# ---- lcd_axil_master ----
===== config.mk =====
export PLATFORM = sky130hd
export DESIGN_NAME = lcd_axil_master
export DESIGN_NICKNAME = d
export VERILOG_FILES = /design/src/rtl/lcd_bus_pkg.sv /design/src/rtl/lcd_axil_wr_channel.sv /design/src/rtl/lcd_axil_master.sv
export SDC_FILE = /design/constraint.sdc
export NUM_CORES = 1
export LEC_CHECK = 0
export CAP_MARGIN = 20
export CELL_PAD_IN_SITES_DETAIL_PLACEMENT = 0
export CELL_PAD_IN_SITES_GLOBAL_PLACEMENT = 1
export CORE_MARGIN = 2
export CORE_UTILIZATION = 41
export DETAILED_ROUTE_END_ITERATION = 10
export PLACE_DENSITY = 0.91
export SKIP_LAST_GASP = 1
export SLEW_MARGIN = 0
export SYNTH_ARGS = -nofsm -noshare
export SYNTH_HDL_FRONTEND = slang
export SYNTH_SLANG_ARGS = --single-unit

===== constraint.sdc =====
create_clock -name aclk -period 5.5 [get_ports aclk]
set_clock_uncertainty 0.2 [all_clocks]
set_input_delay 0.55 -clock aclk [delete_from_list [all_inputs] [get_ports aclk]]
set_output_delay 0.55 -clock aclk [all_outputs]
set_load 0.01 [all_outputs]

===== src/rtl/lcd_bus_pkg.sv =====
// rtl/lcd_bus_pkg.sv - LCD control-register layout, phases and word builder shared by master and slave
package lcd_bus_pkg;

    localparam int CS_BIT  = 28;
    localparam int RS_BIT  = 24;
    localparam int WR_BIT  = 20;
    localparam int RST_BIT = 16;

    localparam logic [31:0] LCD_CTRL_ADDR = 32'h41c0_0000;
    localparam logic [31:0] IDLE_WORD     = 32'h1111_0000;

    typedef enum logic [2:0] {
        PH_WRLO,
        PH_WRHI,
        PH_CSHI,
        PH_RSTLO,
        PH_RSTHI
    } phase_e;

    typedef enum logic [2:0] {
        ST_IDLE,
        ST_ISSUE,
        ST_RESP,
        ST_GAP,
        ST_RST_WAIT
    } state_e;

    // Reset phases carry no bus data; all others replay the latched word.
    function automatic logic [31:0] phase_word(input phase_e ph, input logic rs_val,
                                               input logic [15:0] data_val);
        logic        cs_b, rs_b, wr_b, rst_b;
        logic [15:0] d;
        logic [31:0] w;
        d = data_val;
        case (ph)
            PH_WRLO:  {cs_b, rs_b, wr_b, rst_b} = {1'b0, rs_val, 1'b0, 1'b1};
            PH_WRHI:  {cs_b, rs_b, wr_b, rst_b} = {1'b0, rs_val, 1'b1, 1'b1};
            PH_CSHI:  {cs_b, rs_b, wr_b, rst_b} = 4'b1111;
            PH_RSTLO: begin
                {cs_b, rs_b, wr_b, rst_b} = 4'b1110;
                d = 16'h0000;
            end
            default: begin
                {cs_b, rs_b, wr_b, rst_b} = 4'b1111;
                d = 16'h0000;
            end
        endcase
        w          = 32'h0000_0000;
        w[CS_BIT]  = cs_b;
        w[RS_BIT]  = rs_b;
        w[WR_BIT]  = wr_b;
        w[RST_BIT] = rst_b;
        w[15:0]    = d;
        return w;
    endfunction

endpackage


===== src/rtl/lcd_axil_wr_channel.sv =====
// rtl/lcd_axil_wr_channel.sv - single AXI-lite AW/W/B write with abort timeout
module lcd_axil_wr_channel
    import lcd_bus_pkg::*;
#(
    parameter int unsigned TIMEOUT_CYC = 255
) (
    input  logic        aclk,
    input  logic        aresetn,
    input  logic        start_i,
    input  logic [31:0] addr_i,
    input  logic [31:0] data_i,
    output logic        issued_o,
    output logic        done_o,
    output logic        timeout_o,
    output logic        awvalid_o,
    input  logic        awready_i,
    output logic [31:0] awaddr_o,
    output logic        wvalid_o,
    input  logic        wready_i,
    output logic [31:0] wdata_o,
    input  logic        bvalid_i,
    output logic        bready_o
);

    localparam logic [7:0] TMO_LAST = 8'(TIMEOUT_CYC - 1);

    logic        awvalid_q, awvalid_d;
    logic        wvalid_q, wvalid_d;
    logic        bready_q, bready_d;
    logic [31:0] wdata_q, wdata_d;
    logic [7:0]  tmo_cnt_q, tmo_cnt_d;
    logic        aw_left, w_left, active;

    assign aw_left   = awvalid_q & ~awready_i;
    assign w_left    = wvalid_q & ~wready_i;
    assign active    = awvalid_q | wvalid_q | bready_q;
    assign issued_o  = (awvalid_q | wvalid_q) & ~aw_left & ~w_left;
    assign done_o    = bready_q & bvalid_i;
    assign timeout_o = active & (tmo_cnt_q == TMO_LAST) & ~done_o;

    always_comb begin
        awvalid_d = aw_left;
        wvalid_d  = w_left;
        bready_d  = issued_o | (bready_q & ~bvalid_i);
        wdata_d   = wdata_q;
        tmo_cnt_d = active ? tmo_cnt_q + 8'd1 : tmo_cnt_q;
        if (start_i) begin
            awvalid_d = 1'b1;
            wvalid_d  = 1'b1;
            bready_d  = 1'b0;
            wdata_d   = data_i;
            tmo_cnt_d = 8'd0;
        end else if (timeout_o) begin
            awvalid_d = 1'b0;
            wvalid_d  = 1'b0;
            bready_d  = 1'b0;
            tmo_cnt_d = 8'd0;
        end
    end

    always_ff @(posedge aclk or negedge aresetn) begin
        if (!aresetn) begin
            awvalid_q <= 1'b0;
            wvalid_q  <= 1'b0;
            bready_q  <= 1'b0;
            wdata_q   <= IDLE_WORD;
            tmo_cnt_q <= 8'd0;
        end else begin
            awvalid_q <= awvalid_d;
            wvalid_q  <= wvalid_d;
            bready_q  <= bready_d;
            wdata_q   <= wdata_d;
            tmo_cnt_q <= tmo_cnt_d;
        end
    end

    assign awvalid_o = awvalid_q;
    assign awaddr_o  = addr_i;
    assign wvalid_o  = wvalid_q;
    assign wdata_o   = wdata_q;
    assign bready_o  = bready_q;

endmodule


===== src/rtl/lcd_axil_master.sv =====
// rtl/lcd_axil_master.sv - phase FSM turning LCD command words into AXI-lite bit-bang writes
module lcd_axil_master
    import lcd_bus_pkg::*;
#(
    parameter logic [31:0] TARGET_ADDR = LCD_CTRL_ADDR,
    parameter int unsigned GAP_CYC     = 2,
    parameter int unsigned RST_LOW_CYC = 1000,
    parameter int unsigned RST_REL_CYC = 1000,
    parameter int unsigned TIMEOUT_CYC = 255
) (
    input  logic        aclk,
    input  logic        aresetn,
    output logic        maxi_AWVALID,
    input  logic        maxi_AWREADY,
    output logic [31:0] maxi_AWADDR,
    output logic        maxi_WVALID,
    input  logic        maxi_WREADY,
    output logic [31:0] maxi_WDATA,
    input  logic        maxi_BVALID,
    output logic        maxi_BREADY,
    input  logic        cmd_valid,
    output logic        cmd_ready,
    input  logic        cmd_rs,
    input  logic [15:0] cmd_data,
    input  logic        cmd_last,
    input  logic        rst_req,
    input  logic        err_clr,
    output logic        busy,
    output logic        err
);

    localparam logic [15:0] GAP_LOAD = 16'(GAP_CYC - 1);
    localparam logic [15:0] LOW_LOAD = 16'(RST_LOW_CYC - 1);
    localparam logic [15:0] REL_LOAD = 16'(RST_REL_CYC - 1);

    state_e      state_q, state_d;
    phase_e      phase_q, phase_d;
    logic        rs_q, rs_d;
    logic [15:0] data_q, data_d;
    logic        last_q, last_d;
    logic [15:0] wait_q, wait_d;
    logic        err_q, err_d;

    logic        ch_start, ch_issued, ch_done, ch_timeout;
    logic [31:0] ch_word;

    always_comb begin
        state_d = state_q;
        phase_d = phase_q;
        rs_d    = rs_q;
        data_d  = data_q;
        last_d  = last_q;
        wait_d  = wait_q;
        err_d   = err_q & ~err_clr;
        case (state_q)
            ST_IDLE: begin
                if (rst_req) begin
                    phase_d = PH_RSTLO;
                    state_d = ST_ISSUE;
                end else if (cmd_valid) begin
                    rs_d    = cmd_rs;
                    data_d  = cmd_data;
                    last_d  = cmd_last;
                    phase_d = PH_WRLO;
                    state_d = ST_ISSUE;
                end
            end
            ST_ISSUE: begin
                if (ch_timeout) begin
                    err_d   = 1'b1;
                    state_d = ST_IDLE;
                end else if (ch_issued) begin
                    state_d = ST_RESP;
                end
            end
            ST_RESP: begin
                if (ch_timeout) begin
                    err_d   = 1'b1;
                    state_d = ST_IDLE;
                end else if (ch_done) begin
                    case (phase_q)
                        PH_WRLO: begin
                            if (GAP_CYC == 0) begin
                                phase_d = PH_WRHI;
                                state_d = ST_ISSUE;
                            end else begin
                                wait_d  = GAP_LOAD;
                                state_d = ST_GAP;
                            end
                        end
                        // Without last, cs stays low so the next word continues the burst.
                        PH_WRHI: begin
                            if (last_q) begin
                                phase_d = PH_CSHI;
                                state_d = ST_ISSUE;
                            end else begin
                                state_d = ST_IDLE;
                            end
                        end
                        PH_RSTLO: begin
                            if (RST_LOW_CYC == 0) begin
                                phase_d = PH_RSTHI;
                                state_d = ST_ISSUE;
                            end else begin
                                wait_d  = LOW_LOAD;
                                state_d = ST_RST_WAIT;
                            end
                        end
                        PH_RSTHI: begin
                            if (RST_REL_CYC == 0) begin
                                state_d = ST_IDLE;
                            end else begin
                                wait_d  = REL_LOAD;
                                state_d = ST_RST_WAIT;
                            end
                        end
                        default: state_d = ST_IDLE;
                    endcase
                end
            end
            ST_GAP: begin
                if (wait_q == 16'd0) begin
                    phase_d = PH_WRHI;
                    state_d = ST_ISSUE;
                end else begin
                    wait_d = wait_q - 16'd1;
                end
            end
            ST_RST_WAIT: begin
                if (wait_q != 16'd0) begin
                    wait_d = wait_q - 16'd1;
                end else if (phase_q == PH_RSTLO) begin
                    phase_d = PH_RSTHI;
                    state_d = ST_ISSUE;
                end else begin
                    state_d = ST_IDLE;
                end
            end
            default: state_d = ST_IDLE;
        endcase
    end

    // A write is launched on every entry into ISSUE, using the word of the phase being entered.
    assign ch_start = (state_d == ST_ISSUE) && (state_q != ST_ISSUE);
    assign ch_word  = phase_word(phase_d, rs_d, data_d);

    always_ff @(posedge aclk or negedge aresetn) begin
        if (!aresetn) begin
            state_q <= ST_IDLE;
            phase_q <= PH_CSHI;
            rs_q    <= 1'b0;
            data_q  <= 16'h0000;
            last_q  <= 1'b0;
            wait_q  <= 16'd0;
            err_q   <= 1'b0;
        end else begin
            state_q <= state_d;
            phase_q <= phase_d;
            rs_q    <= rs_d;
            data_q  <= data_d;
            last_q  <= last_d;
            wait_q  <= wait_d;
            err_q   <= err_d;
        end
    end

    lcd_axil_wr_channel #(
        .TIMEOUT_CYC (TIMEOUT_CYC)
    ) u_wr_channel (
        .aclk      (aclk),
        .aresetn   (aresetn),
        .start_i   (ch_start),
        .addr_i    (TARGET_ADDR),
        .data_i    (ch_word),
        .issued_o  (ch_issued),
        .done_o    (ch_done),
        .timeout_o (ch_timeout),
        .awvalid_o (maxi_AWVALID),
        .awready_i (maxi_AWREADY),
        .awaddr_o  (maxi_AWADDR),
        .wvalid_o  (maxi_WVALID),
        .wready_i  (maxi_WREADY),
        .wdata_o   (maxi_WDATA),
        .bvalid_i  (maxi_BVALID),
        .bready_o  (maxi_BREADY)
    );

    assign cmd_ready = (state_q == ST_IDLE) & ~rst_req;
    assign busy      = (state_q != ST_IDLE);
    assign err       = err_q;

endmodule


# ---- bip_datapath_ext ----
**config.mk**
```make
export PLATFORM = sky130hd
export DESIGN_NAME = bip_datapath_ext
export DESIGN_NICKNAME = d
export VERILOG_FILES = /design/src/rtl/bip_pkg.sv /design/src/rtl/bip_mul_serial.sv /design/src/rtl/bip_datapath_ext.sv
export SDC_FILE = /design/constraint.sdc
export NUM_CORES = 1
export LEC_CHECK = 0
export CORE_MARGIN = 2
export CORE_UTILIZATION = 49
export CTS_CLUSTER_DIAMETER = 200
export DETAILED_ROUTE_END_ITERATION = 10
export PLACE_DENSITY = 0.73
export SKIP_CTS_REPAIR_TIMING = 1
export SLEW_MARGIN = 40
export SYNTH_ARGS = -nofsm -noshare
export SYNTH_HDL_FRONTEND = slang
export SYNTH_SLANG_ARGS = --single-unit
export TNS_END_PERCENT = 10
```
**constraint.sdc**
```tcl
create_clock -name i_clk -period 4.6 [get_ports i_clk]
set_input_delay 0.69 -clock i_clk [delete_from_list [all_inputs] [get_ports i_clk]]
set_output_delay 0.69 -clock i_clk [all_outputs]
set_load 0.01 [all_outputs]
```
**src/rtl/bip_pkg.sv**
```systemverilog
// Shared definitions for the BIP accumulator datapath: opcodes, source-select
// codes and the serial multiplier state encoding.
package bip_pkg;

    localparam logic [2:0] OP_ADD = 3'd0;
    localparam logic [2:0] OP_SUB = 3'd1;
    localparam logic [2:0] OP_AND = 3'd2;
    localparam logic [2:0] OP_OR  = 3'd3;
    localparam logic [2:0] OP_XOR = 3'd4;
    localparam logic [2:0] OP_SHL = 3'd5;
    localparam logic [2:0] OP_SAR = 3'd6;
    localparam logic [2:0] OP_MUL = 3'd7;

    localparam logic [1:0] SELA_MEM  = 2'b00;
    localparam logic [1:0] SELA_OPER = 2'b01;
    localparam logic [1:0] SELA_ALU  = 2'b10;
    localparam logic [1:0] SELA_HOLD = 2'b11;

    localparam logic SELB_MEM  = 1'b0;
    localparam logic SELB_OPER = 1'b1;

    typedef enum logic [0:0] {
        MUL_IDLE = 1'b0,
        MUL_RUN  = 1'b1
    } mul_state_e;

endpackage

```
**src/rtl/bip_mul_serial.sv**
```systemverilog
// Unsigned shift-add multiplier, one multiplier bit per cycle over NB_DATA cycles.
// o_last/o_result/o_high_nz describe the final step so the caller can write it on that edge.
module bip_mul_serial
    import bip_pkg::*;
#(
    parameter int NB_DATA = 16
) (
    input  logic               i_clk,
    input  logic               i_reset,
    input  logic               i_start,
    input  logic [NB_DATA-1:0] i_a,
    input  logic [NB_DATA-1:0] i_b,
    output logic               o_busy,
    output logic               o_done,
    output logic               o_last,
    output logic [NB_DATA-1:0] o_result,
    output logic               o_high_nz
);

    localparam int NB_CNT = $clog2(NB_DATA + 1);
    localparam logic [NB_CNT-1:0] CNT_LAST = NB_CNT'(NB_DATA - 1);

    mul_state_e               state_r;
    mul_state_e               state_nxt_s;
    logic [NB_CNT-1:0]        count_r;
    logic [2*NB_DATA-1:0]     mcand_r;
    logic [NB_DATA-1:0]       mplier_r;
    logic [2*NB_DATA-1:0]     prod_r;
    logic [2*NB_DATA-1:0]     prod_step_s;
    logic                     done_r;
    logic                     last_s;

    assign prod_step_s = prod_r + (mplier_r[0] ? mcand_r : {(2*NB_DATA){1'b0}});
    assign last_s      = (state_r == MUL_RUN) && (count_r == CNT_LAST);

    assign o_busy    = (state_r == MUL_RUN);
    assign o_done    = done_r;
    assign o_last    = last_s;
    assign o_result  = prod_step_s[NB_DATA-1:0];
    assign o_high_nz = |prod_step_s[2*NB_DATA-1:NB_DATA];

    // Multiply FSM state register
    always_ff @(posedge i_clk) begin
        if (i_reset) begin
            state_r <= MUL_IDLE;
        end else begin
            state_r <= state_nxt_s;
        end
    end

    // Multiply FSM next-state logic
    always_comb begin
        state_nxt_s = state_r;
        case (state_r)
            MUL_IDLE: begin
                if (i_start) begin
                    state_nxt_s = MUL_RUN;
                end else begin
                    state_nxt_s = MUL_IDLE;
                end
            end
            MUL_RUN: begin
                if (last_s) begin
                    state_nxt_s = MUL_IDLE;
                end else begin
                    state_nxt_s = MUL_RUN;
                end
            end
            default: state_nxt_s = MUL_IDLE;
        endcase
    end

    // Operand latch, partial-product accumulation and iteration counter
    always_ff @(posedge i_clk) begin
        if (i_reset) begin
            count_r  <= {NB_CNT{1'b0}};
            mcand_r  <= {(2*NB_DATA){1'b0}};
            mplier_r <= {NB_DATA{1'b0}};
            prod_r   <= {(2*NB_DATA){1'b0}};
            done_r   <= 1'b0;
        end else begin
            done_r <= last_s;
            if ((state_r == MUL_IDLE) && i_start) begin
                mcand_r  <= {{NB_DATA{1'b0}}, i_a};
                mplier_r <= i_b;
                prod_r   <= {(2*NB_DATA){1'b0}};
                count_r  <= {NB_CNT{1'b0}};
            end else if (state_r == MUL_RUN) begin
                prod_r   <= prod_step_s;
                mcand_r  <= {mcand_r[2*NB_DATA-2:0], 1'b0};
                mplier_r <= {1'b0, mplier_r[NB_DATA-1:1]};
                count_r  <= last_s ? {NB_CNT{1'b0}} : count_r + NB_CNT'(1);
            end
        end
    end

endmodule

```
**src/rtl/bip_datapath_ext.sv**
```systemverilog
// BIP accumulator datapath with extended ALU and registered status flags.
// Define BIP_DATAPATH_MUL_EN to build the iterative multiplier for opcode 7.
module bip_datapath_ext
    import bip_pkg::*;
#(
    parameter int NB_DATA    = 16,
    parameter int NB_OPERAND = 11,
    parameter int NB_OP      = 3
) (
    input  logic                  i_clk,
    input  logic                  i_reset,
    input  logic [1:0]            i_selA,
    input  logic                  i_selB,
    input  logic                  i_WrAcc,
    input  logic [NB_OP-1:0]      i_Op,
    input  logic [NB_OPERAND-1:0] i_Operand,
    input  logic [NB_DATA-1:0]    i_data_memory,
    output logic [NB_OPERAND-1:0] o_Addr,
    output logic [NB_DATA-1:0]    o_data_memory,
    output logic                  o_zero,
    output logic                  o_neg,
    output logic                  o_carry,
    output logic                  o_overflow,
    output logic                  o_busy,
    output logic                  o_done
);

    logic [NB_DATA-1:0] acc_r;
    logic               zero_r;
    logic               neg_r;
    logic               carry_r;
    logic               ovf_r;

    logic [NB_DATA-1:0] oper_ext_s;
    logic [NB_DATA-1:0] b_s;
    logic [NB_DATA:0]   sum_s;
    logic [NB_DATA:0]   diff_s;
    logic [NB_DATA-1:0] alu_res_s;
    logic               alu_carry_s;
    logic               alu_ovf_s;

    logic               wr_en_s;
    logic               acc_we_s;
    logic [NB_DATA-1:0] acc_nxt_s;
    logic               carry_nxt_s;
    logic               ovf_nxt_s;

    logic               mul_busy_s;
    logic               mul_done_s;
    logic               mul_last_s;
    logic [NB_DATA-1:0] mul_res_s;
    logic               mul_high_nz_s;

    generate
        if (NB_DATA > NB_OPERAND) begin : g_sext
            assign oper_ext_s = {{(NB_DATA-NB_OPERAND){i_Operand[NB_OPERAND-1]}}, i_Operand};
        end else begin : g_nosext
            assign oper_ext_s = i_Operand;
        end
    endgenerate

    assign b_s    = (i_selB == SELB_OPER) ? oper_ext_s : i_data_memory;
    assign sum_s  = {1'b0, acc_r} + {1'b0, b_s};
    assign diff_s = {1'b0, acc_r} - {1'b0, b_s};

    // The multiplier owns the datapath while busy, so every other write is gated off.
    assign wr_en_s = i_WrAcc && !mul_busy_s && (i_selA != SELA_HOLD);

`ifdef BIP_DATAPATH_MUL_EN
    logic mul_start_s;

    bip_mul_serial #(
        .NB_DATA (NB_DATA)
    ) u_mul (
        .i_clk     (i_clk),
        .i_reset   (i_reset),
        .i_start   (mul_start_s),
        .i_a       (acc_r),
        .i_b       (b_s),
        .o_busy    (mul_busy_s),
        .o_done    (mul_done_s),
        .o_last    (mul_last_s),
        .o_result  (mul_res_s),
        .o_high_nz (mul_high_nz_s)
    );
`else
    assign mul_busy_s    = 1'b0;
    assign mul_done_s    = 1'b0;
    assign mul_last_s    = 1'b0;
    assign mul_res_s     = {NB_DATA{1'b0}};
    assign mul_high_nz_s = 1'b0;
`endif

    assign o_Addr        = i_Operand;
    assign o_data_memory = acc_r;
    assign o_zero        = zero_r;
    assign o_neg         = neg_r;
    assign o_carry       = carry_r;
    assign o_overflow    = ovf_r;
    assign o_busy        = mul_busy_s;
    assign o_done        = mul_done_s;

    // Single-cycle ALU: result plus carry/overflow candidates
    always_comb begin
        alu_res_s   = {NB_DATA{1'b0}};
        alu_carry_s = 1'b0;
        alu_ovf_s   = 1'b0;
        case (i_Op)
            OP_ADD: begin
                alu_res_s   = sum_s[NB_DATA-1:0];
                alu_carry_s = sum_s[NB_DATA];
                alu_ovf_s   = (acc_r[NB_DATA-1] == b_s[NB_DATA-1]) &&
                              (sum_s[NB_DATA-1] != acc_r[NB_DATA-1]);
            end
            OP_SUB: begin
                alu_res_s   = diff_s[NB_DATA-1:0];
                alu_carry_s = diff_s[NB_DATA];
                alu_ovf_s   = (acc_r[NB_DATA-1] != b_s[NB_DATA-1]) &&
                              (diff_s[NB_DATA-1] != acc_r[NB_DATA-1]);
            end
            OP_AND: alu_res_s = acc_r & b_s;
            OP_OR:  alu_res_s = acc_r | b_s;
            OP_XOR: alu_res_s = acc_r ^ b_s;
            OP_SHL: begin
                alu_res_s   = {acc_r[NB_DATA-2:0], 1'b0};
                alu_carry_s = acc_r[NB_DATA-1];
            end
            OP_SAR: begin
                alu_res_s   = {acc_r[NB_DATA-1], acc_r[NB_DATA-1:1]};
                alu_carry_s = acc_r[0];
            end
            default: begin
                alu_res_s   = {NB_DATA{1'b0}};
                alu_carry_s = 1'b0;
                alu_ovf_s   = 1'b0;
            end
        endcase
    end

    // Accumulator source selection and multiply start decode
    always_comb begin
        acc_we_s    = 1'b0;
        acc_nxt_s   = acc_r;
        carry_nxt_s = carry_r;
        ovf_nxt_s   = ovf_r;
`ifdef BIP_DATAPATH_MUL_EN
        mul_start_s = 1'b0;
`endif
        if (mul_last_s) begin
            acc_we_s    = 1'b1;
            acc_nxt_s   = mul_res_s;
            carry_nxt_s = 1'b0;
            ovf_nxt_s   = mul_high_nz_s;
        end else if (wr_en_s) begin
            case (i_selA)
                SELA_MEM: begin
                    acc_we_s  = 1'b1;
                    acc_nxt_s = i_data_memory;
                end
                SELA_OPER: begin
                    acc_we_s  = 1'b1;
                    acc_nxt_s = oper_ext_s;
                end
                SELA_ALU: begin
                    if (i_Op != OP_MUL) begin
                        acc_we_s    = 1'b1;
                        acc_nxt_s   = alu_res_s;
                        carry_nxt_s = alu_carry_s;
                        ovf_nxt_s   = alu_ovf_s;
                    end else begin
`ifdef BIP_DATAPATH_MUL_EN
                        mul_start_s = 1'b1;
`else
                        acc_we_s    = 1'b0;
`endif
                    end
                end
                default: acc_we_s = 1'b0;
            endcase
        end else begin
            acc_we_s = 1'b0;
        end
    end

    // Accumulator and status flag registers
    always_ff @(posedge i_clk) begin
        if (i_reset) begin
            acc_r   <= {NB_DATA{1'b0}};
            zero_r  <= 1'b0;
            neg_r   <= 1'b0;
            carry_r <= 1'b0;
            ovf_r   <= 1'b0;
        end else if (acc_we_s) begin
            acc_r   <= acc_nxt_s;
            zero_r  <= (acc_nxt_s == {NB_DATA{1'b0}});
            neg_r   <= acc_nxt_s[NB_DATA-1];
            carry_r <= carry_nxt_s;
            ovf_r   <= ovf_nxt_s;
        end
    end

endmodule
```
### Clock network drawn from the DEF, bip_datapath_ext

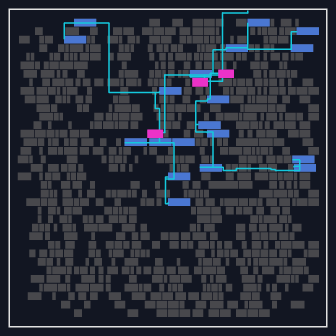
- cyan: clock wires (length 345 microns)
- blue: flip-flops (count 19)
- magenta: clock drivers (count 3)
- routed clock nets: 4

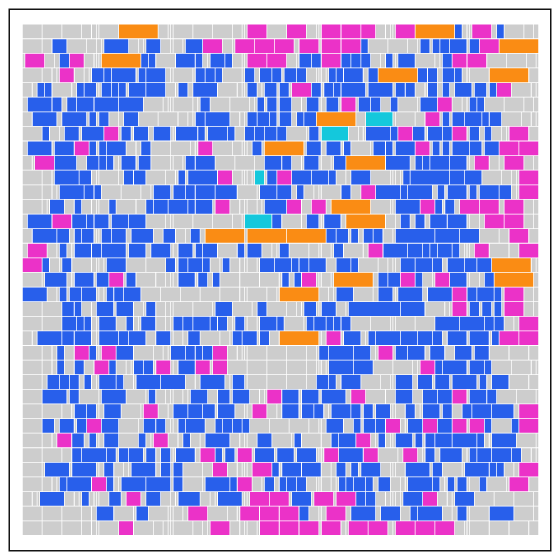
*Cells coloured by class, bip_datapath_ext*
Fill, decap, tap and diode cells in grey.
- blue: combinational and other logic (cells 567)
- magenta: remaining buffers and delay cells (cells 130)
- orange: sequential cells (cells 19)
- cyan: clock drivers and dummy loads (cells 4)

==> metrics.csv, bip_datapath_ext <==
stage,metric,value,unit
run_status,status,"complete, no violations",
drt,drt drc,0,
die,die height,100.6,microns
pwr,top power group,combinational logic,
placed_design,gpl congestion,0.9983,
drt,detailed route wirelength on metal3,2.217,mm
synthesis,cells after synthesis,638,
synthesis,leading area contributor after synthesis,ha_1,
timing,count of final setup violators,0,
drt,Via density,6.708,
placed_design,hpwl dp,15.19,mm
job,tool warnings,71,
synthesis,Multiplexer share,6.765,%
worst_setup_path,Critical Path Sink,o_zero,
clock_network,cts bufs inserted,3,
worst_setup_path,RR Startpoint,o_data_memory[0],
worst_setup_path,CP startpoint,i_selB,
==> bip_datapath_ext: final cells by class <==
class / instances / share of cell area (%)
inverter: 48 / 3.202
timing repair buffer: 130 / 20.28
clock inverter: 1 / 0.08895
multi-input combinational: 519 / 66.47
clock buffer: 3 / 0.7338
sequential: 19 / 6.760
tap: 111 / 2.468
==> bip_datapath_ext: kinds of logic (layout without fill, tap and decap cells) <==
family / after synthesis / after routing
compound gates: 244 / 244
xor+xnor: 17 / 17
fa+ha+maj: 63 / 63
buf+inv: 101 / 182
flops: 19 / 19
mux: 30 / 30
other cells: 1 / 2
simple gates: 163 / 163
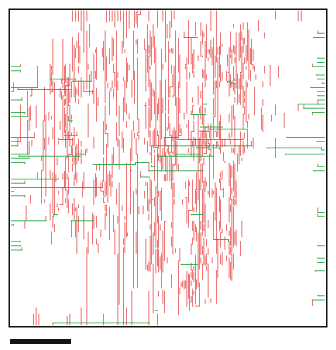
*Wiring by layer, lcd_axil_master*
The bar under the picture is 20 microns long. Only two layers are drawn.
- green: metal 3 (wire length 546 microns)
- red: metal 2 (wire length 4220 microns)

==> metrics.csv, lcd_axil_master <==
stage,metric,value,unit
run_status,status,"complete, no violations",
worst_setup_path,crit-path max cell delay,0.70,ns
synthesis,Basic Gates by Area,17.11,%
grt,vias in the first global route,2949,
worst_setup_path,R2R setup slack,2.11,ns
worst_setup_path,CP Class,reg -> reg,
drt,highest routed layer,met4,
grt,GR met1 Demand/Resource,22.39,%
synthesis,Yosys top cell by instances,dfrtp_1,
worst_setup_path,Crit Path Max Fanout,20,
hold_path,Hold WC Path Type,in -> async,
grt,pin count of the biggest net entering global routing,73,
die,DIE AREA,0.01064,sq mm
pwr,Lkg Pwr,0.002078,uW
synthesis,yosys xor share,1.956,%
synthesis,syn_area_per_cell,9.665,sq um
drt,via count,3147,
final_layout,n_diodes,0,
die,fp_density,41.81,%
synthesis,Ys Warns,0,
timing,worst-margin pin slew,1.006,ns
clock_network,post-CTS sizing,0,
synthesis,Commonest cells post-synth,"67 x dfrtp_1, 44 x buf_4, 30 x nor2_1, 26 x o21ai_0, 23 x nand3_1",
grt,met2 GRT Util,27.67,%
timing,RSZ-0062 raised after global routing,false,
synthesis,largest family of logic cells by area,simple AND/OR/NAND/NOR gates,
pwr,Power Internal,766.1,uW
synthesis,Synth Seq Share,44.86,%
[lcd_axil_master: final cells by class]
type | count | area share (%)
well taps | 133 | 3.583
repair buffers | 56 | 11.69
clock buffers | 10 | 2.748
inverters | 13 | 1.051
flip-flops and latches | 72 | 38.93
multi-input cells | 304 | 40.52
clock inverters | 6 | 1.482
[lcd_axil_master: stage by stage]
step	setup WS (ns)	hold slack [ns]	cells	total power [uW]
finish	2.106	0.1832	594	1010
global route	1.900	0.2989	594	1053
CTS	2.108	0.2335	594	1018
detailed placement	1.917	0.2817	578	596.4
global placement	2.017	0.2832	578	595.5
floorplan	2.491	0.05441	459	588.4

## Gallery

Clock nets.
shot_01.png
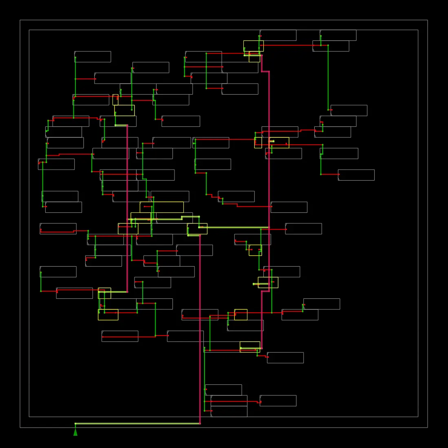
shot_02.png
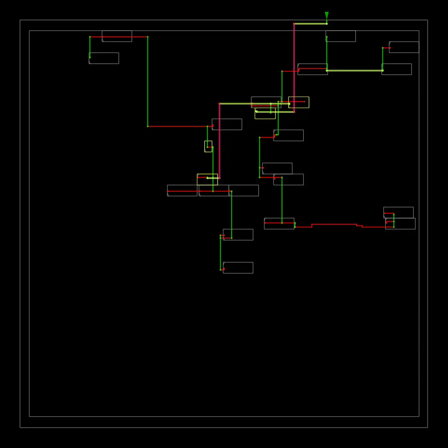
The one with the most sequential cells is shot_01.png.
| picture | from |
|---|---|
| shot_01.png | lcd_axil_master |
| shot_02.png | bip_datapath_ext |


# ---- instr_fetch ----
### Wiring by layer, instr_fetch

The bar under the picture is 20 microns long. Only two layers are drawn.
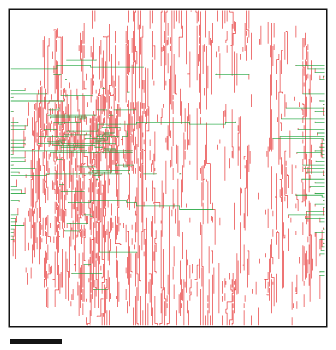

`src/rtl/instr_fetch.sv`:
```
`default_nettype none
// ============================================================================
// Module      : instr_fetch
// Description : Instruction fetch unit. Issues sequential word fetches to an
//               instruction memory with one-cycle read latency, buffers the
//               returned words in a small in-order FIFO for decode, and
//               handles branch/jump redirects by flushing the buffer and
//               discarding any response still in flight.
// Revision    : 1.0 - initial release
// ============================================================================
module instr_fetch #(
  parameter int ADDRESS_BUS_WIDTH = 24,
  parameter int INSTRUCTION_WIDTH = 33,
  parameter int RESET_PC          = 1024,
  parameter int BUF_DEPTH         = 2     // must be at least 2
) (
  input  logic                         clk,
  input  logic                         rst_n,
  output logic [ADDRESS_BUS_WIDTH-1:0] iram_address,
  input  logic [INSTRUCTION_WIDTH-1:0] iram_data,
  output logic                         iram_read_not_write,
  input  logic                         redirect_valid,
  input  logic [ADDRESS_BUS_WIDTH-1:0] redirect_pc,
  output logic                         instr_valid,
  output logic [INSTRUCTION_WIDTH-1:0] instr_data,
  output logic [ADDRESS_BUS_WIDTH-1:0] instr_pc,
  input  logic                         instr_ready
);

  localparam int PTR_W = (BUF_DEPTH > 1) ? $clog2(BUF_DEPTH) : 1;
  localparam int CNT_W = $clog2(BUF_DEPTH + 1);

  localparam logic [ADDRESS_BUS_WIDTH-1:0] c_RESET_PC = ADDRESS_BUS_WIDTH'(RESET_PC);
  localparam logic [CNT_W:0]               c_DEPTH    = (CNT_W + 1)'(BUF_DEPTH);
  localparam logic [PTR_W-1:0]             c_LAST_PTR = PTR_W'(BUF_DEPTH - 1);

  // Control states: RUN = buffer credit available, STALL = occupancy plus
  // inflight request fill the buffer, only a pop can free a slot.
  localparam logic [0:0] c_ST_RUN   = 1'b0;
  localparam logic [0:0] c_ST_STALL = 1'b1;

  logic [ADDRESS_BUS_WIDTH-1:0] r_fetch_pc;
  logic [ADDRESS_BUS_WIDTH-1:0] r_req_pc;
  logic                         r_inflight;
  logic [0:0]                   r_state;
  logic [CNT_W-1:0]             r_count;
  logic [PTR_W-1:0]             r_head;
  logic [PTR_W-1:0]             r_tail;

  logic [INSTRUCTION_WIDTH-1:0] r_buf_data [BUF_DEPTH];
  logic [ADDRESS_BUS_WIDTH-1:0] r_buf_pc   [BUF_DEPTH];

  logic             w_valid;
  logic             w_pop;
  logic             w_push;
  logic             w_kill;
  logic             w_issue;
  logic [CNT_W-1:0] w_count_next;
  logic [CNT_W:0]   w_total_next;
  logic [0:0]       w_state_next;

  function automatic logic [PTR_W-1:0] f_ptr_inc(input logic [PTR_W-1:0] p);
    if (p == c_LAST_PTR) begin
      return '0;
    end
    return p + PTR_W'(1);
  endfunction

  // Handshake, kill and issue decisions for the current cycle.
  // Occupancy plus inflight never exceeds BUF_DEPTH, so in STALL exactly one
  // pop is enough to free a slot; in RUN a slot is free already.
  always_comb begin
    w_valid      = (r_count != '0);
    w_pop        = w_valid & instr_ready;
    // A redirect kills the response arriving at this very edge.
    w_kill       = r_inflight & redirect_valid;
    w_push       = r_inflight & ~w_kill;
    w_issue      = ~redirect_valid & ((r_state == c_ST_RUN) | w_pop);
    w_count_next = r_count;
    if (redirect_valid) begin
      w_count_next = '0;
    end else begin
      w_count_next = r_count + CNT_W'(w_push) - CNT_W'(w_pop);
    end
    w_total_next = {1'b0, w_count_next} + (CNT_W + 1)'(w_issue);
    w_state_next = (w_total_next >= c_DEPTH) ? c_ST_STALL : c_ST_RUN;
  end

  // Fetch pointer, inflight tracking, FIFO pointers and control state.
  always_ff @(posedge clk or negedge rst_n) begin
    if (!rst_n) begin
      r_fetch_pc <= c_RESET_PC;
      r_req_pc   <= '0;
      r_inflight <= 1'b0;
      r_state    <= c_ST_RUN;
      r_count    <= '0;
      r_head     <= '0;
      r_tail     <= '0;
    end else begin
      r_count    <= w_count_next;
      r_state    <= w_state_next;
      r_inflight <= w_issue;
      if (redirect_valid) begin
        r_fetch_pc <= redirect_pc;
        r_head     <= '0;
        r_tail     <= '0;
      end else begin
        if (w_issue) begin
          r_fetch_pc <= r_fetch_pc + ADDRESS_BUS_WIDTH'(1);
          r_req_pc   <= r_fetch_pc;
        end
        if (w_pop) begin
          r_head <= f_ptr_inc(r_head);
        end
        if (w_push) begin
          r_tail <= f_ptr_inc(r_tail);
        end
      end
    end
  end

  // Buffer storage; contents are only observable through a non-zero count.
  always_ff @(posedge clk) begin
    if (w_push) begin
      r_buf_data[r_tail] <= iram_data;
      r_buf_pc[r_tail]   <= r_req_pc;
    end
  end

  assign iram_address        = r_fetch_pc;
  assign iram_read_not_write = 1'b1;
  assign instr_valid         = w_valid;
  // Gate head outputs so they read zero whenever the buffer is empty,
  // including immediately on reset assertion.
  assign instr_data          = w_valid ? r_buf_data[r_head] : '0;
  assign instr_pc            = w_valid ? r_buf_pc[r_head]   : '0;

endmodule
`default_nettype wire

```
`config.mk`:
```
export PLATFORM = sky130hd
export DESIGN_NAME = instr_fetch
export DESIGN_NICKNAME = d
export VERILOG_FILES = /design/src/rtl/instr_fetch.sv
export SDC_FILE = /design/constraint.sdc
export NUM_CORES = 1
export LEC_CHECK = 0
export CAP_MARGIN = 30
export CORE_MARGIN = 2
export CORE_UTILIZATION = 51
export DETAILED_ROUTE_END_ITERATION = 12
export GPL_ROUTABILITY_DRIVEN = 0
export GPL_TIMING_DRIVEN = 0
export PLACE_DENSITY = 0.88
export REMOVE_ABC_BUFFERS = 1
export SETUP_SLACK_MARGIN = 0.3
export SYNTH_ARGS = -nofsm -noshare
export SYNTH_HDL_FRONTEND = slang
export SYNTH_SLANG_ARGS = --single-unit
```
`constraint.sdc`:
```
create_clock -name clk -period 4 [get_ports clk]
set_clock_uncertainty 0.1 [all_clocks]
set_input_delay 0.8 -clock clk [delete_from_list [all_inputs] [get_ports clk]]
set_output_delay 0.8 -clock clk [all_outputs]
set_load 0.05 [all_outputs]
```
# ---- rv64g_l2_evict ----
===== src/rtl/rv64g_l2_evict.sv =====
// L2 eviction engine: picks a victim way in one set, writes it back if dirty,
// invalidates it if valid, and hands the freed way to the miss handler.
module rv64g_l2_evict #(
    parameter int PADDR_W = 56,
    parameter int TAG_W   = PADDR_W - 14,
    parameter int BEATS   = 8
) (
    input  logic               clk_i,
    input  logic               rst_ni,
    input  logic               req_valid_i,
    output logic               req_ready_o,
    input  logic [7:0]         req_set_i,
    output logic               meta_rd_o,
    output logic [7:0]         meta_set_o,
    input  logic [15:0]        meta_valid_i,
    input  logic [15:0]        meta_dirty_i,
    input  logic [TAG_W-1:0]   tag_i,
    output logic [3:0]         meta_way_o,
    output logic               meta_inv_o,
    output logic [7:0]         plru_set_o,
    output logic [15:0]        plru_valid_o,
    input  logic [3:0]         plru_victim_i,
    output logic               plru_access_o,
    output logic [3:0]         plru_way_o,
    output logic               data_rd_o,
    output logic [3:0]         data_way_o,
    output logic [2:0]         data_beat_o,
    input  logic [63:0]        data_rdata_i,
    output logic               wb_valid_o,
    input  logic               wb_ready_i,
    output logic [PADDR_W-1:0] wb_addr_o,
    output logic [63:0]        wb_data_o,
    output logic               wb_last_o,
    output logic               done_valid_o,
    input  logic               done_ready_i,
    output logic [3:0]         done_way_o,
    output logic               done_wb_o
);

    localparam logic [2:0] LAST_BEAT = 3'(BEATS - 1);

    typedef enum logic [2:0] {
        S_IDLE, S_MASK, S_TAG, S_RD, S_SEND, S_INV, S_DONE
    } state_t;

    state_t             state_q, state_d;
    logic [7:0]         set_q, set_d;
    logic [15:0]        dirty_q, dirty_d;
    logic [3:0]         victim_q, victim_d;
    logic [TAG_W-1:0]   tag_q, tag_d;
    logic [2:0]         beat_q, beat_d;
    logic               first_q, first_d;
    logic [63:0]        wbd_q, wbd_d;
    logic               wbflag_q, wbflag_d;

    always_ff @(posedge clk_i or negedge rst_ni) begin
        if (!rst_ni) begin
            state_q  <= S_IDLE;
            set_q    <= '0;
            dirty_q  <= '0;
            victim_q <= '0;
            tag_q    <= '0;
            beat_q   <= '0;
            first_q  <= 1'b0;
            wbd_q    <= '0;
            wbflag_q <= 1'b0;
        end else begin
            state_q  <= state_d;
            set_q    <= set_d;
            dirty_q  <= dirty_d;
            victim_q <= victim_d;
            tag_q    <= tag_d;
            beat_q   <= beat_d;
            first_q  <= first_d;
            wbd_q    <= wbd_d;
            wbflag_q <= wbflag_d;
        end
    end

    // Valid/ready: a transfer happens on every rising edge where both are high;
    // once valid is raised the payload stays stable until that edge.
    always_comb begin
        state_d       = state_q;
        set_d         = set_q;
        dirty_d       = dirty_q;
        victim_d      = victim_q;
        tag_d         = tag_q;
        beat_d        = beat_q;
        first_d       = first_q;
        wbd_d         = wbd_q;
        wbflag_d      = wbflag_q;
        req_ready_o   = 1'b0;
        meta_rd_o     = 1'b0;
        meta_set_o    = set_q;
        meta_way_o    = victim_q;
        meta_inv_o    = 1'b0;
        plru_set_o    = set_q;
        plru_valid_o  = '0;
        plru_access_o = 1'b0;
        plru_way_o    = '0;
        data_rd_o     = 1'b0;
        data_way_o    = '0;
        data_beat_o   = '0;
        wb_valid_o    = 1'b0;
        wb_addr_o     = '0;
        wb_data_o     = '0;
        wb_last_o     = 1'b0;
        done_valid_o  = 1'b0;
        done_way_o    = '0;
        done_wb_o     = 1'b0;

        case (state_q)
            S_IDLE: begin
                req_ready_o = 1'b1;
                if (req_valid_i) begin
                    set_d      = req_set_i;
                    meta_rd_o  = 1'b1;
                    meta_set_o = req_set_i;
                    wbflag_d   = 1'b0;
                    state_d    = S_MASK;
                end
            end
            S_MASK: begin
                plru_valid_o = meta_valid_i;
                dirty_d      = meta_dirty_i;
                victim_d     = plru_victim_i;
                if (meta_valid_i[plru_victim_i]) begin
                    meta_rd_o  = 1'b1;
                    meta_way_o = plru_victim_i;
                    state_d    = S_TAG;
                end else begin
                    state_d = S_DONE;
                end
            end
            S_TAG: begin
                tag_d = tag_i;
                if (dirty_q[victim_q]) begin
                    beat_d  = '0;
                    state_d = S_RD;
                end else begin
                    state_d = S_INV;
                end
            end
            S_RD: begin
                data_rd_o   = 1'b1;
                data_way_o  = victim_q;
                data_beat_o = beat_q;
                first_d     = 1'b1;
                state_d     = S_SEND;
            end
            S_SEND: begin
                // Read data arrives in the first SEND cycle; pass it straight
                // through then and replay the captured copy during stalls.
                wb_valid_o = 1'b1;
                wb_addr_o  = {tag_q, set_q, 6'b0};
                wb_data_o  = first_q ? data_rdata_i : wbd_q;
                wb_last_o  = (beat_q == LAST_BEAT);
                if (first_q) begin
                    wbd_d   = data_rdata_i;
                    first_d = 1'b0;
                end
                if (wb_ready_i) begin
                    if (beat_q == LAST_BEAT) begin
                        wbflag_d = 1'b1;
                        state_d  = S_INV;
                    end else begin
                        beat_d  = beat_q + 3'd1;
                        state_d = S_RD;
                    end
                end
            end
            S_INV: begin
                meta_inv_o = 1'b1;
                state_d    = S_DONE;
            end
            S_DONE: begin
                done_valid_o = 1'b1;
                done_way_o   = victim_q;
                done_wb_o    = wbflag_q;
                if (done_ready_i) begin
                    plru_access_o = 1'b1;
                    plru_way_o    = victim_q;
                    state_d       = S_IDLE;
                end
            end
            default: state_d = S_IDLE;
        endcase
    end

endmodule


===== config.mk =====
export PLATFORM = sky130hd
export DESIGN_NAME = rv64g_l2_evict
export DESIGN_NICKNAME = d
export VERILOG_FILES = /design/src/rtl/rv64g_l2_evict.sv
export SDC_FILE = /design/constraint.sdc
export NUM_CORES = 1
export LEC_CHECK = 0
export CORE_ASPECT_RATIO = 1.5
export CORE_MARGIN = 5
export CORE_UTILIZATION = 38
export DETAILED_ROUTE_END_ITERATION = 8
export GPL_TIMING_DRIVEN = 0
export HOLD_SLACK_MARGIN = 0.12
export PLACE_DENSITY = 0.86
export SYNTH_ARGS = -nofsm -noshare
export SYNTH_HDL_FRONTEND = slang
export SYNTH_SLANG_ARGS = --single-unit

===== constraint.sdc =====
create_clock -name clk_i -period 2.1 [get_ports clk_i]
set_input_delay 0.315 -clock clk_i [delete_from_list [all_inputs] [get_ports clk_i]]
set_output_delay 0.315 -clock clk_i [all_outputs]
set_load 0.005 [all_outputs]

# ---- audio_serial_rx ----
[config.mk]
export PLATFORM = sky130hd
export DESIGN_NAME = audio_serial_rx
export DESIGN_NICKNAME = d
export VERILOG_FILES = /design/src/rtl/audio_serial_rx.sv
export SDC_FILE = /design/constraint.sdc
export NUM_CORES = 1
export LEC_CHECK = 0
export ABC_AREA = 1
export ABC_CLOCK_PERIOD_IN_PS = 2500
export CAP_MARGIN = 5
export CORE_ASPECT_RATIO = 0.7
export CORE_UTILIZATION = 41
export DETAILED_ROUTE_END_ITERATION = 16
export GPL_TIMING_DRIVEN = 0
export SYNTH_ARGS = -nofsm -noshare
export SYNTH_HDL_FRONTEND = slang
export SYNTH_SLANG_ARGS = --single-unit
[constraint.sdc]
create_clock -name clk_i -period 2.5 [get_ports clk_i]
set_input_delay 0.375 -clock clk_i [delete_from_list [all_inputs] [get_ports clk_i]]
set_output_delay 0.375 -clock clk_i [all_outputs]
set_load 0.01 [all_outputs]
[src/rtl/audio_serial_rx.sv]
// audio_serial_rx: oversampling receiver for the three-wire serial audio link
// (bck / ws / sdata). Deserialises MSB-first channel words into parallel
// samples with a one-cycle valid strobe, and tracks frame lock with a
// bit-clock watchdog.
// Optional build macro AUDIO_RX_LJ_EN selects left-justified framing;
// without it the receiver uses standard I2S one-bit-delayed framing.
module audio_serial_rx #(
  parameter int SAMPLE_W    = 16,
  parameter int SYNC_STAGES = 2,
  parameter int TIMEOUT_W   = 8
) (
  input  logic                clk_i,
  input  logic                rst_i,
  input  logic                bck_i,
  input  logic                ws_i,
  input  logic                sdata_i,
  output logic [SAMPLE_W-1:0] sample_o,
  output logic                right_o,
  output logic                valid_o,
  output logic                short_o,
  output logic                locked_o
);

  localparam int CNT_W = $clog2(SAMPLE_W + 1);
  localparam logic [CNT_W-1:0]    CNT_FULL = CNT_W'(SAMPLE_W);
  localparam logic [CNT_W-1:0]    CNT_ONE  = CNT_W'(1);
  localparam logic [SAMPLE_W-1:0] MSB_ONE  = {1'b1, {(SAMPLE_W-1){1'b0}}};
  localparam logic [TIMEOUT_W-1:0] WD_ONE  = TIMEOUT_W'(1);
  localparam logic [TIMEOUT_W-1:0] WD_TERM = '1;

  typedef enum logic {HUNT, RUN} state_t;

  // Synchroniser chains, bck history flop and the two-stage event pipe
  logic [SYNC_STAGES-1:0] bck_sync_q, bck_sync_d;
  logic [SYNC_STAGES-1:0] ws_sync_q,  ws_sync_d;
  logic [SYNC_STAGES-1:0] sd_sync_q,  sd_sync_d;
  logic                   bck_hist_q, bck_hist_d;
  logic [1:0]             ev_pipe_q,  ev_pipe_d;
  logic [1:0]             ev_ws_q,    ev_ws_d;
  logic [1:0]             ev_sd_q,    ev_sd_d;

  // Framing / capture state
  state_t                 state_q,    state_d;
  logic [CNT_W-1:0]       cnt_q,      cnt_d;
  logic [SAMPLE_W-1:0]    sr_q,       sr_d;
  logic                   chan_q,     chan_d;
  logic                   ws_prev_q,  ws_prev_d;
  logic                   prev_vld_q, prev_vld_d;
  logic [TIMEOUT_W-1:0]   wd_q,       wd_d;

  // Registered outputs
  logic [SAMPLE_W-1:0]    sample_q,   sample_d;
  logic                   right_q,    right_d;
  logic                   valid_q,    valid_d;
  logic                   short_q,    short_d;
  logic                   locked_q,   locked_d;

  // Input path: shift the pins through the synchronisers and detect bck rise.
  // ws/sdata are taken from the last sync stage, aligned with the bck rise,
  // then carried down a two-deep pipe so the rise lands SYNC_STAGES+2 later.
  logic rise;
  always_comb begin
    bck_sync_d = {bck_sync_q[SYNC_STAGES-2:0], bck_i};
    ws_sync_d  = {ws_sync_q[SYNC_STAGES-2:0],  ws_i};
    sd_sync_d  = {sd_sync_q[SYNC_STAGES-2:0],  sdata_i};
    bck_hist_d = bck_sync_q[SYNC_STAGES-1];
    rise       = bck_sync_q[SYNC_STAGES-1] & ~bck_hist_q;
    ev_pipe_d  = {ev_pipe_q[0], rise};
    ev_ws_d    = {ev_ws_q[0], ws_sync_q[SYNC_STAGES-1]};
    ev_sd_d    = {ev_sd_q[0], sd_sync_q[SYNC_STAGES-1]};
  end

  // Framing FSM, bit capture, word completion and watchdog
  logic                ev, ws_e, sd_e, boundary;
  logic [SAMPLE_W-1:0] sr_cap, sr_first;
  logic [CNT_W-1:0]    cnt_cap;
  always_comb begin
    state_d    = state_q;
    cnt_d      = cnt_q;
    sr_d       = sr_q;
    chan_d     = chan_q;
    ws_prev_d  = ws_prev_q;
    prev_vld_d = prev_vld_q;
    wd_d       = wd_q;
    sample_d   = sample_q;
    right_d    = right_q;
    valid_d    = 1'b0;
    short_d    = 1'b0;
    locked_d   = locked_q;

    ev       = ev_pipe_q[1];
    ws_e     = ev_ws_q[1];
    sd_e     = ev_sd_q[1];
    boundary = ev & prev_vld_q & (ws_e != ws_prev_q);

    // sr is kept left-aligned: bit n of the slot lands at SAMPLE_W-1-n,
    // so unfilled LSBs are already zero at completion.
    if (cnt_q < CNT_FULL) begin
      sr_cap  = sd_e ? (sr_q | (MSB_ONE >> cnt_q)) : sr_q;
      cnt_cap = cnt_q + CNT_ONE;
    end else begin
      sr_cap  = sr_q;
      cnt_cap = cnt_q;
    end
    sr_first = sd_e ? MSB_ONE : '0;

    // Watchdog reloads on every rise and saturates at terminal count
    if (ev) begin
      ws_prev_d  = ws_e;
      prev_vld_d = 1'b1;
      wd_d       = WD_ONE;
    end else if (wd_q != WD_TERM) begin
      wd_d = wd_q + WD_ONE;
    end

    case (state_q)
      HUNT: begin
        locked_d = 1'b0;
        if (boundary) begin
          state_d  = RUN;
          locked_d = 1'b1;
          chan_d   = ws_e;
`ifdef AUDIO_RX_LJ_EN
          sr_d     = sr_first;
          cnt_d    = CNT_ONE;
`else
          sr_d     = '0;
          cnt_d    = '0;
`endif
        end
      end
      RUN: begin
        if (boundary) begin
          valid_d = 1'b1;
          right_d = chan_q;
          chan_d  = ws_e;
`ifdef AUDIO_RX_LJ_EN
          // Close the word first; this edge's bit opens the next word
          sample_d = sr_q;
          short_d  = (cnt_q < CNT_FULL);
          sr_d     = sr_first;
          cnt_d    = CNT_ONE;
`else
          // The boundary bit is the LSB of the closing word
          sample_d = sr_cap;
          short_d  = (cnt_cap < CNT_FULL);
          sr_d     = '0;
          cnt_d    = '0;
`endif
        end else if (ev) begin
          sr_d  = sr_cap;
          cnt_d = cnt_cap;
        end else if (wd_q == WD_TERM) begin
          // bck stalled: drop lock and throw away the partial word
          state_d  = HUNT;
          locked_d = 1'b0;
          sr_d     = '0;
          cnt_d    = '0;
        end
      end
      default: state_d = HUNT;
    endcase
  end

  // State register: every flop cleared by the asynchronous reset
  always_ff @(posedge clk_i or posedge rst_i) begin
    if (rst_i) begin
      bck_sync_q <= '0;
      ws_sync_q  <= '0;
      sd_sync_q  <= '0;
      bck_hist_q <= 1'b0;
      ev_pipe_q  <= '0;
      ev_ws_q    <= '0;
      ev_sd_q    <= '0;
      state_q    <= HUNT;
      cnt_q      <= '0;
      sr_q       <= '0;
      chan_q     <= 1'b0;
      ws_prev_q  <= 1'b0;
      prev_vld_q <= 1'b0;
      wd_q       <= '0;
      sample_q   <= '0;
      right_q    <= 1'b0;
      valid_q    <= 1'b0;
      short_q    <= 1'b0;
      locked_q   <= 1'b0;
    end else begin
      bck_sync_q <= bck_sync_d;
      ws_sync_q  <= ws_sync_d;
      sd_sync_q  <= sd_sync_d;
      bck_hist_q <= bck_hist_d;
      ev_pipe_q  <= ev_pipe_d;
      ev_ws_q    <= ev_ws_d;
      ev_sd_q    <= ev_sd_d;
      state_q    <= state_d;
      cnt_q      <= cnt_d;
      sr_q       <= sr_d;
      chan_q     <= chan_d;
      ws_prev_q  <= ws_prev_d;
      prev_vld_q <= prev_vld_d;
      wd_q       <= wd_d;
      sample_q   <= sample_d;
      right_q    <= right_d;
      valid_q    <= valid_d;
      short_q    <= short_d;
      locked_q   <= locked_d;
    end
  end

  assign sample_o = sample_q;
  assign right_o  = right_q;
  assign valid_o  = valid_q;
  assign short_o  = short_q;
  assign locked_o = locked_q;

endmodule


==> gallery <==
PDN straps and rails.
The bar under the picture is 20 microns long. Pins as bars on the die edge.
image #1
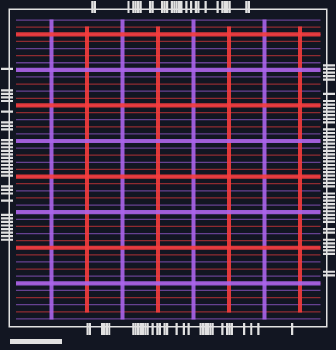
image #2
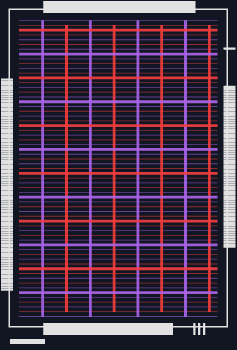
image #3
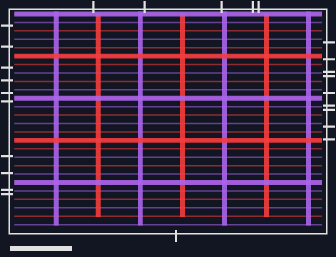
instr_fetch is image #1.
rv64g_l2_evict is image #2.
audio_serial_rx is image #3.

Key to image #1:
- purple: VSS
- red: VDD
- rows: 42
- met5 straps: 8
- met1 rails: 43

### Clock nets, rv64g_l2_evict

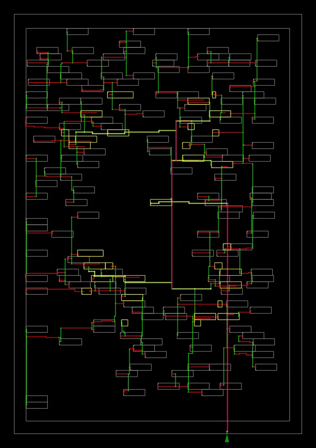
Clock group: 3050 uW
CTS sink count: 142

==> metrics.csv, rv64g_l2_evict <==
stage,metric,value,unit
final_layout,Register Area,0.003555,sq mm
clock_network,post-CTS sizing,815,
timing,RSZ-0062 raised after global routing,true,
grt,GR met1 Demand/Resource,24.74,%
die,core area,0.01908,sq mm
final_layout,most numerous logic cells after layout,"141 x dfrtp_1, 141 x clkdlybuf4s50_1, 104 x buf_6",
timing,count of final setup violators,224,
final_layout,Top reg by flops,wbd_q,
die,die height,180.1,microns
run_status,failing checks,setup timing,
final_layout,clock buffer count,18,
run_status,status,"complete, but fails checks",
clock_network,hold_buf cts,1,
placed_design,port bufs,328,
grt,met2 GRT Util,46.64,%
final_layout,fin cells,1382,
hold_path,Hold Startpoint,plru_victim_i[0],
timing,final worst slack,-0.3237,ns
rv64g_l2_evict: stage by stage:
step | cell area, sq um | util [%] | hold WS [ns] | total power, uW | TNS, ns
2_1_floorplan | 7352 | - | 0.01941 | 8841 | 0
3_3_place_gp | 10960 | 57.41 | 0.4553 | 11890 | -815.08
3_5_place_dp | 10980 | 57.56 | 0.3546 | 12160 | -88.44
4_1_cts | 12630 | 66.17 | 0.1597 | 17080 | -38.22
5_1_grt | 13490 | 70.70 | 0.1685 | 19920 | -44.73
6_report | 13490 | 70.70 | 0.1676 | 19000 | -35.29
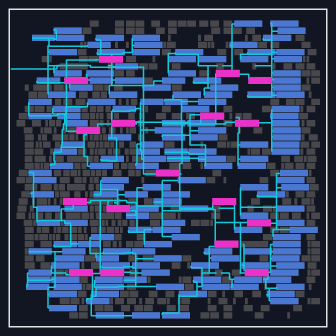
*Clock network drawn from the DEF, instr_fetch*
- blue: flip-flops (count 168)
- magenta: clock drivers (count 17)
- cyan: clock wires (length 1720 microns)
- routed clock nets: 18

About 'Wiring by layer' of instr_fetch:
- green: metal 3 (wire length 1010 microns)
- red: metal 2 (wire length 7650 microns)

==> metrics.csv, instr_fetch <==
stage,metric,value,unit
run_status,status,"complete, no violations",
clock_network,CTS Buffer Depth,2,
synthesis,Mapped Area,0.006958,sq mm
synthesis,Ys Warns,0,
job,Max-cap violations,0,
drt,met2 wire len,7.654,mm
placed_design,Post-DP Area,0.008618,sq mm
synthesis,Yosys cell types,47,
grt,GRT Max-Usage Layer,met2,
final_layout,number of logic gates,293,
worst_setup_path,CP Class,reg -> out,
grt,GR met1 Demand/Resource,27.35,%
die,die height,120.8,microns
final_layout,largest registers,"r_buf_data (66), r_buf_pc (48)",
worst_setup_path,Worst EP required,3.10,ns
grt,pin count of the biggest net entering global routing,39,
drt,DRT Pass-1 Iters,5,
grt,first-pass GRT wire length,23.97,mm
synthesis,cells after synthesis,500,
worst_setup_path,R2R depth,10,
synthesis,largest family of logic cells by area,multiplexers,
synthesis,ys async rst share,32.14,%
final_layout,nets,705,
final_layout,clock buffer count,18,
pwr,Flop pwr share,36.2,%
synthesis,AO/OA Area Share,4.909,%
grt,All-Layer GR Usage,21.74,%
synthesis,Yosys Chip Area,0.006958,sq mm
die,DIE WIDTH,120.8,microns
final_layout,post-route design area,0.009225,sq mm
final_layout,Data buffer area share,17.09,%
final_layout,flop share of the area,51.81,%
instr_fetch: cell usage in the layout, fill, tap and decap left out, drive strengths merged, types with 3 or more instances in the layout:
cell type and instances:
a31oi 12, inv 10, or4 7, and3 3, o21ai 12, a21oi 3
nand2 22, nor2 79, clkinv 6, clkdlybuf4s50 140, a211oi 4, edfxtp 114
o41ai 3, ha 3, mux2 24, o31ai 8, or3 3, nand4 7
dfrtp 53, buf 9, nand3 13, a21o 3, mux2i 58, clkinvlp 7
xnor2 8, clkbuf 18
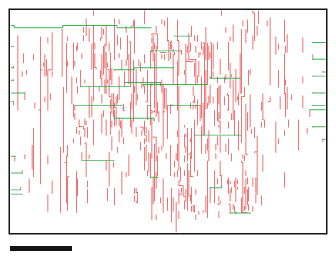
*Wiring by layer, audio_serial_rx*
The bar under the picture is 20 microns long. Only two layers are drawn.
- green: metal 3 (wire length 267 microns)
- red: metal 2 (wire length 2330 microns)

==> metrics.csv, audio_serial_rx <==
stage,metric,value,unit
run_status,status,"complete, no violations",
synthesis,Multiplexer share,0,%
placed_design,Placed Cells,432,
timing,Slew HR,46.97,%
worst_setup_path,Buffers & Inverters on Critical Path,1,
timing,Max Fclk,0.6208,GHz
grt,first-pass GRT wire length,10.21,mm
clock_network,post-CTS sizing,0,
die,well-tap cell count,94,
die,I/O pins,25,
worst_setup_path,Worst path slowest cell,clkdlybuf4s50_1,
worst_setup_path,Crit Path Max Fanout,2,
final_layout,n_diodes,0,
pwr,Lkg Pwr,0.001756,uW
synthesis,synthesized flop and latch total,66,
synthesis,syn_area_per_cell,9.141,sq um
synthesis,Synth Seq Share,57.54,%
grt,pin count of the biggest net entering global routing,67,
pwr,switching portion of total power,31.32,%
worst_setup_path,critical path startpoint category,register,
worst_setup_path,CP Class,reg -> out,
synthesis,Syn Nets,326,
clock_network,CTS root buf,clkbuf_8,
pwr,Power Internal,1909,uW
timing,fin crit share,64.43,%
worst_setup_path,R2R depth,7,
final_layout,Comb/total area,30.58,%
timing,Max Transition Viols Final,0,
pwr,clock share of power,31.1,%
final_layout,nets,361,
hold_path,Hold Path Depth,0,
drt,via count,2143,
grt,met2 GRT Util,23.12,%
==> audio_serial_rx: power groups by stage <==
stage	Sequential, uW	Clock (uW)	Combinational, uW
after floorplan	1340	0	361
after global placement	1320	0	598
after detailed placement	1330	0	601
after CTS	1310	909	607
after global routing	1330	945	685
final	1310	866	606
==> audio_serial_rx: per-stage QoR <==
stage | area (sq um) | hold slack (ns)
2_1_floorplan | 2870 | 0.3312
3_3_place_gp | 3228 | 0.3312
3_5_place_dp | 3231 | 0.3347
4_1_cts | 3425 | 0.3524
5_1_grt | 3425 | 0.3587
6_report | 3425 | 0.3504

# ---- reg_share_arb ----
[src/rtl/reg_share_pkg.sv]
// Shared state type, default sizing and index-width helper for the
// round-robin shared-register arbiter.
package reg_share_pkg;

    typedef enum logic [1:0] {
        IDLE = 2'd0,
        LOAD = 2'd1,
        HOLD = 2'd2
    } arb_state_t;

    localparam int DEF_N     = 4;
    localparam int DEF_WIDTH = 8;

    // Index width that never collapses to zero bits for a single requester.
    function automatic int idx_w(input int n);
        return (n > 1) ? $clog2(n) : 1;
    endfunction

endpackage

[src/rtl/reg_share_arb_rr_pick.sv]
// Combinational round-robin picker: first set req bit after ptr, wrapping to 0.
module rr_pick
    import reg_share_pkg::*;
#(
    parameter int N = DEF_N,
    localparam int IW = idx_w(N)
) (
    input  logic [N-1:0]  req,
    input  logic [IW-1:0] ptr,
    output logic [N-1:0]  pick,
    output logic [IW-1:0] idx,
    output logic          any
);

    always_comb begin
        int j;
        j    = 0;
        pick = '0;
        idx  = '0;
        any  = 1'b0;
        // Offsets 1..N visit every index once, with ptr itself searched last.
        for (int i = 1; i <= N; i++) begin
            j = (int'(ptr) + i) % N;
            if (!any && req[IW'(j)]) begin
                any = 1'b1;
                idx = IW'(j);
            end
        end
        if (any) pick[idx] = 1'b1;
    end

endmodule

[src/rtl/reg_share_arb.sv]
// Round-robin arbiter steering one requester word into a shared holding register.
// Optional ARB_LOCK_EN adds the lock port and the HOLD state for back-to-back reloads.
module reg_share_arb
    import reg_share_pkg::*;
#(
    parameter int N     = DEF_N,
    parameter int WIDTH = DEF_WIDTH
) (
    input  logic                 clk,
    input  logic                 rst,
    input  logic [N-1:0]         req,
    input  logic [N*WIDTH-1:0]   din,
`ifdef ARB_LOCK_EN
    input  logic [N-1:0]         lock,
`endif
    output logic [N-1:0]         gnt,
    output logic [WIDTH-1:0]     q,
    output logic                 q_valid,
    output logic [$clog2(N)-1:0] owner
);

    localparam int IW = idx_w(N);

    arb_state_t       state, state_nx;
    logic [N-1:0]     gnt_nx;
    logic [N-1:0]     pick;
    logic [IW-1:0]    pick_idx;
    logic             pick_any;
    logic [IW-1:0]    ptr;
    logic [IW-1:0]    sel_p0;
    logic             load_en;
    logic             hold_ok;
    logic [WIDTH-1:0] word [N];
    logic [WIDTH-1:0] word_sel;
    logic [WIDTH-1:0] q_nx;

    rr_pick #(.N(N)) u_pick (
        .req  (req),
        .ptr  (ptr),
        .pick (pick),
        .idx  (pick_idx),
        .any  (pick_any)
    );

    for (genvar i = 0; i < N; i++) begin : g_word
        assign word[i] = din[i*WIDTH +: WIDTH];
    end

    assign word_sel = word[sel_p0];
    assign load_en  = (state == LOAD) || (state == HOLD);

`ifdef ARB_LOCK_EN
    assign hold_ok = lock[sel_p0] && req[sel_p0];
`else
    assign hold_ok = 1'b0;
`endif

    // Per-bit load mux in front of the shared register.
    for (genvar b = 0; b < WIDTH; b++) begin : g_load_mux
        assign q_nx[b] = load_en ? word_sel[b] : q[b];
    end

    always_comb begin
        state_nx = state;
        gnt_nx   = gnt;
        case (state)
            IDLE: begin
                if (pick_any) begin
                    state_nx = LOAD;
                    gnt_nx   = pick;
                end else begin
                    gnt_nx = '0;
                end
            end
            LOAD, HOLD: begin
                if (hold_ok) begin
                    state_nx = HOLD;
                end else begin
                    state_nx = IDLE;
                    gnt_nx   = '0;
                end
            end
            default: begin
                state_nx = IDLE;
                gnt_nx   = '0;
            end
        endcase
    end

    // sel_p0 tracks the granted index; owner only publishes it once q is loaded.
    always_ff @(posedge clk or posedge rst) begin
        if (rst) begin
            state   <= IDLE;
            gnt     <= '0;
            sel_p0  <= '0;
            owner   <= '0;
            ptr     <= IW'(N - 1);
            q       <= '0;
            q_valid <= 1'b0;
        end else begin
            state <= state_nx;
            gnt   <= gnt_nx;
            q     <= q_nx;
            if (state == IDLE && pick_any) sel_p0 <= pick_idx;
            if (load_en) begin
                q_valid <= 1'b1;
                owner   <= sel_p0;
                ptr     <= sel_p0;
            end
        end
    end

endmodule
[config.mk]
export PLATFORM = sky130hd
export DESIGN_NAME = reg_share_arb
export DESIGN_NICKNAME = d
export VERILOG_FILES = /design/src/rtl/reg_share_pkg.sv /design/src/rtl/reg_share_arb_rr_pick.sv /design/src/rtl/reg_share_arb.sv
export SDC_FILE = /design/constraint.sdc
export NUM_CORES = 1
export LEC_CHECK = 0
export CAP_MARGIN = 20
export CELL_PAD_IN_SITES_DETAIL_PLACEMENT = 0
export CELL_PAD_IN_SITES_GLOBAL_PLACEMENT = 1
export CORE_UTILIZATION = 30
export DETAILED_ROUTE_END_ITERATION = 7
export PLACE_DENSITY = 0.82
export RECOVER_POWER = 25
export SYNTH_ARGS = -nofsm -noshare
export SYNTH_HDL_FRONTEND = slang
export SYNTH_SLANG_ARGS = --single-unit
[constraint.sdc]
create_clock -name clk -period 2 [get_ports clk]
set_input_delay 0.6 -clock clk [delete_from_list [all_inputs] [get_ports clk]]
set_output_delay 0.6 -clock clk [all_outputs]
set_load 0.01 [all_outputs]
# ---- pes_serdes_shift ----
<file path="src/rtl/pes_serdes_shift.sv">
// pes_serdes_shift: independent WIDTH-bit TX serialiser / RX deserialiser with LSB- or MSB-first order.
// Define PES_SERDES_PARITY_EN to append an even-parity bit per word on TX and check it on RX.
module pes_serdes_shift #(
    parameter int unsigned WIDTH      = 8,
    parameter logic        IDLE_LEVEL = 1'b0
) (
    input  logic             clk,
    input  logic             reset_n,
    input  logic             en,
    input  logic             dir,
    input  logic [WIDTH-1:0] tx_data,
    input  logic             tx_valid,
    output logic             tx_ready,
    output logic             tx_busy,
    output logic             tx_done,
    output logic             serial_out,
    input  logic             serial_in,
    input  logic             rx_en,
    input  logic             rx_clear,
    output logic [WIDTH-1:0] rx_data,
    output logic             rx_valid,
    output logic             rx_perr
);
    localparam int unsigned      CNT_W    = $clog2(WIDTH + 2);
    localparam logic [CNT_W-1:0] LAST_BIT = CNT_W'(WIDTH - 1);
`ifdef PES_SERDES_PARITY_EN
    localparam logic [CNT_W-1:0] RX_LAST  = CNT_W'(WIDTH);
`else
    localparam logic [CNT_W-1:0] RX_LAST  = CNT_W'(WIDTH - 1);
`endif

    typedef enum logic [1:0] {
`ifdef PES_SERDES_PARITY_EN
        ST_PARITY = 2'd2,
`endif
        ST_IDLE   = 2'd0,
        ST_SHIFT  = 2'd1
    } tx_state_e;

    tx_state_e        state_q, state_d;
    logic [WIDTH-1:0] tx_sh_q, tx_sh_d;
    logic [CNT_W-1:0] tx_cnt_q, tx_cnt_d;
    logic             tx_dir_q, tx_dir_d;
    logic             serial_out_q, serial_out_d;
    logic             tx_ready_q, tx_ready_d;
    logic             tx_busy_q, tx_busy_d;
    logic             tx_done_q, tx_done_d;
`ifdef PES_SERDES_PARITY_EN
    logic             tx_par_q, tx_par_d;
`endif

    logic [WIDTH-1:0] rx_sh_q, rx_sh_d;
    logic [CNT_W-1:0] rx_cnt_q, rx_cnt_d;
    logic             rx_dir_q, rx_dir_d;
    logic [WIDTH-1:0] rx_data_q, rx_data_d;
    logic             rx_valid_q, rx_valid_d;
    logic             rx_perr_q, rx_perr_d;
    logic             rx_dir_eff;
    logic [WIDTH-1:0] rx_ins;

    // TX state and datapath registers
    always_ff @(posedge clk or negedge reset_n) begin
        if (!reset_n) begin
            state_q      <= ST_IDLE;
            tx_sh_q      <= '0;
            tx_cnt_q     <= '0;
            tx_dir_q     <= 1'b0;
            serial_out_q <= IDLE_LEVEL;
            tx_ready_q   <= 1'b1;
            tx_busy_q    <= 1'b0;
            tx_done_q    <= 1'b0;
`ifdef PES_SERDES_PARITY_EN
            tx_par_q     <= 1'b0;
`endif
        end else begin
            state_q      <= state_d;
            tx_sh_q      <= tx_sh_d;
            tx_cnt_q     <= tx_cnt_d;
            tx_dir_q     <= tx_dir_d;
            serial_out_q <= serial_out_d;
            tx_ready_q   <= tx_ready_d;
            tx_busy_q    <= tx_busy_d;
            tx_done_q    <= tx_done_d;
`ifdef PES_SERDES_PARITY_EN
            tx_par_q     <= tx_par_d;
`endif
        end
    end

    // TX next state; ready reasserts one cycle after the word ends so IDLE sees a full cycle
    always_comb begin
        state_d      = state_q;
        tx_sh_d      = tx_sh_q;
        tx_cnt_d     = tx_cnt_q;
        tx_dir_d     = tx_dir_q;
        serial_out_d = serial_out_q;
        tx_ready_d   = tx_ready_q;
        tx_busy_d    = tx_busy_q;
        tx_done_d    = 1'b0;
`ifdef PES_SERDES_PARITY_EN
        tx_par_d     = tx_par_q;
`endif
        case (state_q)
            ST_IDLE: begin
                serial_out_d = IDLE_LEVEL;
                tx_ready_d   = 1'b1;
                if (tx_valid && tx_ready_q) begin
                    state_d    = ST_SHIFT;
                    tx_sh_d    = tx_data;
                    tx_dir_d   = dir;
                    tx_cnt_d   = '0;
                    tx_ready_d = 1'b0;
                    tx_busy_d  = 1'b1;
`ifdef PES_SERDES_PARITY_EN
                    tx_par_d   = ^tx_data;
`endif
                end
            end
            ST_SHIFT: begin
                if (en) begin
                    if (tx_dir_q) begin
                        serial_out_d = tx_sh_q[WIDTH-1];
                        tx_sh_d      = tx_sh_q << 1;
                    end else begin
                        serial_out_d = tx_sh_q[0];
                        tx_sh_d      = tx_sh_q >> 1;
                    end
                    tx_cnt_d = tx_cnt_q + CNT_W'(1);
                    if (tx_cnt_q == LAST_BIT) begin
                        tx_cnt_d  = '0;
`ifdef PES_SERDES_PARITY_EN
                        state_d   = ST_PARITY;
`else
                        state_d   = ST_IDLE;
                        tx_busy_d = 1'b0;
                        tx_done_d = 1'b1;
`endif
                    end
                end
            end
`ifdef PES_SERDES_PARITY_EN
            ST_PARITY: begin
                if (en) begin
                    serial_out_d = tx_par_q;
                    state_d      = ST_IDLE;
                    tx_busy_d    = 1'b0;
                    tx_done_d    = 1'b1;
                end
            end
`endif
            default: state_d = ST_IDLE;
        endcase
    end

    // RX registers
    always_ff @(posedge clk or negedge reset_n) begin
        if (!reset_n) begin
            rx_sh_q    <= '0;
            rx_cnt_q   <= '0;
            rx_dir_q   <= 1'b0;
            rx_data_q  <= '0;
            rx_valid_q <= 1'b0;
            rx_perr_q  <= 1'b0;
        end else begin
            rx_sh_q    <= rx_sh_d;
            rx_cnt_q   <= rx_cnt_d;
            rx_dir_q   <= rx_dir_d;
            rx_data_q  <= rx_data_d;
            rx_valid_q <= rx_valid_d;
            rx_perr_q  <= rx_perr_d;
        end
    end

    // RX capture; bit order is fixed by dir at the first bit of each word
    always_comb begin
        rx_sh_d    = rx_sh_q;
        rx_cnt_d   = rx_cnt_q;
        rx_dir_d   = rx_dir_q;
        rx_data_d  = rx_data_q;
        rx_valid_d = 1'b0;
        rx_perr_d  = rx_perr_q;
        rx_dir_eff = (rx_cnt_q == '0) ? dir : rx_dir_q;
        rx_ins     = rx_dir_eff ? {rx_sh_q[WIDTH-2:0], serial_in}
                                : {serial_in, rx_sh_q[WIDTH-1:1]};
        if (rx_clear) begin
            rx_cnt_d = '0;
            rx_sh_d  = '0;
        end else if (en && rx_en) begin
            rx_dir_d = rx_dir_eff;
            rx_cnt_d = rx_cnt_q + CNT_W'(1);
            if (rx_cnt_q == RX_LAST) begin
                rx_cnt_d   = '0;
                rx_sh_d    = '0;
                rx_valid_d = 1'b1;
`ifdef PES_SERDES_PARITY_EN
                rx_data_d  = rx_sh_q;
                rx_perr_d  = (^rx_sh_q) ^ serial_in;
`else
                rx_data_d  = rx_ins;
                rx_perr_d  = 1'b0;
`endif
            end else begin
                rx_sh_d = rx_ins;
            end
        end
    end

    assign tx_ready   = tx_ready_q;
    assign tx_busy    = tx_busy_q;
    assign tx_done    = tx_done_q;
    assign serial_out = serial_out_q;
    assign rx_data    = rx_data_q;
    assign rx_valid   = rx_valid_q;
    assign rx_perr    = rx_perr_q;

endmodule

</file>
<file path="config.mk">
export PLATFORM = sky130hd
export DESIGN_NAME = pes_serdes_shift
export DESIGN_NICKNAME = d
export VERILOG_FILES = /design/src/rtl/pes_serdes_shift.sv
export SDC_FILE = /design/constraint.sdc
export NUM_CORES = 1
export LEC_CHECK = 0
export ABC_AREA = 1
export CAP_MARGIN = 30
export CORE_ASPECT_RATIO = 0.9
export CORE_UTILIZATION = 48
export CTS_CLUSTER_DIAMETER = 80
export DETAILED_ROUTE_END_ITERATION = 16
export PLACE_DENSITY_LB_ADDON = 0.1
export REMOVE_ABC_BUFFERS = 1
export SETUP_SLACK_MARGIN = 0.15
export SLEW_MARGIN = 20
export SYNTH_ARGS = -nofsm -noshare
export SYNTH_HDL_FRONTEND = slang
export SYNTH_SLANG_ARGS = --single-unit
</file>
<file path="constraint.sdc">
create_clock -name clk -period 1.3 [get_ports clk]
set_clock_uncertainty 0.15 [all_clocks]
set_input_delay 0.195 -clock clk [delete_from_list [all_inputs] [get_ports clk]]
set_output_delay 0.195 -clock clk [all_outputs]
set_load 0.005 [all_outputs]
</file>
# ---- mill_modif_mod ----
$ cat config.mk
export PLATFORM = sky130hd
export DESIGN_NAME = mill_modif_mod
export DESIGN_NICKNAME = d
export VERILOG_FILES = /design/src/rtl/mill_modif_mod.sv
export SDC_FILE = /design/constraint.sdc
export NUM_CORES = 1
export LEC_CHECK = 0
export CORE_ASPECT_RATIO = 0.7
export CORE_UTILIZATION = 51
export CTS_BUF_LIST = sky130_fd_sc_hd__clkbuf_4 sky130_fd_sc_hd__clkbuf_8 sky130_fd_sc_hd__clkbuf_16
export CTS_CLUSTER_DIAMETER = 40
export DETAILED_ROUTE_END_ITERATION = 6
export PLACE_DENSITY = 0.79
export SYNTH_ARGS = -nofsm -noshare
export SYNTH_HDL_FRONTEND = slang
export SYNTH_SLANG_ARGS = --single-unit
$ cat constraint.sdc
create_clock -name clk -period 11.15 [get_ports clk]
set_input_delay 1.115 -clock clk [delete_from_list [all_inputs] [get_ports clk]]
set_output_delay 1.115 -clock clk [all_outputs]
set_load 0.005 [all_outputs]
$ cat src/rtl/mill_modif_mod.sv
// mill_modif_mod: modified Miller encoder (ISO 14443A PCD->PICC), frame -> pause envelope
// Ports: clk, in_PoR (async active-high reset), in_enable (low aborts), in_start (1-cycle request),
//        in_data[M-1:0] (bit 0 sent first), in_len (clamped to M), out_data (1 = carrier, 0 = pause),
//        out_busy (frame in progress), out_done (1-cycle completion pulse).
// Option: define MILL_PARITY_EN to insert an odd-parity bit after every full payload byte.
module mill_modif_mod #(
  parameter int M          = 256,
  parameter int LEN_W      = 9,
  parameter int ETU_CLKS   = 32,
  parameter int PAUSE_CLKS = 8
) (
  input  logic             clk,
  input  logic             in_PoR,
  input  logic             in_enable,
  input  logic             in_start,
  input  logic [M-1:0]     in_data,
  input  logic [LEN_W-1:0] in_len,
  output logic             out_data,
  output logic             out_busy,
  output logic             out_done
);
  localparam int CW = $clog2(ETU_CLKS);
  localparam logic [CW-1:0] C_LAST  = CW'(ETU_CLKS - 1);
  localparam logic [CW-1:0] C_HALF  = CW'(ETU_CLKS / 2);
  localparam logic [CW-1:0] C_PAUSE = CW'(PAUSE_CLKS);
  localparam logic [CW-1:0] C_XEND  = CW'(ETU_CLKS / 2 + PAUSE_CLKS);
  localparam logic [LEN_W-1:0] L_MAX = LEN_W'(M);
  typedef enum logic [2:0] {IDLE, SOF, DATA, EOF0, EOFY} state_t;
  typedef enum logic [1:0] {SYM_Y, SYM_X, SYM_Z} sym_t;
  state_t st_q, st_d;
  sym_t sym_q, sym_d;
  logic [CW-1:0] c_q, c_d;
  logic [LEN_W-1:0] bits_q, bits_d, rem;
  logic [M-1:0] sh_q, sh_d;
  logic cur_q, cur_d, nxt;
  logic data_q, data_d, busy_q, busy_d, done_q, done_d;
  logic start_ok, last, data_edge, is_par, ins_par, par_bit;
  function automatic sym_t code(input logic b, input logic prev_one);
    return b ? SYM_X : prev_one ? SYM_Y : SYM_Z;
  endfunction
  assign start_ok  = st_q == IDLE && in_enable && in_start;
  assign last      = c_q == C_LAST;
  assign data_edge = st_q == DATA && in_enable && last;
`ifdef MILL_PARITY_EN
  logic [2:0] pcnt_q;
  logic par_q, is_par_q;
  // par_q holds the XOR of the byte's bits sent so far; the parity symbol follows bit 7
  assign is_par  = is_par_q;
  assign ins_par = !is_par_q && pcnt_q == 3'd7;
  assign par_bit = ~(par_q ^ cur_q);
  always_ff @(posedge clk or posedge in_PoR)
    if (in_PoR) begin
      pcnt_q   <= '0;
      par_q    <= 1'b0;
      is_par_q <= 1'b0;
    end else if (start_ok) begin
      pcnt_q   <= '0;
      par_q    <= 1'b0;
      is_par_q <= 1'b0;
    end else if (data_edge) begin
      is_par_q <= is_par_q ? 1'b0 : ins_par;
      pcnt_q   <= is_par_q ? pcnt_q : pcnt_q + 3'd1;
      par_q    <= is_par_q ? par_q : ins_par ? 1'b0 : par_q ^ cur_q;
    end
`else
  assign is_par  = 1'b0;
  assign ins_par = 1'b0;
  assign par_bit = 1'b0;
`endif
  // Registers describe the symbol/cycle being output; out_data is computed from the next values
  always_comb begin
    st_d   = st_q;
    sym_d  = sym_q;
    c_d    = c_q + 1'b1;
    bits_d = bits_q;
    sh_d   = sh_q;
    cur_d  = cur_q;
    busy_d = busy_q;
    done_d = 1'b0;
    rem    = is_par ? bits_q : bits_q - 1'b1;
    nxt    = is_par ? sh_q[0] : ins_par ? par_bit : sh_q[1];
    if (st_q == IDLE) begin
      c_d = '0;
      if (start_ok) begin
        st_d   = SOF;
        sym_d  = SYM_Z;
        sh_d   = in_data;
        bits_d = in_len > L_MAX ? L_MAX : in_len;
        cur_d  = 1'b0;
        busy_d = 1'b1;
      end
    end else if (!in_enable) begin
      st_d   = IDLE;
      c_d    = '0;
      busy_d = 1'b0;
    end else if (last) begin
      c_d = '0;
      case (st_q)
        SOF: begin
          st_d  = bits_q == '0 ? EOF0 : DATA;
          cur_d = bits_q == '0 ? 1'b0 : sh_q[0];
          sym_d = code(cur_d, 1'b0);
        end
        DATA: begin
          bits_d = is_par ? bits_q : bits_q - 1'b1;
          sh_d   = is_par ? sh_q : sh_q >> 1;
          st_d   = rem == '0 && !ins_par ? EOF0 : DATA;
          cur_d  = rem == '0 && !ins_par ? 1'b0 : nxt;
          sym_d  = code(cur_d, cur_q);
        end
        EOF0: begin
          st_d  = EOFY;
          sym_d = SYM_Y;
        end
        EOFY: begin
          st_d   = IDLE;
          busy_d = 1'b0;
          done_d = 1'b1;
        end
        default: st_d = IDLE;
      endcase
    end
    data_d = st_d == IDLE ||
             !(sym_d == SYM_Z ? c_d < C_PAUSE :
               sym_d == SYM_X ? (c_d >= C_HALF && c_d < C_XEND) : 1'b0);
  end
  always_ff @(posedge clk or posedge in_PoR)
    if (in_PoR) begin
      st_q   <= IDLE;
      sym_q  <= SYM_Y;
      c_q    <= '0;
      bits_q <= '0;
      sh_q   <= '0;
      cur_q  <= 1'b0;
      data_q <= 1'b1;
      busy_q <= 1'b0;
      done_q <= 1'b0;
    end else begin
      st_q   <= st_d;
      sym_q  <= sym_d;
      c_q    <= c_d;
      bits_q <= bits_d;
      sh_q   <= sh_d;
      cur_q  <= cur_d;
      data_q <= data_d;
      busy_q <= busy_d;
      done_q <= done_d;
    end
  assign out_data = data_q;
  assign out_busy = busy_q;
  assign out_done = done_q;
endmodule
### Clock network drawn from the DEF, reg_share_arb

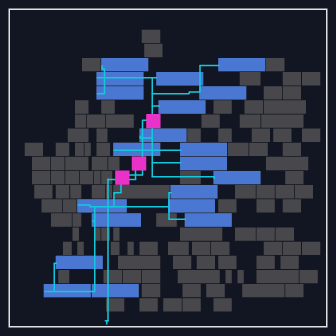
- magenta: clock drivers (count 3)
- blue: flip-flops (count 20)
- cyan: clock wires (length 209 microns)
- routed clock nets: 4

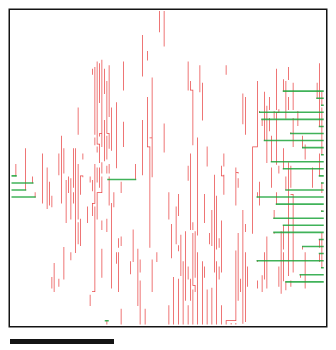
*Wiring by layer, reg_share_arb*
The bar under the picture is 20 microns long. Only two layers are drawn.
- red: metal 2 (wire length 1210 microns)
- green: metal 3 (wire length 176 microns)

==> metrics.csv, reg_share_arb <==
stage,metric,value,unit
synthesis,syn_area_per_cell,14.03,sq um
final_layout,most numerous logic cells after layout,"52 x clkdlybuf4s50_1, 18 x dfrtp_1, 9 x mux2_2",
worst_setup_path,Buffers & Inverters on Critical Path,2,
final_layout,nets,173,
synthesis,Max-area cell share,43.37,%
worst_setup_path,crit-path cells,"clkdlybuf4s50_1, or4_4, nand2_4, inv_4, mux2_4",
grt,GRT Max-Usage Layer,met2,
worst_setup_path,CP startpoint,req[3],
worst_setup_path,Critical Path Sink,sel_p0[1],
grt,vias in the first global route,866,
synthesis,"top cells, area","dfrtp_1 43%, mux4_2 17%, mux2_2 9.8%",
die,I/O pins,53,
pwr,Flop pwr share,36.5,%
hold_path,end of the worst hold path,q_valid,
grt,first-pass GRT wire length,3.829,mm
run_status,status,"complete, no violations",
drt,Via density,4.736,
pwr,Clock group,317,uW
drt,1st-iter DRT viols,9,
synthesis,ys async rst share,100.0,%
clock_network,CTS Buffer Depth,2,
clock_network,cts bufs inserted,3,
synthesis,Commonest cells post-synth,"18 x dfrtp_1, 9 x mux2_2, 8 x mux4_2, 6 x inv_1, 4 x o21ai_0",
worst_setup_path,R2R setup slack,0.43,ns
## reg_share_arb: stage by stage
stage	worst slack (ns)	hold WS, ns	cell area [sq um]
floorplan	0.3232	0.4870	1039
global placement	-0.1175	0.4548	1640
detailed placement	-0.1343	0.4606	1640
CTS	0.1788	0.4907	1693
global route	0.1464	0.5128	1689
finish	0.1865	0.4807	1689
## reg_share_arb: flip-flops by register name (all words and copies together) (netlist names)
signal and count:
q_valid 1, q 8, ptr 2, state 1, owner 2, gnt 4
sel_p0 2
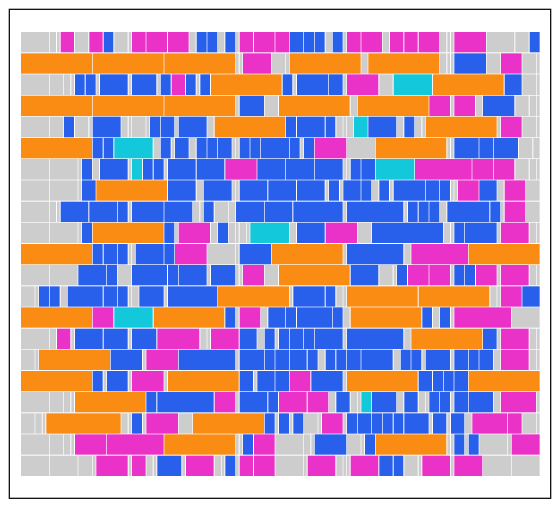
*Cells coloured by class, pes_serdes_shift*
Fill, decap, tap and diode cells in grey.
- cyan: clock drivers and dummy loads (cells 8)
- orange: sequential cells (cells 39)
- blue: combinational and other logic (cells 199)
- magenta: remaining buffers and delay cells (cells 72)

==> metrics.csv, pes_serdes_shift <==
stage,metric,value,unit
run_status,status,"complete, but fails checks",
run_status,failing checks,setup timing,
timing,final worst slack,-0.2142,ns
synthesis,leading area contributor after synthesis,dfrtp_1,
synthesis,Multiplexer share,0,%
worst_setup_path,Crit path arrival time,1.59,ns
worst_setup_path,RR Startpoint,rx_cnt_q[0],
worst_setup_path,CP Depth,7,
pwr,P_sw,1841,uW
pwr,switching portion of total power,39.11,%
pwr,Seq group,1740,uW
grt,pin count of the biggest net entering global routing,29,
final_layout,most numerous logic cells after layout,"61 x nand2_1, 38 x dfrtp_1, 30 x nand3_2",
synthesis,Ys Warns,0,
clock_network,CTS tree,yes,
worst_setup_path,Critical Path Sink,rx_cnt_q[0],
timing,count of final setup violators,37,
die,core area,0.003810,sq mm
pwr,P_comb,2170,uW
drt,Avg WL per Cell,17.05,microns
clock_network,cts bufs inserted,5,
worst_setup_path,crit-path max cell delay,0.42,ns
final_layout,"Core Util, Final",81.12,%
[pes_serdes_shift: routing by layer]
layer / wire (microns) / track usage, % / part of all wire, % / vias up
met3: 461 / 5.161 / 7.4 / 18
li1: - / - / - / 943
met1: 2599 / 37.75 / 42 / 959
met4: 153 / 11.48 / 2.5 / 0
met5: 0 / 0 / 0 / -
met2: 2994 / 42.23 / 48 / 95
[pes_serdes_shift: cell type report]
class,instances,area [sq um]
repair buffers,72,653.1
clock inverters,1,5.005
flip-flops and latches,39,977.2
well taps,46,57.56
inverters,26,102.6
clock buffers,7,76.32
multi-input cells,172,1210
repair inverters,1,8.758
fillers,220,719.4
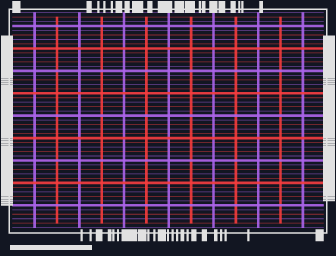
*PDN straps and rails, mill_modif_mod*
The bar under the picture is 50 microns long. Pins as bars on the die edge.
- red: VDD
- purple: VSS
- met4 straps: 13
- signal pins: 272
- met5 straps: 9
- met1 rails: 49
- rows: 48

==> metrics.csv, mill_modif_mod <==
stage,metric,value,unit
final_layout,share of cells above drive strength 1,4.197,%
hold_path,end of the worst hold path,c_q[0],
final_layout,flop share of the area,41.65,%
grt,M3 GR Usage,5.457,%
synthesis,Yosys Chip Area,0.01286,sq mm
drt,1st-iter DRT viols,1129,
run_status,status,"complete, no violations",
clock_network,"CTS clk-pin slew, worst paths",0.06,ns
grt,All-Layer GR Usage,25.22,%
timing,clock skew,0.01355,ns
final_layout,"Core Util, Final",67.93,%
synthesis,Basic Gates by Area,25.45,%
placed_design,hpwl dp,20.72,mm
pwr,Logic pwr share,18.0,%
synthesis,Synth Seq Share,54.30,%
worst_setup_path,CP Class,in -> reg,
pwr,top power group,sequential cells,
mill_modif_mod: worst max-delay path by stage:
stage	slack, ns	depth (start not counted)	from	to
floorplan	2.34	1	in_PoR	bits_q[0]
global placement	6.91	6	in_enable	sh_q[112]
detailed placement	6.76	6	in_enable	sh_q[127]
CTS	7.30	7	in_enable	sh_q[162]
global route	6.83	7	in_enable	sh_q[114]
finish	7.19	7	in_enable	sh_q[115]
mill_modif_mod: flip-flops by register name, indices dropped and copies added (netlist names):
register and cells:
sym_q 2, out_done 1, sh_q 256, out_busy 1
out_data 1, st_q 3, c_q 5, cur_q 1
bits_q 9

## Gallery

Clock nets.
panel A
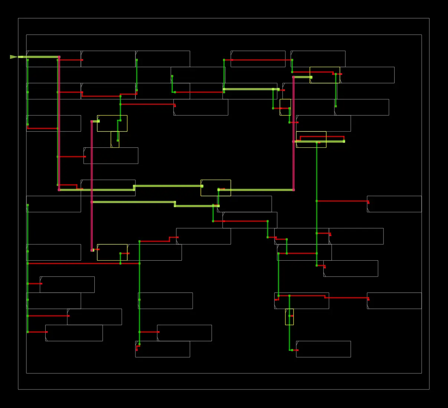
panel B
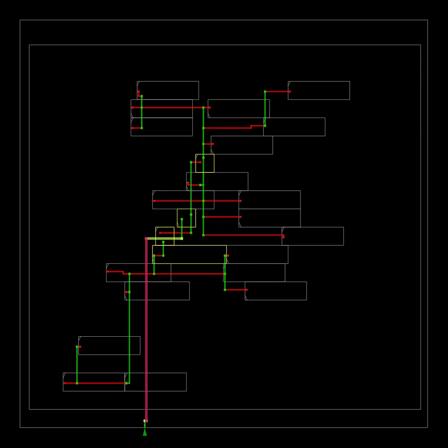
panel C
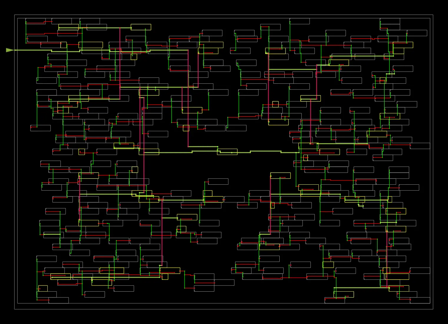
reg_share_arb -> panel B
mill_modif_mod -> panel C
pes_serdes_shift -> panel A
- most clock buffers: panel C


# ---- conv_accum_sched_flat ----
$ cat src/rtl/conv_sched_pkg.sv
// rtl/conv_sched_pkg.sv - shared types and constants for the convolve-accumulate scheduler
//
// Purpose: scheduler FSM state encoding and SRAM read latency.
// Ports: none (package).
package conv_sched_pkg;

  typedef enum logic [2:0] {
    IDLE,
    CLR,
    LOAD_W,
    STREAM,
    DRAIN,
    NEXT,
    DONE
  } state_e;

  // Weight/feature SRAMs return data one cycle after the address is issued,
  // so the valid strobes are the issue strobes delayed by this many cycles.
  localparam int SRAM_RD_LAT = 1;

endpackage

$ cat src/rtl/conv_accum_sched_if.sv
// rtl/conv_accum_sched_if.sv - job, SRAM address and datapath control bundle for conv_accum_sched
//
// Purpose: groups the scheduler's job request, SRAM read addresses, datapath
// strobes and status into one bundle.
// Modports:
//   master - scheduler side: receives job config and wr_en_conv, drives the rest
//   slave  - job issuer / datapath side
interface conv_accum_sched_if #(
  parameter int MaxRowWidth = 9,
  parameter int MaxColWidth = 9,
  parameter int GroupWidth  = 8,
  parameter int AddrWidth   = 16
) ();

  logic                   start;
  logic [MaxRowWidth-1:0] row_cfg;
  logic [MaxColWidth-1:0] col_cfg;
  logic [GroupWidth-1:0]  grp_cfg;
  logic [AddrWidth-1:0]   wt_rd_addr;
  logic [AddrWidth-1:0]   fm_rd_addr;
  logic                   weight_valid;
  logic                   data_valid;
  logic                   conv_first;
  logic                   conv_rst;
  logic [MaxRowWidth-1:0] row_out;
  logic [MaxColWidth-1:0] col_out;
  logic                   wr_en_conv;
  logic                   busy;
  logic                   done;
  logic                   error;

  modport master (
    input  start, row_cfg, col_cfg, grp_cfg, wr_en_conv,
    output wt_rd_addr, fm_rd_addr, weight_valid, data_valid, conv_first,
           conv_rst, row_out, col_out, busy, done, error
  );

  modport slave (
    output start, row_cfg, col_cfg, grp_cfg, wr_en_conv,
    input  wt_rd_addr, fm_rd_addr, weight_valid, data_valid, conv_first,
           conv_rst, row_out, col_out, busy, done, error
  );

endinterface

$ cat src/rtl/sched_addr_gen.sv
// rtl/sched_addr_gen.sv - group base-address accumulators and beat counter
//
// Purpose: produces weight and feature SRAM read addresses as base + beat.
// Bases advance by KernelSize and row*col per group, so no multiplier is needed.
// Ports:
//   Clk, Rst  - clock, synchronous active-high reset
//   job_clr   - new job accepted: bases and beat to 0
//   grp_adv   - advance both bases to the next group
//   beat_clr  - restart the beat counter
//   beat_inc  - count one issued beat
//   fm_step   - row*col of the current job (modulo 2^AddrWidth)
//   wt_addr   - weight address, fm_addr - feature address, beat - beat index
module sched_addr_gen #(
  parameter int KernelSize = 9,
  parameter int AddrWidth  = 16,
  parameter int BeatWidth  = 18
) (
  input  logic                 Clk,
  input  logic                 Rst,
  input  logic                 job_clr,
  input  logic                 grp_adv,
  input  logic                 beat_clr,
  input  logic                 beat_inc,
  input  logic [AddrWidth-1:0] fm_step,
  output logic [AddrWidth-1:0] wt_addr,
  output logic [AddrWidth-1:0] fm_addr,
  output logic [BeatWidth-1:0] beat
);

  logic [AddrWidth-1:0] wt_base_q, wt_base_d;
  logic [AddrWidth-1:0] fm_base_q, fm_base_d;
  logic [BeatWidth-1:0] beat_q, beat_d;

  always_comb begin
    wt_base_d = wt_base_q;
    fm_base_d = fm_base_q;
    beat_d    = beat_q;
    if (job_clr) begin
      wt_base_d = '0;
      fm_base_d = '0;
    end else if (grp_adv) begin
      wt_base_d = wt_base_q + AddrWidth'(KernelSize);
      fm_base_d = fm_base_q + fm_step;
    end
    if (job_clr || beat_clr) begin
      beat_d = '0;
    end else if (beat_inc) begin
      beat_d = beat_q + BeatWidth'(1);
    end
  end

  always_ff @(posedge Clk) begin
    if (Rst) begin
      wt_base_q <= '0;
      fm_base_q <= '0;
      beat_q    <= '0;
    end else begin
      wt_base_q <= wt_base_d;
      fm_base_q <= fm_base_d;
      beat_q    <= beat_d;
    end
  end

  // Address arithmetic wraps naturally at AddrWidth bits.
  assign wt_addr = wt_base_q + beat_q[AddrWidth-1:0];
  assign fm_addr = fm_base_q + beat_q[AddrWidth-1:0];
  assign beat    = beat_q;

endmodule

$ cat src/rtl/conv_accum_sched.sv
// rtl/conv_accum_sched.sv - layer job sequencer for the 4-channel convolve-accumulate datapath
//
// Purpose: for each input-channel group clears the datapath, fetches KernelSize
// weight beats, streams row*col feature beats, then waits until all expected
// partial sums are written back. Pulses done after the last group.
// Optional: CONV_SCHED_WATCHDOG_EN adds a DRAIN watchdog that sets a sticky
// error and forces DONE after TimeoutCycles DRAIN cycles.
// Ports:
//   Clk, Rst - clock, synchronous active-high reset
//   bus      - conv_accum_sched_if.master: job config in, SRAM addresses,
//              valid strobes, conv_first/conv_rst, row/col out, status out
module conv_accum_sched
  import conv_sched_pkg::*;
#(
  parameter int KernelSize    = 9,
  parameter int KernelDim     = 3,
  parameter int MaxRowWidth   = 9,
  parameter int MaxColWidth   = 9,
  parameter int GroupWidth    = 8,
  parameter int AddrWidth     = 16,
  parameter int TimeoutCycles = 1024
) (
  input  logic               Clk,
  input  logic               Rst,
  conv_accum_sched_if.master bus
);

  localparam int BW = MaxRowWidth + MaxColWidth;

  state_e                 state_q, state_d;
  logic [MaxRowWidth-1:0] row_q, row_d;
  logic [MaxColWidth-1:0] col_q, col_d;
  logic [GroupWidth-1:0]  grp_q, grp_d;
  logic [GroupWidth-1:0]  g_q, g_d;
  logic [BW-1:0]          rowcol_q, rowcol_d;
  logic [AddrWidth-1:0]   exp_q, exp_d;
  logic [AddrWidth-1:0]   wr_cnt_q, wr_cnt_d;
  logic                   wv_q, wv_d;
  logic                   dv_q, dv_d;

  logic                   accept;
  logic                   last_w;
  logic                   last_f;
  logic [BW-1:0]          out_rows, out_cols, rowcol_w;
  logic [AddrWidth-1:0]   wt_addr, fm_addr;
  logic [BW-1:0]          beat;

`ifdef CONV_SCHED_WATCHDOG_EN
  localparam int WdW = $clog2(TimeoutCycles + 1);
  logic [WdW-1:0] wd_cnt_q, wd_cnt_d;
  logic           error_q, error_d;
`endif

  assign accept = (state_q == IDLE) && bus.start;
  assign last_w = (beat == BW'(KernelSize - 1));
  assign last_f = (beat == rowcol_q - BW'(1));

  // Output feature-map extent; only meaningful when row/col >= KernelDim.
  always_comb begin
    out_rows = BW'(bus.row_cfg) - BW'(KernelDim - 1);
    out_cols = BW'(bus.col_cfg) - BW'(KernelDim - 1);
    rowcol_w = BW'(bus.row_cfg) * BW'(bus.col_cfg);
  end

  always_comb begin
    state_d  = state_q;
    row_d    = row_q;
    col_d    = col_q;
    grp_d    = grp_q;
    g_d      = g_q;
    rowcol_d = rowcol_q;
    exp_d    = exp_q;
    wr_cnt_d = wr_cnt_q;
    wv_d     = (state_q == LOAD_W);
    dv_d     = (state_q == STREAM);
`ifdef CONV_SCHED_WATCHDOG_EN
    error_d  = error_q;
    wd_cnt_d = (state_q == DRAIN) ? wd_cnt_q + WdW'(1) : '0;
`endif

    // Write-backs can land while features are still streaming, so they are
    // counted from LOAD_W onwards rather than only in DRAIN.
    if ((state_q == LOAD_W || state_q == STREAM || state_q == DRAIN) && bus.wr_en_conv) begin
      wr_cnt_d = wr_cnt_q + AddrWidth'(1);
    end

    unique case (state_q)
      IDLE: begin
        if (bus.start) begin
          row_d    = bus.row_cfg;
          col_d    = bus.col_cfg;
          grp_d    = bus.grp_cfg;
          g_d      = '0;
          rowcol_d = rowcol_w;
          if (bus.row_cfg < MaxRowWidth'(KernelDim) || bus.col_cfg < MaxColWidth'(KernelDim)) begin
            exp_d = '0;
          end else begin
            exp_d = AddrWidth'(out_rows * out_cols);
          end
`ifdef CONV_SCHED_WATCHDOG_EN
          error_d = 1'b0;
`endif
          state_d = (bus.grp_cfg == '0) ? DONE : CLR;
        end
      end
      CLR: begin
        wr_cnt_d = '0;
        state_d  = LOAD_W;
      end
      LOAD_W: begin
        // A zero-sized feature map has no stream phase at all.
        if (last_w) state_d = (rowcol_q == '0) ? DRAIN : STREAM;
      end
      STREAM: begin
        if (last_f) state_d = DRAIN;
      end
      DRAIN: begin
        if (wr_cnt_q == exp_q) begin
          state_d = NEXT;
        end
`ifdef CONV_SCHED_WATCHDOG_EN
        else if (wd_cnt_q == WdW'(TimeoutCycles - 1)) begin
          error_d = 1'b1;
          state_d = DONE;
        end
`endif
      end
      NEXT: begin
        g_d     = g_q + GroupWidth'(1);
        state_d = (g_d < grp_q) ? CLR : DONE;
      end
      DONE: begin
        state_d = IDLE;
      end
      default: state_d = IDLE;
    endcase
  end

  always_ff @(posedge Clk) begin
    if (Rst) begin
      state_q  <= IDLE;
      row_q    <= '0;
      col_q    <= '0;
      grp_q    <= '0;
      g_q      <= '0;
      rowcol_q <= '0;
      exp_q    <= '0;
      wr_cnt_q <= '0;
      wv_q     <= 1'b0;
      dv_q     <= 1'b0;
    end else begin
      state_q  <= state_d;
      row_q    <= row_d;
      col_q    <= col_d;
      grp_q    <= grp_d;
      g_q      <= g_d;
      rowcol_q <= rowcol_d;
      exp_q    <= exp_d;
      wr_cnt_q <= wr_cnt_d;
      wv_q     <= wv_d;
      dv_q     <= dv_d;
    end
  end

`ifdef CONV_SCHED_WATCHDOG_EN
  always_ff @(posedge Clk) begin
    if (Rst) begin
      wd_cnt_q <= '0;
      error_q  <= 1'b0;
    end else begin
      wd_cnt_q <= wd_cnt_d;
      error_q  <= error_d;
    end
  end
  assign bus.error = error_q;
`else
  assign bus.error = 1'b0;
`endif

  sched_addr_gen #(
    .KernelSize (KernelSize),
    .AddrWidth  (AddrWidth),
    .BeatWidth  (BW)
  ) u_addr_gen (
    .Clk      (Clk),
    .Rst      (Rst),
    .job_clr  (accept),
    .grp_adv  (state_q == NEXT),
    .beat_clr ((state_q == CLR) || (state_q == LOAD_W && last_w)),
    .beat_inc ((state_q == LOAD_W) || (state_q == STREAM)),
    .fm_step  (rowcol_q[AddrWidth-1:0]),
    .wt_addr  (wt_addr),
    .fm_addr  (fm_addr),
    .beat     (beat)
  );

  assign bus.wt_rd_addr   = (state_q == LOAD_W) ? wt_addr : '0;
  assign bus.fm_rd_addr   = (state_q == STREAM) ? fm_addr : '0;
  assign bus.weight_valid = wv_q;
  assign bus.data_valid   = dv_q;
  assign bus.conv_rst     = (state_q == CLR);
  assign bus.conv_first   = (g_q == '0) &&
                            (state_q == CLR || state_q == LOAD_W ||
                             state_q == STREAM || state_q == DRAIN);
  assign bus.row_out      = row_q;
  assign bus.col_out      = col_q;
  assign bus.busy         = (state_q != IDLE);
  assign bus.done         = (state_q == DONE);

endmodule

$ cat src/flat_wrapper.sv
// flat-port wrapper written by rule: the top's interface ports become plain ports
module conv_accum_sched_flat import conv_sched_pkg::*;
#(
  parameter int KernelSize    = 9,
  parameter int KernelDim     = 3,
  parameter int MaxRowWidth   = 9,
  parameter int MaxColWidth   = 9,
  parameter int GroupWidth    = 8,
  parameter int AddrWidth     = 16,
  parameter int TimeoutCycles = 1024
)
  (Clk, Rst, bus_start, bus_row_cfg, bus_col_cfg, bus_grp_cfg, bus_wr_en_conv, bus_wt_rd_addr, bus_fm_rd_addr, bus_weight_valid, bus_data_valid, bus_conv_first, bus_conv_rst, bus_row_out, bus_col_out, bus_busy, bus_done, bus_error);
  conv_accum_sched_if #(.MaxRowWidth(MaxRowWidth), .MaxColWidth(MaxColWidth), .GroupWidth(GroupWidth), .AddrWidth(AddrWidth)) bus_i ();
  input  logic Clk;
  input  logic Rst;
  input wire logic [$bits(bus_i.start)-1:0] bus_start;
  input wire logic [$bits(bus_i.row_cfg)-1:0] bus_row_cfg;
  input wire logic [$bits(bus_i.col_cfg)-1:0] bus_col_cfg;
  input wire logic [$bits(bus_i.grp_cfg)-1:0] bus_grp_cfg;
  input wire logic [$bits(bus_i.wr_en_conv)-1:0] bus_wr_en_conv;
  output wire logic [$bits(bus_i.wt_rd_addr)-1:0] bus_wt_rd_addr;
  output wire logic [$bits(bus_i.fm_rd_addr)-1:0] bus_fm_rd_addr;
  output wire logic [$bits(bus_i.weight_valid)-1:0] bus_weight_valid;
  output wire logic [$bits(bus_i.data_valid)-1:0] bus_data_valid;
  output wire logic [$bits(bus_i.conv_first)-1:0] bus_conv_first;
  output wire logic [$bits(bus_i.conv_rst)-1:0] bus_conv_rst;
  output wire logic [$bits(bus_i.row_out)-1:0] bus_row_out;
  output wire logic [$bits(bus_i.col_out)-1:0] bus_col_out;
  output wire logic [$bits(bus_i.busy)-1:0] bus_busy;
  output wire logic [$bits(bus_i.done)-1:0] bus_done;
  output wire logic [$bits(bus_i.error)-1:0] bus_error;
  assign bus_i.start = bus_start;
  assign bus_i.row_cfg = bus_row_cfg;
  assign bus_i.col_cfg = bus_col_cfg;
  assign bus_i.grp_cfg = bus_grp_cfg;
  assign bus_i.wr_en_conv = bus_wr_en_conv;
  assign bus_wt_rd_addr = bus_i.wt_rd_addr;
  assign bus_fm_rd_addr = bus_i.fm_rd_addr;
  assign bus_weight_valid = bus_i.weight_valid;
  assign bus_data_valid = bus_i.data_valid;
  assign bus_conv_first = bus_i.conv_first;
  assign bus_conv_rst = bus_i.conv_rst;
  assign bus_row_out = bus_i.row_out;
  assign bus_col_out = bus_i.col_out;
  assign bus_busy = bus_i.busy;
  assign bus_done = bus_i.done;
  assign bus_error = bus_i.error;
  conv_accum_sched #(.KernelSize(KernelSize), .KernelDim(KernelDim), .MaxRowWidth(MaxRowWidth), .MaxColWidth(MaxColWidth), .GroupWidth(GroupWidth), .AddrWidth(AddrWidth), .TimeoutCycles(TimeoutCycles)) u_core (.Clk(Clk), .Rst(Rst), .bus(bus_i));
endmodule
$ cat config.mk
export PLATFORM = sky130hd
export DESIGN_NAME = conv_accum_sched_flat
export DESIGN_NICKNAME = d
export VERILOG_FILES = /design/src/rtl/conv_sched_pkg.sv /design/src/rtl/conv_accum_sched_if.sv /design/src/rtl/sched_addr_gen.sv /design/src/rtl/conv_accum_sched.sv /design/src/flat_wrapper.sv
export SDC_FILE = /design/constraint.sdc
export NUM_CORES = 1
export LEC_CHECK = 0
export ABC_AREA = 0
export CORE_ASPECT_RATIO = 0.5
export CORE_MARGIN = 4
export CORE_UTILIZATION = 40
export CTS_CLUSTER_SIZE = 8
export DETAILED_ROUTE_END_ITERATION = 7
export MAX_ROUTING_LAYER = met4
export PLACE_DENSITY_LB_ADDON = 0.3
export SLEW_MARGIN = 5
export SYNTH_ARGS = -nofsm -noshare
export SYNTH_HDL_FRONTEND = slang
export SYNTH_HIERARCHICAL = 1
export SYNTH_SLANG_ARGS = --single-unit
$ cat constraint.sdc
create_clock -name Clk -period 10.9 [get_ports Clk]
set_input_delay 2.18 -clock Clk [delete_from_list [all_inputs] [get_ports Clk]]
set_output_delay 2.18 -clock Clk [all_outputs]
set_load 0.05 [all_outputs]
# ---- dual_dispatch_ctrl ----
===== config.mk =====
export PLATFORM = sky130hd
export DESIGN_NAME = dual_dispatch_ctrl
export DESIGN_NICKNAME = d
export VERILOG_FILES = /design/src/rtl/dual_dispatch_ctrl.sv
export SDC_FILE = /design/constraint.sdc
export NUM_CORES = 1
export LEC_CHECK = 0
export CAP_MARGIN = 20
export CORE_AREA = 2 2 139 141
export CTS_CLUSTER_SIZE = 20
export DETAILED_ROUTE_END_ITERATION = 6
export DIE_AREA = 0 0 141 143
export HOLD_SLACK_MARGIN = 0.08
export PLACE_DENSITY = 0.81
export SLEW_MARGIN = 20
export SYNTH_ARGS = -nofsm -noshare
export SYNTH_HDL_FRONTEND = slang
export SYNTH_SLANG_ARGS = --single-unit

===== constraint.sdc =====
create_clock -name clk -period 15.3 [get_ports clk]
set_input_delay 2.295 -clock clk [delete_from_list [all_inputs] [get_ports clk]]
set_output_delay 2.295 -clock clk [all_outputs]
set_load 0.1 [all_outputs]

===== src/rtl/dual_dispatch_ctrl.sv =====
// Dual-issue dispatch front end: throttles the instruction queue, holds up to four
// in-order instructions and dispatches up to two per cycle under RS credit limits.
// Optional flush port and logic are built when DISPATCH_FLUSH_EN is defined.
module dual_dispatch_ctrl #(
    parameter int RS_DEPTH = 8,
    parameter int CW       = 4
) (
    input  logic        clk,
    input  logic        rst_n,
    input  logic [31:0] inst1,
    input  logic [31:0] inst2,
    output logic        stall1,
    output logic        stall2,
    input  logic [1:0]  rs_release,
`ifdef DISPATCH_FLUSH_EN
    input  logic        flush,
`endif
    output logic        disp_vld1,
    output logic        disp_vld2,
    output logic [31:0] disp_inst1,
    output logic [31:0] disp_inst2
);

    localparam logic [CW:0] CRED_MAX = (CW+1)'(RS_DEPTH);

    // Slot 0 (head, oldest) lives in buf_q[31:0], slot 3 in buf_q[127:96].
    logic [127:0]  buf_q;
    logic [2:0]    occ;
    logic          f_vld1;
    logic          f_vld2;
    logic [CW-1:0] credits;

    logic [1:0]    iss_n;
    logic [1:0]    arr_n;
    logic [2:0]    keep;
    logic [2:0]    nxt_occ;
    logic [2:0]    space;
    logic [127:0]  buf_nxt;
    logic [CW:0]   cred_sum;
    logic [CW-1:0] cred_nxt;
    logic          flush_i;
    logic [5:0]    s0_dest;
    logic          s0_branch;
    logic          raw;

`ifdef DISPATCH_FLUSH_EN
    assign flush_i = flush;
`else
    assign flush_i = 1'b0;
`endif

    // Returns {valid, register}; stores, branches and writes to r0 produce no destination.
    function automatic logic [5:0] dest_of(input logic [5:0] op,
                                           input logic [4:0] rt,
                                           input logic [4:0] rd);
        logic [5:0] d;
        if (op == 6'h00)
            d = {1'b1, rd};
        else if (op == 6'h2B || op == 6'h04 || op == 6'h05)
            d = 6'd0;
        else
            d = {1'b1, rt};
        if (d[4:0] == 5'd0)
            d[5] = 1'b0;
        return d;
    endfunction

    assign s0_dest   = dest_of(buf_q[31:26], buf_q[20:16], buf_q[15:11]);
    assign s0_branch = (buf_q[31:26] == 6'h04) || (buf_q[31:26] == 6'h05);
    assign raw       = s0_dest[5] &&
                       ((s0_dest[4:0] == buf_q[57:53]) || (s0_dest[4:0] == buf_q[52:48]));

    always_comb begin
        iss_n = 2'd0;
        if (occ >= 3'd1 && credits != '0) begin
            iss_n = 2'd1;
            if (occ >= 3'd2 && credits >= CW'(2) && !s0_branch && !raw)
                iss_n = 2'd2;
        end
        if (flush_i)
            iss_n = 2'd0;
    end

    assign arr_n   = {1'b0, f_vld1} + {1'b0, f_vld2};
    assign keep    = occ - {1'b0, iss_n};
    assign nxt_occ = keep + {1'b0, arr_n};
    assign space   = 3'd4 - nxt_occ;

    // Queue handshake: a request is made in any cycle where stall1=0 (plus a second
    // instruction when stall2=0 too); the queue presents the requested instructions
    // on inst1/inst2 in the following cycle with no valid signal of its own. Space is
    // counted after this cycle's issue and arrivals, so every request always fits.
    assign stall1 = ~rst_n | flush_i | (space == 3'd0);
    assign stall2 = stall1 | (space < 3'd2);

    always_comb begin
        buf_nxt = buf_q >> {iss_n, 5'd0};
        for (int j = 0; j < 4; j++) begin
            if (f_vld1 && keep == 3'(j))
                buf_nxt[j*32 +: 32] = inst1;
            if (f_vld2 && (keep + 3'd1) == 3'(j))
                buf_nxt[j*32 +: 32] = inst2;
        end
    end

    // Release and issue net out; the count saturates at the RS depth.
    assign cred_sum = {1'b0, credits} - (CW+1)'(iss_n) + (CW+1)'(rs_release);
    assign cred_nxt = (cred_sum > CRED_MAX) ? CRED_MAX[CW-1:0] : cred_sum[CW-1:0];

    always_ff @(posedge clk or negedge rst_n) begin
        if (!rst_n) begin
            buf_q      <= '0;
            occ        <= 3'd0;
            f_vld1     <= 1'b0;
            f_vld2     <= 1'b0;
            credits    <= CW'(RS_DEPTH);
            disp_vld1  <= 1'b0;
            disp_vld2  <= 1'b0;
            disp_inst1 <= '0;
            disp_inst2 <= '0;
        end else begin
            credits   <= cred_nxt;
            f_vld1    <= ~stall1;
            f_vld2    <= ~stall2;
            disp_vld1 <= (iss_n != 2'd0);
            disp_vld2 <= (iss_n == 2'd2);
            if (iss_n != 2'd0)
                disp_inst1 <= buf_q[31:0];
            if (iss_n == 2'd2)
                disp_inst2 <= buf_q[63:32];
            if (flush_i) begin
                occ <= 3'd0;
            end else begin
                occ   <= nxt_occ;
                buf_q <= buf_nxt;
            end
        end
    end

endmodule



==> layout pictures side by side <==
Cells coloured by class.
Fill, decap, tap and diode cells in grey.
(a)
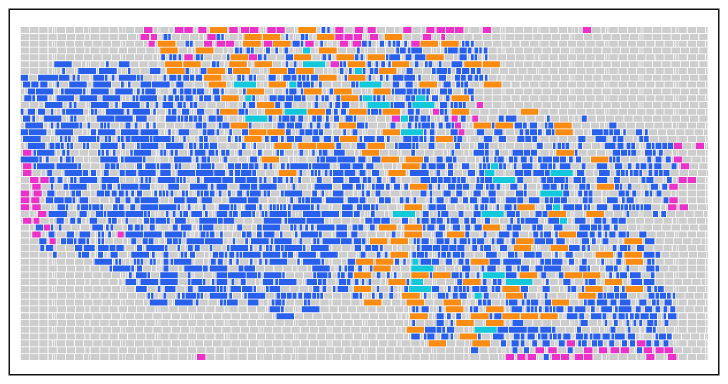
(b)
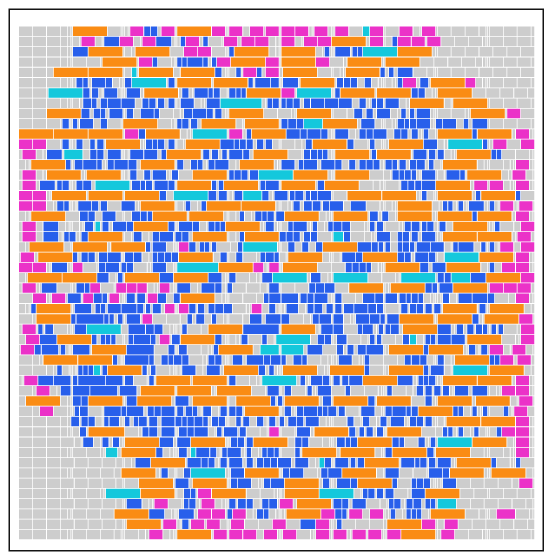
- (b) = dual_dispatch_ctrl
- (a) = conv_accum_sched_flat
- highest utilization: (b)
- most sequential cells: (b)

### PDN straps and rails, dual_dispatch_ctrl

The bar under the picture is 50 microns long. Pins as bars on the die edge.
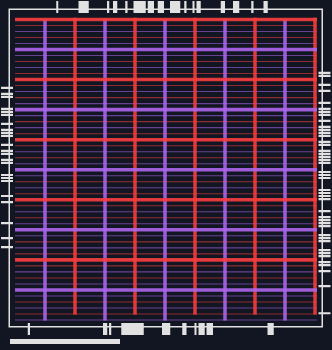
- purple: VSS
- red: VDD
- met5 straps: 10
- met1 rails: 51
- met4 straps: 10
- rows: 50
- signal pins: 136

==> metrics.csv, dual_dispatch_ctrl <==
stage,metric,value,unit
clock_network,H-tree levels,1,
clock_network,post-CTS sizing,0,
placed_design,gpl congestion,0.9026,
worst_setup_path,Reg2Reg Capture Point,buf_q[81],
grt,GR met1 Demand/Resource,43.55,%
synthesis,Syn Nets,1196,
final_layout,Data buffer area share,11.84,%
final_layout,share of cells above drive strength 1,7.383,%
drt,Final ANT Viol Nets,0,
job,tool warnings,30,
synthesis,Commonest cells post-synth,"202 x dfrtp_1, 165 x nand2_1, 152 x a21oi_1, 71 x nand3_1",
timing,clock skew,0.01637,ns
worst_setup_path,Critical Path Sink,stall2,
run_status,status,"complete, but fails checks",
drt,highest routed layer,met4,
synthesis,Yosys Chip Area,0.01053,sq mm
clock_network,Post-CTS Setup Bufs,0,
synthesis,Mapped Area,0.01053,sq mm
final_layout,Comb/total area,38.96,%
synthesis,yosys cell count,1112,
run_status,failing checks,DRC,
synthesis,most used flip-flop cell after synthesis,dfrtp_1,
drt,drt drc,6,
clock_network,CTS root buf,clkbuf_16,
synthesis,Yosys top cell by instances,dfrtp_1,
[dual_dispatch_ctrl: cell families (layout without fill, tap and decap cells)]
family                   Yosys count  in the layout  synth area share, %
XOR/XNOR                           6              6               0.4990
AND/OR/NAND/NOR                  345            345                14.73
buffers and inverters            112            219                5.382
multiplexers                      93             93                9.172
AND-OR/OR-AND                    337            337                19.78
adder cells (fa/ha/maj)           16             16                2.186
flip-flops                       203            203                48.25
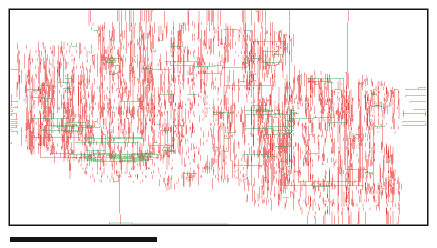
*Wiring by layer, conv_accum_sched_flat*
The bar under the picture is 100 microns long. Only two layers are drawn.
- green: metal 3 (wire length 1810 microns)
- red: metal 2 (wire length 17300 microns)

==> metrics.csv, conv_accum_sched_flat <==
stage,metric,value,unit
drt,WL met1,19.31,mm
synthesis,Basic Gates by Area,23.85,%
final_layout,area delta synth->final,12.02,%
placed_design,Placed Cells,2365,
worst_setup_path,Worst EP required,11.22,ns
run_status,status,"complete, no violations",
clock_network,CTS root buf,clkbuf_16,
drt,Via density,5.344,
drt,1st-iter DRT viols,939,
grt,All-Layer GR Usage,19.97,%
drt,DRT Pass-1 Iters,5,
grt,GRT Max-Usage Layer,met2,
worst_setup_path,Buffers & Inverters on Critical Path,7,
-- conv_accum_sched_flat: area by class of cell --
type                    count  area, sq um  area share (%)
well taps                 484        605.6           3.580
clock buffers              18        439.2           2.597
clock inverters            14        148.9          0.8803
flip-flops and latches    139         2783           16.45
repair buffers             97        935.9           5.533
inverters                 201        754.5           4.461
multi-input cells        1444        11250           66.50
-- conv_accum_sched_flat: worst min-delay path, cell delays in order (launching register included) --
cell	delay (ns)
dfxtp_1	0.30
nand2_1	0.05
a21oi_1	0.05

# ---- layer_norm_stream ----
### Cells coloured by class, layer_norm_stream

Fill, decap, tap and diode cells in grey.
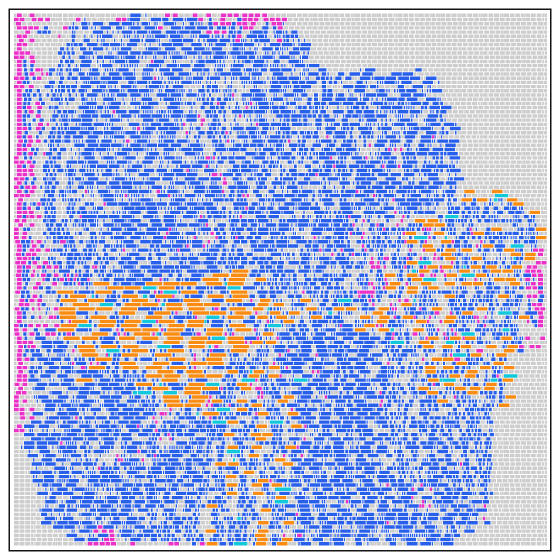

===== src/rtl/layer_norm_stream.sv =====
// layer_norm_stream: streaming fixed-point LayerNorm, y = gamma*(x-mean)/std + beta, optional affine bypass.
// Latency: last input handshake to first out_valid is 2+DATA_WIDTH+2*FRAC_BITS cycles (34 at defaults).
// Backpressure: in_ready low from last input until the token drains; out_data/out_last hold while out_ready low.
module layer_norm_stream #(
    parameter int DATA_WIDTH = 16,
    parameter int FRAC_BITS  = 8,
    parameter int EMBED_DIM  = 8,
    parameter int EPS        = 1
) (
    input  logic                         clk,
    input  logic                         rst,
    input  logic                         in_valid,
    output logic                         in_ready,
    input  logic signed [DATA_WIDTH-1:0] in_data,
    input  logic                         affine_bypass,
    input  logic signed [DATA_WIDTH-1:0] gamma_in [EMBED_DIM],
    input  logic signed [DATA_WIDTH-1:0] beta_in  [EMBED_DIM],
    output logic                         out_valid,
    input  logic                         out_ready,
    output logic signed [DATA_WIDTH-1:0] out_data,
    output logic                         out_last,
    output logic                         busy
);

    localparam int LOG2_N = $clog2(EMBED_DIM);
    localparam int CNT_W  = LOG2_N;
    localparam int SUM_W  = DATA_WIDTH + LOG2_N;
    localparam int SQ_W   = 2*DATA_WIDTH + LOG2_N;
    localparam int VAR_W  = 2*DATA_WIDTH;
    localparam int VR_W   = 2*SUM_W + 2;
    localparam int STD_W  = DATA_WIDTH;
    localparam int SREM_W = STD_W + 3;
    localparam int DREM_W = STD_W + 2;
    localparam int INV_W  = 2*FRAC_BITS + 1;
    localparam int STEP_W = $clog2(DATA_WIDTH + INV_W);
    localparam int DIFF_W = SUM_W + 1;
    localparam int P1_W   = DIFF_W + INV_W + 1;
    localparam int P2_W   = P1_W + DATA_WIDTH;
    localparam int Y_W    = P2_W + 1;

    localparam logic [CNT_W-1:0]  LAST_IDX   = CNT_W'(EMBED_DIM - 1);
    localparam logic [STEP_W-1:0] SQRT_LAST  = STEP_W'(DATA_WIDTH - 1);
    localparam logic [STEP_W-1:0] RECIP_LAST = STEP_W'(INV_W - 1);
    localparam logic signed [Y_W-1:0] Y_MAX = {{(Y_W-DATA_WIDTH+1){1'b0}}, {(DATA_WIDTH-1){1'b1}}};
    localparam logic signed [Y_W-1:0] Y_MIN = {{(Y_W-DATA_WIDTH+1){1'b1}}, {(DATA_WIDTH-1){1'b0}}};

    typedef enum logic [2:0] {
        S_ACCUM,
        S_STATS,
        S_SQRT,
        S_RECIP,
        S_NORM
    } state_t;

    state_t                    state_q, state_d;
    logic [CNT_W-1:0]          cnt_q, cnt_d;
    logic signed [SUM_W-1:0]   sum_q, sum_d;
    logic [SQ_W-1:0]           sumsq_q, sumsq_d;
    logic signed [SUM_W-1:0]   mean_q, mean_d;
    logic                      bypass_q, bypass_d;
    logic [VAR_W-1:0]          rad_q, rad_d;
    logic [STD_W-1:0]          root_q, root_d;
    logic [SREM_W-1:0]         srem_q, srem_d;
    logic [DREM_W-1:0]         drem_q, drem_d;
    logic [INV_W-1:0]          quot_q, quot_d;
    logic [STEP_W-1:0]         step_q, step_d;
    logic signed [DATA_WIDTH-1:0] buf_q [EMBED_DIM];
    logic                      buf_we;

    // Statistics / iteration helpers
    logic signed [2*DATA_WIDTH-1:0] x_ext, x_sq;
    logic signed [SUM_W-1:0]   mean_c;
    logic signed [VR_W-1:0]    m_ext, mean_sq, sq_avg, var_raw, var_pos, var_eps;
    logic [VAR_W-1:0]          var_c;
    logic [SREM_W-1:0]         s_rem_sh, s_trial;
    logic                      s_ge;
    logic [STD_W-1:0]          std_c;
    logic [DREM_W-1:0]         d_rem_sh, d_std;
    logic                      d_ge;

    // Normalisation / affine helpers
    logic signed [DIFF_W-1:0]  diff;
    logic signed [INV_W:0]     inv_s;
    logic signed [P1_W-1:0]    p1, nrm;
    logic signed [P2_W-1:0]    p2;
    logic signed [Y_W-1:0]     aff, pick;
    logic signed [DATA_WIDTH-1:0] y_sat;

    // Mean/variance, one sqrt step and one divide step, evaluated from the current registers
    always_comb begin
        x_ext    = (2*DATA_WIDTH)'(in_data);
        x_sq     = x_ext * x_ext;
        mean_c   = sum_q >>> LOG2_N;
        m_ext    = VR_W'(mean_c);
        mean_sq  = m_ext * m_ext;
        sq_avg   = $signed(VR_W'(sumsq_q >> LOG2_N));
        var_raw  = sq_avg - mean_sq;
        var_pos  = var_raw[VR_W-1] ? '0 : var_raw;
        var_eps  = var_pos + VR_W'(EPS);
        var_c    = (|var_eps[VR_W-1:VAR_W]) ? '1 : VAR_W'(var_eps);

        s_rem_sh = SREM_W'({srem_q, rad_q[VAR_W-1 -: 2]});
        s_trial  = SREM_W'({root_q, 2'b01});
        s_ge     = (s_rem_sh >= s_trial);

        // Dividend is 2^(2*FRAC_BITS): only its MSB, fed on the first step, is set.
        std_c    = (root_q == '0) ? STD_W'(1) : root_q;
        d_rem_sh = DREM_W'({drem_q, (step_q == '0)});
        d_std    = DREM_W'(std_c);
        d_ge     = (d_rem_sh >= d_std);
    end

    // Output element: normalise, optional affine, then saturate; all intermediates full width
    always_comb begin
        diff  = DIFF_W'(buf_q[cnt_q]) - DIFF_W'(mean_q);
        inv_s = $signed({1'b0, quot_q});
        p1    = P1_W'(diff) * P1_W'(inv_s);
        nrm   = p1 >>> FRAC_BITS;
        p2    = P2_W'(nrm) * P2_W'(gamma_in[cnt_q]);
        aff   = Y_W'(p2 >>> FRAC_BITS) + Y_W'(beta_in[cnt_q]);
        pick  = bypass_q ? Y_W'(nrm) : aff;
        if (pick > Y_MAX) begin
            y_sat = {1'b0, {(DATA_WIDTH-1){1'b1}}};
        end else if (pick < Y_MIN) begin
            y_sat = {1'b1, {(DATA_WIDTH-1){1'b0}}};
        end else begin
            y_sat = DATA_WIDTH'(pick);
        end
    end

    // Next-state and output decode
    always_comb begin
        state_d  = state_q;
        cnt_d    = cnt_q;
        sum_d    = sum_q;
        sumsq_d  = sumsq_q;
        mean_d   = mean_q;
        bypass_d = bypass_q;
        rad_d    = rad_q;
        root_d   = root_q;
        srem_d   = srem_q;
        drem_d   = drem_q;
        quot_d   = quot_q;
        step_d   = step_q;
        buf_we   = 1'b0;

        in_ready  = (state_q == S_ACCUM);
        out_valid = (state_q == S_NORM);
        out_last  = (state_q == S_NORM) && (cnt_q == LAST_IDX);
        out_data  = (state_q == S_NORM) ? y_sat : '0;
        busy      = !((state_q == S_ACCUM) && (cnt_q == '0));

        case (state_q)
            S_ACCUM: begin
                if (in_valid) begin
                    buf_we  = 1'b1;
                    sum_d   = sum_q + SUM_W'(in_data);
                    sumsq_d = sumsq_q + SQ_W'($unsigned(x_sq));
                    if (cnt_q == '0) begin
                        bypass_d = affine_bypass;
                    end
                    if (cnt_q == LAST_IDX) begin
                        cnt_d   = '0;
                        state_d = S_STATS;
                    end else begin
                        cnt_d = cnt_q + CNT_W'(1);
                    end
                end
            end
            S_STATS: begin
                mean_d  = mean_c;
                rad_d   = var_c;
                root_d  = '0;
                srem_d  = '0;
                step_d  = '0;
                state_d = S_SQRT;
            end
            S_SQRT: begin
                rad_d  = rad_q << 2;
                root_d = {root_q[STD_W-2:0], s_ge};
                srem_d = s_ge ? (s_rem_sh - s_trial) : s_rem_sh;
                step_d = step_q + STEP_W'(1);
                if (step_q == SQRT_LAST) begin
                    step_d  = '0;
                    drem_d  = '0;
                    quot_d  = '0;
                    state_d = S_RECIP;
                end
            end
            S_RECIP: begin
                drem_d = d_ge ? (d_rem_sh - d_std) : d_rem_sh;
                quot_d = {quot_q[INV_W-2:0], d_ge};
                step_d = step_q + STEP_W'(1);
                if (step_q == RECIP_LAST) begin
                    step_d  = '0;
                    cnt_d   = '0;
                    state_d = S_NORM;
                end
            end
            S_NORM: begin
                if (out_ready) begin
                    if (cnt_q == LAST_IDX) begin
                        cnt_d   = '0;
                        sum_d   = '0;
                        sumsq_d = '0;
                        state_d = S_ACCUM;
                    end else begin
                        cnt_d = cnt_q + CNT_W'(1);
                    end
                end
            end
            default: begin
                state_d = S_ACCUM;
                cnt_d   = '0;
            end
        endcase
    end

    // State and datapath registers; reset discards any partial token
    always_ff @(posedge clk) begin
        if (rst) begin
            state_q  <= S_ACCUM;
            cnt_q    <= '0;
            sum_q    <= '0;
            sumsq_q  <= '0;
            mean_q   <= '0;
            bypass_q <= 1'b0;
            rad_q    <= '0;
            root_q   <= '0;
            srem_q   <= '0;
            drem_q   <= '0;
            quot_q   <= '0;
            step_q   <= '0;
            for (int i = 0; i < EMBED_DIM; i++) begin
                buf_q[i] <= '0;
            end
        end else begin
            state_q  <= state_d;
            cnt_q    <= cnt_d;
            sum_q    <= sum_d;
            sumsq_q  <= sumsq_d;
            mean_q   <= mean_d;
            bypass_q <= bypass_d;
            rad_q    <= rad_d;
            root_q   <= root_d;
            srem_q   <= srem_d;
            drem_q   <= drem_d;
            quot_q   <= quot_d;
            step_q   <= step_d;
            if (buf_we) begin
                buf_q[cnt_q] <= in_data;
            end
        end
    end

endmodule


===== config.mk =====
export PLATFORM = sky130hd
export DESIGN_NAME = layer_norm_stream
export DESIGN_NICKNAME = d
export VERILOG_FILES = /design/src/rtl/layer_norm_stream.sv
export SDC_FILE = /design/constraint.sdc
export NUM_CORES = 2
export LEC_CHECK = 0
export CORE_MARGIN = 2
export CORE_UTILIZATION = 55
export DETAILED_ROUTE_END_ITERATION = 10
export GPL_ROUTABILITY_DRIVEN = 0
export GPL_TIMING_DRIVEN = 0
export PLACE_DENSITY_LB_ADDON = 0.25
export SKIP_CTS_REPAIR_TIMING = 1
export SLEW_MARGIN = 20
export SYNTH_ARGS = -nofsm -noshare
export SYNTH_HDL_FRONTEND = slang
export SYNTH_SLANG_ARGS = --single-unit

===== constraint.sdc =====
create_clock -name clk -period 65.4 [get_ports clk]
set_input_delay 19.62 -clock clk [delete_from_list [all_inputs] [get_ports clk]]
set_output_delay 19.62 -clock clk [all_outputs]
set_load 0.01 [all_outputs]

# ---- fifo_wr_arbiter ----
### config.mk
export PLATFORM = sky130hd
export DESIGN_NAME = fifo_wr_arbiter
export DESIGN_NICKNAME = d
export VERILOG_FILES = /design/src/rtl/fifo_wr_arbiter.sv
export SDC_FILE = /design/constraint.sdc
export NUM_CORES = 1
export LEC_CHECK = 0
export ABC_AREA = 1
export CAP_MARGIN = 40
export CELL_PAD_IN_SITES_DETAIL_PLACEMENT = 2
export CELL_PAD_IN_SITES_GLOBAL_PLACEMENT = 2
export CORE_AREA = 3 3 94 96
export DETAILED_ROUTE_END_ITERATION = 12
export DIE_AREA = 0 0 97 99
export GPL_ROUTABILITY_DRIVEN = 0
export HOLD_SLACK_MARGIN = 0.08
export PLACE_DENSITY = 0.87
export SKIP_CTS_REPAIR_TIMING = 1
export SYNTH_ARGS = -nofsm -noshare
export SYNTH_HDL_FRONTEND = slang
export SYNTH_SLANG_ARGS = --single-unit
### constraint.sdc
create_clock -name clock -period 2.6 [get_ports clock]
set_clock_uncertainty 0.15 [all_clocks]
set_input_delay 0.52 -clock clock [delete_from_list [all_inputs] [get_ports clock]]
set_output_delay 0.52 -clock clock [all_outputs]
set_load 0.005 [all_outputs]
### src/rtl/fifo_wr_arbiter.sv
// Round-robin arbiter sharing one FIFO write port among NUM_REQ producers.
// Grants are bounded bursts; a full FIFO stalls the burst without ending it.
module fifo_wr_arbiter #(
    parameter int NUM_REQ    = 4,
    parameter int DATA_WIDTH = 16,
    parameter int BURST_LEN  = 4,
    localparam int IW = (NUM_REQ > 1) ? $clog2(NUM_REQ) : 1
) (
    input  logic                          clock,
    input  logic                          rst,
    input  logic [NUM_REQ-1:0]            req_valid,
    input  logic [NUM_REQ*DATA_WIDTH-1:0] req_data,
    output logic [NUM_REQ-1:0]            req_ready,
    input  logic                          fifo_full,
    output logic                          fifo_wr_en,
    output logic [DATA_WIDTH-1:0]         fifo_din,
    output logic                          grant_valid,
    output logic [IW-1:0]                 grant_id
);

    typedef enum logic {
        IDLE,
        BUSY
    } state_t;

    state_t        state, state_nx;
    logic [IW-1:0] grant_nx;
    logic [IW-1:0] last_grant, last_nx;
    logic [7:0]    burst_cnt, cnt_nx;
    logic [IW-1:0] pick;
    logic          pick_ok;
    int            idx;

    // Rotating priority: search upward from the producer after last_grant.
    always_comb begin
        pick    = '0;
        pick_ok = 1'b0;
        idx     = 0;
        for (int k = 1; k <= NUM_REQ; k++) begin
            idx = (int'(last_grant) + k) % NUM_REQ;
            if (!pick_ok && req_valid[IW'(idx)]) begin
                pick    = IW'(idx);
                pick_ok = 1'b1;
            end
        end
    end

    always_ff @(posedge clock) begin
        if (rst) begin
            state      <= IDLE;
            grant_id   <= '0;
            last_grant <= IW'(NUM_REQ - 1);
            burst_cnt  <= '0;
        end else begin
            state      <= state_nx;
            grant_id   <= grant_nx;
            last_grant <= last_nx;
            burst_cnt  <= cnt_nx;
        end
    end

    always_comb begin
        state_nx = state;
        grant_nx = grant_id;
        last_nx  = last_grant;
        cnt_nx   = burst_cnt;
        unique case (state)
            IDLE: begin
                if (pick_ok) begin
                    grant_nx = pick;
                    cnt_nx   = '0;
                    state_nx = BUSY;
                end
            end
            BUSY: begin
                if (!req_valid[grant_id]) begin
                    last_nx  = grant_id;
                    state_nx = IDLE;
                end else if (!fifo_full) begin
                    cnt_nx = burst_cnt + 8'd1;
                    if (burst_cnt == 8'(BURST_LEN - 1)) begin
                        last_nx  = grant_id;
                        state_nx = IDLE;
                    end
                end
            end
            default: state_nx = IDLE;
        endcase
    end

    // Handshake is suppressed during reset so no word is lost in that cycle.
    always_comb begin
        req_ready = '0;
        if (state == BUSY && !rst)
            req_ready[grant_id] = ~fifo_full;
    end

    assign fifo_wr_en  = (state == BUSY) && !rst
                         && req_valid[grant_id] && !fifo_full;
    assign fifo_din    = req_data[grant_id*DATA_WIDTH +: DATA_WIDTH];
    assign grant_valid = (state == BUSY);

endmodule

# ---- exec_controller ----
--- src/rtl/exec_controller.sv ---
// exec_controller
// Execution sequencer between the debugger command decoder and the pipeline.
// Turns HALT / STEP / RUN / RUN_N commands into the global stall and a fetch
// freeze. Watches IF for the program-end opcode, drains the pipeline, then
// parks in HALTED. Counts unstalled cycles for UART readout.
//
// Ports
//   i_clk            system clock, rising edge
//   i_rst            asynchronous reset, active low
//   i_cmd_valid      command strobe
//   o_cmd_ready      command can be accepted this cycle
//   i_cmd            00 HALT, 01 STEP, 10 RUN, 11 RUN_N
//   i_step_count     cycle budget for RUN_N, sampled on acceptance
//   i_clear          return to IDLE, zero the cycle counter
//   i_load_active    debugger is writing instruction memory
//   i_instr_if       instruction at IF output
//   o_stall          global pipeline stall
//   o_freeze_fetch   hold PC/IF while later stages advance
//   o_done           one-cycle pulse on entering HALTED
//   o_state          current state code
//   o_cycle_count    unstalled cycles since last clear, saturating
//
// State   | meaning
// IDLE    | pipeline stalled, waiting for a command
// RUN     | free-running until HALT command or halt opcode
// RUN_N   | running for a fixed number of cycles
// STEP    | single unstalled cycle
// DRAIN   | halt opcode fetched, fetch frozen while in-flight ops retire
// HALTED  | program finished; left only through i_clear or reset

module exec_controller #(
    parameter int         SIZE         = 32,
    parameter int         CNT_WIDTH    = 16,
    parameter logic [5:0] HALT_OPCODE  = 6'b111111,
    parameter int         DRAIN_CYCLES = 4
) (
    input  logic                 i_clk,
    input  logic                 i_rst,
    input  logic                 i_cmd_valid,
    output logic                 o_cmd_ready,
    input  logic [1:0]           i_cmd,
    input  logic [CNT_WIDTH-1:0] i_step_count,
    input  logic                 i_clear,
    input  logic                 i_load_active,
    input  logic [SIZE-1:0]      i_instr_if,
    output logic                 o_stall,
    output logic                 o_freeze_fetch,
    output logic                 o_done,
    output logic [2:0]           o_state,
    output logic [31:0]          o_cycle_count
);

    typedef enum logic [2:0] {
        ST_IDLE   = 3'd0,
        ST_RUN    = 3'd1,
        ST_RUN_N  = 3'd2,
        ST_STEP   = 3'd3,
        ST_DRAIN  = 3'd4,
        ST_HALTED = 3'd5
    } state_t;

    localparam logic [1:0] CMD_HALT  = 2'b00;
    localparam logic [1:0] CMD_STEP  = 2'b01;
    localparam logic [1:0] CMD_RUN   = 2'b10;
    localparam logic [1:0] CMD_RUN_N = 2'b11;

    localparam int             DW         = $clog2(DRAIN_CYCLES + 1);
    localparam logic [DW-1:0]  DRAIN_LOAD = DW'(DRAIN_CYCLES);

    state_t               state, state_nxt;
    logic [CNT_WIDTH-1:0] remain, remain_nxt;
    logic [DW-1:0]        drain_cnt, drain_nxt;

    logic accept;
    logic halt_seen;
    logic load_eff;
    logic clear_eff;

    // HALTED ignores i_load_active: only clear or reset may leave it.
    assign load_eff  = i_load_active && (state != ST_HALTED);
    assign clear_eff = i_clear && !load_eff;
    assign accept    = i_cmd_valid && o_cmd_ready && !i_clear && !i_load_active;
    assign halt_seen = ((state == ST_RUN) || (state == ST_RUN_N) || (state == ST_STEP))
                       && (i_instr_if[SIZE-1:SIZE-6] == HALT_OPCODE);
    assign o_state   = state;

    always_comb begin
        state_nxt  = state;
        remain_nxt = remain;
        drain_nxt  = drain_cnt;
        if (load_eff) begin
            state_nxt = ST_IDLE;
            drain_nxt = '0;
        end else if (clear_eff) begin
            state_nxt  = ST_IDLE;
            remain_nxt = '0;
            drain_nxt  = '0;
        end else if (halt_seen) begin
            // Halt opcode beats both budget expiry and a same-cycle HALT command.
            state_nxt = ST_DRAIN;
            drain_nxt = DRAIN_LOAD;
        end else begin
            case (state)
                ST_IDLE: begin
                    if (accept) begin
                        case (i_cmd)
                            CMD_STEP: state_nxt = ST_STEP;
                            CMD_RUN:  state_nxt = ST_RUN;
                            CMD_RUN_N: begin
                                remain_nxt = i_step_count;
                                if (i_step_count != '0) state_nxt = ST_RUN_N;
                            end
                            default: ;
                        endcase
                    end
                end
                ST_RUN: begin
                    if (accept && (i_cmd == CMD_HALT)) state_nxt = ST_IDLE;
                end
                ST_RUN_N: begin
                    if (accept && (i_cmd == CMD_HALT)) begin
                        state_nxt  = ST_IDLE;
                        remain_nxt = '0;
                    end else begin
                        remain_nxt = remain - CNT_WIDTH'(1);
                        if (remain <= CNT_WIDTH'(1)) state_nxt = ST_IDLE;
                    end
                end
                ST_STEP: state_nxt = ST_IDLE;
                ST_DRAIN: begin
                    drain_nxt = drain_cnt - DW'(1);
                    if (drain_cnt <= DW'(1)) state_nxt = ST_HALTED;
                end
                ST_HALTED: state_nxt = ST_HALTED;
                default:   state_nxt = ST_IDLE;
            endcase
        end
    end

    always_ff @(posedge i_clk or negedge i_rst) begin
        if (!i_rst) begin
            state          <= ST_IDLE;
            remain         <= '0;
            drain_cnt      <= '0;
            o_stall        <= 1'b1;
            o_freeze_fetch <= 1'b0;
            o_done         <= 1'b0;
            o_cmd_ready    <= 1'b1;
            o_cycle_count  <= '0;
        end else begin
            state          <= state_nxt;
            remain         <= remain_nxt;
            drain_cnt      <= drain_nxt;
            o_stall        <= !((state_nxt == ST_RUN) || (state_nxt == ST_RUN_N) ||
                                (state_nxt == ST_STEP) || (state_nxt == ST_DRAIN));
            o_freeze_fetch <= (state_nxt == ST_DRAIN);
            o_done         <= (state_nxt == ST_HALTED) && (state != ST_HALTED);
            // Registered copy of the ready rule; clear/load mask it from the next cycle.
            o_cmd_ready    <= !i_clear && !i_load_active &&
                              ((state_nxt == ST_IDLE) || (state_nxt == ST_RUN) ||
                               (state_nxt == ST_RUN_N));
            if (clear_eff)
                o_cycle_count <= '0;
            else if (!o_stall && (o_cycle_count != 32'hFFFF_FFFF))
                o_cycle_count <= o_cycle_count + 32'd1;
        end
    end

endmodule

--- config.mk ---
export PLATFORM = sky130hd
export DESIGN_NAME = exec_controller
export DESIGN_NICKNAME = d
export VERILOG_FILES = /design/src/rtl/exec_controller.sv
export SDC_FILE = /design/constraint.sdc
export NUM_CORES = 1
export LEC_CHECK = 0
export CORE_UTILIZATION = 53
export CTS_CLUSTER_SIZE = 8
export DETAILED_ROUTE_END_ITERATION = 7
export PLACE_DENSITY_LB_ADDON = 0.15
export SETUP_SLACK_MARGIN = 0.1
export SKIP_LAST_GASP = 1
export SLEW_MARGIN = 20
export SYNTH_ARGS = -nofsm -noshare
export SYNTH_HDL_FRONTEND = slang
export SYNTH_SLANG_ARGS = --single-unit
--- constraint.sdc ---
create_clock -name i_clk -period 3.5 [get_ports i_clk]
set_input_delay 1.05 -clock i_clk [delete_from_list [all_inputs] [get_ports i_clk]]
set_output_delay 1.05 -clock i_clk [all_outputs]
set_load 0.02 [all_outputs]
# ---- ats21_alarm_collector ----
[src/rtl/ats21_alarm_collector.sv]
// Collects ATS21 alarm "finished" pulses into a show-ahead event queue drained by valid/ready, with irq.
// Optional feature macro ATS21_EVT_TIMESTAMP_EN: attaches a free-running timestamp to each event.
module ats21_alarm_collector #(
  parameter int NUM_ALARMS = 24,
  parameter int FIFO_DEPTH = 8,
  parameter int TS_WIDTH   = 16,
  localparam int ID_W      = $clog2(NUM_ALARMS),
  localparam int PW        = $clog2(FIFO_DEPTH),
  localparam int CW        = PW + 1
) (
  input  logic                  clk,
  input  logic                  reset,
  input  logic [NUM_ALARMS-1:0] alarm_in,
  input  logic [NUM_ALARMS-1:0] mask,
  input  logic                  clear,
  output logic                  evt_valid,
  input  logic                  evt_ready,
  output logic [ID_W-1:0]       evt_id,
  output logic [TS_WIDTH-1:0]   evt_ts,
  output logic [CW-1:0]         evt_count,
  output logic [NUM_ALARMS-1:0] pending,
  output logic                  overflow,
  output logic                  irq
);

  logic [NUM_ALARMS-1:0] alarm_prev;
  logic [NUM_ALARMS-1:0] rise;
  logic [NUM_ALARMS-1:0] pend_q;
  logic [NUM_ALARMS-1:0] push_oh;
  logic [ID_W-1:0]       sel_id;
  logic [ID_W-1:0]       mem_id [FIFO_DEPTH];
  logic [PW-1:0]         wr_ptr;
  logic [PW-1:0]         rd_ptr;
  logic [CW-1:0]         count;
  logic                  ovf_q;
  logic                  push;
  logic                  pop;

  assign rise = alarm_in & ~alarm_prev & ~mask;
  assign pop  = (count != '0) && evt_ready;
  // A full queue still accepts a push when the head leaves in the same cycle.
  assign push = (pend_q != '0) && ((count < CW'(FIFO_DEPTH)) || pop);

  always_comb begin
    sel_id = '0;
    for (int i = NUM_ALARMS - 1; i >= 0; i--) begin
      if (pend_q[i]) sel_id = ID_W'(i);
    end
  end

  assign push_oh = push ? (NUM_ALARMS'(1) << sel_id) : '0;

  always_ff @(posedge clk or posedge reset) begin
    if (reset) begin
      alarm_prev <= '0;
      pend_q     <= '0;
      ovf_q      <= 1'b0;
      wr_ptr     <= '0;
      rd_ptr     <= '0;
      count      <= '0;
      for (int i = 0; i < FIFO_DEPTH; i++) mem_id[i] <= '0;
    end else begin
      // Edge history tracks the input even through clear, so a clear never creates an edge.
      alarm_prev <= alarm_in;
      if (clear) begin
        pend_q <= '0;
        ovf_q  <= 1'b0;
        wr_ptr <= '0;
        rd_ptr <= '0;
        count  <= '0;
      end else begin
        pend_q <= (pend_q & ~push_oh) | rise;
        if ((rise & pend_q & ~push_oh) != '0) ovf_q <= 1'b1;
        if (push) begin
          mem_id[wr_ptr] <= sel_id;
          wr_ptr         <= wr_ptr + PW'(1);
        end
        if (pop) rd_ptr <= rd_ptr + PW'(1);
        count <= count + CW'(push) - CW'(pop);
      end
    end
  end

`ifdef ATS21_EVT_TIMESTAMP_EN
  logic [TS_WIDTH-1:0] ts_cnt;
  logic [TS_WIDTH-1:0] ts_reg [NUM_ALARMS];
  logic [TS_WIDTH-1:0] mem_ts [FIFO_DEPTH];

  always_ff @(posedge clk or posedge reset) begin
    if (reset) begin
      ts_cnt <= '0;
      for (int i = 0; i < NUM_ALARMS; i++) ts_reg[i] <= '0;
      for (int i = 0; i < FIFO_DEPTH; i++) mem_ts[i] <= '0;
    end else begin
      ts_cnt <= ts_cnt + TS_WIDTH'(1);
      if (!clear) begin
        // A merged rise keeps the timestamp of the event already waiting.
        for (int i = 0; i < NUM_ALARMS; i++) begin
          if (rise[i] && !(pend_q[i] && !push_oh[i])) ts_reg[i] <= ts_cnt;
        end
        if (push) mem_ts[wr_ptr] <= ts_reg[sel_id];
      end
    end
  end

  assign evt_ts = mem_ts[rd_ptr];
`else
  assign evt_ts = '0;
`endif

  assign evt_valid = (count != '0);
  assign evt_id    = mem_id[rd_ptr];
  assign evt_count = count;
  assign pending   = pend_q;
  assign overflow  = ovf_q;
  assign irq       = evt_valid | ovf_q;

endmodule

[config.mk]
export PLATFORM = sky130hd
export DESIGN_NAME = ats21_alarm_collector
export DESIGN_NICKNAME = d
export VERILOG_FILES = /design/src/rtl/ats21_alarm_collector.sv
export SDC_FILE = /design/constraint.sdc
export NUM_CORES = 1
export LEC_CHECK = 0
export CAP_MARGIN = 20
export CORE_MARGIN = 2
export CORE_UTILIZATION = 55
export CTS_CLUSTER_SIZE = 30
export DETAILED_ROUTE_END_ITERATION = 8
export GPL_ROUTABILITY_DRIVEN = 0
export GPL_TIMING_DRIVEN = 0
export PLACE_DENSITY = 0.84
export SYNTH_ARGS = -nofsm -noshare
export SYNTH_HDL_FRONTEND = slang
export SYNTH_SLANG_ARGS = --single-unit
[constraint.sdc]
create_clock -name clk -period 7.55 [get_ports clk]
set_input_delay 0.755 -clock clk [delete_from_list [all_inputs] [get_ports clk]]
set_output_delay 0.755 -clock clk [all_outputs]
set_load 0.1 [all_outputs]
# ---- UartRx ----
`config.mk`:
```
export PLATFORM = sky130hd
export DESIGN_NAME = UartRx
export DESIGN_NICKNAME = d
export VERILOG_FILES = /design/src/rtl/uart_rx_checker.sv
export SDC_FILE = /design/constraint.sdc
export NUM_CORES = 1
export LEC_CHECK = 0
export CAP_MARGIN = 10
export CORE_MARGIN = 2
export CORE_UTILIZATION = 54
export CTS_BUF_LIST = sky130_fd_sc_hd__clkbuf_4 sky130_fd_sc_hd__clkbuf_8 sky130_fd_sc_hd__clkbuf_16
export DETAILED_ROUTE_END_ITERATION = 7
export PLACE_DENSITY = 0.75
export SLEW_MARGIN = 15
export SYNTH_ARGS = -nofsm -noshare
export SYNTH_HDL_FRONTEND = slang
export SYNTH_SLANG_ARGS = --single-unit
```
`constraint.sdc`:
```
create_clock -name clk -period 2.2 [get_ports clk]
set_input_delay 0.55 -clock clk [delete_from_list [all_inputs] [get_ports clk]]
set_output_delay 0.55 -clock clk [all_outputs]
set_load 0.01 [all_outputs]
```
`src/rtl/uart_rx_checker.sv`:
```
// UART link-integrity checker: receives bytes, checks them against an
// incrementing or LFSR pattern and measures the interval between bytes.
// Also contains UartRx, a fractional-rate UART receiver (8N1, LSB first).

module UartRx #(
  parameter int clockRate = 76_800_000,
  parameter int baudRate  = 12_000_000
) (
  input  logic       clk,
  input  logic       reset,
  input  logic       uart,
  output logic       available,
  output logic [7:0] data
);

  // Phase is kept in half-bit units scaled so that one clock = 2*baudRate
  // and one bit = 2*clockRate; this gives exact fractional bit timing.
  localparam logic signed [31:0] HALF_BIT = 32'(clockRate);
  localparam logic signed [31:0] FULL_BIT = 32'(2 * clockRate);
  localparam logic signed [31:0] STEP     = 32'(2 * baudRate);

  typedef enum logic {IDLE, BUSY} rx_state_t;

  rx_state_t          rx_state, rx_next;
  logic               uart_p0, uart_p1, uart_p2;
  logic signed [31:0] phase;
  logic [3:0]         bit_idx;
  logic [7:0]         shift;
  logic               start, tick;

  // uart_p2 is cleared by reset so that a line already low after reset
  // (e.g. in the middle of a frame) is never taken as a start bit.
  assign start = (rx_state == IDLE) && uart_p2 && !uart_p1;
  assign tick  = (rx_state == BUSY) && (phase <= 32'sd0);

  // Two-stage synchroniser for the asynchronous serial line
  always_ff @(posedge clk) begin
    uart_p0 <= uart;
    uart_p1 <= uart_p0;
  end

  // Control state: frame FSM, bit index, edge history and output strobe
  always_ff @(posedge clk) begin
    if (reset) begin
      rx_state  <= IDLE;
      uart_p2   <= 1'b0;
      bit_idx   <= 4'd0;
      available <= 1'b0;
    end else begin
      rx_state  <= rx_next;
      uart_p2   <= uart_p1;
      available <= tick && (bit_idx == 4'd9) && uart_p1;
      if (start)
        bit_idx <= 4'd0;
      else if (tick)
        bit_idx <= bit_idx + 4'd1;
    end
  end

  // Frame sequencing: abort on a false start bit, finish after the stop bit
  always_comb begin
    rx_next = rx_state;
    case (rx_state)
      IDLE: if (start) rx_next = BUSY;
      BUSY: if (tick && ((bit_idx == 4'd0 && uart_p1) || bit_idx == 4'd9))
              rx_next = IDLE;
      default: rx_next = IDLE;
    endcase
  end

  // Datapath: mid-bit phase accumulator, shift register and output byte
  always_ff @(posedge clk) begin
    if (start)
      phase <= HALF_BIT - STEP;
    else if (rx_state == BUSY)
      phase <= tick ? (phase + FULL_BIT - STEP) : (phase - STEP);
    if (tick && bit_idx >= 4'd1 && bit_idx <= 4'd8)
      shift <= {uart_p1, shift[7:1]};
    if (tick && bit_idx == 4'd9)
      data <= shift;
  end

endmodule


```
### Cells coloured by class, ats21_alarm_collector

Fill, decap, tap and diode cells in grey.
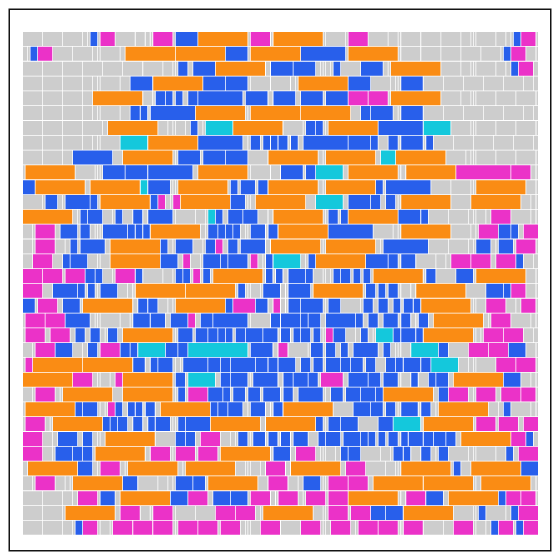
- magenta: remaining buffers and delay cells (cells 118)
- blue: combinational and other logic (cells 344)
- orange: sequential cells (cells 99)
- cyan: clock drivers and dummy loads (cells 16)

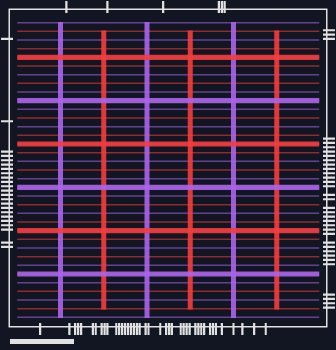
*PDN straps and rails, ats21_alarm_collector*
The bar under the picture is 20 microns long. Pins as bars on the die edge.
- red: VDD
- purple: VSS
- met4 straps: 6
- signal pins: 104
- rows: 34
- met5 straps: 6
- met1 rails: 35

==> metrics.csv, ats21_alarm_collector <==
stage,metric,value,unit
run_status,status,"complete, no violations",
clock_network,cts bufs inserted,9,
placed_design,post-place setup slack,3.832,ns
clock_network,Post-CTS Setup Bufs,0,
grt,GRT Max-Usage Layer,met2,
drt,Final ANT Viol Nets,0,
final_layout,n_diodes,0,
synthesis,Mapped Area,0.004982,sq mm
grt,first-pass GRT wire length,20.82,mm
final_layout,seq_cells,99,
final_layout,Combinational Area,0.002293,sq mm
worst_setup_path,Crit path arrival time,3.31,ns
synthesis,Yosys cell types,61,
placed_design,port bufs,86,
worst_setup_path,CP Class,reg -> out,
grt,Overflow after GRT,0,
timing,final setup TNS,0,ns
synthesis,Commonest cells post-synth,"99 x dfrtp_1, 38 x nand2_1, 34 x a21oi_1, 34 x o21ai_0, 31 x nor2_1",
die,num rows,34,
final_layout,Comb/total area,36.58,%
timing,count of final setup violators,0,
synthesis,Yosys top cell by instances,dfrtp_1,
synthesis,Synth Seq Share,49.72,%
grt,M3 GR Usage,8.644,%
synthesis,ys async rst share,100.0,%
worst_setup_path,Reg2Reg Capture Point,mem_id[22],
grt,All-Layer GR Usage,27.48,%
final_layout,most numerous logic cells after layout,"99 x dfrtp_1, 86 x clkdlybuf4s50_1, 38 x nand2_1",
final_layout,"Core Util, Final",71.54,%
[ats21_alarm_collector: critical path: cells and delay by family (launching register included)]
| family | cells | cell delay [ns] |
|---|---|---|
| buffers and inverters | 2 | 1.64 |
| flip-flops | 1 | 0.40 |
| multiplexers | 2 | 0.90 |
[ats21_alarm_collector: registers in the layout, summed over array words and instances (netlist names)]
| signal | count |
|---|---|
| mem_id | 40 |
| alarm_prev | 24 |
| pending | 24 |
| evt_count | 4 |
| rd_ptr | 3 |
| wr_ptr | 3 |
| overflow | 1 |
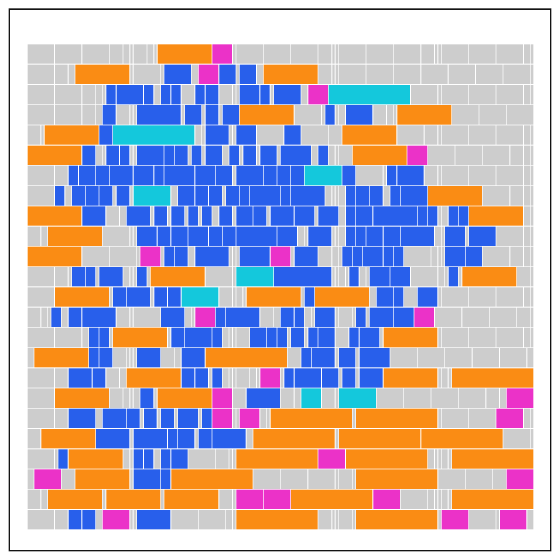
*Cells coloured by class, UartRx*
Fill, decap, tap and diode cells in grey.
- orange: sequential cells (cells 48)
- magenta: remaining buffers and delay cells (cells 23)
- blue: combinational and other logic (cells 203)
- cyan: clock drivers and dummy loads (cells 8)

==> metrics.csv, UartRx <==
stage,metric,value,unit
final_layout,seq_cells,48,
worst_setup_path,Critical Path Sink,shift[2],
timing,Final Critical Period,2.071,ns
final_layout,Top reg by flops,phase,
final_layout,largest registers,"phase (23), data (8), shift (8)",
job,Max-cap violations,0,
final_layout,Register Area,0.001121,sq mm
timing,Slew HR,57.18,%
final_layout,clock buffer count,6,
worst_setup_path,CP Class,reg -> reg,
die,I/O pins,12,
final_layout,share of cells above drive strength 1,13.83,%
timing,final setup TNS,0,ns
run_status,status,"complete, no violations",
final_layout,most numerous logic cells after layout,"32 x dfxtp_1, 28 x nand2_1, 26 x nor2_1",
timing,Max Fclk,0.4828,GHz
synthesis,Yosys cell types,60,
clock_network,Post-CTS Setup Bufs,0,
synthesis,Yosys Chip Area,0.002539,sq mm
[UartRx: kinds of logic (layout without fill, tap and decap cells)]
group | count (synthesis) | after routing | share of synthesized area, %
AND-OR/OR-AND | 64 | 64 | 17.30
adder cells (fa/ha/maj) | 5 | 5 | 2.366
AND/OR/NAND/NOR | 106 | 106 | 22.62
multiplexers | 11 | 11 | 4.387
XOR/XNOR | 9 | 9 | 3.105
flip-flops | 48 | 48 | 44.16
buffers and inverters | 24 | 39 | 6.062
[UartRx: layer usage]
layer	share of wire (%)	global-route usage, %
met1	46	30.30
met2	45	31.92
met3	7.0	5.278
met4	1.8	6.996
met5	0	0
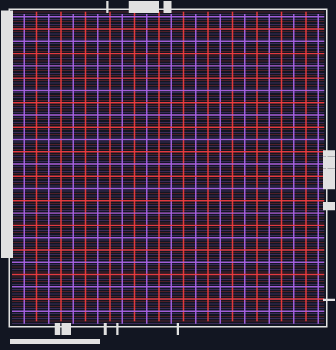
*PDN straps and rails, layer_norm_stream*
The bar under the picture is 100 microns long. Pins as bars on the die edge.
- red: VDD
- purple: VSS
- met5 straps: 25
- rows: 127
- signal pins: 297
- met1 rails: 128
- met4 straps: 25

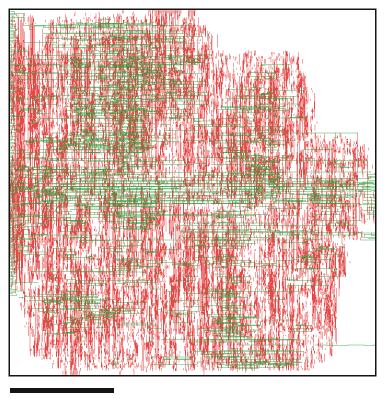
*Wiring by layer, layer_norm_stream*
The bar under the picture is 100 microns long. Only two layers are drawn.
- red: metal 2 (wire length 92.1 mm)
- green: metal 3 (wire length 30.1 mm)

## Picture notes: 'Cells coloured by class' of layer_norm_stream
- orange: sequential cells (cells 313)
- magenta: remaining buffers and delay cells (cells 627)
- cyan: clock drivers and dummy loads (cells 64)
- blue: combinational and other logic (cells 6815)

==> metrics.csv, layer_norm_stream <==
stage,metric,value,unit
worst_setup_path,crit end category,output port,
hold_path,end of the worst hold path,rad_q[2],
synthesis,most used flip-flop cell after synthesis,dfxtp_1,
synthesis,Max-area cell share,35.55,%
synthesis,AO/OA Area Share,10.55,%
clock_network,"CTS clk-pin slew, worst paths",0.06,ns
worst_setup_path,critical path startpoint category,primary input,
placed_design,post-place setup slack,12.33,ns
timing,clock skew,0.03373,ns
worst_setup_path,Crit path arrival time,33.61,ns
die,well-tap cell count,1612,
timing,"Hold Violations, Final",0,
final_layout,Combinational Area,0.05161,sq mm
grt,vias in the first global route,56700,
worst_setup_path,Reg2Reg Capture Point,rad_q[20],
final_layout,n_diodes,7,
timing,Slew HR,13.99,%
run_status,status,"complete, no violations",
synthesis,Yosys cell types,112,
grt,first-pass GRT wire length,329.4,mm
timing,Max Fclk,0.01879,GHz
[layer_norm_stream: worst max-delay path by stage]
stage | startpoint | to | cells past startpoint
global placement | gamma_in[67] | out_data[4] | 42
global route | gamma_in[73] | out_data[4] | 43
CTS | gamma_in[8] | out_data[4] | 44
detailed placement | gamma_in[8] | out_data[4] | 44
finish | gamma_in[8] | out_data[4] | 42
floorplan | gamma_in[121] | out_data[10] | 43
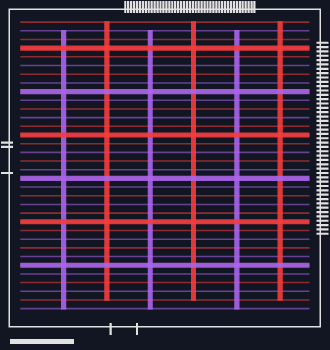
*PDN straps and rails, fifo_wr_arbiter*
The bar under the picture is 20 microns long. Pins as bars on the die edge.
- purple: VSS
- red: VDD
- met5 straps: 6
- signal pins: 95

==> metrics.csv, fifo_wr_arbiter <==
stage,metric,value,unit
run_status,status,"complete, no violations",
synthesis,Commonest cells post-synth,"73 x nand2_1, 26 x nand3_1, 21 x a22oi_1, 16 x inv_1, 15 x nor2_1",
timing,"Hold Violations, Final",0,
synthesis,Synth Seq Share,19.26,%
synthesis,Yosys Chip Area,0.001351,sq mm
clock_network,Latency at later pin,0.25,ns
die,fp_density,16.61,%
grt,vias in the first global route,2092,
placed_design,Post-DP Area,0.002499,sq mm
worst_setup_path,Reg2Reg Capture Point,burst_cnt[7],
final_layout,flop share of the area,10.35,%
placed_design,port bufs,94,
worst_setup_path,Crit path arrival time,1.85,ns
job,Max-cap violations,0,
die,core area,0.008134,sq mm
timing,count of final setup violators,0,
synthesis,Basic Gates by Area,50.56,%
synthesis,Ys Warns,0,
worst_setup_path,R2R setup slack,0.66,ns
grt,All-Layer GR Usage,14.07,%
synthesis,yosys cell count,223,
final_layout,number of logic gates,182,
final_layout,"Core Util, Final",31.80,%
final_layout,Register Area,267.8,sq um
grt,initial antenna violation count,0,
synthesis,synthesized flop and latch total,13,
synthesis,Max-area cell share,20.28,%
worst_setup_path,crit end category,output port,
worst_setup_path,Critical Path Sink,req_ready[0],
hold_path,Hold WC Path Type,reg -> reg,
final_layout,Combinational Area,985.9,sq um
synthesis,"top cells, area","nand2_1 20%, dfxtp_1 19%, a22oi_1 12%",
grt,first-pass GRT wire length,11.14,mm
final_layout,share of cells above drive strength 1,14.55,%
synthesis,Mapped Area,0.001351,sq mm
[fifo_wr_arbiter: registers in the layout (all words and copies together) (netlist names)]
register     count
grant_valid      1
burst_cnt        8
grant_id         2
last_grant       2
[fifo_wr_arbiter: critical path: stages]
cell             delay, ns
clkdlybuf4s50_1       0.42
clkinv_1              0.09
nand3_2               0.15
nor3_2                0.14
clkdlybuf4s50_1       0.53
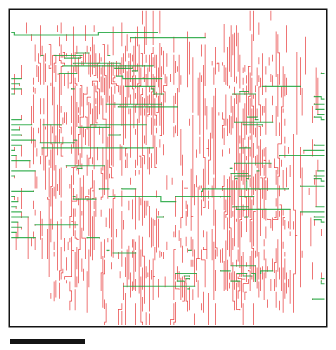
*Wiring by layer, exec_controller*
The bar under the picture is 20 microns long. Only two layers are drawn.
- red: metal 2 (wire length 4470 microns)
- green: metal 3 (wire length 623 microns)

==> metrics.csv, exec_controller <==
stage,metric,value,unit
die,fp_density,55.25,%
synthesis,Ys Warns,0,
timing,worst-margin pin slew,0.8426,ns
drt,highest routed layer,met4,
clock_network,Latency at later pin,0.34,ns
synthesis,Commonest cells post-synth,"56 x dfrtp_1, 39 x a21oi_1, 38 x o21ai_0, 36 x nand2_1, 33 x nor2_1",
worst_setup_path,crit-path max cell delay,0.58,ns
final_layout,nets,548,
final_layout,dominant class by area,combinational gates,
die,core area,0.006422,sq mm
worst_setup_path,CP startpoint,i_load_active,
synthesis,Max-area cell share,39.49,%
synthesis,leading area contributor after synthesis,dfrtp_1,
synthesis,Yosys cell types,55,
worst_setup_path,Worst path slowest cell,and3_1,
run_status,status,"complete, but fails checks",
grt,met2 GRT Util,44.49,%
drt,drt drc,10,
drt,Post-Route WL,9.257,mm
synthesis,most used flip-flop cell after synthesis,dfrtp_1,
worst_setup_path,CP Class,in -> reg,
synthesis,Synth Seq Share,40.97,%
worst_setup_path,Crit Path Max Fanout,14,
clock_network,CTS tree,yes,
clock_network,H-tree levels,3,
placed_design,hpwl dp,6.645,mm
timing,RSZ-0062 raised after global routing,false,
worst_setup_path,R2R setup slack,1.13,ns
final_layout,post-route design area,0.004486,sq mm
synthesis,"top cells, area","dfrtp_1 39%, a21oi_1 5.5%, o21ai_0 5.4%",
clock_network,CTS Buffer Depth,2,
timing,clock skew,0.01131,ns
job,tool warnings,54,
placed_design,port bufs,67,
clock_network,CTS root buf,clkbuf_8,
hold_path,Hold WC Path Type,reg -> reg,
run_status,failing checks,DRC,
grt,GRT Max-Usage Layer,met2,
exec_controller: cells by family after synthesis:
group                    count (synthesis)  synth area share [%]
XOR/XNOR                                 8                 1.975
multiplexers                             2                0.5994
flip-flops                              58                 40.97
AND-OR/OR-AND                          119                 20.28
buffers and inverters                   28                 3.455
AND/OR/NAND/NOR                        198                 30.96
adder cells (fa/ha/maj)                  5                 1.763
exec_controller: worst reg2reg max path, stage by stage, from the launching register on:
cell	delay [ns]
dfrtp_1	0.48
or3b_2	0.72
a21o_1	0.41
o41ai_1	0.37
nand2_1	0.10
a21oi_1	0.19

==> layout pictures side by side <==
Clock nets.
Plate I
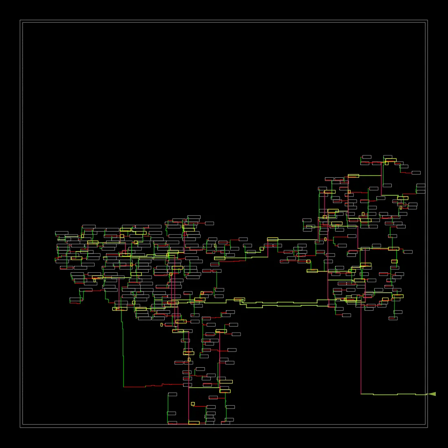
Plate II
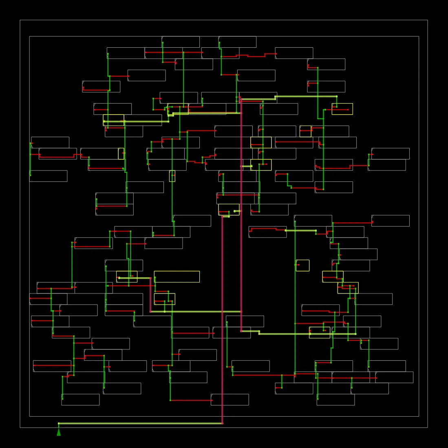
Plate III
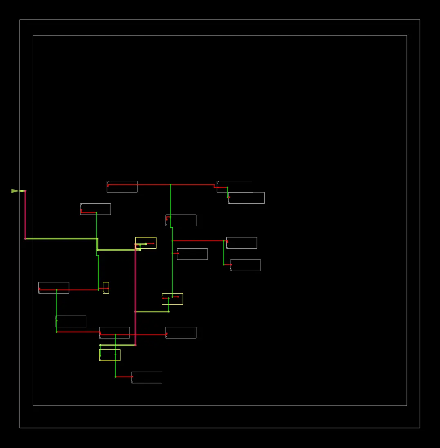
Plate IV
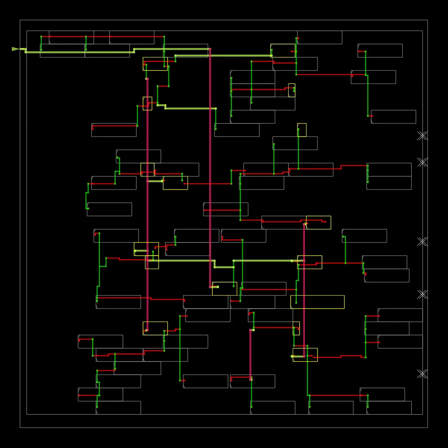
Of these, fewest sequential cells: Plate III
Of these, most clock buffers: Plate I
For fifo_wr_arbiter, see Plate III.
For ats21_alarm_collector, see Plate II.
For exec_controller, see Plate IV.
For layer_norm_stream, see Plate I.


# ---- ram_arbiter_2r_flat ----
### Clock nets, ram_arbiter_2r_flat

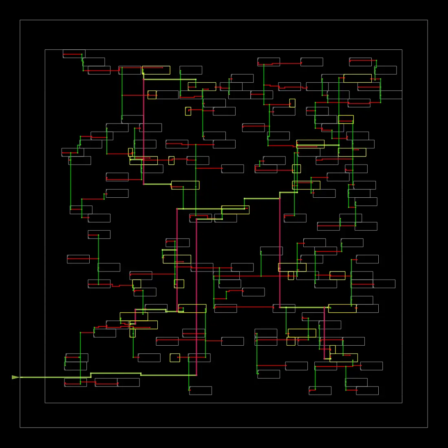

===== src/rtl/ram_arbiter_2r_if.sv =====
`default_nettype none
// ============================================================================
// Module   : ram_arbiter_2r_if
// Brief    : Request/response bus of the two requesters plus the RAM port.
// Revision : 1.0
// ============================================================================
interface ram_arbiter_2r_if #(
  parameter int ADDR_WIDTH = 16,
  parameter int DATA_WIDTH = 32
);
  logic [1:0]            req_valid;
  logic [1:0]            req_ready;
  logic [1:0]            req_we;
  logic [ADDR_WIDTH-1:0] req_addr0;
  logic [ADDR_WIDTH-1:0] req_addr1;
  logic [DATA_WIDTH-1:0] req_wdata0;
  logic [DATA_WIDTH-1:0] req_wdata1;
  logic [1:0]            rsp_rvalid;
  logic [DATA_WIDTH-1:0] rsp_rdata0;
  logic [DATA_WIDTH-1:0] rsp_rdata1;
  logic [1:0]            rsp_wack;
  logic                  ram_we;
  logic [ADDR_WIDTH-1:0] ram_addr;
  logic [DATA_WIDTH-1:0] ram_di;
  logic [DATA_WIDTH-1:0] ram_dout;

  modport slave (
    input  req_valid, req_we, req_addr0, req_addr1, req_wdata0, req_wdata1,
    input  ram_dout,
    output req_ready, rsp_rvalid, rsp_rdata0, rsp_rdata1, rsp_wack,
    output ram_we, ram_addr, ram_di
  );

  modport master (
    output req_valid, req_we, req_addr0, req_addr1, req_wdata0, req_wdata1,
    output ram_dout,
    input  req_ready, rsp_rvalid, rsp_rdata0, rsp_rdata1, rsp_wack,
    input  ram_we, ram_addr, ram_di
  );
endinterface
`default_nettype wire


===== src/rtl/ram_arbiter_2r.sv =====
`default_nettype none
// ============================================================================
// Module   : ram_arbiter_2r
// Brief    : Two-requester arbiter/sequencer in front of a 1-cycle-read RAM.
// Revision : 1.0
// ============================================================================
module ram_arbiter_2r #(
  parameter int ADDR_WIDTH     = 16,
  parameter int DATA_WIDTH     = 32,
  parameter bit FIXED_PRIORITY = 1'b0
) (
  input  logic            clk,
  input  logic            rstn,
  ram_arbiter_2r_if.slave bus
);

  localparam logic [1:0] S_IDLE  = 2'd0;
  localparam logic [1:0] S_ISSUE = 2'd1;
  localparam logic [1:0] S_DATA  = 2'd2;

  logic [1:0]            r_state;
  logic                  r_last_grant;
  logic                  r_owner;
  logic                  r_ram_we;
  logic [ADDR_WIDTH-1:0] r_ram_addr;
  logic [DATA_WIDTH-1:0] r_ram_di;
  logic [1:0]            r_rvalid;
  logic [1:0]            r_wack;
  logic [DATA_WIDTH-1:0] r_rdata0;
  logic [DATA_WIDTH-1:0] r_rdata1;

  logic [1:0]            w_grant;
  logic                  w_accept;
  logic                  w_win_id;
  logic                  w_win_we;
  logic [ADDR_WIDTH-1:0] w_win_addr;
  logic [DATA_WIDTH-1:0] w_win_wdata;

  always_comb begin
    w_grant = 2'b00;
    if (r_state == S_IDLE) begin
      case (bus.req_valid)
        2'b01:   w_grant = 2'b01;
        2'b10:   w_grant = 2'b10;
        // On a tie the requester that was not served last wins.
        2'b11:   w_grant = (FIXED_PRIORITY || r_last_grant) ? 2'b01 : 2'b10;
        default: w_grant = 2'b00;
      endcase
    end
  end

  assign w_accept    = |w_grant;
  assign w_win_id    = w_grant[1];
  assign w_win_we    = w_win_id ? bus.req_we[1]  : bus.req_we[0];
  assign w_win_addr  = w_win_id ? bus.req_addr1  : bus.req_addr0;
  assign w_win_wdata = w_win_id ? bus.req_wdata1 : bus.req_wdata0;

  // The RAM port is loaded on the accept edge so the access sits in ISSUE.
  always_ff @(posedge clk) begin
    if (!rstn) begin
      r_state      <= S_IDLE;
      r_last_grant <= 1'b1;
      r_owner      <= 1'b0;
      r_ram_we     <= 1'b0;
      r_ram_addr   <= '0;
      r_ram_di     <= '0;
      r_rvalid     <= 2'b00;
      r_wack       <= 2'b00;
      r_rdata0     <= '0;
      r_rdata1     <= '0;
    end else begin
      r_ram_we <= 1'b0;
      r_rvalid <= 2'b00;
      r_wack   <= 2'b00;
      case (r_state)
        S_IDLE: begin
          if (w_accept) begin
            r_owner      <= w_win_id;
            r_last_grant <= w_win_id;
            r_ram_we     <= w_win_we;
            r_ram_addr   <= w_win_addr;
            r_ram_di     <= w_win_wdata;
            r_state      <= S_ISSUE;
          end
        end
        S_ISSUE: begin
          if (r_ram_we) begin
            r_wack[r_owner] <= 1'b1;
            r_state         <= S_IDLE;
          end else begin
            r_state <= S_DATA;
          end
        end
        S_DATA: begin
          if (r_owner) begin
            r_rdata1 <= bus.ram_dout;
          end else begin
            r_rdata0 <= bus.ram_dout;
          end
          r_rvalid[r_owner] <= 1'b1;
          r_state           <= S_IDLE;
        end
        default: r_state <= S_IDLE;
      endcase
    end
  end

  assign bus.req_ready  = w_grant;
  assign bus.rsp_rvalid = r_rvalid;
  assign bus.rsp_wack   = r_wack;
  assign bus.rsp_rdata0 = r_rdata0;
  assign bus.rsp_rdata1 = r_rdata1;
  assign bus.ram_we     = r_ram_we;
  assign bus.ram_addr   = r_ram_addr;
  assign bus.ram_di     = r_ram_di;

endmodule
`default_nettype wire


===== src/flat_wrapper.sv =====
// flat-port wrapper written by rule: the top's interface ports become plain ports
module ram_arbiter_2r_flat 
#(
  parameter int ADDR_WIDTH     = 16,
  parameter int DATA_WIDTH     = 32,
  parameter bit FIXED_PRIORITY = 1'b0
)
  (clk, rstn, bus_req_valid, bus_req_we, bus_req_addr0, bus_req_addr1, bus_req_wdata0, bus_req_wdata1, bus_ram_dout, bus_req_ready, bus_rsp_rvalid, bus_rsp_rdata0, bus_rsp_rdata1, bus_rsp_wack, bus_ram_we, bus_ram_addr, bus_ram_di);
  ram_arbiter_2r_if #(.ADDR_WIDTH(ADDR_WIDTH), .DATA_WIDTH(DATA_WIDTH)) bus_i ();
  input  logic clk;
  input  logic rstn;
  input wire logic [$bits(bus_i.req_valid)-1:0] bus_req_valid;
  input wire logic [$bits(bus_i.req_we)-1:0] bus_req_we;
  input wire logic [$bits(bus_i.req_addr0)-1:0] bus_req_addr0;
  input wire logic [$bits(bus_i.req_addr1)-1:0] bus_req_addr1;
  input wire logic [$bits(bus_i.req_wdata0)-1:0] bus_req_wdata0;
  input wire logic [$bits(bus_i.req_wdata1)-1:0] bus_req_wdata1;
  input wire logic [$bits(bus_i.ram_dout)-1:0] bus_ram_dout;
  output wire logic [$bits(bus_i.req_ready)-1:0] bus_req_ready;
  output wire logic [$bits(bus_i.rsp_rvalid)-1:0] bus_rsp_rvalid;
  output wire logic [$bits(bus_i.rsp_rdata0)-1:0] bus_rsp_rdata0;
  output wire logic [$bits(bus_i.rsp_rdata1)-1:0] bus_rsp_rdata1;
  output wire logic [$bits(bus_i.rsp_wack)-1:0] bus_rsp_wack;
  output wire logic [$bits(bus_i.ram_we)-1:0] bus_ram_we;
  output wire logic [$bits(bus_i.ram_addr)-1:0] bus_ram_addr;
  output wire logic [$bits(bus_i.ram_di)-1:0] bus_ram_di;
  assign bus_i.req_valid = bus_req_valid;
  assign bus_i.req_we = bus_req_we;
  assign bus_i.req_addr0 = bus_req_addr0;
  assign bus_i.req_addr1 = bus_req_addr1;
  assign bus_i.req_wdata0 = bus_req_wdata0;
  assign bus_i.req_wdata1 = bus_req_wdata1;
  assign bus_i.ram_dout = bus_ram_dout;
  assign bus_req_ready = bus_i.req_ready;
  assign bus_rsp_rvalid = bus_i.rsp_rvalid;
  assign bus_rsp_rdata0 = bus_i.rsp_rdata0;
  assign bus_rsp_rdata1 = bus_i.rsp_rdata1;
  assign bus_rsp_wack = bus_i.rsp_wack;
  assign bus_ram_we = bus_i.ram_we;
  assign bus_ram_addr = bus_i.ram_addr;
  assign bus_ram_di = bus_i.ram_di;
  ram_arbiter_2r #(.ADDR_WIDTH(ADDR_WIDTH), .DATA_WIDTH(DATA_WIDTH), .FIXED_PRIORITY(FIXED_PRIORITY)) u_core (.clk(clk), .rstn(rstn), .bus(bus_i));
endmodule

===== config.mk =====
export PLATFORM = sky130hd
export DESIGN_NAME = ram_arbiter_2r_flat
export DESIGN_NICKNAME = d
export VERILOG_FILES = /design/src/rtl/ram_arbiter_2r_if.sv /design/src/rtl/ram_arbiter_2r.sv /design/src/flat_wrapper.sv
export SDC_FILE = /design/constraint.sdc
export NUM_CORES = 1
export LEC_CHECK = 0
export CORE_MARGIN = 8
export CORE_UTILIZATION = 35
export CTS_CLUSTER_DIAMETER = 200
export DETAILED_ROUTE_END_ITERATION = 10
export HOLD_SLACK_MARGIN = 0.05
export PLACE_DENSITY_LB_ADDON = 0.08
export SLEW_MARGIN = 10
export SYNTH_ARGS = -nofsm -noshare
export SYNTH_HDL_FRONTEND = slang
export SYNTH_SLANG_ARGS = --single-unit

===== constraint.sdc =====
create_clock -name clk -period 2.02 [get_ports clk]
set_clock_uncertainty 0.15 [all_clocks]
set_input_delay 0.404 -clock clk [delete_from_list [all_inputs] [get_ports clk]]
set_output_delay 0.404 -clock clk [all_outputs]
set_load 0.01 [all_outputs]

# ---- hdb3_rx_ctrl ----
File: src/rtl/hdb3_rx_ctrl.sv
// HDB3 receive controller: tracks mark polarity, erases 000V/B00V substitutions through a
// 4-symbol delay line, sequences IDLE/ACQ/LOCK/LOS link state and counts code violations.
module hdb3_rx_ctrl #(
    parameter int LOCK_MARKS = 4,
    parameter int LOS_ZEROS  = 16,
    parameter int ERR_CNT_W  = 16
) (
    input  logic                 clk,
    input  logic                 rst_n,
    input  logic                 en,
    input  logic                 indata_P,
    input  logic                 indata_N,
    input  logic                 clr_err,
    output logic                 dataout,
    output logic                 dataout_valid,
    output logic                 locked,
    output logic                 los,
    output logic                 code_err,
    output logic [ERR_CNT_W-1:0] err_cnt
);

    localparam int ZW = $clog2(LOS_ZEROS + 1);
    localparam int MW = $clog2(LOCK_MARKS + 1);

    localparam logic [ZW-1:0] Z_LOS  = ZW'(LOS_ZEROS);
    localparam logic [ZW-1:0] Z_TWO  = ZW'(2);
    localparam logic [ZW-1:0] Z_FOUR = ZW'(4);
    localparam logic [MW-1:0] M_LOCK = MW'(LOCK_MARKS);
    localparam logic [MW-1:0] M_ONE  = MW'(1);

    typedef enum logic [1:0] {
        ST_IDLE = 2'd0,
        ST_ACQ  = 2'd1,
        ST_LOCK = 2'd2,
        ST_LOS  = 2'd3
    } state_t;

    state_t          state;
    state_t          state_nxt;
    logic [3:0]      d;
    logic [ZW-1:0]   zrun;
    logic [ZW-1:0]   zrun_nxt;
    logic [MW-1:0]   mcnt;
    logic [MW-1:0]   mcnt_nxt;
    logic            last_pol;
    logic            first_mark;
    logic            v_seen;
    logic            last_v_pol;

    logic            mark_pos;
    logic            mark_neg;
    logic            illegal;
    logic            is_mark;
    logic            pol;
    logic            is_v;
    logic            v_bad_zeros;
    logic            v_bad_pol;
    logic            zero_four;
    logic            viol;
    logic            err_now;
    logic            los_entry;

    assign mark_pos = indata_P & ~indata_N;
    assign mark_neg = ~indata_P & indata_N;
    assign illegal  = indata_P & indata_N;
    assign is_mark  = mark_pos | mark_neg;
    assign pol      = mark_pos;

    // A mark repeating the previous mark's polarity is a bipolar violation (V).
    assign is_v = is_mark & ~first_mark & (pol == last_pol);

    always_comb begin
        zrun_nxt = zrun;
        if (is_mark) begin
            zrun_nxt = '0;
        end else if (zrun != Z_LOS) begin
            zrun_nxt = zrun + 1'b1;
        end
    end

    // The zero-run count doubles as the history of the two preceding symbols.
    assign v_bad_zeros = is_v & (zrun < Z_TWO);
    assign v_bad_pol   = is_v & v_seen & (pol == last_v_pol);
    assign zero_four   = (state == ST_LOCK) & ~is_mark & (zrun_nxt == Z_FOUR) & (zrun != Z_FOUR);
    assign viol        = illegal | v_bad_zeros | v_bad_pol | zero_four;
    assign err_now     = en & (state != ST_LOS) & viol;

    // The first strobe out of IDLE is already an acquisition symbol.
    always_comb begin
        state_nxt = state;
        mcnt_nxt  = mcnt;
        if (en) begin
            case (state)
                ST_IDLE, ST_ACQ: begin
                    if (viol) begin
                        mcnt_nxt = '0;
                    end else if (is_mark) begin
                        mcnt_nxt = mcnt + 1'b1;
                    end
                    state_nxt = ST_ACQ;
                    if (zrun_nxt == Z_LOS) begin
                        state_nxt = ST_LOS;
                    end else if (!viol && is_mark && (mcnt_nxt == M_LOCK)) begin
                        state_nxt = ST_LOCK;
                    end
                end
                ST_LOCK: begin
                    if (zrun_nxt == Z_LOS) begin
                        state_nxt = ST_LOS;
                    end
                end
                ST_LOS: begin
                    if (is_mark) begin
                        state_nxt = ST_ACQ;
                        mcnt_nxt  = M_ONE;
                    end
                end
                default: begin
                    state_nxt = ST_IDLE;
                end
            endcase
            if ((state != ST_LOS) && (state_nxt == ST_LOS)) begin
                mcnt_nxt = '0;
            end
        end
    end

    assign los_entry = en & (state != ST_LOS) & (state_nxt == ST_LOS);

    always_ff @(posedge clk or negedge rst_n) begin
        if (!rst_n) begin
            state  <= ST_IDLE;
            mcnt   <= '0;
            zrun   <= '0;
            locked <= 1'b0;
            los    <= 1'b0;
        end else if (en) begin
            state  <= state_nxt;
            mcnt   <= mcnt_nxt;
            zrun   <= zrun_nxt;
            locked <= (state_nxt == ST_LOCK);
            los    <= (state_nxt == ST_LOS);
        end
    end

    // LOS entry forgets polarity history so the first mark after it can never read as V.
    always_ff @(posedge clk or negedge rst_n) begin
        if (!rst_n) begin
            last_pol   <= 1'b0;
            first_mark <= 1'b1;
            v_seen     <= 1'b0;
            last_v_pol <= 1'b0;
        end else if (en) begin
            if (is_mark) begin
                last_pol   <= pol;
                first_mark <= 1'b0;
            end
            if (is_v) begin
                v_seen     <= 1'b1;
                last_v_pol <= pol;
            end
            if (los_entry) begin
                first_mark <= 1'b1;
                v_seen     <= 1'b0;
            end
        end
    end

    // On V, the V and the three symbols behind it (000 or B00) are replaced with zeros.
    always_ff @(posedge clk or negedge rst_n) begin
        if (!rst_n) begin
            d       <= '0;
            dataout <= 1'b0;
        end else if (en) begin
            dataout <= d[3];
            if (los_entry || is_v) begin
                d <= '0;
            end else begin
                d <= {d[2:0], is_mark};
            end
        end
    end

    always_ff @(posedge clk or negedge rst_n) begin
        if (!rst_n) begin
            dataout_valid <= 1'b0;
            code_err      <= 1'b0;
        end else begin
            dataout_valid <= en & (state == ST_LOCK);
            code_err      <= err_now;
        end
    end

    always_ff @(posedge clk or negedge rst_n) begin
        if (!rst_n) begin
            err_cnt <= '0;
        end else if (clr_err) begin
            err_cnt <= '0;
        end else if (err_now && (err_cnt != '1)) begin
            err_cnt <= err_cnt + 1'b1;
        end
    end

endmodule
File: config.mk
export PLATFORM = sky130hd
export DESIGN_NAME = hdb3_rx_ctrl
export DESIGN_NICKNAME = d
export VERILOG_FILES = /design/src/rtl/hdb3_rx_ctrl.sv
export SDC_FILE = /design/constraint.sdc
export NUM_CORES = 1
export LEC_CHECK = 0
export ABC_AREA = 1
export CAP_MARGIN = 20
export CORE_MARGIN = 2
export CORE_UTILIZATION = 55
export CTS_CLUSTER_SIZE = 10
export DETAILED_ROUTE_END_ITERATION = 10
export GPL_TIMING_DRIVEN = 0
export HOLD_SLACK_MARGIN = 0.02
export PLACE_DENSITY = 0.79
export SYNTH_ARGS = -nofsm -noshare
export SYNTH_HDL_FRONTEND = slang
export SYNTH_SLANG_ARGS = --single-unit
export TNS_END_PERCENT = 10
File: constraint.sdc
create_clock -name clk -period 2.6 [get_ports clk]
set_input_delay 0.52 -clock clk [delete_from_list [all_inputs] [get_ports clk]]
set_output_delay 0.52 -clock clk [all_outputs]
set_load 0.02 [all_outputs]
### Cells coloured by class, ram_arbiter_2r_flat

Fill, decap, tap and diode cells in grey.
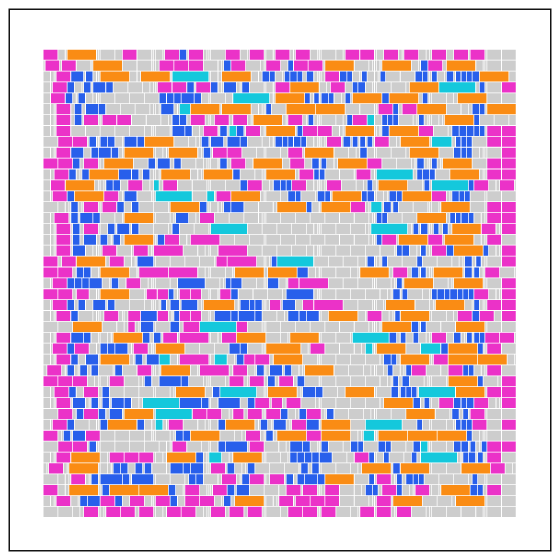
- blue: combinational and other logic (cells 417)
- cyan: clock drivers and dummy loads (cells 32)
- magenta: remaining buffers and delay cells (cells 279)
- orange: sequential cells (cells 121)

## Picture notes: 'Clock nets' of ram_arbiter_2r_flat
CTS sink count: 121
Latency at later pin: 0.41 ns
Clock group: 2710 uW
seq_cells: 121

==> metrics.csv, ram_arbiter_2r_flat <==
stage,metric,value,unit
drt,Final ANT Viol Nets,0,
job,tool warnings,26,
synthesis,Multiplexer share,0,%
synthesis,yosys cell count,601,
die,die height,134.9,microns
final_layout,bufs w/o clock,279,
run_status,status,"complete, no violations",
grt,Overflow after GRT,0,
pwr,P_sw,1825,uW
pwr,total power draw,6724,uW
hold_path,end of the worst hold path,u_core.r_state[1],
timing,fin crit share,96.57,%
timing,count of final setup violators,0,
final_layout,Non-clk invs,2,
worst_setup_path,crit end category,output port,
timing,RSZ-0062 raised after global routing,false,
die,DIE WIDTH,134.9,microns
die,num rows,43,
grt,vias in the first global route,5517,
clock_network,post-CTS sizing,17,
synthesis,Syn Nets,735,
placed_design,port bufs,252,
timing,final setup TNS,0,ns
pwr,P_comb,1380,uW
final_layout,flop share of the area,29.36,%
drt,drt drc,0,
die,DIE AREA,0.01821,sq mm
grt,first-pass GRT wire length,28.93,mm
clock_network,"CTS clk-pin slew, worst paths",0.06,ns
clock_network,Post-CTS Setup Bufs,1,
worst_setup_path,Crit path arrival time,1.40,ns
ram_arbiter_2r_flat: placed cells by master, fill, tap and decap left out, types with 2 or more instances in the layout:
master / n
clkdlybuf4s50_1: 248
nand2_1: 131
dfxtp_1: 119
a21oi_1: 112
nand3_1: 50
o21ai_0: 49
a311oi_1: 42
clkbuf_16: 17
buf_4: 16
buf_12: 11
clkinv_2: 7
a311oi_2: 6
nor2_1: 4
clkinvlp_4: 4
nor2_4: 3
nor3_1: 3
or3b_4: 2
nor3b_4: 2
clkinv_4: 2
clkbuf_8: 2
dlygate4sd2_1: 2
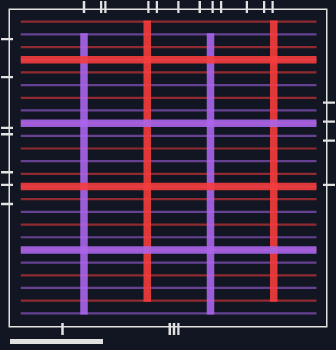
*PDN straps and rails, hdb3_rx_ctrl*
The bar under the picture is 20 microns long. Pins as bars on the die edge.
- red: VDD
- purple: VSS
- rows: 23
- met5 straps: 4
- met4 straps: 4
- signal pins: 27
- met1 rails: 24

==> metrics.csv, hdb3_rx_ctrl <==
stage,metric,value,unit
run_status,status,"complete, no violations",
worst_setup_path,Reg2Reg Capture Point,err_cnt[8],
worst_setup_path,RR Startpoint,zrun[0],
final_layout,most numerous logic cells after layout,"66 x nand2_1, 38 x dfrtp_1, 35 x inv_1",
drt,DRT Pass-1 Iters,4,
final_layout,clock buffer count,7,
synthesis,Yosys Chip Area,0.002238,sq mm
drt,met2 wire len,2.361,mm
pwr,Cell Pwr Density,612.5,mW/mm^2
synthesis,syn_area_per_cell,8.110,sq um
die,DIE AREA,0.004596,sq mm
drt,highest routed layer,met4,
worst_setup_path,Crit Path Max Fanout,7,
worst_setup_path,R2R depth,17,
synthesis,AO/OA Area Share,11.29,%
drt,Via density,5.390,
timing,final worst slack,0.2986,ns
worst_setup_path,R2R setup slack,0.30,ns
final_layout,filler cell count,309,
synthesis,"top cells, area","dfrtp_1 42%, nand2_1 11%, inv_1 6.0%",
final_layout,max FFs per register,16,
drt,1st-iter DRT viols,141,
worst_setup_path,Critical Path Sink,err_cnt[8],
synthesis,Max-area cell share,42.48,%
worst_setup_path,crit end category,register,
clock_network,CTS sink count,39,
timing,Slew HR,42.06,%
grt,met2 GRT Util,35.05,%
worst_setup_path,CP startpoint,zrun[0],
drt,via count,2005,
synthesis,leading area contributor after synthesis,dfrtp_1,
final_layout,fin cells,372,
synthesis,Multiplexer share,0,%
drt,Final ANT Viol Nets,0,
hdb3_rx_ctrl: power by group:
group	total, uW	switching, uW	internal (uW)
sequential	754	57.0	697
clock	457	216	241
combinational	503	298	205
hdb3_rx_ctrl: critical path, cell delays in order, from the launching register on:
cell and delay [ns]:
dfrtp_1 0.44, inv_1 0.10, ha_1 0.21, nand2_1 0.06
inv_1 0.06, nand2_2 0.07, nand2_2 0.06, nor2_4 0.14
nand3_2 0.10, nor2_4 0.13, nor2_4 0.07, nor2_8 0.10
o21ai_4 0.11, nor2_4 0.13, nand2_2 0.09, nor2_4 0.09
nor2_1 0.05, o21a_1 0.18

# ---- ab_pulse_mc ----
### Clock nets, ab_pulse_mc

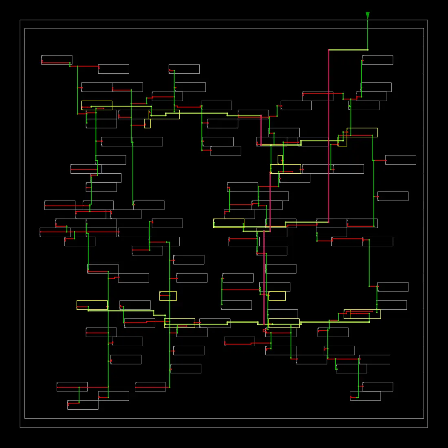

==> config.mk <==
export PLATFORM = sky130hd
export DESIGN_NAME = ab_pulse_mc
export DESIGN_NICKNAME = d
export VERILOG_FILES = /design/src/rtl/ab_pulse_mc.sv
export SDC_FILE = /design/constraint.sdc
export NUM_CORES = 1
export LEC_CHECK = 0
export CORE_UTILIZATION = 47
export DETAILED_ROUTE_END_ITERATION = 10
export MAX_ROUTING_LAYER = met4
export PLACE_DENSITY = 0.73
export REMOVE_ABC_BUFFERS = 1
export SYNTH_ARGS = -nofsm -noshare
export SYNTH_HDL_FRONTEND = slang
export SYNTH_SLANG_ARGS = --single-unit
==> constraint.sdc <==
create_clock -name clk -period 2.8 [get_ports clk]
set_input_delay 0.42 -clock clk [delete_from_list [all_inputs] [get_ports clk]]
set_output_delay 0.42 -clock clk [all_outputs]
set_load 0.01 [all_outputs]
==> src/rtl/ab_pulse_mc.sv <==
// Multi-channel edge-triggered pulse generator: each channel turns a selected
// edge on its input into a pulse with a programmable delay and width.
module ab_pulse_mc #(
   parameter int CH   = 4,
   parameter int CW   = 8,
   parameter int SYNC = 2
) (
   input  logic             clk,
   input  logic             rst,
   input  logic [CH-1:0]    check,
   input  logic [1:0]       edge_sel,
   input  logic             retrig,
   input  logic             oneshot,
   input  logic [CH-1:0]    arm,
   input  logic [CH*CW-1:0] delay,
   input  logic [CH*CW-1:0] width,
   output logic [CH-1:0]    pulse,
   output logic [CH-1:0]    busy,
   output logic [CH-1:0]    locked
);
   typedef enum logic [1:0] {IDLE, DELAY, ACTIVE, LOCKED} state_t;

   logic [CH-1:0] s;
   logic [CH-1:0] prev;
   logic [CH-1:0] trig;

   generate
      if (SYNC == 0) begin : g_nosync
         assign s = check;
      end else begin : g_sync
         logic [CH-1:0] sync_q [SYNC];
         always_ff @(posedge clk or posedge rst) begin
            if (rst) begin
               for (int k = 0; k < SYNC; k++) sync_q[k] <= '0;
            end else begin
               sync_q[0] <= check;
               for (int k = 1; k < SYNC; k++) sync_q[k] <= sync_q[k-1];
            end
         end
         assign s = sync_q[SYNC-1];
      end
   endgenerate

   // prev resets to 0 so an input already high at reset release reads as a rising edge.
   always_ff @(posedge clk or posedge rst) begin
      if (rst) prev <= '0;
      else     prev <= s;
   end

   assign trig = ({CH{edge_sel[0]}} & s & ~prev) | ({CH{edge_sel[1]}} & ~s & prev);

   for (genvar i = 0; i < CH; i++) begin : g_ch
      state_t        state;
      logic [CW-1:0] cnt;
      logic [CW-1:0] wm1;
      logic [CW-1:0] d_in;
      logic [CW-1:0] w_in;
      logic [CW-1:0] w_in_m1;
      logic          start;
      logic          pulse_q;
      logic          busy_q;
      logic          locked_q;

      assign d_in    = delay[i*CW +: CW];
      assign w_in    = width[i*CW +: CW];
      assign w_in_m1 = (w_in == '0) ? '0 : w_in - 1'b1;
      // Timing (re)starts from IDLE, or from DELAY/ACTIVE when retrigger is enabled.
      assign start   = trig[i] && ((state == IDLE) ||
                       (retrig && (state == DELAY || state == ACTIVE)));

      always_ff @(posedge clk or posedge rst) begin
         if (rst) begin
            state    <= IDLE;
            cnt      <= '0;
            wm1      <= '0;
            pulse_q  <= 1'b0;
            busy_q   <= 1'b0;
            locked_q <= 1'b0;
         end else if (start) begin
            wm1      <= w_in_m1;
            busy_q   <= 1'b1;
            locked_q <= 1'b0;
            if (d_in == '0) begin
               state   <= ACTIVE;
               cnt     <= w_in_m1;
               pulse_q <= 1'b1;
            end else begin
               state   <= DELAY;
               cnt     <= d_in - 1'b1;
               pulse_q <= 1'b0;
            end
         end else begin
            case (state)
               DELAY: begin
                  if (cnt == '0) begin
                     state   <= ACTIVE;
                     cnt     <= wm1;
                     pulse_q <= 1'b1;
                  end else begin
                     cnt <= cnt - 1'b1;
                  end
               end
               ACTIVE: begin
                  if (cnt == '0) begin
                     pulse_q <= 1'b0;
                     busy_q  <= 1'b0;
                     if (oneshot) begin
                        state    <= LOCKED;
                        locked_q <= 1'b1;
                     end else begin
                        state <= IDLE;
                     end
                  end else begin
                     cnt <= cnt - 1'b1;
                  end
               end
               LOCKED: begin
                  if (arm[i]) begin
                     state    <= IDLE;
                     locked_q <= 1'b0;
                  end
               end
               default: ;
            endcase
         end
      end

      assign pulse[i]  = pulse_q;
      assign busy[i]   = busy_q;
      assign locked[i] = locked_q;
   end
endmodule

# ---- uart_tx ----
===== src/rtl/uart_tx.sv =====
// -----------------------------------------------------------------------------
// uart_tx -- UART transmit path.
//
// Bytes arrive as single-cycle tx_byte/tx_valid strobes and are buffered in a
// FIFO_DEPTH-entry FIFO. Each byte is sent on uart_txd as a frame:
// one start bit (low), 8 data bits LSB first, an optional even/odd parity bit,
// and 1, 2 or 3 stop bits (high). Each bit lasts cr_baud_limit+1 clocks.
//
// Ports:
//   clk, reset_n       clock, asynchronous active-low reset
//   cr_pbit/cr_ptype   parity enable / type (0 even, 1 odd)
//   cr_sbit            stop bits: 00->1, 01->2, 10/11->3
//   cr_baud_limit      bit period minus one, in clocks
//   cr_baud_update     pulse: restart the current bit with the new limit
//   cr_tx_en           allow new frames to start
//   tx_byte/tx_valid   enqueue strobe; dropped silently when full
//   fifo_tx_*          FIFO empty / full / occupancy (registered)
//   uart_txd           serial line, idle high (registered)
//   tx_busy            a frame is in progress
//   cts_n              clear-to-send, active low (only with UART_TX_CTS_EN)
//
// Build option: define UART_TX_CTS_EN to add the cts_n input. It is
// synchronised with two flops and gates the start of each new frame only.
// -----------------------------------------------------------------------------
module uart_tx #(
  parameter int unsigned FIFO_DEPTH = 16
) (
  input  logic        clk,
  input  logic        reset_n,
  input  logic        cr_pbit,
  input  logic        cr_ptype,
  input  logic [1:0]  cr_sbit,
  input  logic [31:0] cr_baud_limit,
  input  logic        cr_baud_update,
  input  logic        cr_tx_en,
  input  logic [7:0]  tx_byte,
  input  logic        tx_valid,
  output logic        fifo_tx_empty,
  output logic        fifo_tx_full,
  output logic [31:0] fifo_tx_fill,
  output logic        uart_txd,
  output logic        tx_busy
`ifdef UART_TX_CTS_EN
  ,
  input  logic        cts_n
`endif
);

  localparam int unsigned AW = $clog2(FIFO_DEPTH);
  localparam logic [AW-1:0] PTR_ONE  = AW'(1);
  localparam logic [AW:0]   CNT_ONE  = (AW+1)'(1);
  localparam logic [AW:0]   CNT_FULL = (AW+1)'(FIFO_DEPTH);

  typedef enum logic [2:0] {S_IDLE, S_START, S_DATA, S_PARITY, S_STOP} state_e;

  // ---------------------------------------------------------------- FIFO ----
  logic [7:0]    mem_q [FIFO_DEPTH];
  logic [AW-1:0] wr_ptr_q, wr_ptr_d, rd_ptr_q, rd_ptr_d;
  logic [AW:0]   fill_q, fill_d;
  logic          empty_q, full_q;
  logic          push, pop;
  logic [7:0]    rd_data;

  assign rd_data = mem_q[rd_ptr_q];

  always_comb begin
    // NOTE: every signal gets a default before any branch, so no path
    // leaves a value unassigned and no latch is inferred.
    fill_d   = fill_q;
    // A pop in the same cycle frees a slot, so a full FIFO still accepts.
    push     = tx_valid && (!full_q || pop);
    wr_ptr_d = push ? wr_ptr_q + PTR_ONE : wr_ptr_q;
    rd_ptr_d = pop  ? rd_ptr_q + PTR_ONE : rd_ptr_q;
    if (push && !pop)      fill_d = fill_q + CNT_ONE;
    else if (pop && !push) fill_d = fill_q - CNT_ONE;
  end

  // NOTE: the storage array has no reset; only pointers and fill define
  // which entries are valid, and leaving it unreset lets it map to RAM.
  always_ff @(posedge clk) begin
    if (push) mem_q[wr_ptr_q] <= tx_byte;
  end

  // ------------------------------------------------------------ CTS gate ----
  logic cts_ok;
`ifdef UART_TX_CTS_EN
  logic cts_meta_q, cts_sync_q;
  // Reset to "not clear" so nothing starts before the line is sampled.
  always_ff @(posedge clk or negedge reset_n) begin
    if (!reset_n) begin
      cts_meta_q <= 1'b1;
      cts_sync_q <= 1'b1;
    end else begin
      cts_meta_q <= cts_n;
      cts_sync_q <= cts_meta_q;
    end
  end
  assign cts_ok = !cts_sync_q;
`else
  assign cts_ok = 1'b1;
`endif

  // ------------------------------------------------------ serializer FSM ----
  state_e      state_q, state_d;
  logic [31:0] baud_cnt_q, baud_cnt_d;
  logic [2:0]  idx_q, idx_d;
  logic [7:0]  data_q, data_d;
  logic        par_en_q, par_en_d;
  logic        par_bit_q, par_bit_d;
  logic [1:0]  sbit_q, sbit_d;
  logic        txd_q, txd_d;
  logic        tick;
  logic [2:0]  stop_last;

  // An update pulse clears the counter, so it suppresses the tick too.
  assign tick      = (state_q != S_IDLE) && !cr_baud_update &&
                     (baud_cnt_q == cr_baud_limit);
  assign stop_last = (sbit_q == 2'b00) ? 3'd0 :
                     (sbit_q == 2'b01) ? 3'd1 : 3'd2;

  always_comb begin
    state_d   = state_q;
    idx_d     = idx_q;
    data_d    = data_q;
    par_en_d  = par_en_q;
    par_bit_d = par_bit_q;
    sbit_d    = sbit_q;
    pop       = 1'b0;

    if (state_q == S_IDLE || cr_baud_update || tick) baud_cnt_d = '0;
    else                                             baud_cnt_d = baud_cnt_q + 32'd1;

    unique case (state_q)
      S_IDLE: begin
        if (cr_tx_en && !empty_q && cts_ok) begin
          // Frame format is captured here and held for the whole frame.
          pop       = 1'b1;
          data_d    = rd_data;
          par_en_d  = cr_pbit;
          par_bit_d = ^rd_data ^ cr_ptype;
          sbit_d    = cr_sbit;
          idx_d     = 3'd0;
          state_d   = S_START;
        end
      end
      S_START: begin
        if (tick) begin
          idx_d   = 3'd0;
          state_d = S_DATA;
        end
      end
      S_DATA: begin
        if (tick) begin
          if (idx_q == 3'd7) begin
            idx_d   = 3'd0;
            state_d = par_en_q ? S_PARITY : S_STOP;
          end else begin
            idx_d = idx_q + 3'd1;
          end
        end
      end
      S_PARITY: begin
        if (tick) begin
          idx_d   = 3'd0;
          state_d = S_STOP;
        end
      end
      S_STOP: begin
        // idx_q counts stop bits already completed.
        if (tick) begin
          if (idx_q == stop_last) state_d = S_IDLE;
          else                    idx_d   = idx_q + 3'd1;
        end
      end
      default: state_d = S_IDLE;
    endcase

    // Line level is decoded from the next state so uart_txd is a clean flop.
    unique case (state_d)
      S_START:  txd_d = 1'b0;
      S_DATA:   txd_d = data_d[idx_d];
      S_PARITY: txd_d = par_bit_d;
      default:  txd_d = 1'b1;
    endcase
  end

  // NOTE: sequential state uses non-blocking assignments so every flop
  // samples the pre-edge values, independent of statement order.
  always_ff @(posedge clk or negedge reset_n) begin
    if (!reset_n) begin
      state_q    <= S_IDLE;
      baud_cnt_q <= '0;
      idx_q      <= '0;
      data_q     <= '0;
      par_en_q   <= 1'b0;
      par_bit_q  <= 1'b0;
      sbit_q     <= '0;
      txd_q      <= 1'b1;
      wr_ptr_q   <= '0;
      rd_ptr_q   <= '0;
      fill_q     <= '0;
      empty_q    <= 1'b1;
      full_q     <= 1'b0;
    end else begin
      state_q    <= state_d;
      baud_cnt_q <= baud_cnt_d;
      idx_q      <= idx_d;
      data_q     <= data_d;
      par_en_q   <= par_en_d;
      par_bit_q  <= par_bit_d;
      sbit_q     <= sbit_d;
      txd_q      <= txd_d;
      wr_ptr_q   <= wr_ptr_d;
      rd_ptr_q   <= rd_ptr_d;
      fill_q     <= fill_d;
      empty_q    <= (fill_d == '0);
      full_q     <= (fill_d == CNT_FULL);
    end
  end

  assign fifo_tx_empty = empty_q;
  assign fifo_tx_full  = full_q;
  assign fifo_tx_fill  = {{(31-AW){1'b0}}, fill_q};
  assign uart_txd      = txd_q;
  assign tx_busy       = (state_q != S_IDLE);

endmodule


===== config.mk =====
export PLATFORM = sky130hd
export DESIGN_NAME = uart_tx
export DESIGN_NICKNAME = d
export VERILOG_FILES = /design/src/rtl/uart_tx.sv
export SDC_FILE = /design/constraint.sdc
export NUM_CORES = 1
export LEC_CHECK = 0
export ABC_AREA = 1
export CAP_MARGIN = 0
export CORE_ASPECT_RATIO = 0.9
export CORE_MARGIN = 4
export CORE_UTILIZATION = 63
export DETAILED_ROUTE_END_ITERATION = 7
export PLACE_DENSITY = 0.95
export SETUP_SLACK_MARGIN = 0.5
export SYNTH_ARGS = -nofsm -noshare
export SYNTH_HDL_FRONTEND = slang
export SYNTH_SLANG_ARGS = --single-unit

===== constraint.sdc =====
create_clock -name clk -period 4 [get_ports clk]
set_clock_uncertainty 0.05 [all_clocks]
set_input_delay 0.8 -clock clk [delete_from_list [all_inputs] [get_ports clk]]
set_output_delay 0.8 -clock clk [all_outputs]
set_load 0.02 [all_outputs]

# ---- ptmch_spi_frame_cap ----
===== config.mk =====
export PLATFORM = sky130hd
export DESIGN_NAME = ptmch_spi_frame_cap
export DESIGN_NICKNAME = d
export VERILOG_FILES = /design/src/rtl/ptmch_pkg.sv /design/src/rtl/ptmch_spi_byte_shifter.sv /design/src/rtl/ptmch_spi_frame_cap.sv
export SDC_FILE = /design/constraint.sdc
export NUM_CORES = 1
export LEC_CHECK = 0
export CAP_MARGIN = 0
export CORE_MARGIN = 5
export CORE_UTILIZATION = 35
export CTS_CLUSTER_SIZE = 16
export DETAILED_ROUTE_END_ITERATION = 7
export SETUP_SLACK_MARGIN = 0.1
export SYNTH_ARGS = -nofsm -noshare
export SYNTH_HDL_FRONTEND = slang
export SYNTH_SLANG_ARGS = --single-unit

===== constraint.sdc =====
create_clock -name SPI_CLK -period 4.1 [get_ports SPI_CLK]
set_input_delay 1.23 -clock SPI_CLK [delete_from_list [all_inputs] [get_ports SPI_CLK]]
set_output_delay 1.23 -clock SPI_CLK [all_outputs]
set_load 0.05 [all_outputs]

===== src/rtl/ptmch_pkg.sv =====
// ptmch_pkg: shared opcodes, FSM state and frame record for the SPI frame capture front end.
package ptmch_pkg;
    localparam logic [7:0] P_OP_WREN      = 8'h06;
    localparam logic [7:0] P_OP_PROG_LOAD = 8'h02;
    localparam logic [7:0] P_OP_PROG_EXEC = 8'h10;
    localparam logic [7:0] P_OP_PAGE_READ = 8'h13;
    // Record counter is sized for the widest supported P_DCNT_W; tops use the low bits.
    localparam int DCNT_MAX_W = 16;

    typedef enum logic [2:0] {SKIP, IDLE, OPC, ADDR, DATA} frm_state_t;

    typedef struct packed {
        logic [7:0]            opcode;
        logic [23:0]           addr;
        logic [DCNT_MAX_W-1:0] dcnt;
        logic                  known;
        logic                  ovf;
    } frm_rec_t;

    function automatic logic [1:0] addr_bytes(input logic [7:0] op);
        return op == P_OP_PROG_LOAD ? 2'd2 :
               (op == P_OP_PROG_EXEC || op == P_OP_PAGE_READ) ? 2'd3 : 2'd0;
    endfunction

    function automatic logic op_known(input logic [7:0] op);
        return op == P_OP_WREN || addr_bytes(op) != 2'd0;
    endfunction
endpackage


===== src/rtl/ptmch_spi_byte_shifter.sv =====
// ptmch_spi_byte_shifter: MSB-first MOSI deserialiser with bit counter and registered byte strobe.
module ptmch_spi_byte_shifter (
    input  logic       SPI_CLK,
    input  logic       RESET_N,
    input  logic       cs,
    input  logic       mosi,
    output logic       byte_done,
    output logic [7:0] byte_val,
    output logic       stb,
    output logic [7:0] data
);
    logic [6:0] shift;
    logic [2:0] bit_cnt;

    // byte_done/byte_val describe the byte completing on the current edge, so the FSM can act on it.
    assign byte_done = ~cs & (bit_cnt == 3'd7);
    assign byte_val  = {shift, mosi};

    always_ff @(posedge SPI_CLK) begin
        if (!RESET_N) begin
            shift   <= '0;
            bit_cnt <= '0;
            stb     <= 1'b0;
            data    <= '0;
        end else begin
            stb     <= byte_done;
            bit_cnt <= cs ? 3'd0 : bit_cnt + 3'd1;
            if (!cs) shift <= byte_val[6:0];
            if (byte_done) data <= byte_val;
        end
    end
endmodule


===== src/rtl/ptmch_spi_frame_cap.sv =====
// ptmch_spi_frame_cap: SPI-NAND command frame decoder publishing one toggle-announced record per frame.
module ptmch_spi_frame_cap
    import ptmch_pkg::*;
#(
    parameter int P_DCNT_W = 12
) (
    input  logic                SPI_CLK,
    input  logic                RESET_N,
    input  logic                SPI_CS,
    input  logic                SPI_MOSI,
    output logic                BYTE_STB,
    output logic [7:0]          BYTE_DATA,
    output logic                FRM_TGL,
    output logic [7:0]          FRM_OPCODE,
    output logic [23:0]         FRM_ADDR,
    output logic [P_DCNT_W-1:0] FRM_DCNT,
    output logic                FRM_KNOWN,
    output logic                FRM_OVF
);
    localparam logic [DCNT_MAX_W-1:0] DCNT_SAT = DCNT_MAX_W'((64'd1 << P_DCNT_W) - 64'd1);

    frm_state_t state, state_d;
    frm_rec_t   cur, cur_d;
    logic [1:0] addr_left, left_d;
    logic       pub;
    logic       byte_done;
    logic [7:0] byte_val;

    ptmch_spi_byte_shifter u_shift (
        .SPI_CLK   (SPI_CLK),
        .RESET_N   (RESET_N),
        .cs        (SPI_CS),
        .mosi      (SPI_MOSI),
        .byte_done (byte_done),
        .byte_val  (byte_val),
        .stb       (BYTE_STB),
        .data      (BYTE_DATA)
    );

    always_comb begin
        state_d = state;
        cur_d   = cur;
        left_d  = addr_left;
        pub     = 1'b0;
        if (SPI_CS) begin
            state_d = IDLE;
            pub     = state == DATA;
        end else begin
            case (state)
                IDLE: begin
                    state_d = OPC;
                    cur_d   = '0;
                end
                OPC: if (byte_done) begin
                    cur_d.opcode = byte_val;
                    cur_d.known  = op_known(byte_val);
                    left_d       = addr_bytes(byte_val);
                    state_d      = left_d == 2'd0 ? SKIP : ADDR;
                    pub          = left_d == 2'd0;
                end
                ADDR: if (byte_done) begin
                    cur_d.addr = {cur.addr[15:0], byte_val};
                    left_d     = addr_left - 2'd1;
                    if (addr_left == 2'd1) begin
                        state_d = cur.opcode == P_OP_PROG_LOAD ? DATA : SKIP;
                        pub     = cur.opcode != P_OP_PROG_LOAD;
                    end
                end
                DATA: if (byte_done) begin
                    if (cur.dcnt == DCNT_SAT) cur_d.ovf = 1'b1;
                    else cur_d.dcnt = cur.dcnt + DCNT_MAX_W'(1);
                end
                default: ;
            endcase
        end
    end

    always_ff @(posedge SPI_CLK) begin
        if (!RESET_N) begin
            state      <= SKIP;
            cur        <= '0;
            addr_left  <= '0;
            FRM_TGL    <= 1'b0;
            FRM_OPCODE <= '0;
            FRM_ADDR   <= '0;
            FRM_DCNT   <= '0;
            FRM_KNOWN  <= 1'b0;
            FRM_OVF    <= 1'b0;
        end else begin
            state     <= state_d;
            cur       <= cur_d;
            addr_left <= left_d;
            if (pub) begin
                FRM_TGL    <= ~FRM_TGL;
                FRM_OPCODE <= cur_d.opcode;
                FRM_ADDR   <= cur_d.addr;
                FRM_DCNT   <= cur_d.dcnt[P_DCNT_W-1:0];
                FRM_KNOWN  <= cur_d.known;
                FRM_OVF    <= cur_d.ovf;
            end
        end
    end
endmodule


### PDN straps and rails, ptmch_spi_frame_cap

The bar under the picture is 50 microns long. Pins as bars on the die edge.
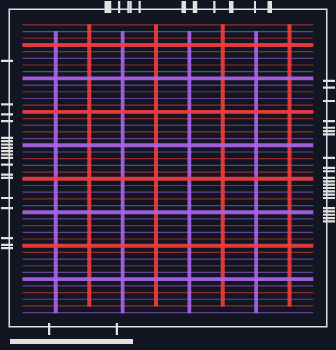
- red: VDD
- purple: VSS
- met1 rails: 44
- met5 straps: 8
- rows: 43

==> metrics.csv, ptmch_spi_frame_cap <==
stage,metric,value,unit
placed_design,port bufs,59,
pwr,Cell Pwr Density,443.4,mW/mm^2
drt,Via density,5.496,
run_status,status,"complete, no violations",
hold_path,end of the worst hold path,u_shift.bit_cnt[0],
clock_network,CTS tree,yes,
timing,worst-margin pin slew,0.8652,ns
worst_setup_path,R2R setup slack,1.45,ns
synthesis,Commonest cells post-synth,"121 x dfxtp_1, 62 x nor2_1, 45 x nor3_1, 37 x a211oi_1, 35 x nand2_1",
timing,final setup TNS,0,ns
pwr,P_comb,64.8,uW
job,Max-cap violations,0,
hold_path,Hold Path Depth,1,
drt,WL met1,6.312,mm
final_layout,Register Area,0.002422,sq mm
worst_setup_path,CP Depth,5,
pwr,Seq group,1190,uW
pwr,P_sw,603.6,uW
synthesis,synthesized flop and latch total,121,
timing,Slew HR,42.32,%
pwr,Clock group,1530,uW
synthesis,syn_area_per_cell,9.160,sq um
synthesis,leading area contributor after synthesis,dfxtp_1,
placed_design,Post-DP Area,0.005659,sq mm
synthesis,Yosys Chip Area,0.004910,sq mm
pwr,switching portion of total power,21.72,%
synthesis,Basic Gates by Area,22.07,%
grt,pin count of the biggest net entering global routing,83,
pwr,top power group,clock,
worst_setup_path,Worst path slowest cell,or4_1,
worst_setup_path,Critical Path Sink,FRM_ADDR[0],
drt,met2 wire len,6.196,mm
[ptmch_spi_frame_cap: flip-flops by register name, indices dropped and copies added, names as in the netlist, 2 cells and up]
signal,cells
u_shift.bit_cnt,3
addr_left,2
FRM_OPCODE,8
u_shift.shift,7
FRM_DCNT,12
cur,50
state,3
u_shift.data,8
FRM_ADDR,24
[ptmch_spi_frame_cap: layout make-up]
class | count | share of cell area (%)
repair buffers | 73 | 11.50
well taps | 180 | 3.593
flip-flops and latches | 121 | 38.64
multi-input cells | 366 | 36.19
clock buffers | 19 | 7.066
clock inverters | 13 | 2.655
inverters | 6 | 0.3593
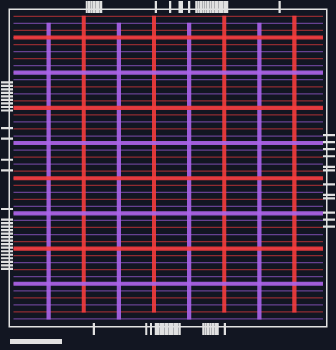
*PDN straps and rails, ab_pulse_mc*
The bar under the picture is 20 microns long. Pins as bars on the die edge.
- purple: VSS
- red: VDD
- met1 rails: 44
- met4 straps: 8
- rows: 43

## Picture notes: 'Clock nets' of ab_pulse_mc
clock buffer count: 12
cts bufs inserted: 9
Latency at later pin: 0.35 ns
clock skew: 0.004136 ns

==> metrics.csv, ab_pulse_mc <==
stage,metric,value,unit
run_status,status,"complete, no violations",
worst_setup_path,"CP delay by family, top",simple AND/OR/NAND/NOR gates,
final_layout,fin cells,1071,
timing,Max Transition Viols Final,0,
timing,Max Fclk,0.4134,GHz
final_layout,post-route design area,0.008127,sq mm
placed_design,Post-DP Area,0.007853,sq mm
grt,vias in the first global route,5819,
worst_setup_path,crit end category,register,
clock_network,hold_buf cts,0,
final_layout,Register Area,0.002402,sq mm
placed_design,Placed Cells,1056,
die,num rows,43,
drt,Post-Route WL,16.14,mm
grt,initial antenna violation count,0,
final_layout,most frequent logic cell in the layout,dfrtp_1,
clock_network,CTS sink count,96,
clock_network,CTS root buf,clkbuf_16,
final_layout,Combinational Area,0.003970,sq mm
timing,RSZ-0062 raised after global routing,false,
final_layout,"Core Util, Final",58.09,%
synthesis,Multiplexer share,4.167,%
die,well-tap cell count,180,
synthesis,Yosys top cell by instances,dfrtp_1,
worst_setup_path,CP startpoint,g_ch[3].cnt[0],
placed_design,port bufs,89,
drt,1st-iter DRT viols,454,
synthesis,cells after synthesis,809,
synthesis,yosys cell count,809,
worst_setup_path,critical path startpoint category,register,
worst_setup_path,CP Depth,7,
final_layout,flop share of the area,29.56,%
final_layout,area delta synth->final,19.77,%
==> ab_pulse_mc: power breakdown <==
group	internal (uW)	leakage (uW)	total, uW	switching, uW
Sequential	1960	0.00115	2460	506
Clock	643	0.000134	1170	524
Combinational	1370	0.00209	3000	1630
==> ab_pulse_mc: per-layer routing <==
metal | track usage (%) | wire [microns] | vias up
li1 | - | - | 3106
met1 | 31.63 | 7783 | 2917
met2 | 37.96 | 7520 | 154
met3 | 5.009 | 686 | 14
met4 | 4.878 | 155 | 0
met5 | - | 0 | -
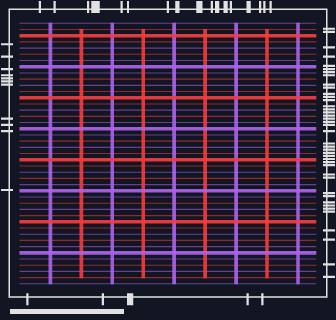
*PDN straps and rails, uart_tx*
The bar under the picture is 50 microns long. Pins as bars on the die edge.
- purple: VSS
- red: VDD
- met4 straps: 9
- rows: 42
- met5 straps: 8

==> metrics.csv, uart_tx <==
stage,metric,value,unit
clock_network,CTS sink count,194,
grt,initial antenna violation count,0,
worst_setup_path,Crit Path Max Fanout,31,
final_layout,fin cells,1294,
worst_setup_path,CP Depth,18,
run_status,status,"complete, no violations",
synthesis,syn_area_per_cell,9.349,sq um
final_layout,area delta synth->final,12.80,%
synthesis,Synth Seq Share,56.87,%
synthesis,Yosys top cell by instances,nand2_1,
timing,Final Critical Period,3.033,ns
drt,WL met1,8.582,mm
clock_network,H-tree levels,4,
placed_design,Post-DP Area,0.01029,sq mm
final_layout,Register Area,0.005499,sq mm
final_layout,most frequent logic cell in the layout,nand2_1,
die,die height,125.5,microns
synthesis,Mapped Area,0.009667,sq mm
pwr,P_comb,652,uW
timing,Max Fclk,0.3297,GHz
synthesis,yosys xor share,3.715,%
worst_setup_path,R2R depth,18,
timing,Max Transition Viols Final,0,
pwr,Logic pwr share,13.3,%
final_layout,max FFs per register,128,
timing,final setup TNS,0,ns
grt,met2 GRT Util,47.04,%
die,DIE AREA,0.01739,sq mm
timing,Slew HR,27.90,%
placed_design,Placed Cells,1262,
synthesis,leading area contributor after synthesis,edfxtp_1,
drt,detailed route wirelength on metal3,2.668,mm
timing,worst-margin pin slew,1.080,ns
final_layout,most numerous logic cells after layout,"179 x nand2_1, 163 x nor2_1, 128 x edfxtp_1",
-- uart_tx: metrics by stage --
| stage | worst slack (ns) | util [%] | hold WS [ns] |
|---|---|---|---|
| 2_1_floorplan | 1.685 | - | 0.3987 |
| 3_3_place_gp | 0.8966 | 69.17 | 0.4318 |
| 3_5_place_dp | 0.7625 | 69.17 | 0.4347 |
| 4_1_cts | 1.048 | 73.32 | 0.4300 |
| 5_1_grt | 0.7177 | 73.32 | 0.4747 |
| 6_report | 0.9669 | 73.32 | 0.4248 |

==> notes/layouts.md <==
Pictures saved along the way, in no particular order.

Cells coloured by class.
Fill, decap, tap and diode cells in grey.
picture 1
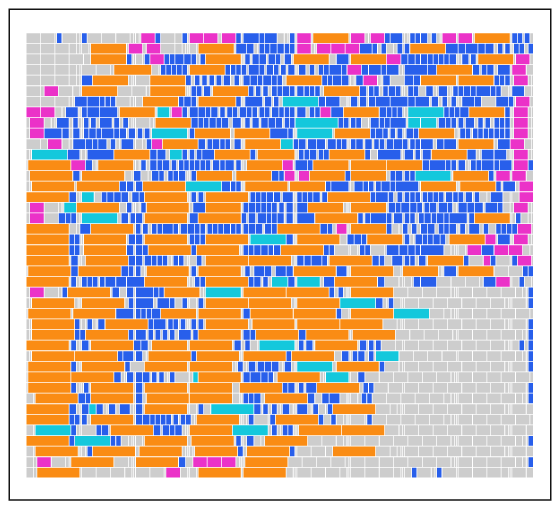
picture 2
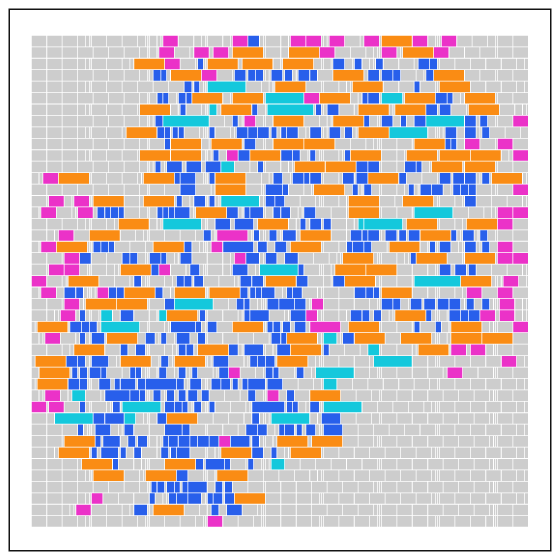
picture 3
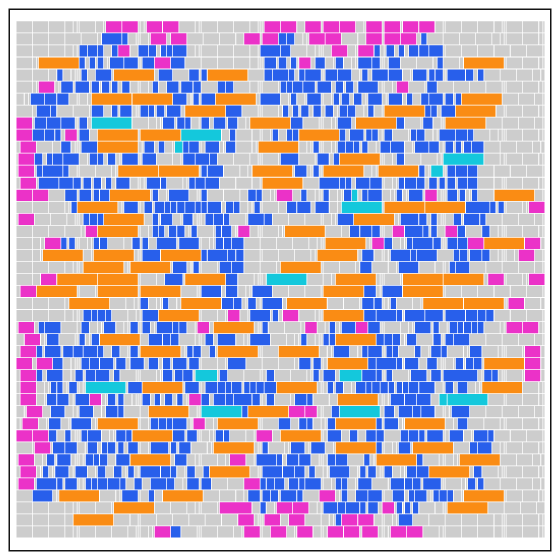
uart_tx: picture 1
ptmch_spi_frame_cap: picture 2
ab_pulse_mc: picture 3
Of these, most cells: picture 1
Of these, most sequential cells: picture 1


# ---- lc3_mem_ctrl ----
### PDN straps and rails, lc3_mem_ctrl

The bar under the picture is 20 microns long. Pins as bars on the die edge.
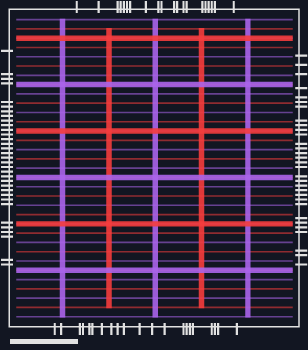

<file path="config.mk">
export PLATFORM = sky130hd
export DESIGN_NAME = lc3_mem_ctrl
export DESIGN_NICKNAME = d
export VERILOG_FILES = /design/src/rtl/lc3_mem_ctrl.sv
export SDC_FILE = /design/constraint.sdc
export NUM_CORES = 1
export LEC_CHECK = 0
export CAP_MARGIN = 20
export CORE_ASPECT_RATIO = 1.1
export CORE_MARGIN = 1.5
export CORE_UTILIZATION = 30
export CTS_CLUSTER_SIZE = 10
export DETAILED_ROUTE_END_ITERATION = 10
export PLACE_DENSITY_LB_ADDON = 0.08
export SLEW_MARGIN = 20
export SYNTH_ARGS = -nofsm -noshare
export SYNTH_HDL_FRONTEND = slang
export SYNTH_SLANG_ARGS = --single-unit
</file>
<file path="constraint.sdc">
create_clock -name clk -period 1.6 [get_ports clk]
set_input_delay 0.24 -clock clk [delete_from_list [all_inputs] [get_ports clk]]
set_output_delay 0.24 -clock clk [all_outputs]
set_load 0.01 [all_outputs]
</file>
<file path="src/rtl/lc3_mem_ctrl.sv">
// LC-3 memory sequencer: turns MAR loads and memWE into single req/ack bus accesses
// and reports memRDY. Optional access timeout is built when LC3_MEM_TIMEOUT_EN is defined.
module lc3_mem_ctrl #(
  parameter int unsigned TIMEOUT = 16
) (
  input  logic        clk,
  input  logic        rst,
  input  logic        ldMAR,
  input  logic [15:0] mar,
  input  logic        memWE,
  input  logic [15:0] wdata,
  output logic        memRDY,
  output logic [15:0] rdata,
  output logic        mem_req,
  output logic        mem_we,
  output logic [15:0] mem_addr,
  output logic [15:0] mem_wdata,
  input  logic [15:0] mem_rdata,
  input  logic        mem_ack,
  output logic        bus_err
);

  if (TIMEOUT < 2 || TIMEOUT > 255) begin : g_bad_timeout
    $error("lc3_mem_ctrl: TIMEOUT must be in 2..255");
  end

  typedef enum logic [1:0] {S_IDLE, S_PEND, S_RD, S_WR} state_t;

  state_t      state, state_n;
  logic        pend_ld, pend_ld_n;
  logic [15:0] addr_q, wdata_q;
  logic        busy, expire, done;
  logic        rdy_n, req_n, we_n;

  assign busy = (state == S_RD) || (state == S_WR);

`ifdef LC3_MEM_TIMEOUT_EN
  logic [7:0] cnt;

  // An ack in the expiry cycle wins: the access completes normally.
  assign expire = busy && !mem_ack && (cnt == 8'(TIMEOUT - 1));

  always_ff @(posedge clk) begin
    if (!rst)       cnt <= '0;
    else if (!busy) cnt <= '0;
    else if (!mem_ack) cnt <= cnt + 8'd1;
  end

  always_ff @(posedge clk) begin
    if (!rst)        bus_err <= 1'b0;
    else if (expire) bus_err <= 1'b1;
  end
`else
  assign expire  = 1'b0;
  assign bus_err = 1'b0;
`endif

  assign done = busy && (mem_ack || expire);

  // state register
  always_ff @(posedge clk) begin
    if (!rst) begin
      state   <= S_IDLE;
      pend_ld <= 1'b0;
    end else begin
      state   <= state_n;
      pend_ld <= pend_ld_n;
    end
  end

  // next state; a load arriving in the completion cycle still chains a read
  always_comb begin
    state_n   = state;
    pend_ld_n = pend_ld;
    unique case (state)
      S_IDLE: begin
        if (memWE) begin
          state_n   = S_WR;
          pend_ld_n = ldMAR;
        end else if (ldMAR) begin
          state_n = S_PEND;
        end
      end
      S_PEND: begin
        state_n = S_RD;
        if (ldMAR) pend_ld_n = 1'b1;
      end
      S_RD, S_WR: begin
        if (ldMAR) pend_ld_n = 1'b1;
        if (done) begin
          if (pend_ld || ldMAR) begin
            state_n   = S_PEND;
            pend_ld_n = 1'b0;
          end else begin
            state_n = S_IDLE;
          end
        end
      end
      default: state_n = S_IDLE;
    endcase
  end

  // outputs decoded from the next state so they leave the flops aligned with state
  always_comb begin
    rdy_n = (state_n == S_IDLE);
    req_n = (state_n == S_RD) || (state_n == S_WR);
    we_n  = (state_n == S_WR);
  end

  always_ff @(posedge clk) begin
    if (!rst) begin
      memRDY  <= 1'b1;
      mem_req <= 1'b0;
      mem_we  <= 1'b0;
    end else begin
      memRDY  <= rdy_n;
      mem_req <= req_n;
      mem_we  <= we_n;
    end
  end

  always_ff @(posedge clk) begin
    if (!rst) begin
      addr_q  <= '0;
      wdata_q <= '0;
    end else begin
      if ((state == S_IDLE && memWE) || state == S_PEND) addr_q <= mar;
      if (state == S_IDLE && memWE) wdata_q <= wdata;
    end
  end

  // write completion mirrors the stored data so rdata tracks the written location
  always_ff @(posedge clk) begin
    if (!rst)                              rdata <= '0;
    else if (state == S_RD && mem_ack)     rdata <= mem_rdata;
    else if (state == S_RD && expire)      rdata <= '0;
    else if (state == S_WR && mem_ack)     rdata <= wdata_q;
  end

  assign mem_addr  = addr_q;
  assign mem_wdata = wdata_q;

endmodule

</file>
# ---- alu_addsub_arbiter ----
`config.mk`:
```
export PLATFORM = sky130hd
export DESIGN_NAME = alu_addsub_arbiter
export DESIGN_NICKNAME = d
export VERILOG_FILES = /design/src/rtl/alu_addsub_arbiter.sv
export SDC_FILE = /design/constraint.sdc
export NUM_CORES = 1
export LEC_CHECK = 0
export ABC_CLOCK_PERIOD_IN_PS = 1900
export CAP_MARGIN = 20
export CORE_AREA = 2 2 105 117
export CTS_CLUSTER_DIAMETER = 100
export DETAILED_ROUTE_END_ITERATION = 10
export DIE_AREA = 0 0 107 119
export HOLD_SLACK_MARGIN = 0.03
export PLACE_DENSITY_LB_ADDON = 0.05
export SKIP_LAST_GASP = 1
export SLEW_MARGIN = 25
export SYNTH_ARGS = -nofsm -noshare
export SYNTH_HDL_FRONTEND = slang
export SYNTH_SLANG_ARGS = --single-unit
export TNS_END_PERCENT = 10
```
`constraint.sdc`:
```
create_clock -name clk -period 1.9 [get_ports clk]
set_input_delay 0.38 -clock clk [delete_from_list [all_inputs] [get_ports clk]]
set_output_delay 0.38 -clock clk [all_outputs]
set_load 0.05 [all_outputs]
```
`src/rtl/alu_addsub_arbiter.sv`:
```
// Round-robin arbiter sharing one adder_substractor among NUM_REQ requesters.
// One request in flight at a time; the result comes back on a valid/ready channel.
module alu_addsub_arbiter #(
  parameter int NUM_REQ = 4,
  parameter int WIDTH   = 16,
  parameter int ID_W    = 2
) (
  input  logic                     clk,
  input  logic                     rst_n,
  input  logic [NUM_REQ-1:0]       req_valid,
  output logic [NUM_REQ-1:0]       req_ready,
  input  logic [NUM_REQ*WIDTH-1:0] req_op1,
  input  logic [NUM_REQ*WIDTH-1:0] req_op2,
  input  logic [NUM_REQ-1:0]       req_mode,
  output logic [WIDTH-1:0]         as_op1,
  output logic [WIDTH-1:0]         as_op2,
  output logic                     as_mode,
  input  logic [2*WIDTH-1:0]       as_result,
  output logic                     rsp_valid,
  input  logic                     rsp_ready,
  output logic [2*WIDTH-1:0]       rsp_result,
  output logic [ID_W-1:0]          rsp_id
);

  localparam int unsigned NR = NUM_REQ;

  typedef enum logic [1:0] {IDLE, EXEC, RESP} state_t;

  state_t            state;
  logic [ID_W-1:0]   ptr;
  logic [ID_W-1:0]   cur_id;
  logic [ID_W-1:0]   winner;
  logic [ID_W-1:0]   ptr_nxt;
  logic              found;

  // Search from the pointer upward, wrapping, for the first valid requester.
  always_comb begin
    int unsigned cand;
    found  = 1'b0;
    winner = '0;
    cand   = 0;
    for (int unsigned k = 0; k < NR; k++) begin
      cand = (32'(ptr) + k) % NR;
      if (!found && req_valid[ID_W'(cand)]) begin
        found  = 1'b1;
        winner = ID_W'(cand);
      end
    end
    ptr_nxt = (winner == ID_W'(NUM_REQ - 1)) ? '0 : winner + 1'b1;
    req_ready = '0;
    // Held low throughout reset even though the state register reads IDLE.
    if (rst_n && (state == IDLE) && found)
      req_ready[winner] = 1'b1;
  end

  always_ff @(posedge clk or negedge rst_n) begin
    if (!rst_n) begin
      state      <= IDLE;
      ptr        <= '0;
      cur_id     <= '0;
      as_op1     <= '0;
      as_op2     <= '0;
      as_mode    <= 1'b0;
      rsp_valid  <= 1'b0;
      rsp_result <= '0;
      rsp_id     <= '0;
    end else begin
      case (state)
        IDLE: begin
          if (found) begin
            as_op1  <= req_op1[int'(winner)*WIDTH +: WIDTH];
            as_op2  <= req_op2[int'(winner)*WIDTH +: WIDTH];
            as_mode <= req_mode[winner];
            cur_id  <= winner;
            ptr     <= ptr_nxt;
            state   <= EXEC;
          end
        end
        EXEC: begin
          rsp_result <= as_result;
          rsp_id     <= cur_id;
          rsp_valid  <= 1'b1;
          state      <= RESP;
        end
        RESP: begin
          if (rsp_ready) begin
            rsp_valid <= 1'b0;
            state     <= IDLE;
          end
        end
        default: state <= IDLE;
      endcase
    end
  end

endmodule

```
# ---- fifo_unload_ser_n_m_flat ----
$ cat src/rtl/fifo_unload_ser_n_m_pkg.sv
// Shared types and default widths for the FIFO unload serialiser.
package fifo_unload_pkg;

   localparam int N_DEF     = 32;
   localparam int M_DEF     = 16;
   localparam int ADDR_DEF  = 4;
   localparam int FRM_W_DEF = 8;

   typedef enum logic [1:0] {
      IDLE,
      CAPTURE,
      SEND,
      DONE
   } state_t;

endpackage

$ cat src/rtl/fifo_unload_ser_n_m_if.sv
// FIFO-side and stream-side signals of the unload serialiser, bundled.
interface fifo_unload_ser_n_m_if
   import fifo_unload_pkg::*;
#(
   parameter int n     = N_DEF,
   parameter int m     = M_DEF,
   parameter int frm_w = FRM_W_DEF
);

   logic             clr_i;
   logic             full_i;
   logic [n-1:0]     data_i [m];
   logic             ena_rd_o;
   logic [n-1:0]     data_o;
   logic             valid_o;
   logic             ready_i;
   logic             last_o;
   logic             busy_o;
   logic [frm_w-1:0] frm_o;
   logic             ovf_o;

   modport slave (
      input  clr_i, full_i, data_i, ready_i,
      output ena_rd_o, data_o, valid_o, last_o, busy_o, frm_o, ovf_o
   );

   modport master (
      output clr_i, full_i, data_i, ready_i,
      input  ena_rd_o, data_o, valid_o, last_o, busy_o, frm_o, ovf_o
   );

endinterface

$ cat src/rtl/fifo_unload_ser_n_m_sync_2ff.sv
// Two-flop synchroniser for a single asynchronous level signal.
module sync_2ff (
   input  logic clk,
   input  logic rst_n,
   input  logic d,
   output logic q
);

   logic meta;

   // NOTE: sequential state uses non-blocking assignments so both flops sample
   // the pre-edge values and the chain really is two stages deep.
   always_ff @(posedge clk or negedge rst_n) begin
      if (!rst_n) begin
         meta <= 1'b0;
         q    <= 1'b0;
      end else begin
         meta <= d;
         q    <= meta;
      end
   end

endmodule

$ cat src/rtl/fifo_unload_ser_n_m.sv
// Snapshots a full m-word FIFO buffer and streams it out oldest-first over
// valid/ready, counting completed frames and flagging missed ones.
module fifo_unload_ser_n_m
   import fifo_unload_pkg::*;
#(
   parameter int n       = N_DEF,
   parameter int m       = M_DEF,
   parameter int address = ADDR_DEF,
   parameter int frm_w   = FRM_W_DEF
) (
   input  logic                  clk_i,
   input  logic                  rst_i,
   fifo_unload_ser_n_m_if.slave  bus
);

   state_t             state, state_nx;
   logic               full_s, full_q;
   logic [address-1:0] idx;
   logic [n-1:0]       shadow [m];
   logic [n-1:0]       data_hold;
   logic [frm_w-1:0]   frm_q;
   logic               ovf_q;
   logic               xfer, last_w, ovf_edge;

   sync_2ff u_sync_full (
      .clk   (clk_i),
      .rst_n (rst_i),
      .d     (bus.full_i),
      .q     (full_s)
   );

   assign last_w   = (idx == address'(m - 1));
   assign xfer     = (state == SEND) && bus.ready_i;
   // A fresh full flag while still busy means the FIFO refilled under us.
   assign ovf_edge = full_s && !full_q && (state != IDLE);

   always_ff @(posedge clk_i or negedge rst_i) begin
      if (!rst_i) state <= IDLE;
      else        state <= state_nx;
   end

   // NOTE: next state defaults to the current state before the case, so no
   // path leaves state_nx unassigned and no latch is inferred.
   always_comb begin
      state_nx = state;
      unique case (state)
         IDLE:    if (full_s)          state_nx = CAPTURE;
         CAPTURE:                      state_nx = SEND;
         SEND:    if (xfer && last_w)  state_nx = DONE;
         DONE:    if (!full_s)         state_nx = IDLE;
         default:                      state_nx = IDLE;
      endcase
   end

   // NOTE: the shadow array is reset along with everything else so the
   // stream never exposes stale words after an asynchronous reset.
   always_ff @(posedge clk_i or negedge rst_i) begin
      if (!rst_i) begin
         for (int k = 0; k < m; k++) shadow[k] <= '0;
         idx       <= '0;
         data_hold <= '0;
      end else begin
         if (state == IDLE && full_s) begin
            for (int k = 0; k < m; k++) shadow[k] <= bus.data_i[k];
            idx <= '0;
         end
         if (state == SEND) data_hold <= shadow[idx];
         if (xfer)          idx       <= idx + 1'b1;
      end
   end

   always_ff @(posedge clk_i or negedge rst_i) begin
      if (!rst_i) begin
         full_q <= 1'b0;
         frm_q  <= '0;
         ovf_q  <= 1'b0;
      end else begin
         full_q <= full_s;
         if (bus.clr_i) begin
            frm_q <= '0;
            ovf_q <= 1'b0;
         end else begin
            if (xfer && last_w) frm_q <= frm_q + 1'b1;
            if (ovf_edge)       ovf_q <= 1'b1;
         end
      end
   end

   // Outside SEND the word output parks on the last value it showed.
   assign bus.data_o   = (state == SEND) ? shadow[idx] : data_hold;
   assign bus.valid_o  = (state == SEND);
   assign bus.last_o   = (state == SEND) && last_w;
   assign bus.ena_rd_o = (state == CAPTURE);
   assign bus.busy_o   = (state != IDLE);
   assign bus.frm_o    = frm_q;
   assign bus.ovf_o    = ovf_q;

endmodule

$ cat src/flat_wrapper.sv
// flat-port wrapper written by rule: the top's interface ports become plain ports
module fifo_unload_ser_n_m_flat import fifo_unload_pkg::*;
#(
   parameter int n       = N_DEF,
   parameter int m       = M_DEF,
   parameter int address = ADDR_DEF,
   parameter int frm_w   = FRM_W_DEF
)
  (clk_i, rst_i, bus_clr_i, bus_full_i, bus_data_i, bus_ready_i, bus_ena_rd_o, bus_data_o, bus_valid_o, bus_last_o, bus_busy_o, bus_frm_o, bus_ovf_o);
  fifo_unload_ser_n_m_if #(.n(n), .m(m), .frm_w(frm_w)) bus_i ();
  input  logic clk_i;
  input  logic rst_i;
  input wire logic [$bits(bus_i.clr_i)-1:0] bus_clr_i;
  input wire logic [$bits(bus_i.full_i)-1:0] bus_full_i;
  input wire logic [$bits(bus_i.data_i)-1:0] bus_data_i;
  input wire logic [$bits(bus_i.ready_i)-1:0] bus_ready_i;
  output wire logic [$bits(bus_i.ena_rd_o)-1:0] bus_ena_rd_o;
  output wire logic [$bits(bus_i.data_o)-1:0] bus_data_o;
  output wire logic [$bits(bus_i.valid_o)-1:0] bus_valid_o;
  output wire logic [$bits(bus_i.last_o)-1:0] bus_last_o;
  output wire logic [$bits(bus_i.busy_o)-1:0] bus_busy_o;
  output wire logic [$bits(bus_i.frm_o)-1:0] bus_frm_o;
  output wire logic [$bits(bus_i.ovf_o)-1:0] bus_ovf_o;
  assign bus_i.clr_i = bus_clr_i;
  assign bus_i.full_i = bus_full_i;
  assign bus_i.data_i = {>>{bus_data_i}};
  assign bus_i.ready_i = bus_ready_i;
  assign bus_ena_rd_o = bus_i.ena_rd_o;
  assign bus_data_o = bus_i.data_o;
  assign bus_valid_o = bus_i.valid_o;
  assign bus_last_o = bus_i.last_o;
  assign bus_busy_o = bus_i.busy_o;
  assign bus_frm_o = bus_i.frm_o;
  assign bus_ovf_o = bus_i.ovf_o;
  fifo_unload_ser_n_m #(.n(n), .m(m), .address(address), .frm_w(frm_w)) u_core (.clk_i(clk_i), .rst_i(rst_i), .bus(bus_i));
endmodule
$ cat config.mk
export PLATFORM = sky130hd
export DESIGN_NAME = fifo_unload_ser_n_m_flat
export DESIGN_NICKNAME = d
export VERILOG_FILES = /design/src/rtl/fifo_unload_ser_n_m_pkg.sv /design/src/rtl/fifo_unload_ser_n_m_if.sv /design/src/rtl/fifo_unload_ser_n_m_sync_2ff.sv /design/src/rtl/fifo_unload_ser_n_m.sv /design/src/flat_wrapper.sv
export SDC_FILE = /design/constraint.sdc
export NUM_CORES = 1
export LEC_CHECK = 0
export CORE_MARGIN = 2
export CORE_UTILIZATION = 46
export CTS_CLUSTER_DIAMETER = 60
export DETAILED_ROUTE_END_ITERATION = 12
export PLACE_DENSITY = 0.73
export SYNTH_ARGS = -nofsm -noshare
export SYNTH_HDL_FRONTEND = slang
export SYNTH_HIERARCHICAL = 1
export SYNTH_SLANG_ARGS = --single-unit
$ cat constraint.sdc
create_clock -name clk_i -period 3.85 [get_ports clk_i]
set_input_delay 0.77 -clock clk_i [delete_from_list [all_inputs] [get_ports clk_i]]
set_output_delay 0.77 -clock clk_i [all_outputs]
set_load 0.03 [all_outputs]
### PDN straps and rails, fifo_unload_ser_n_m_flat

The bar under the picture is 50 microns long. Pins as bars on the die edge.
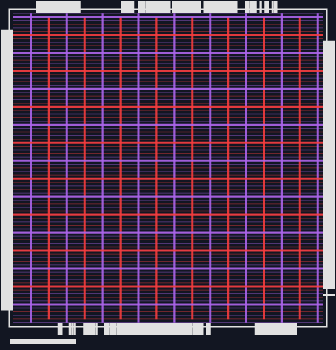
- red: VDD
- purple: VSS
- signal pins: 562
- rows: 86
- met4 straps: 17
- met1 rails: 87

==> metrics.csv, fifo_unload_ser_n_m_flat <==
stage,metric,value,unit
run_status,status,"complete, no violations",
synthesis,largest family of logic cells by area,simple AND/OR/NAND/NOR gates,
die,fp_density,46.39,%
grt,M3 GR Usage,7.088,%
pwr,clock share of power,20.0,%
final_layout,max FFs per register,512,
drt,met2 wire len,37.03,mm
synthesis,Mapped Area,0.02546,sq mm
grt,Overflow after GRT,0,
drt,drt drc,0,
pwr,P_sw,11060,uW
synthesis,Yosys Chip Area,0.02546,sq mm
clock_network,hold_buf cts,0,
pwr,Flop pwr share,37.1,%
timing,fin crit share,98.14,%
worst_setup_path,RR Startpoint,u_core/state[0],
drt,detailed route wirelength on metal3,7.321,mm
synthesis,adder share,0.2949,%
placed_design,post-place setup slack,0.4427,ns
grt,GR met1 Demand/Resource,39.18,%
final_layout,fin cells,4014,
worst_setup_path,Reg2Reg Capture Point,u_core/shadow[79],
placed_design,hpwl dp,58.28,mm
synthesis,syn_area_per_cell,9.208,sq um
worst_setup_path,R2R depth,6,
final_layout,"Core Util, Final",61.49,%
clock_network,cts bufs inserted,58,
timing,Max Fclk,0.2647,GHz
worst_setup_path,Critical Path Sink,bus_data_o[25],
synthesis,Max-area cell share,55.24,%
worst_setup_path,CP startpoint,u_core/idx[0],
synthesis,cells after synthesis,2765,
grt,pin count of the biggest net entering global routing,112,
grt,GRT Max-Usage Layer,met2,
clock_network,post-CTS sizing,0,
final_layout,Comb/total area,31.25,%
final_layout,dominant class by area,flip-flops and latches,
job,tool warnings,33,
pwr,Logic pwr share,42.8,%
die,num rows,86,
clock_network,CTS root buf,clkbuf_16,
grt,initial antenna violation count,10,
==> fifo_unload_ser_n_m_flat: worst min path at each step <==
| stage | from | depth (start not counted) | slack [ns] | endpoint |
|---|---|---|---|---|
| after floorplan | u_core/u_sync_full/meta | 0 | 0.33 | u_core/u_sync_full/q |
| after global placement | u_core/u_sync_full/meta | 0 | 0.33 | u_core/u_sync_full/q |
| after detailed placement | u_core/u_sync_full/meta | 0 | 0.35 | u_core/u_sync_full/q |
| after CTS | rst_i | 1 | 0.13 | u_core/shadow[185] |
| after global routing | rst_i | 1 | 0.13 | u_core/shadow[185] |
| final | rst_i | 1 | 0.11 | u_core/shadow[185] |
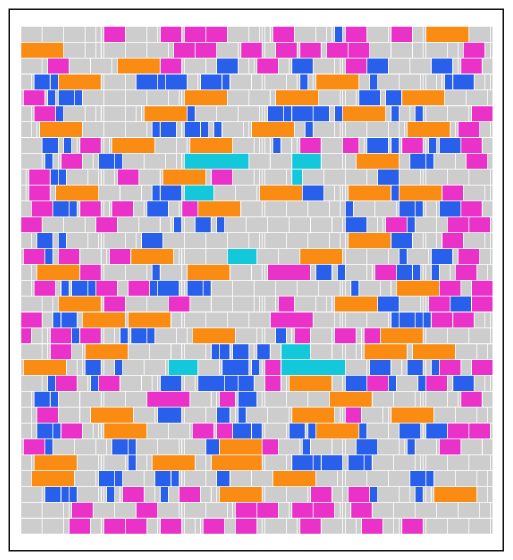
*Cells coloured by class, lc3_mem_ctrl*
Fill, decap, tap and diode cells in grey.
- orange: sequential cells (cells 53)
- cyan: clock drivers and dummy loads (cells 8)
- blue: combinational and other logic (cells 164)
- magenta: remaining buffers and delay cells (cells 117)

Notes on 'PDN straps and rails' of lc3_mem_ctrl above:
- purple: VSS
- red: VDD
- met5 straps: 6
- rows: 32
- met1 rails: 33
- signal pins: 105

==> metrics.csv, lc3_mem_ctrl <==
stage,metric,value,unit
hold_path,Hold Startpoint,rst,
run_status,status,"complete, no violations",
placed_design,gpl congestion,0.6832,
timing,final worst slack,0.1127,ns
clock_network,CTS Buffer Depth,2,
synthesis,Syn Nets,289,
worst_setup_path,Critical Path Sink,mem_req,
die,DIE AREA,0.007817,sq mm
synthesis,leading area contributor after synthesis,dfxtp_1,
final_layout,area delta synth->final,58.78,%
worst_setup_path,Worst EP required,1.36,ns
clock_network,CTS root buf,clkbuf_8,
timing,final setup TNS,0,ns
die,fp_density,31.05,%
drt,Post-Route WL,5.530,mm
final_layout,post-route design area,0.003475,sq mm
clock_network,hold_buf cts,0,
die,core area,0.007047,sq mm
final_layout,n_diodes,0,
lc3_mem_ctrl: layout make-up:
type / count / area [sq um] / share of cell area, %
multi-input cells: 164 / 1001 / 28.81
flip-flops and latches: 53 / 1065 / 30.64
clock inverters: 3 / 65.06 / 1.873
well taps: 85 / 106.4 / 3.061
clock buffers: 5 / 68.82 / 1.981
repair buffers: 117 / 1169 / 33.63
lc3_mem_ctrl: per-layer routing:
metal	vias up	track usage (%)
li1	998	-
met1	870	18.17
met2	75	22.53
met3	7	6.150
met4	0	3.629
met5	-	0
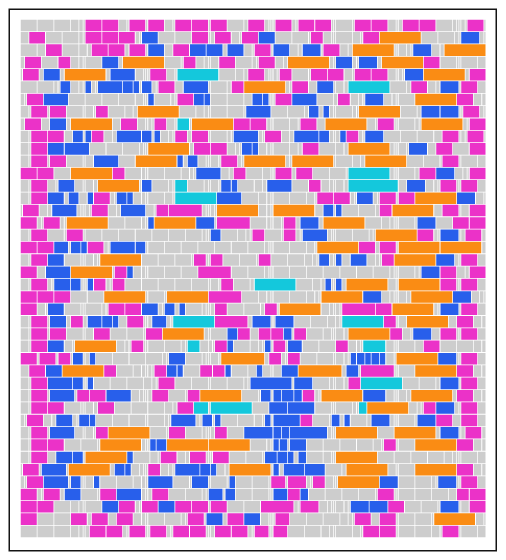
*Cells coloured by class, alu_addsub_arbiter*
Fill, decap, tap and diode cells in grey.
- cyan: clock drivers and dummy loads (cells 16)
- orange: sequential cells (cells 74)
- blue: combinational and other logic (cells 215)
- magenta: remaining buffers and delay cells (cells 278)

==> metrics.csv, alu_addsub_arbiter <==
stage,metric,value,unit
run_status,status,"complete, but fails checks",
run_status,failing checks,setup timing,
grt,GRT Max-Usage Layer,met2,
drt,Final ANT Viol Nets,0,
timing,Max Transition Viols Final,0,
timing,Slew HR,58.63,%
pwr,P_comb,8200,uW
grt,first-pass GRT wire length,19.38,mm
timing,Max Fclk,0.4595,GHz
synthesis,leading area contributor after synthesis,dfrtp_1,
final_layout,Combinational Area,0.001869,sq mm
synthesis,cells after synthesis,317,
timing,RSZ-0062 raised after global routing,true,
die,num rows,42,
final_layout,fin cells,737,
pwr,Flop pwr share,22.4,%
drt,DRT Pass-1 Iters,4,
final_layout,Top reg by flops,rsp_result,
drt,detailed route wirelength on metal3,1.011,mm
drt,Via density,4.882,
pwr,P_sw,6076,uW
timing,final worst slack,-0.2761,ns
synthesis,Yosys Chip Area,0.003861,sq mm
die,fp_density,32.95,%
worst_setup_path,CP Depth,7,
synthesis,Multiplexer share,18.73,%
timing,count of final setup violators,8,
worst_setup_path,CP Class,reg -> out,
drt,via count,3598,
die,DIE AREA,0.01273,sq mm
==> alu_addsub_arbiter: final timing paths <==
kind	slack, ns	startpoint	to
max	-0.28	ptr[1]	req_ready[3]
min	0.40	rst_n	rsp_result[8]
max reg2reg	-0.04	ptr[1]	as_op1[2]
min reg2reg	0.48	cur_id[0]	cur_id[0]
max in group asynchronous	0.67	rst_n	ptr[1]
min in group clk	0.48	cur_id[0]	cur_id[0]


==> notes/layouts.md <==
Pictures saved along the way, in no particular order.

Cells coloured by class.
Fill, decap, tap and diode cells in grey.
Plate I
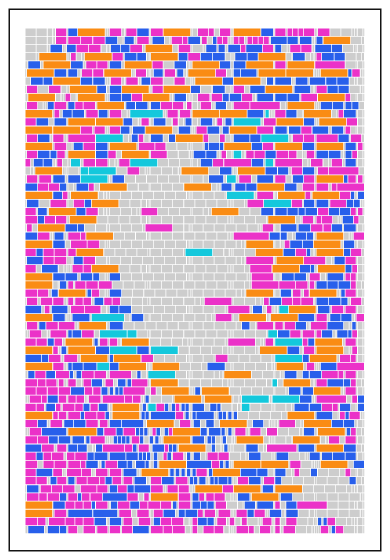
Plate II
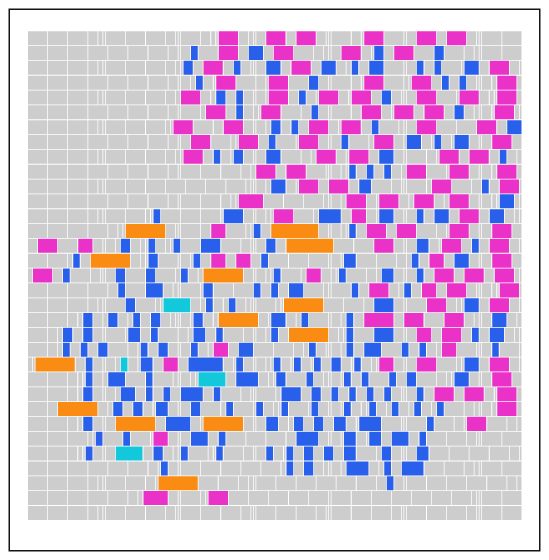
Plate III
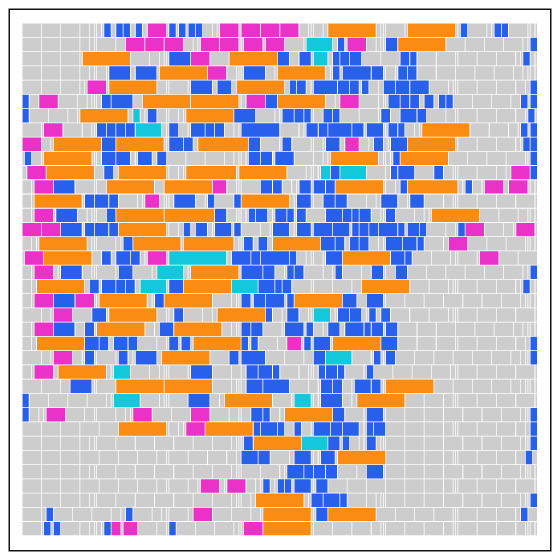
Plate IV
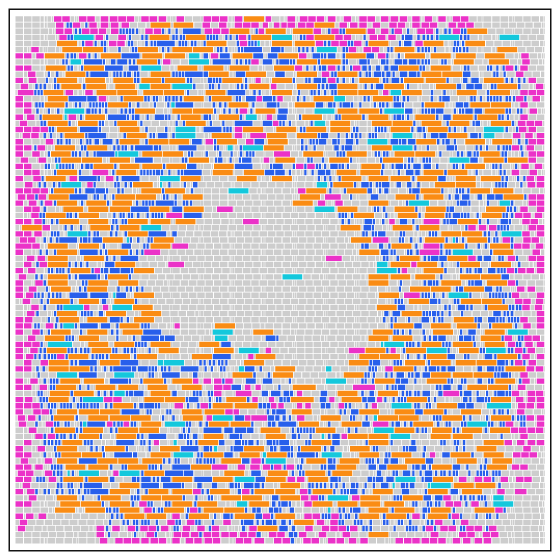
Plate V
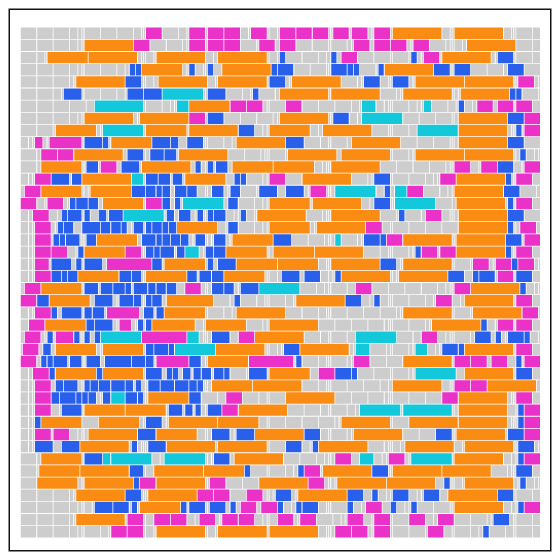
Plate VI
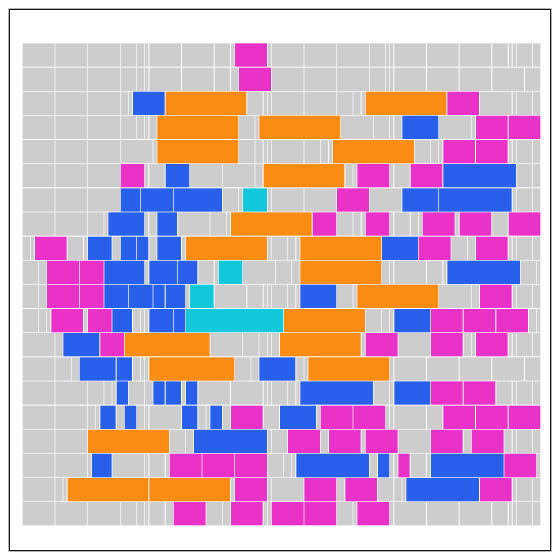
reg_share_arb -> Plate VI
fifo_wr_arbiter -> Plate II
rv64g_l2_evict -> Plate I
instr_fetch -> Plate V
lcd_axil_master -> Plate III
fifo_unload_ser_n_m_flat -> Plate IV


==> notes/layouts.md <==
Pictures saved along the way, in no particular order.

Clock network drawn from the DEF.
(a)
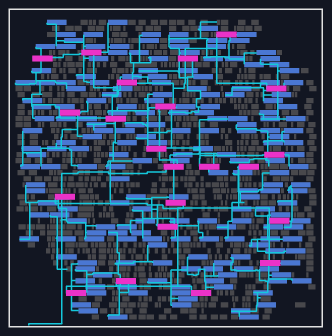
(b)
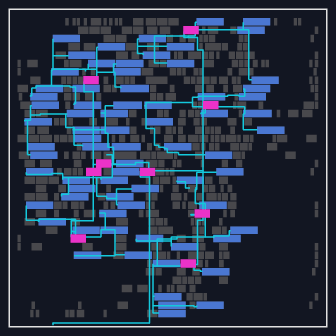
(c)
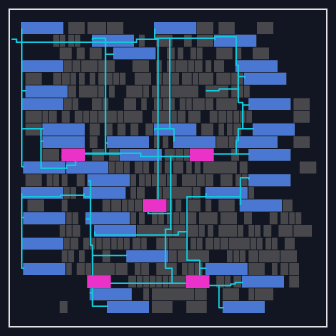
(d)
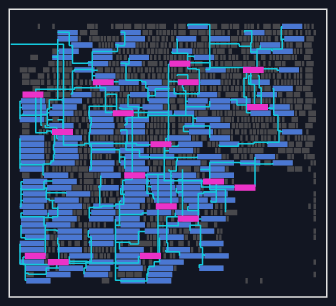
(e)
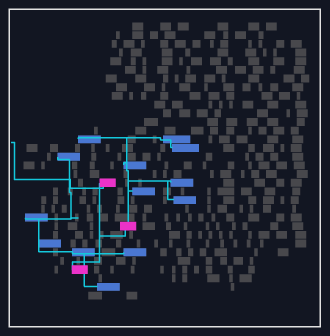
(f)
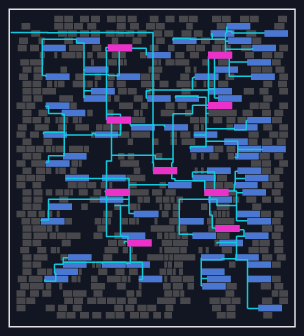
Of these, fewest sequential cells: (e)
(b) comes from lcd_axil_master.
(f) comes from alu_addsub_arbiter.
(c) comes from hdb3_rx_ctrl.
(a) comes from dual_dispatch_ctrl.
(d) comes from uart_tx.
(e) comes from fifo_wr_arbiter.

Key to (a):
- cyan: clock wires (length 2490 microns)
- blue: flip-flops (count 203)
- magenta: clock drivers (count 22)
- flops lie: spread over the die

Power and IR drop assume default switching activity.
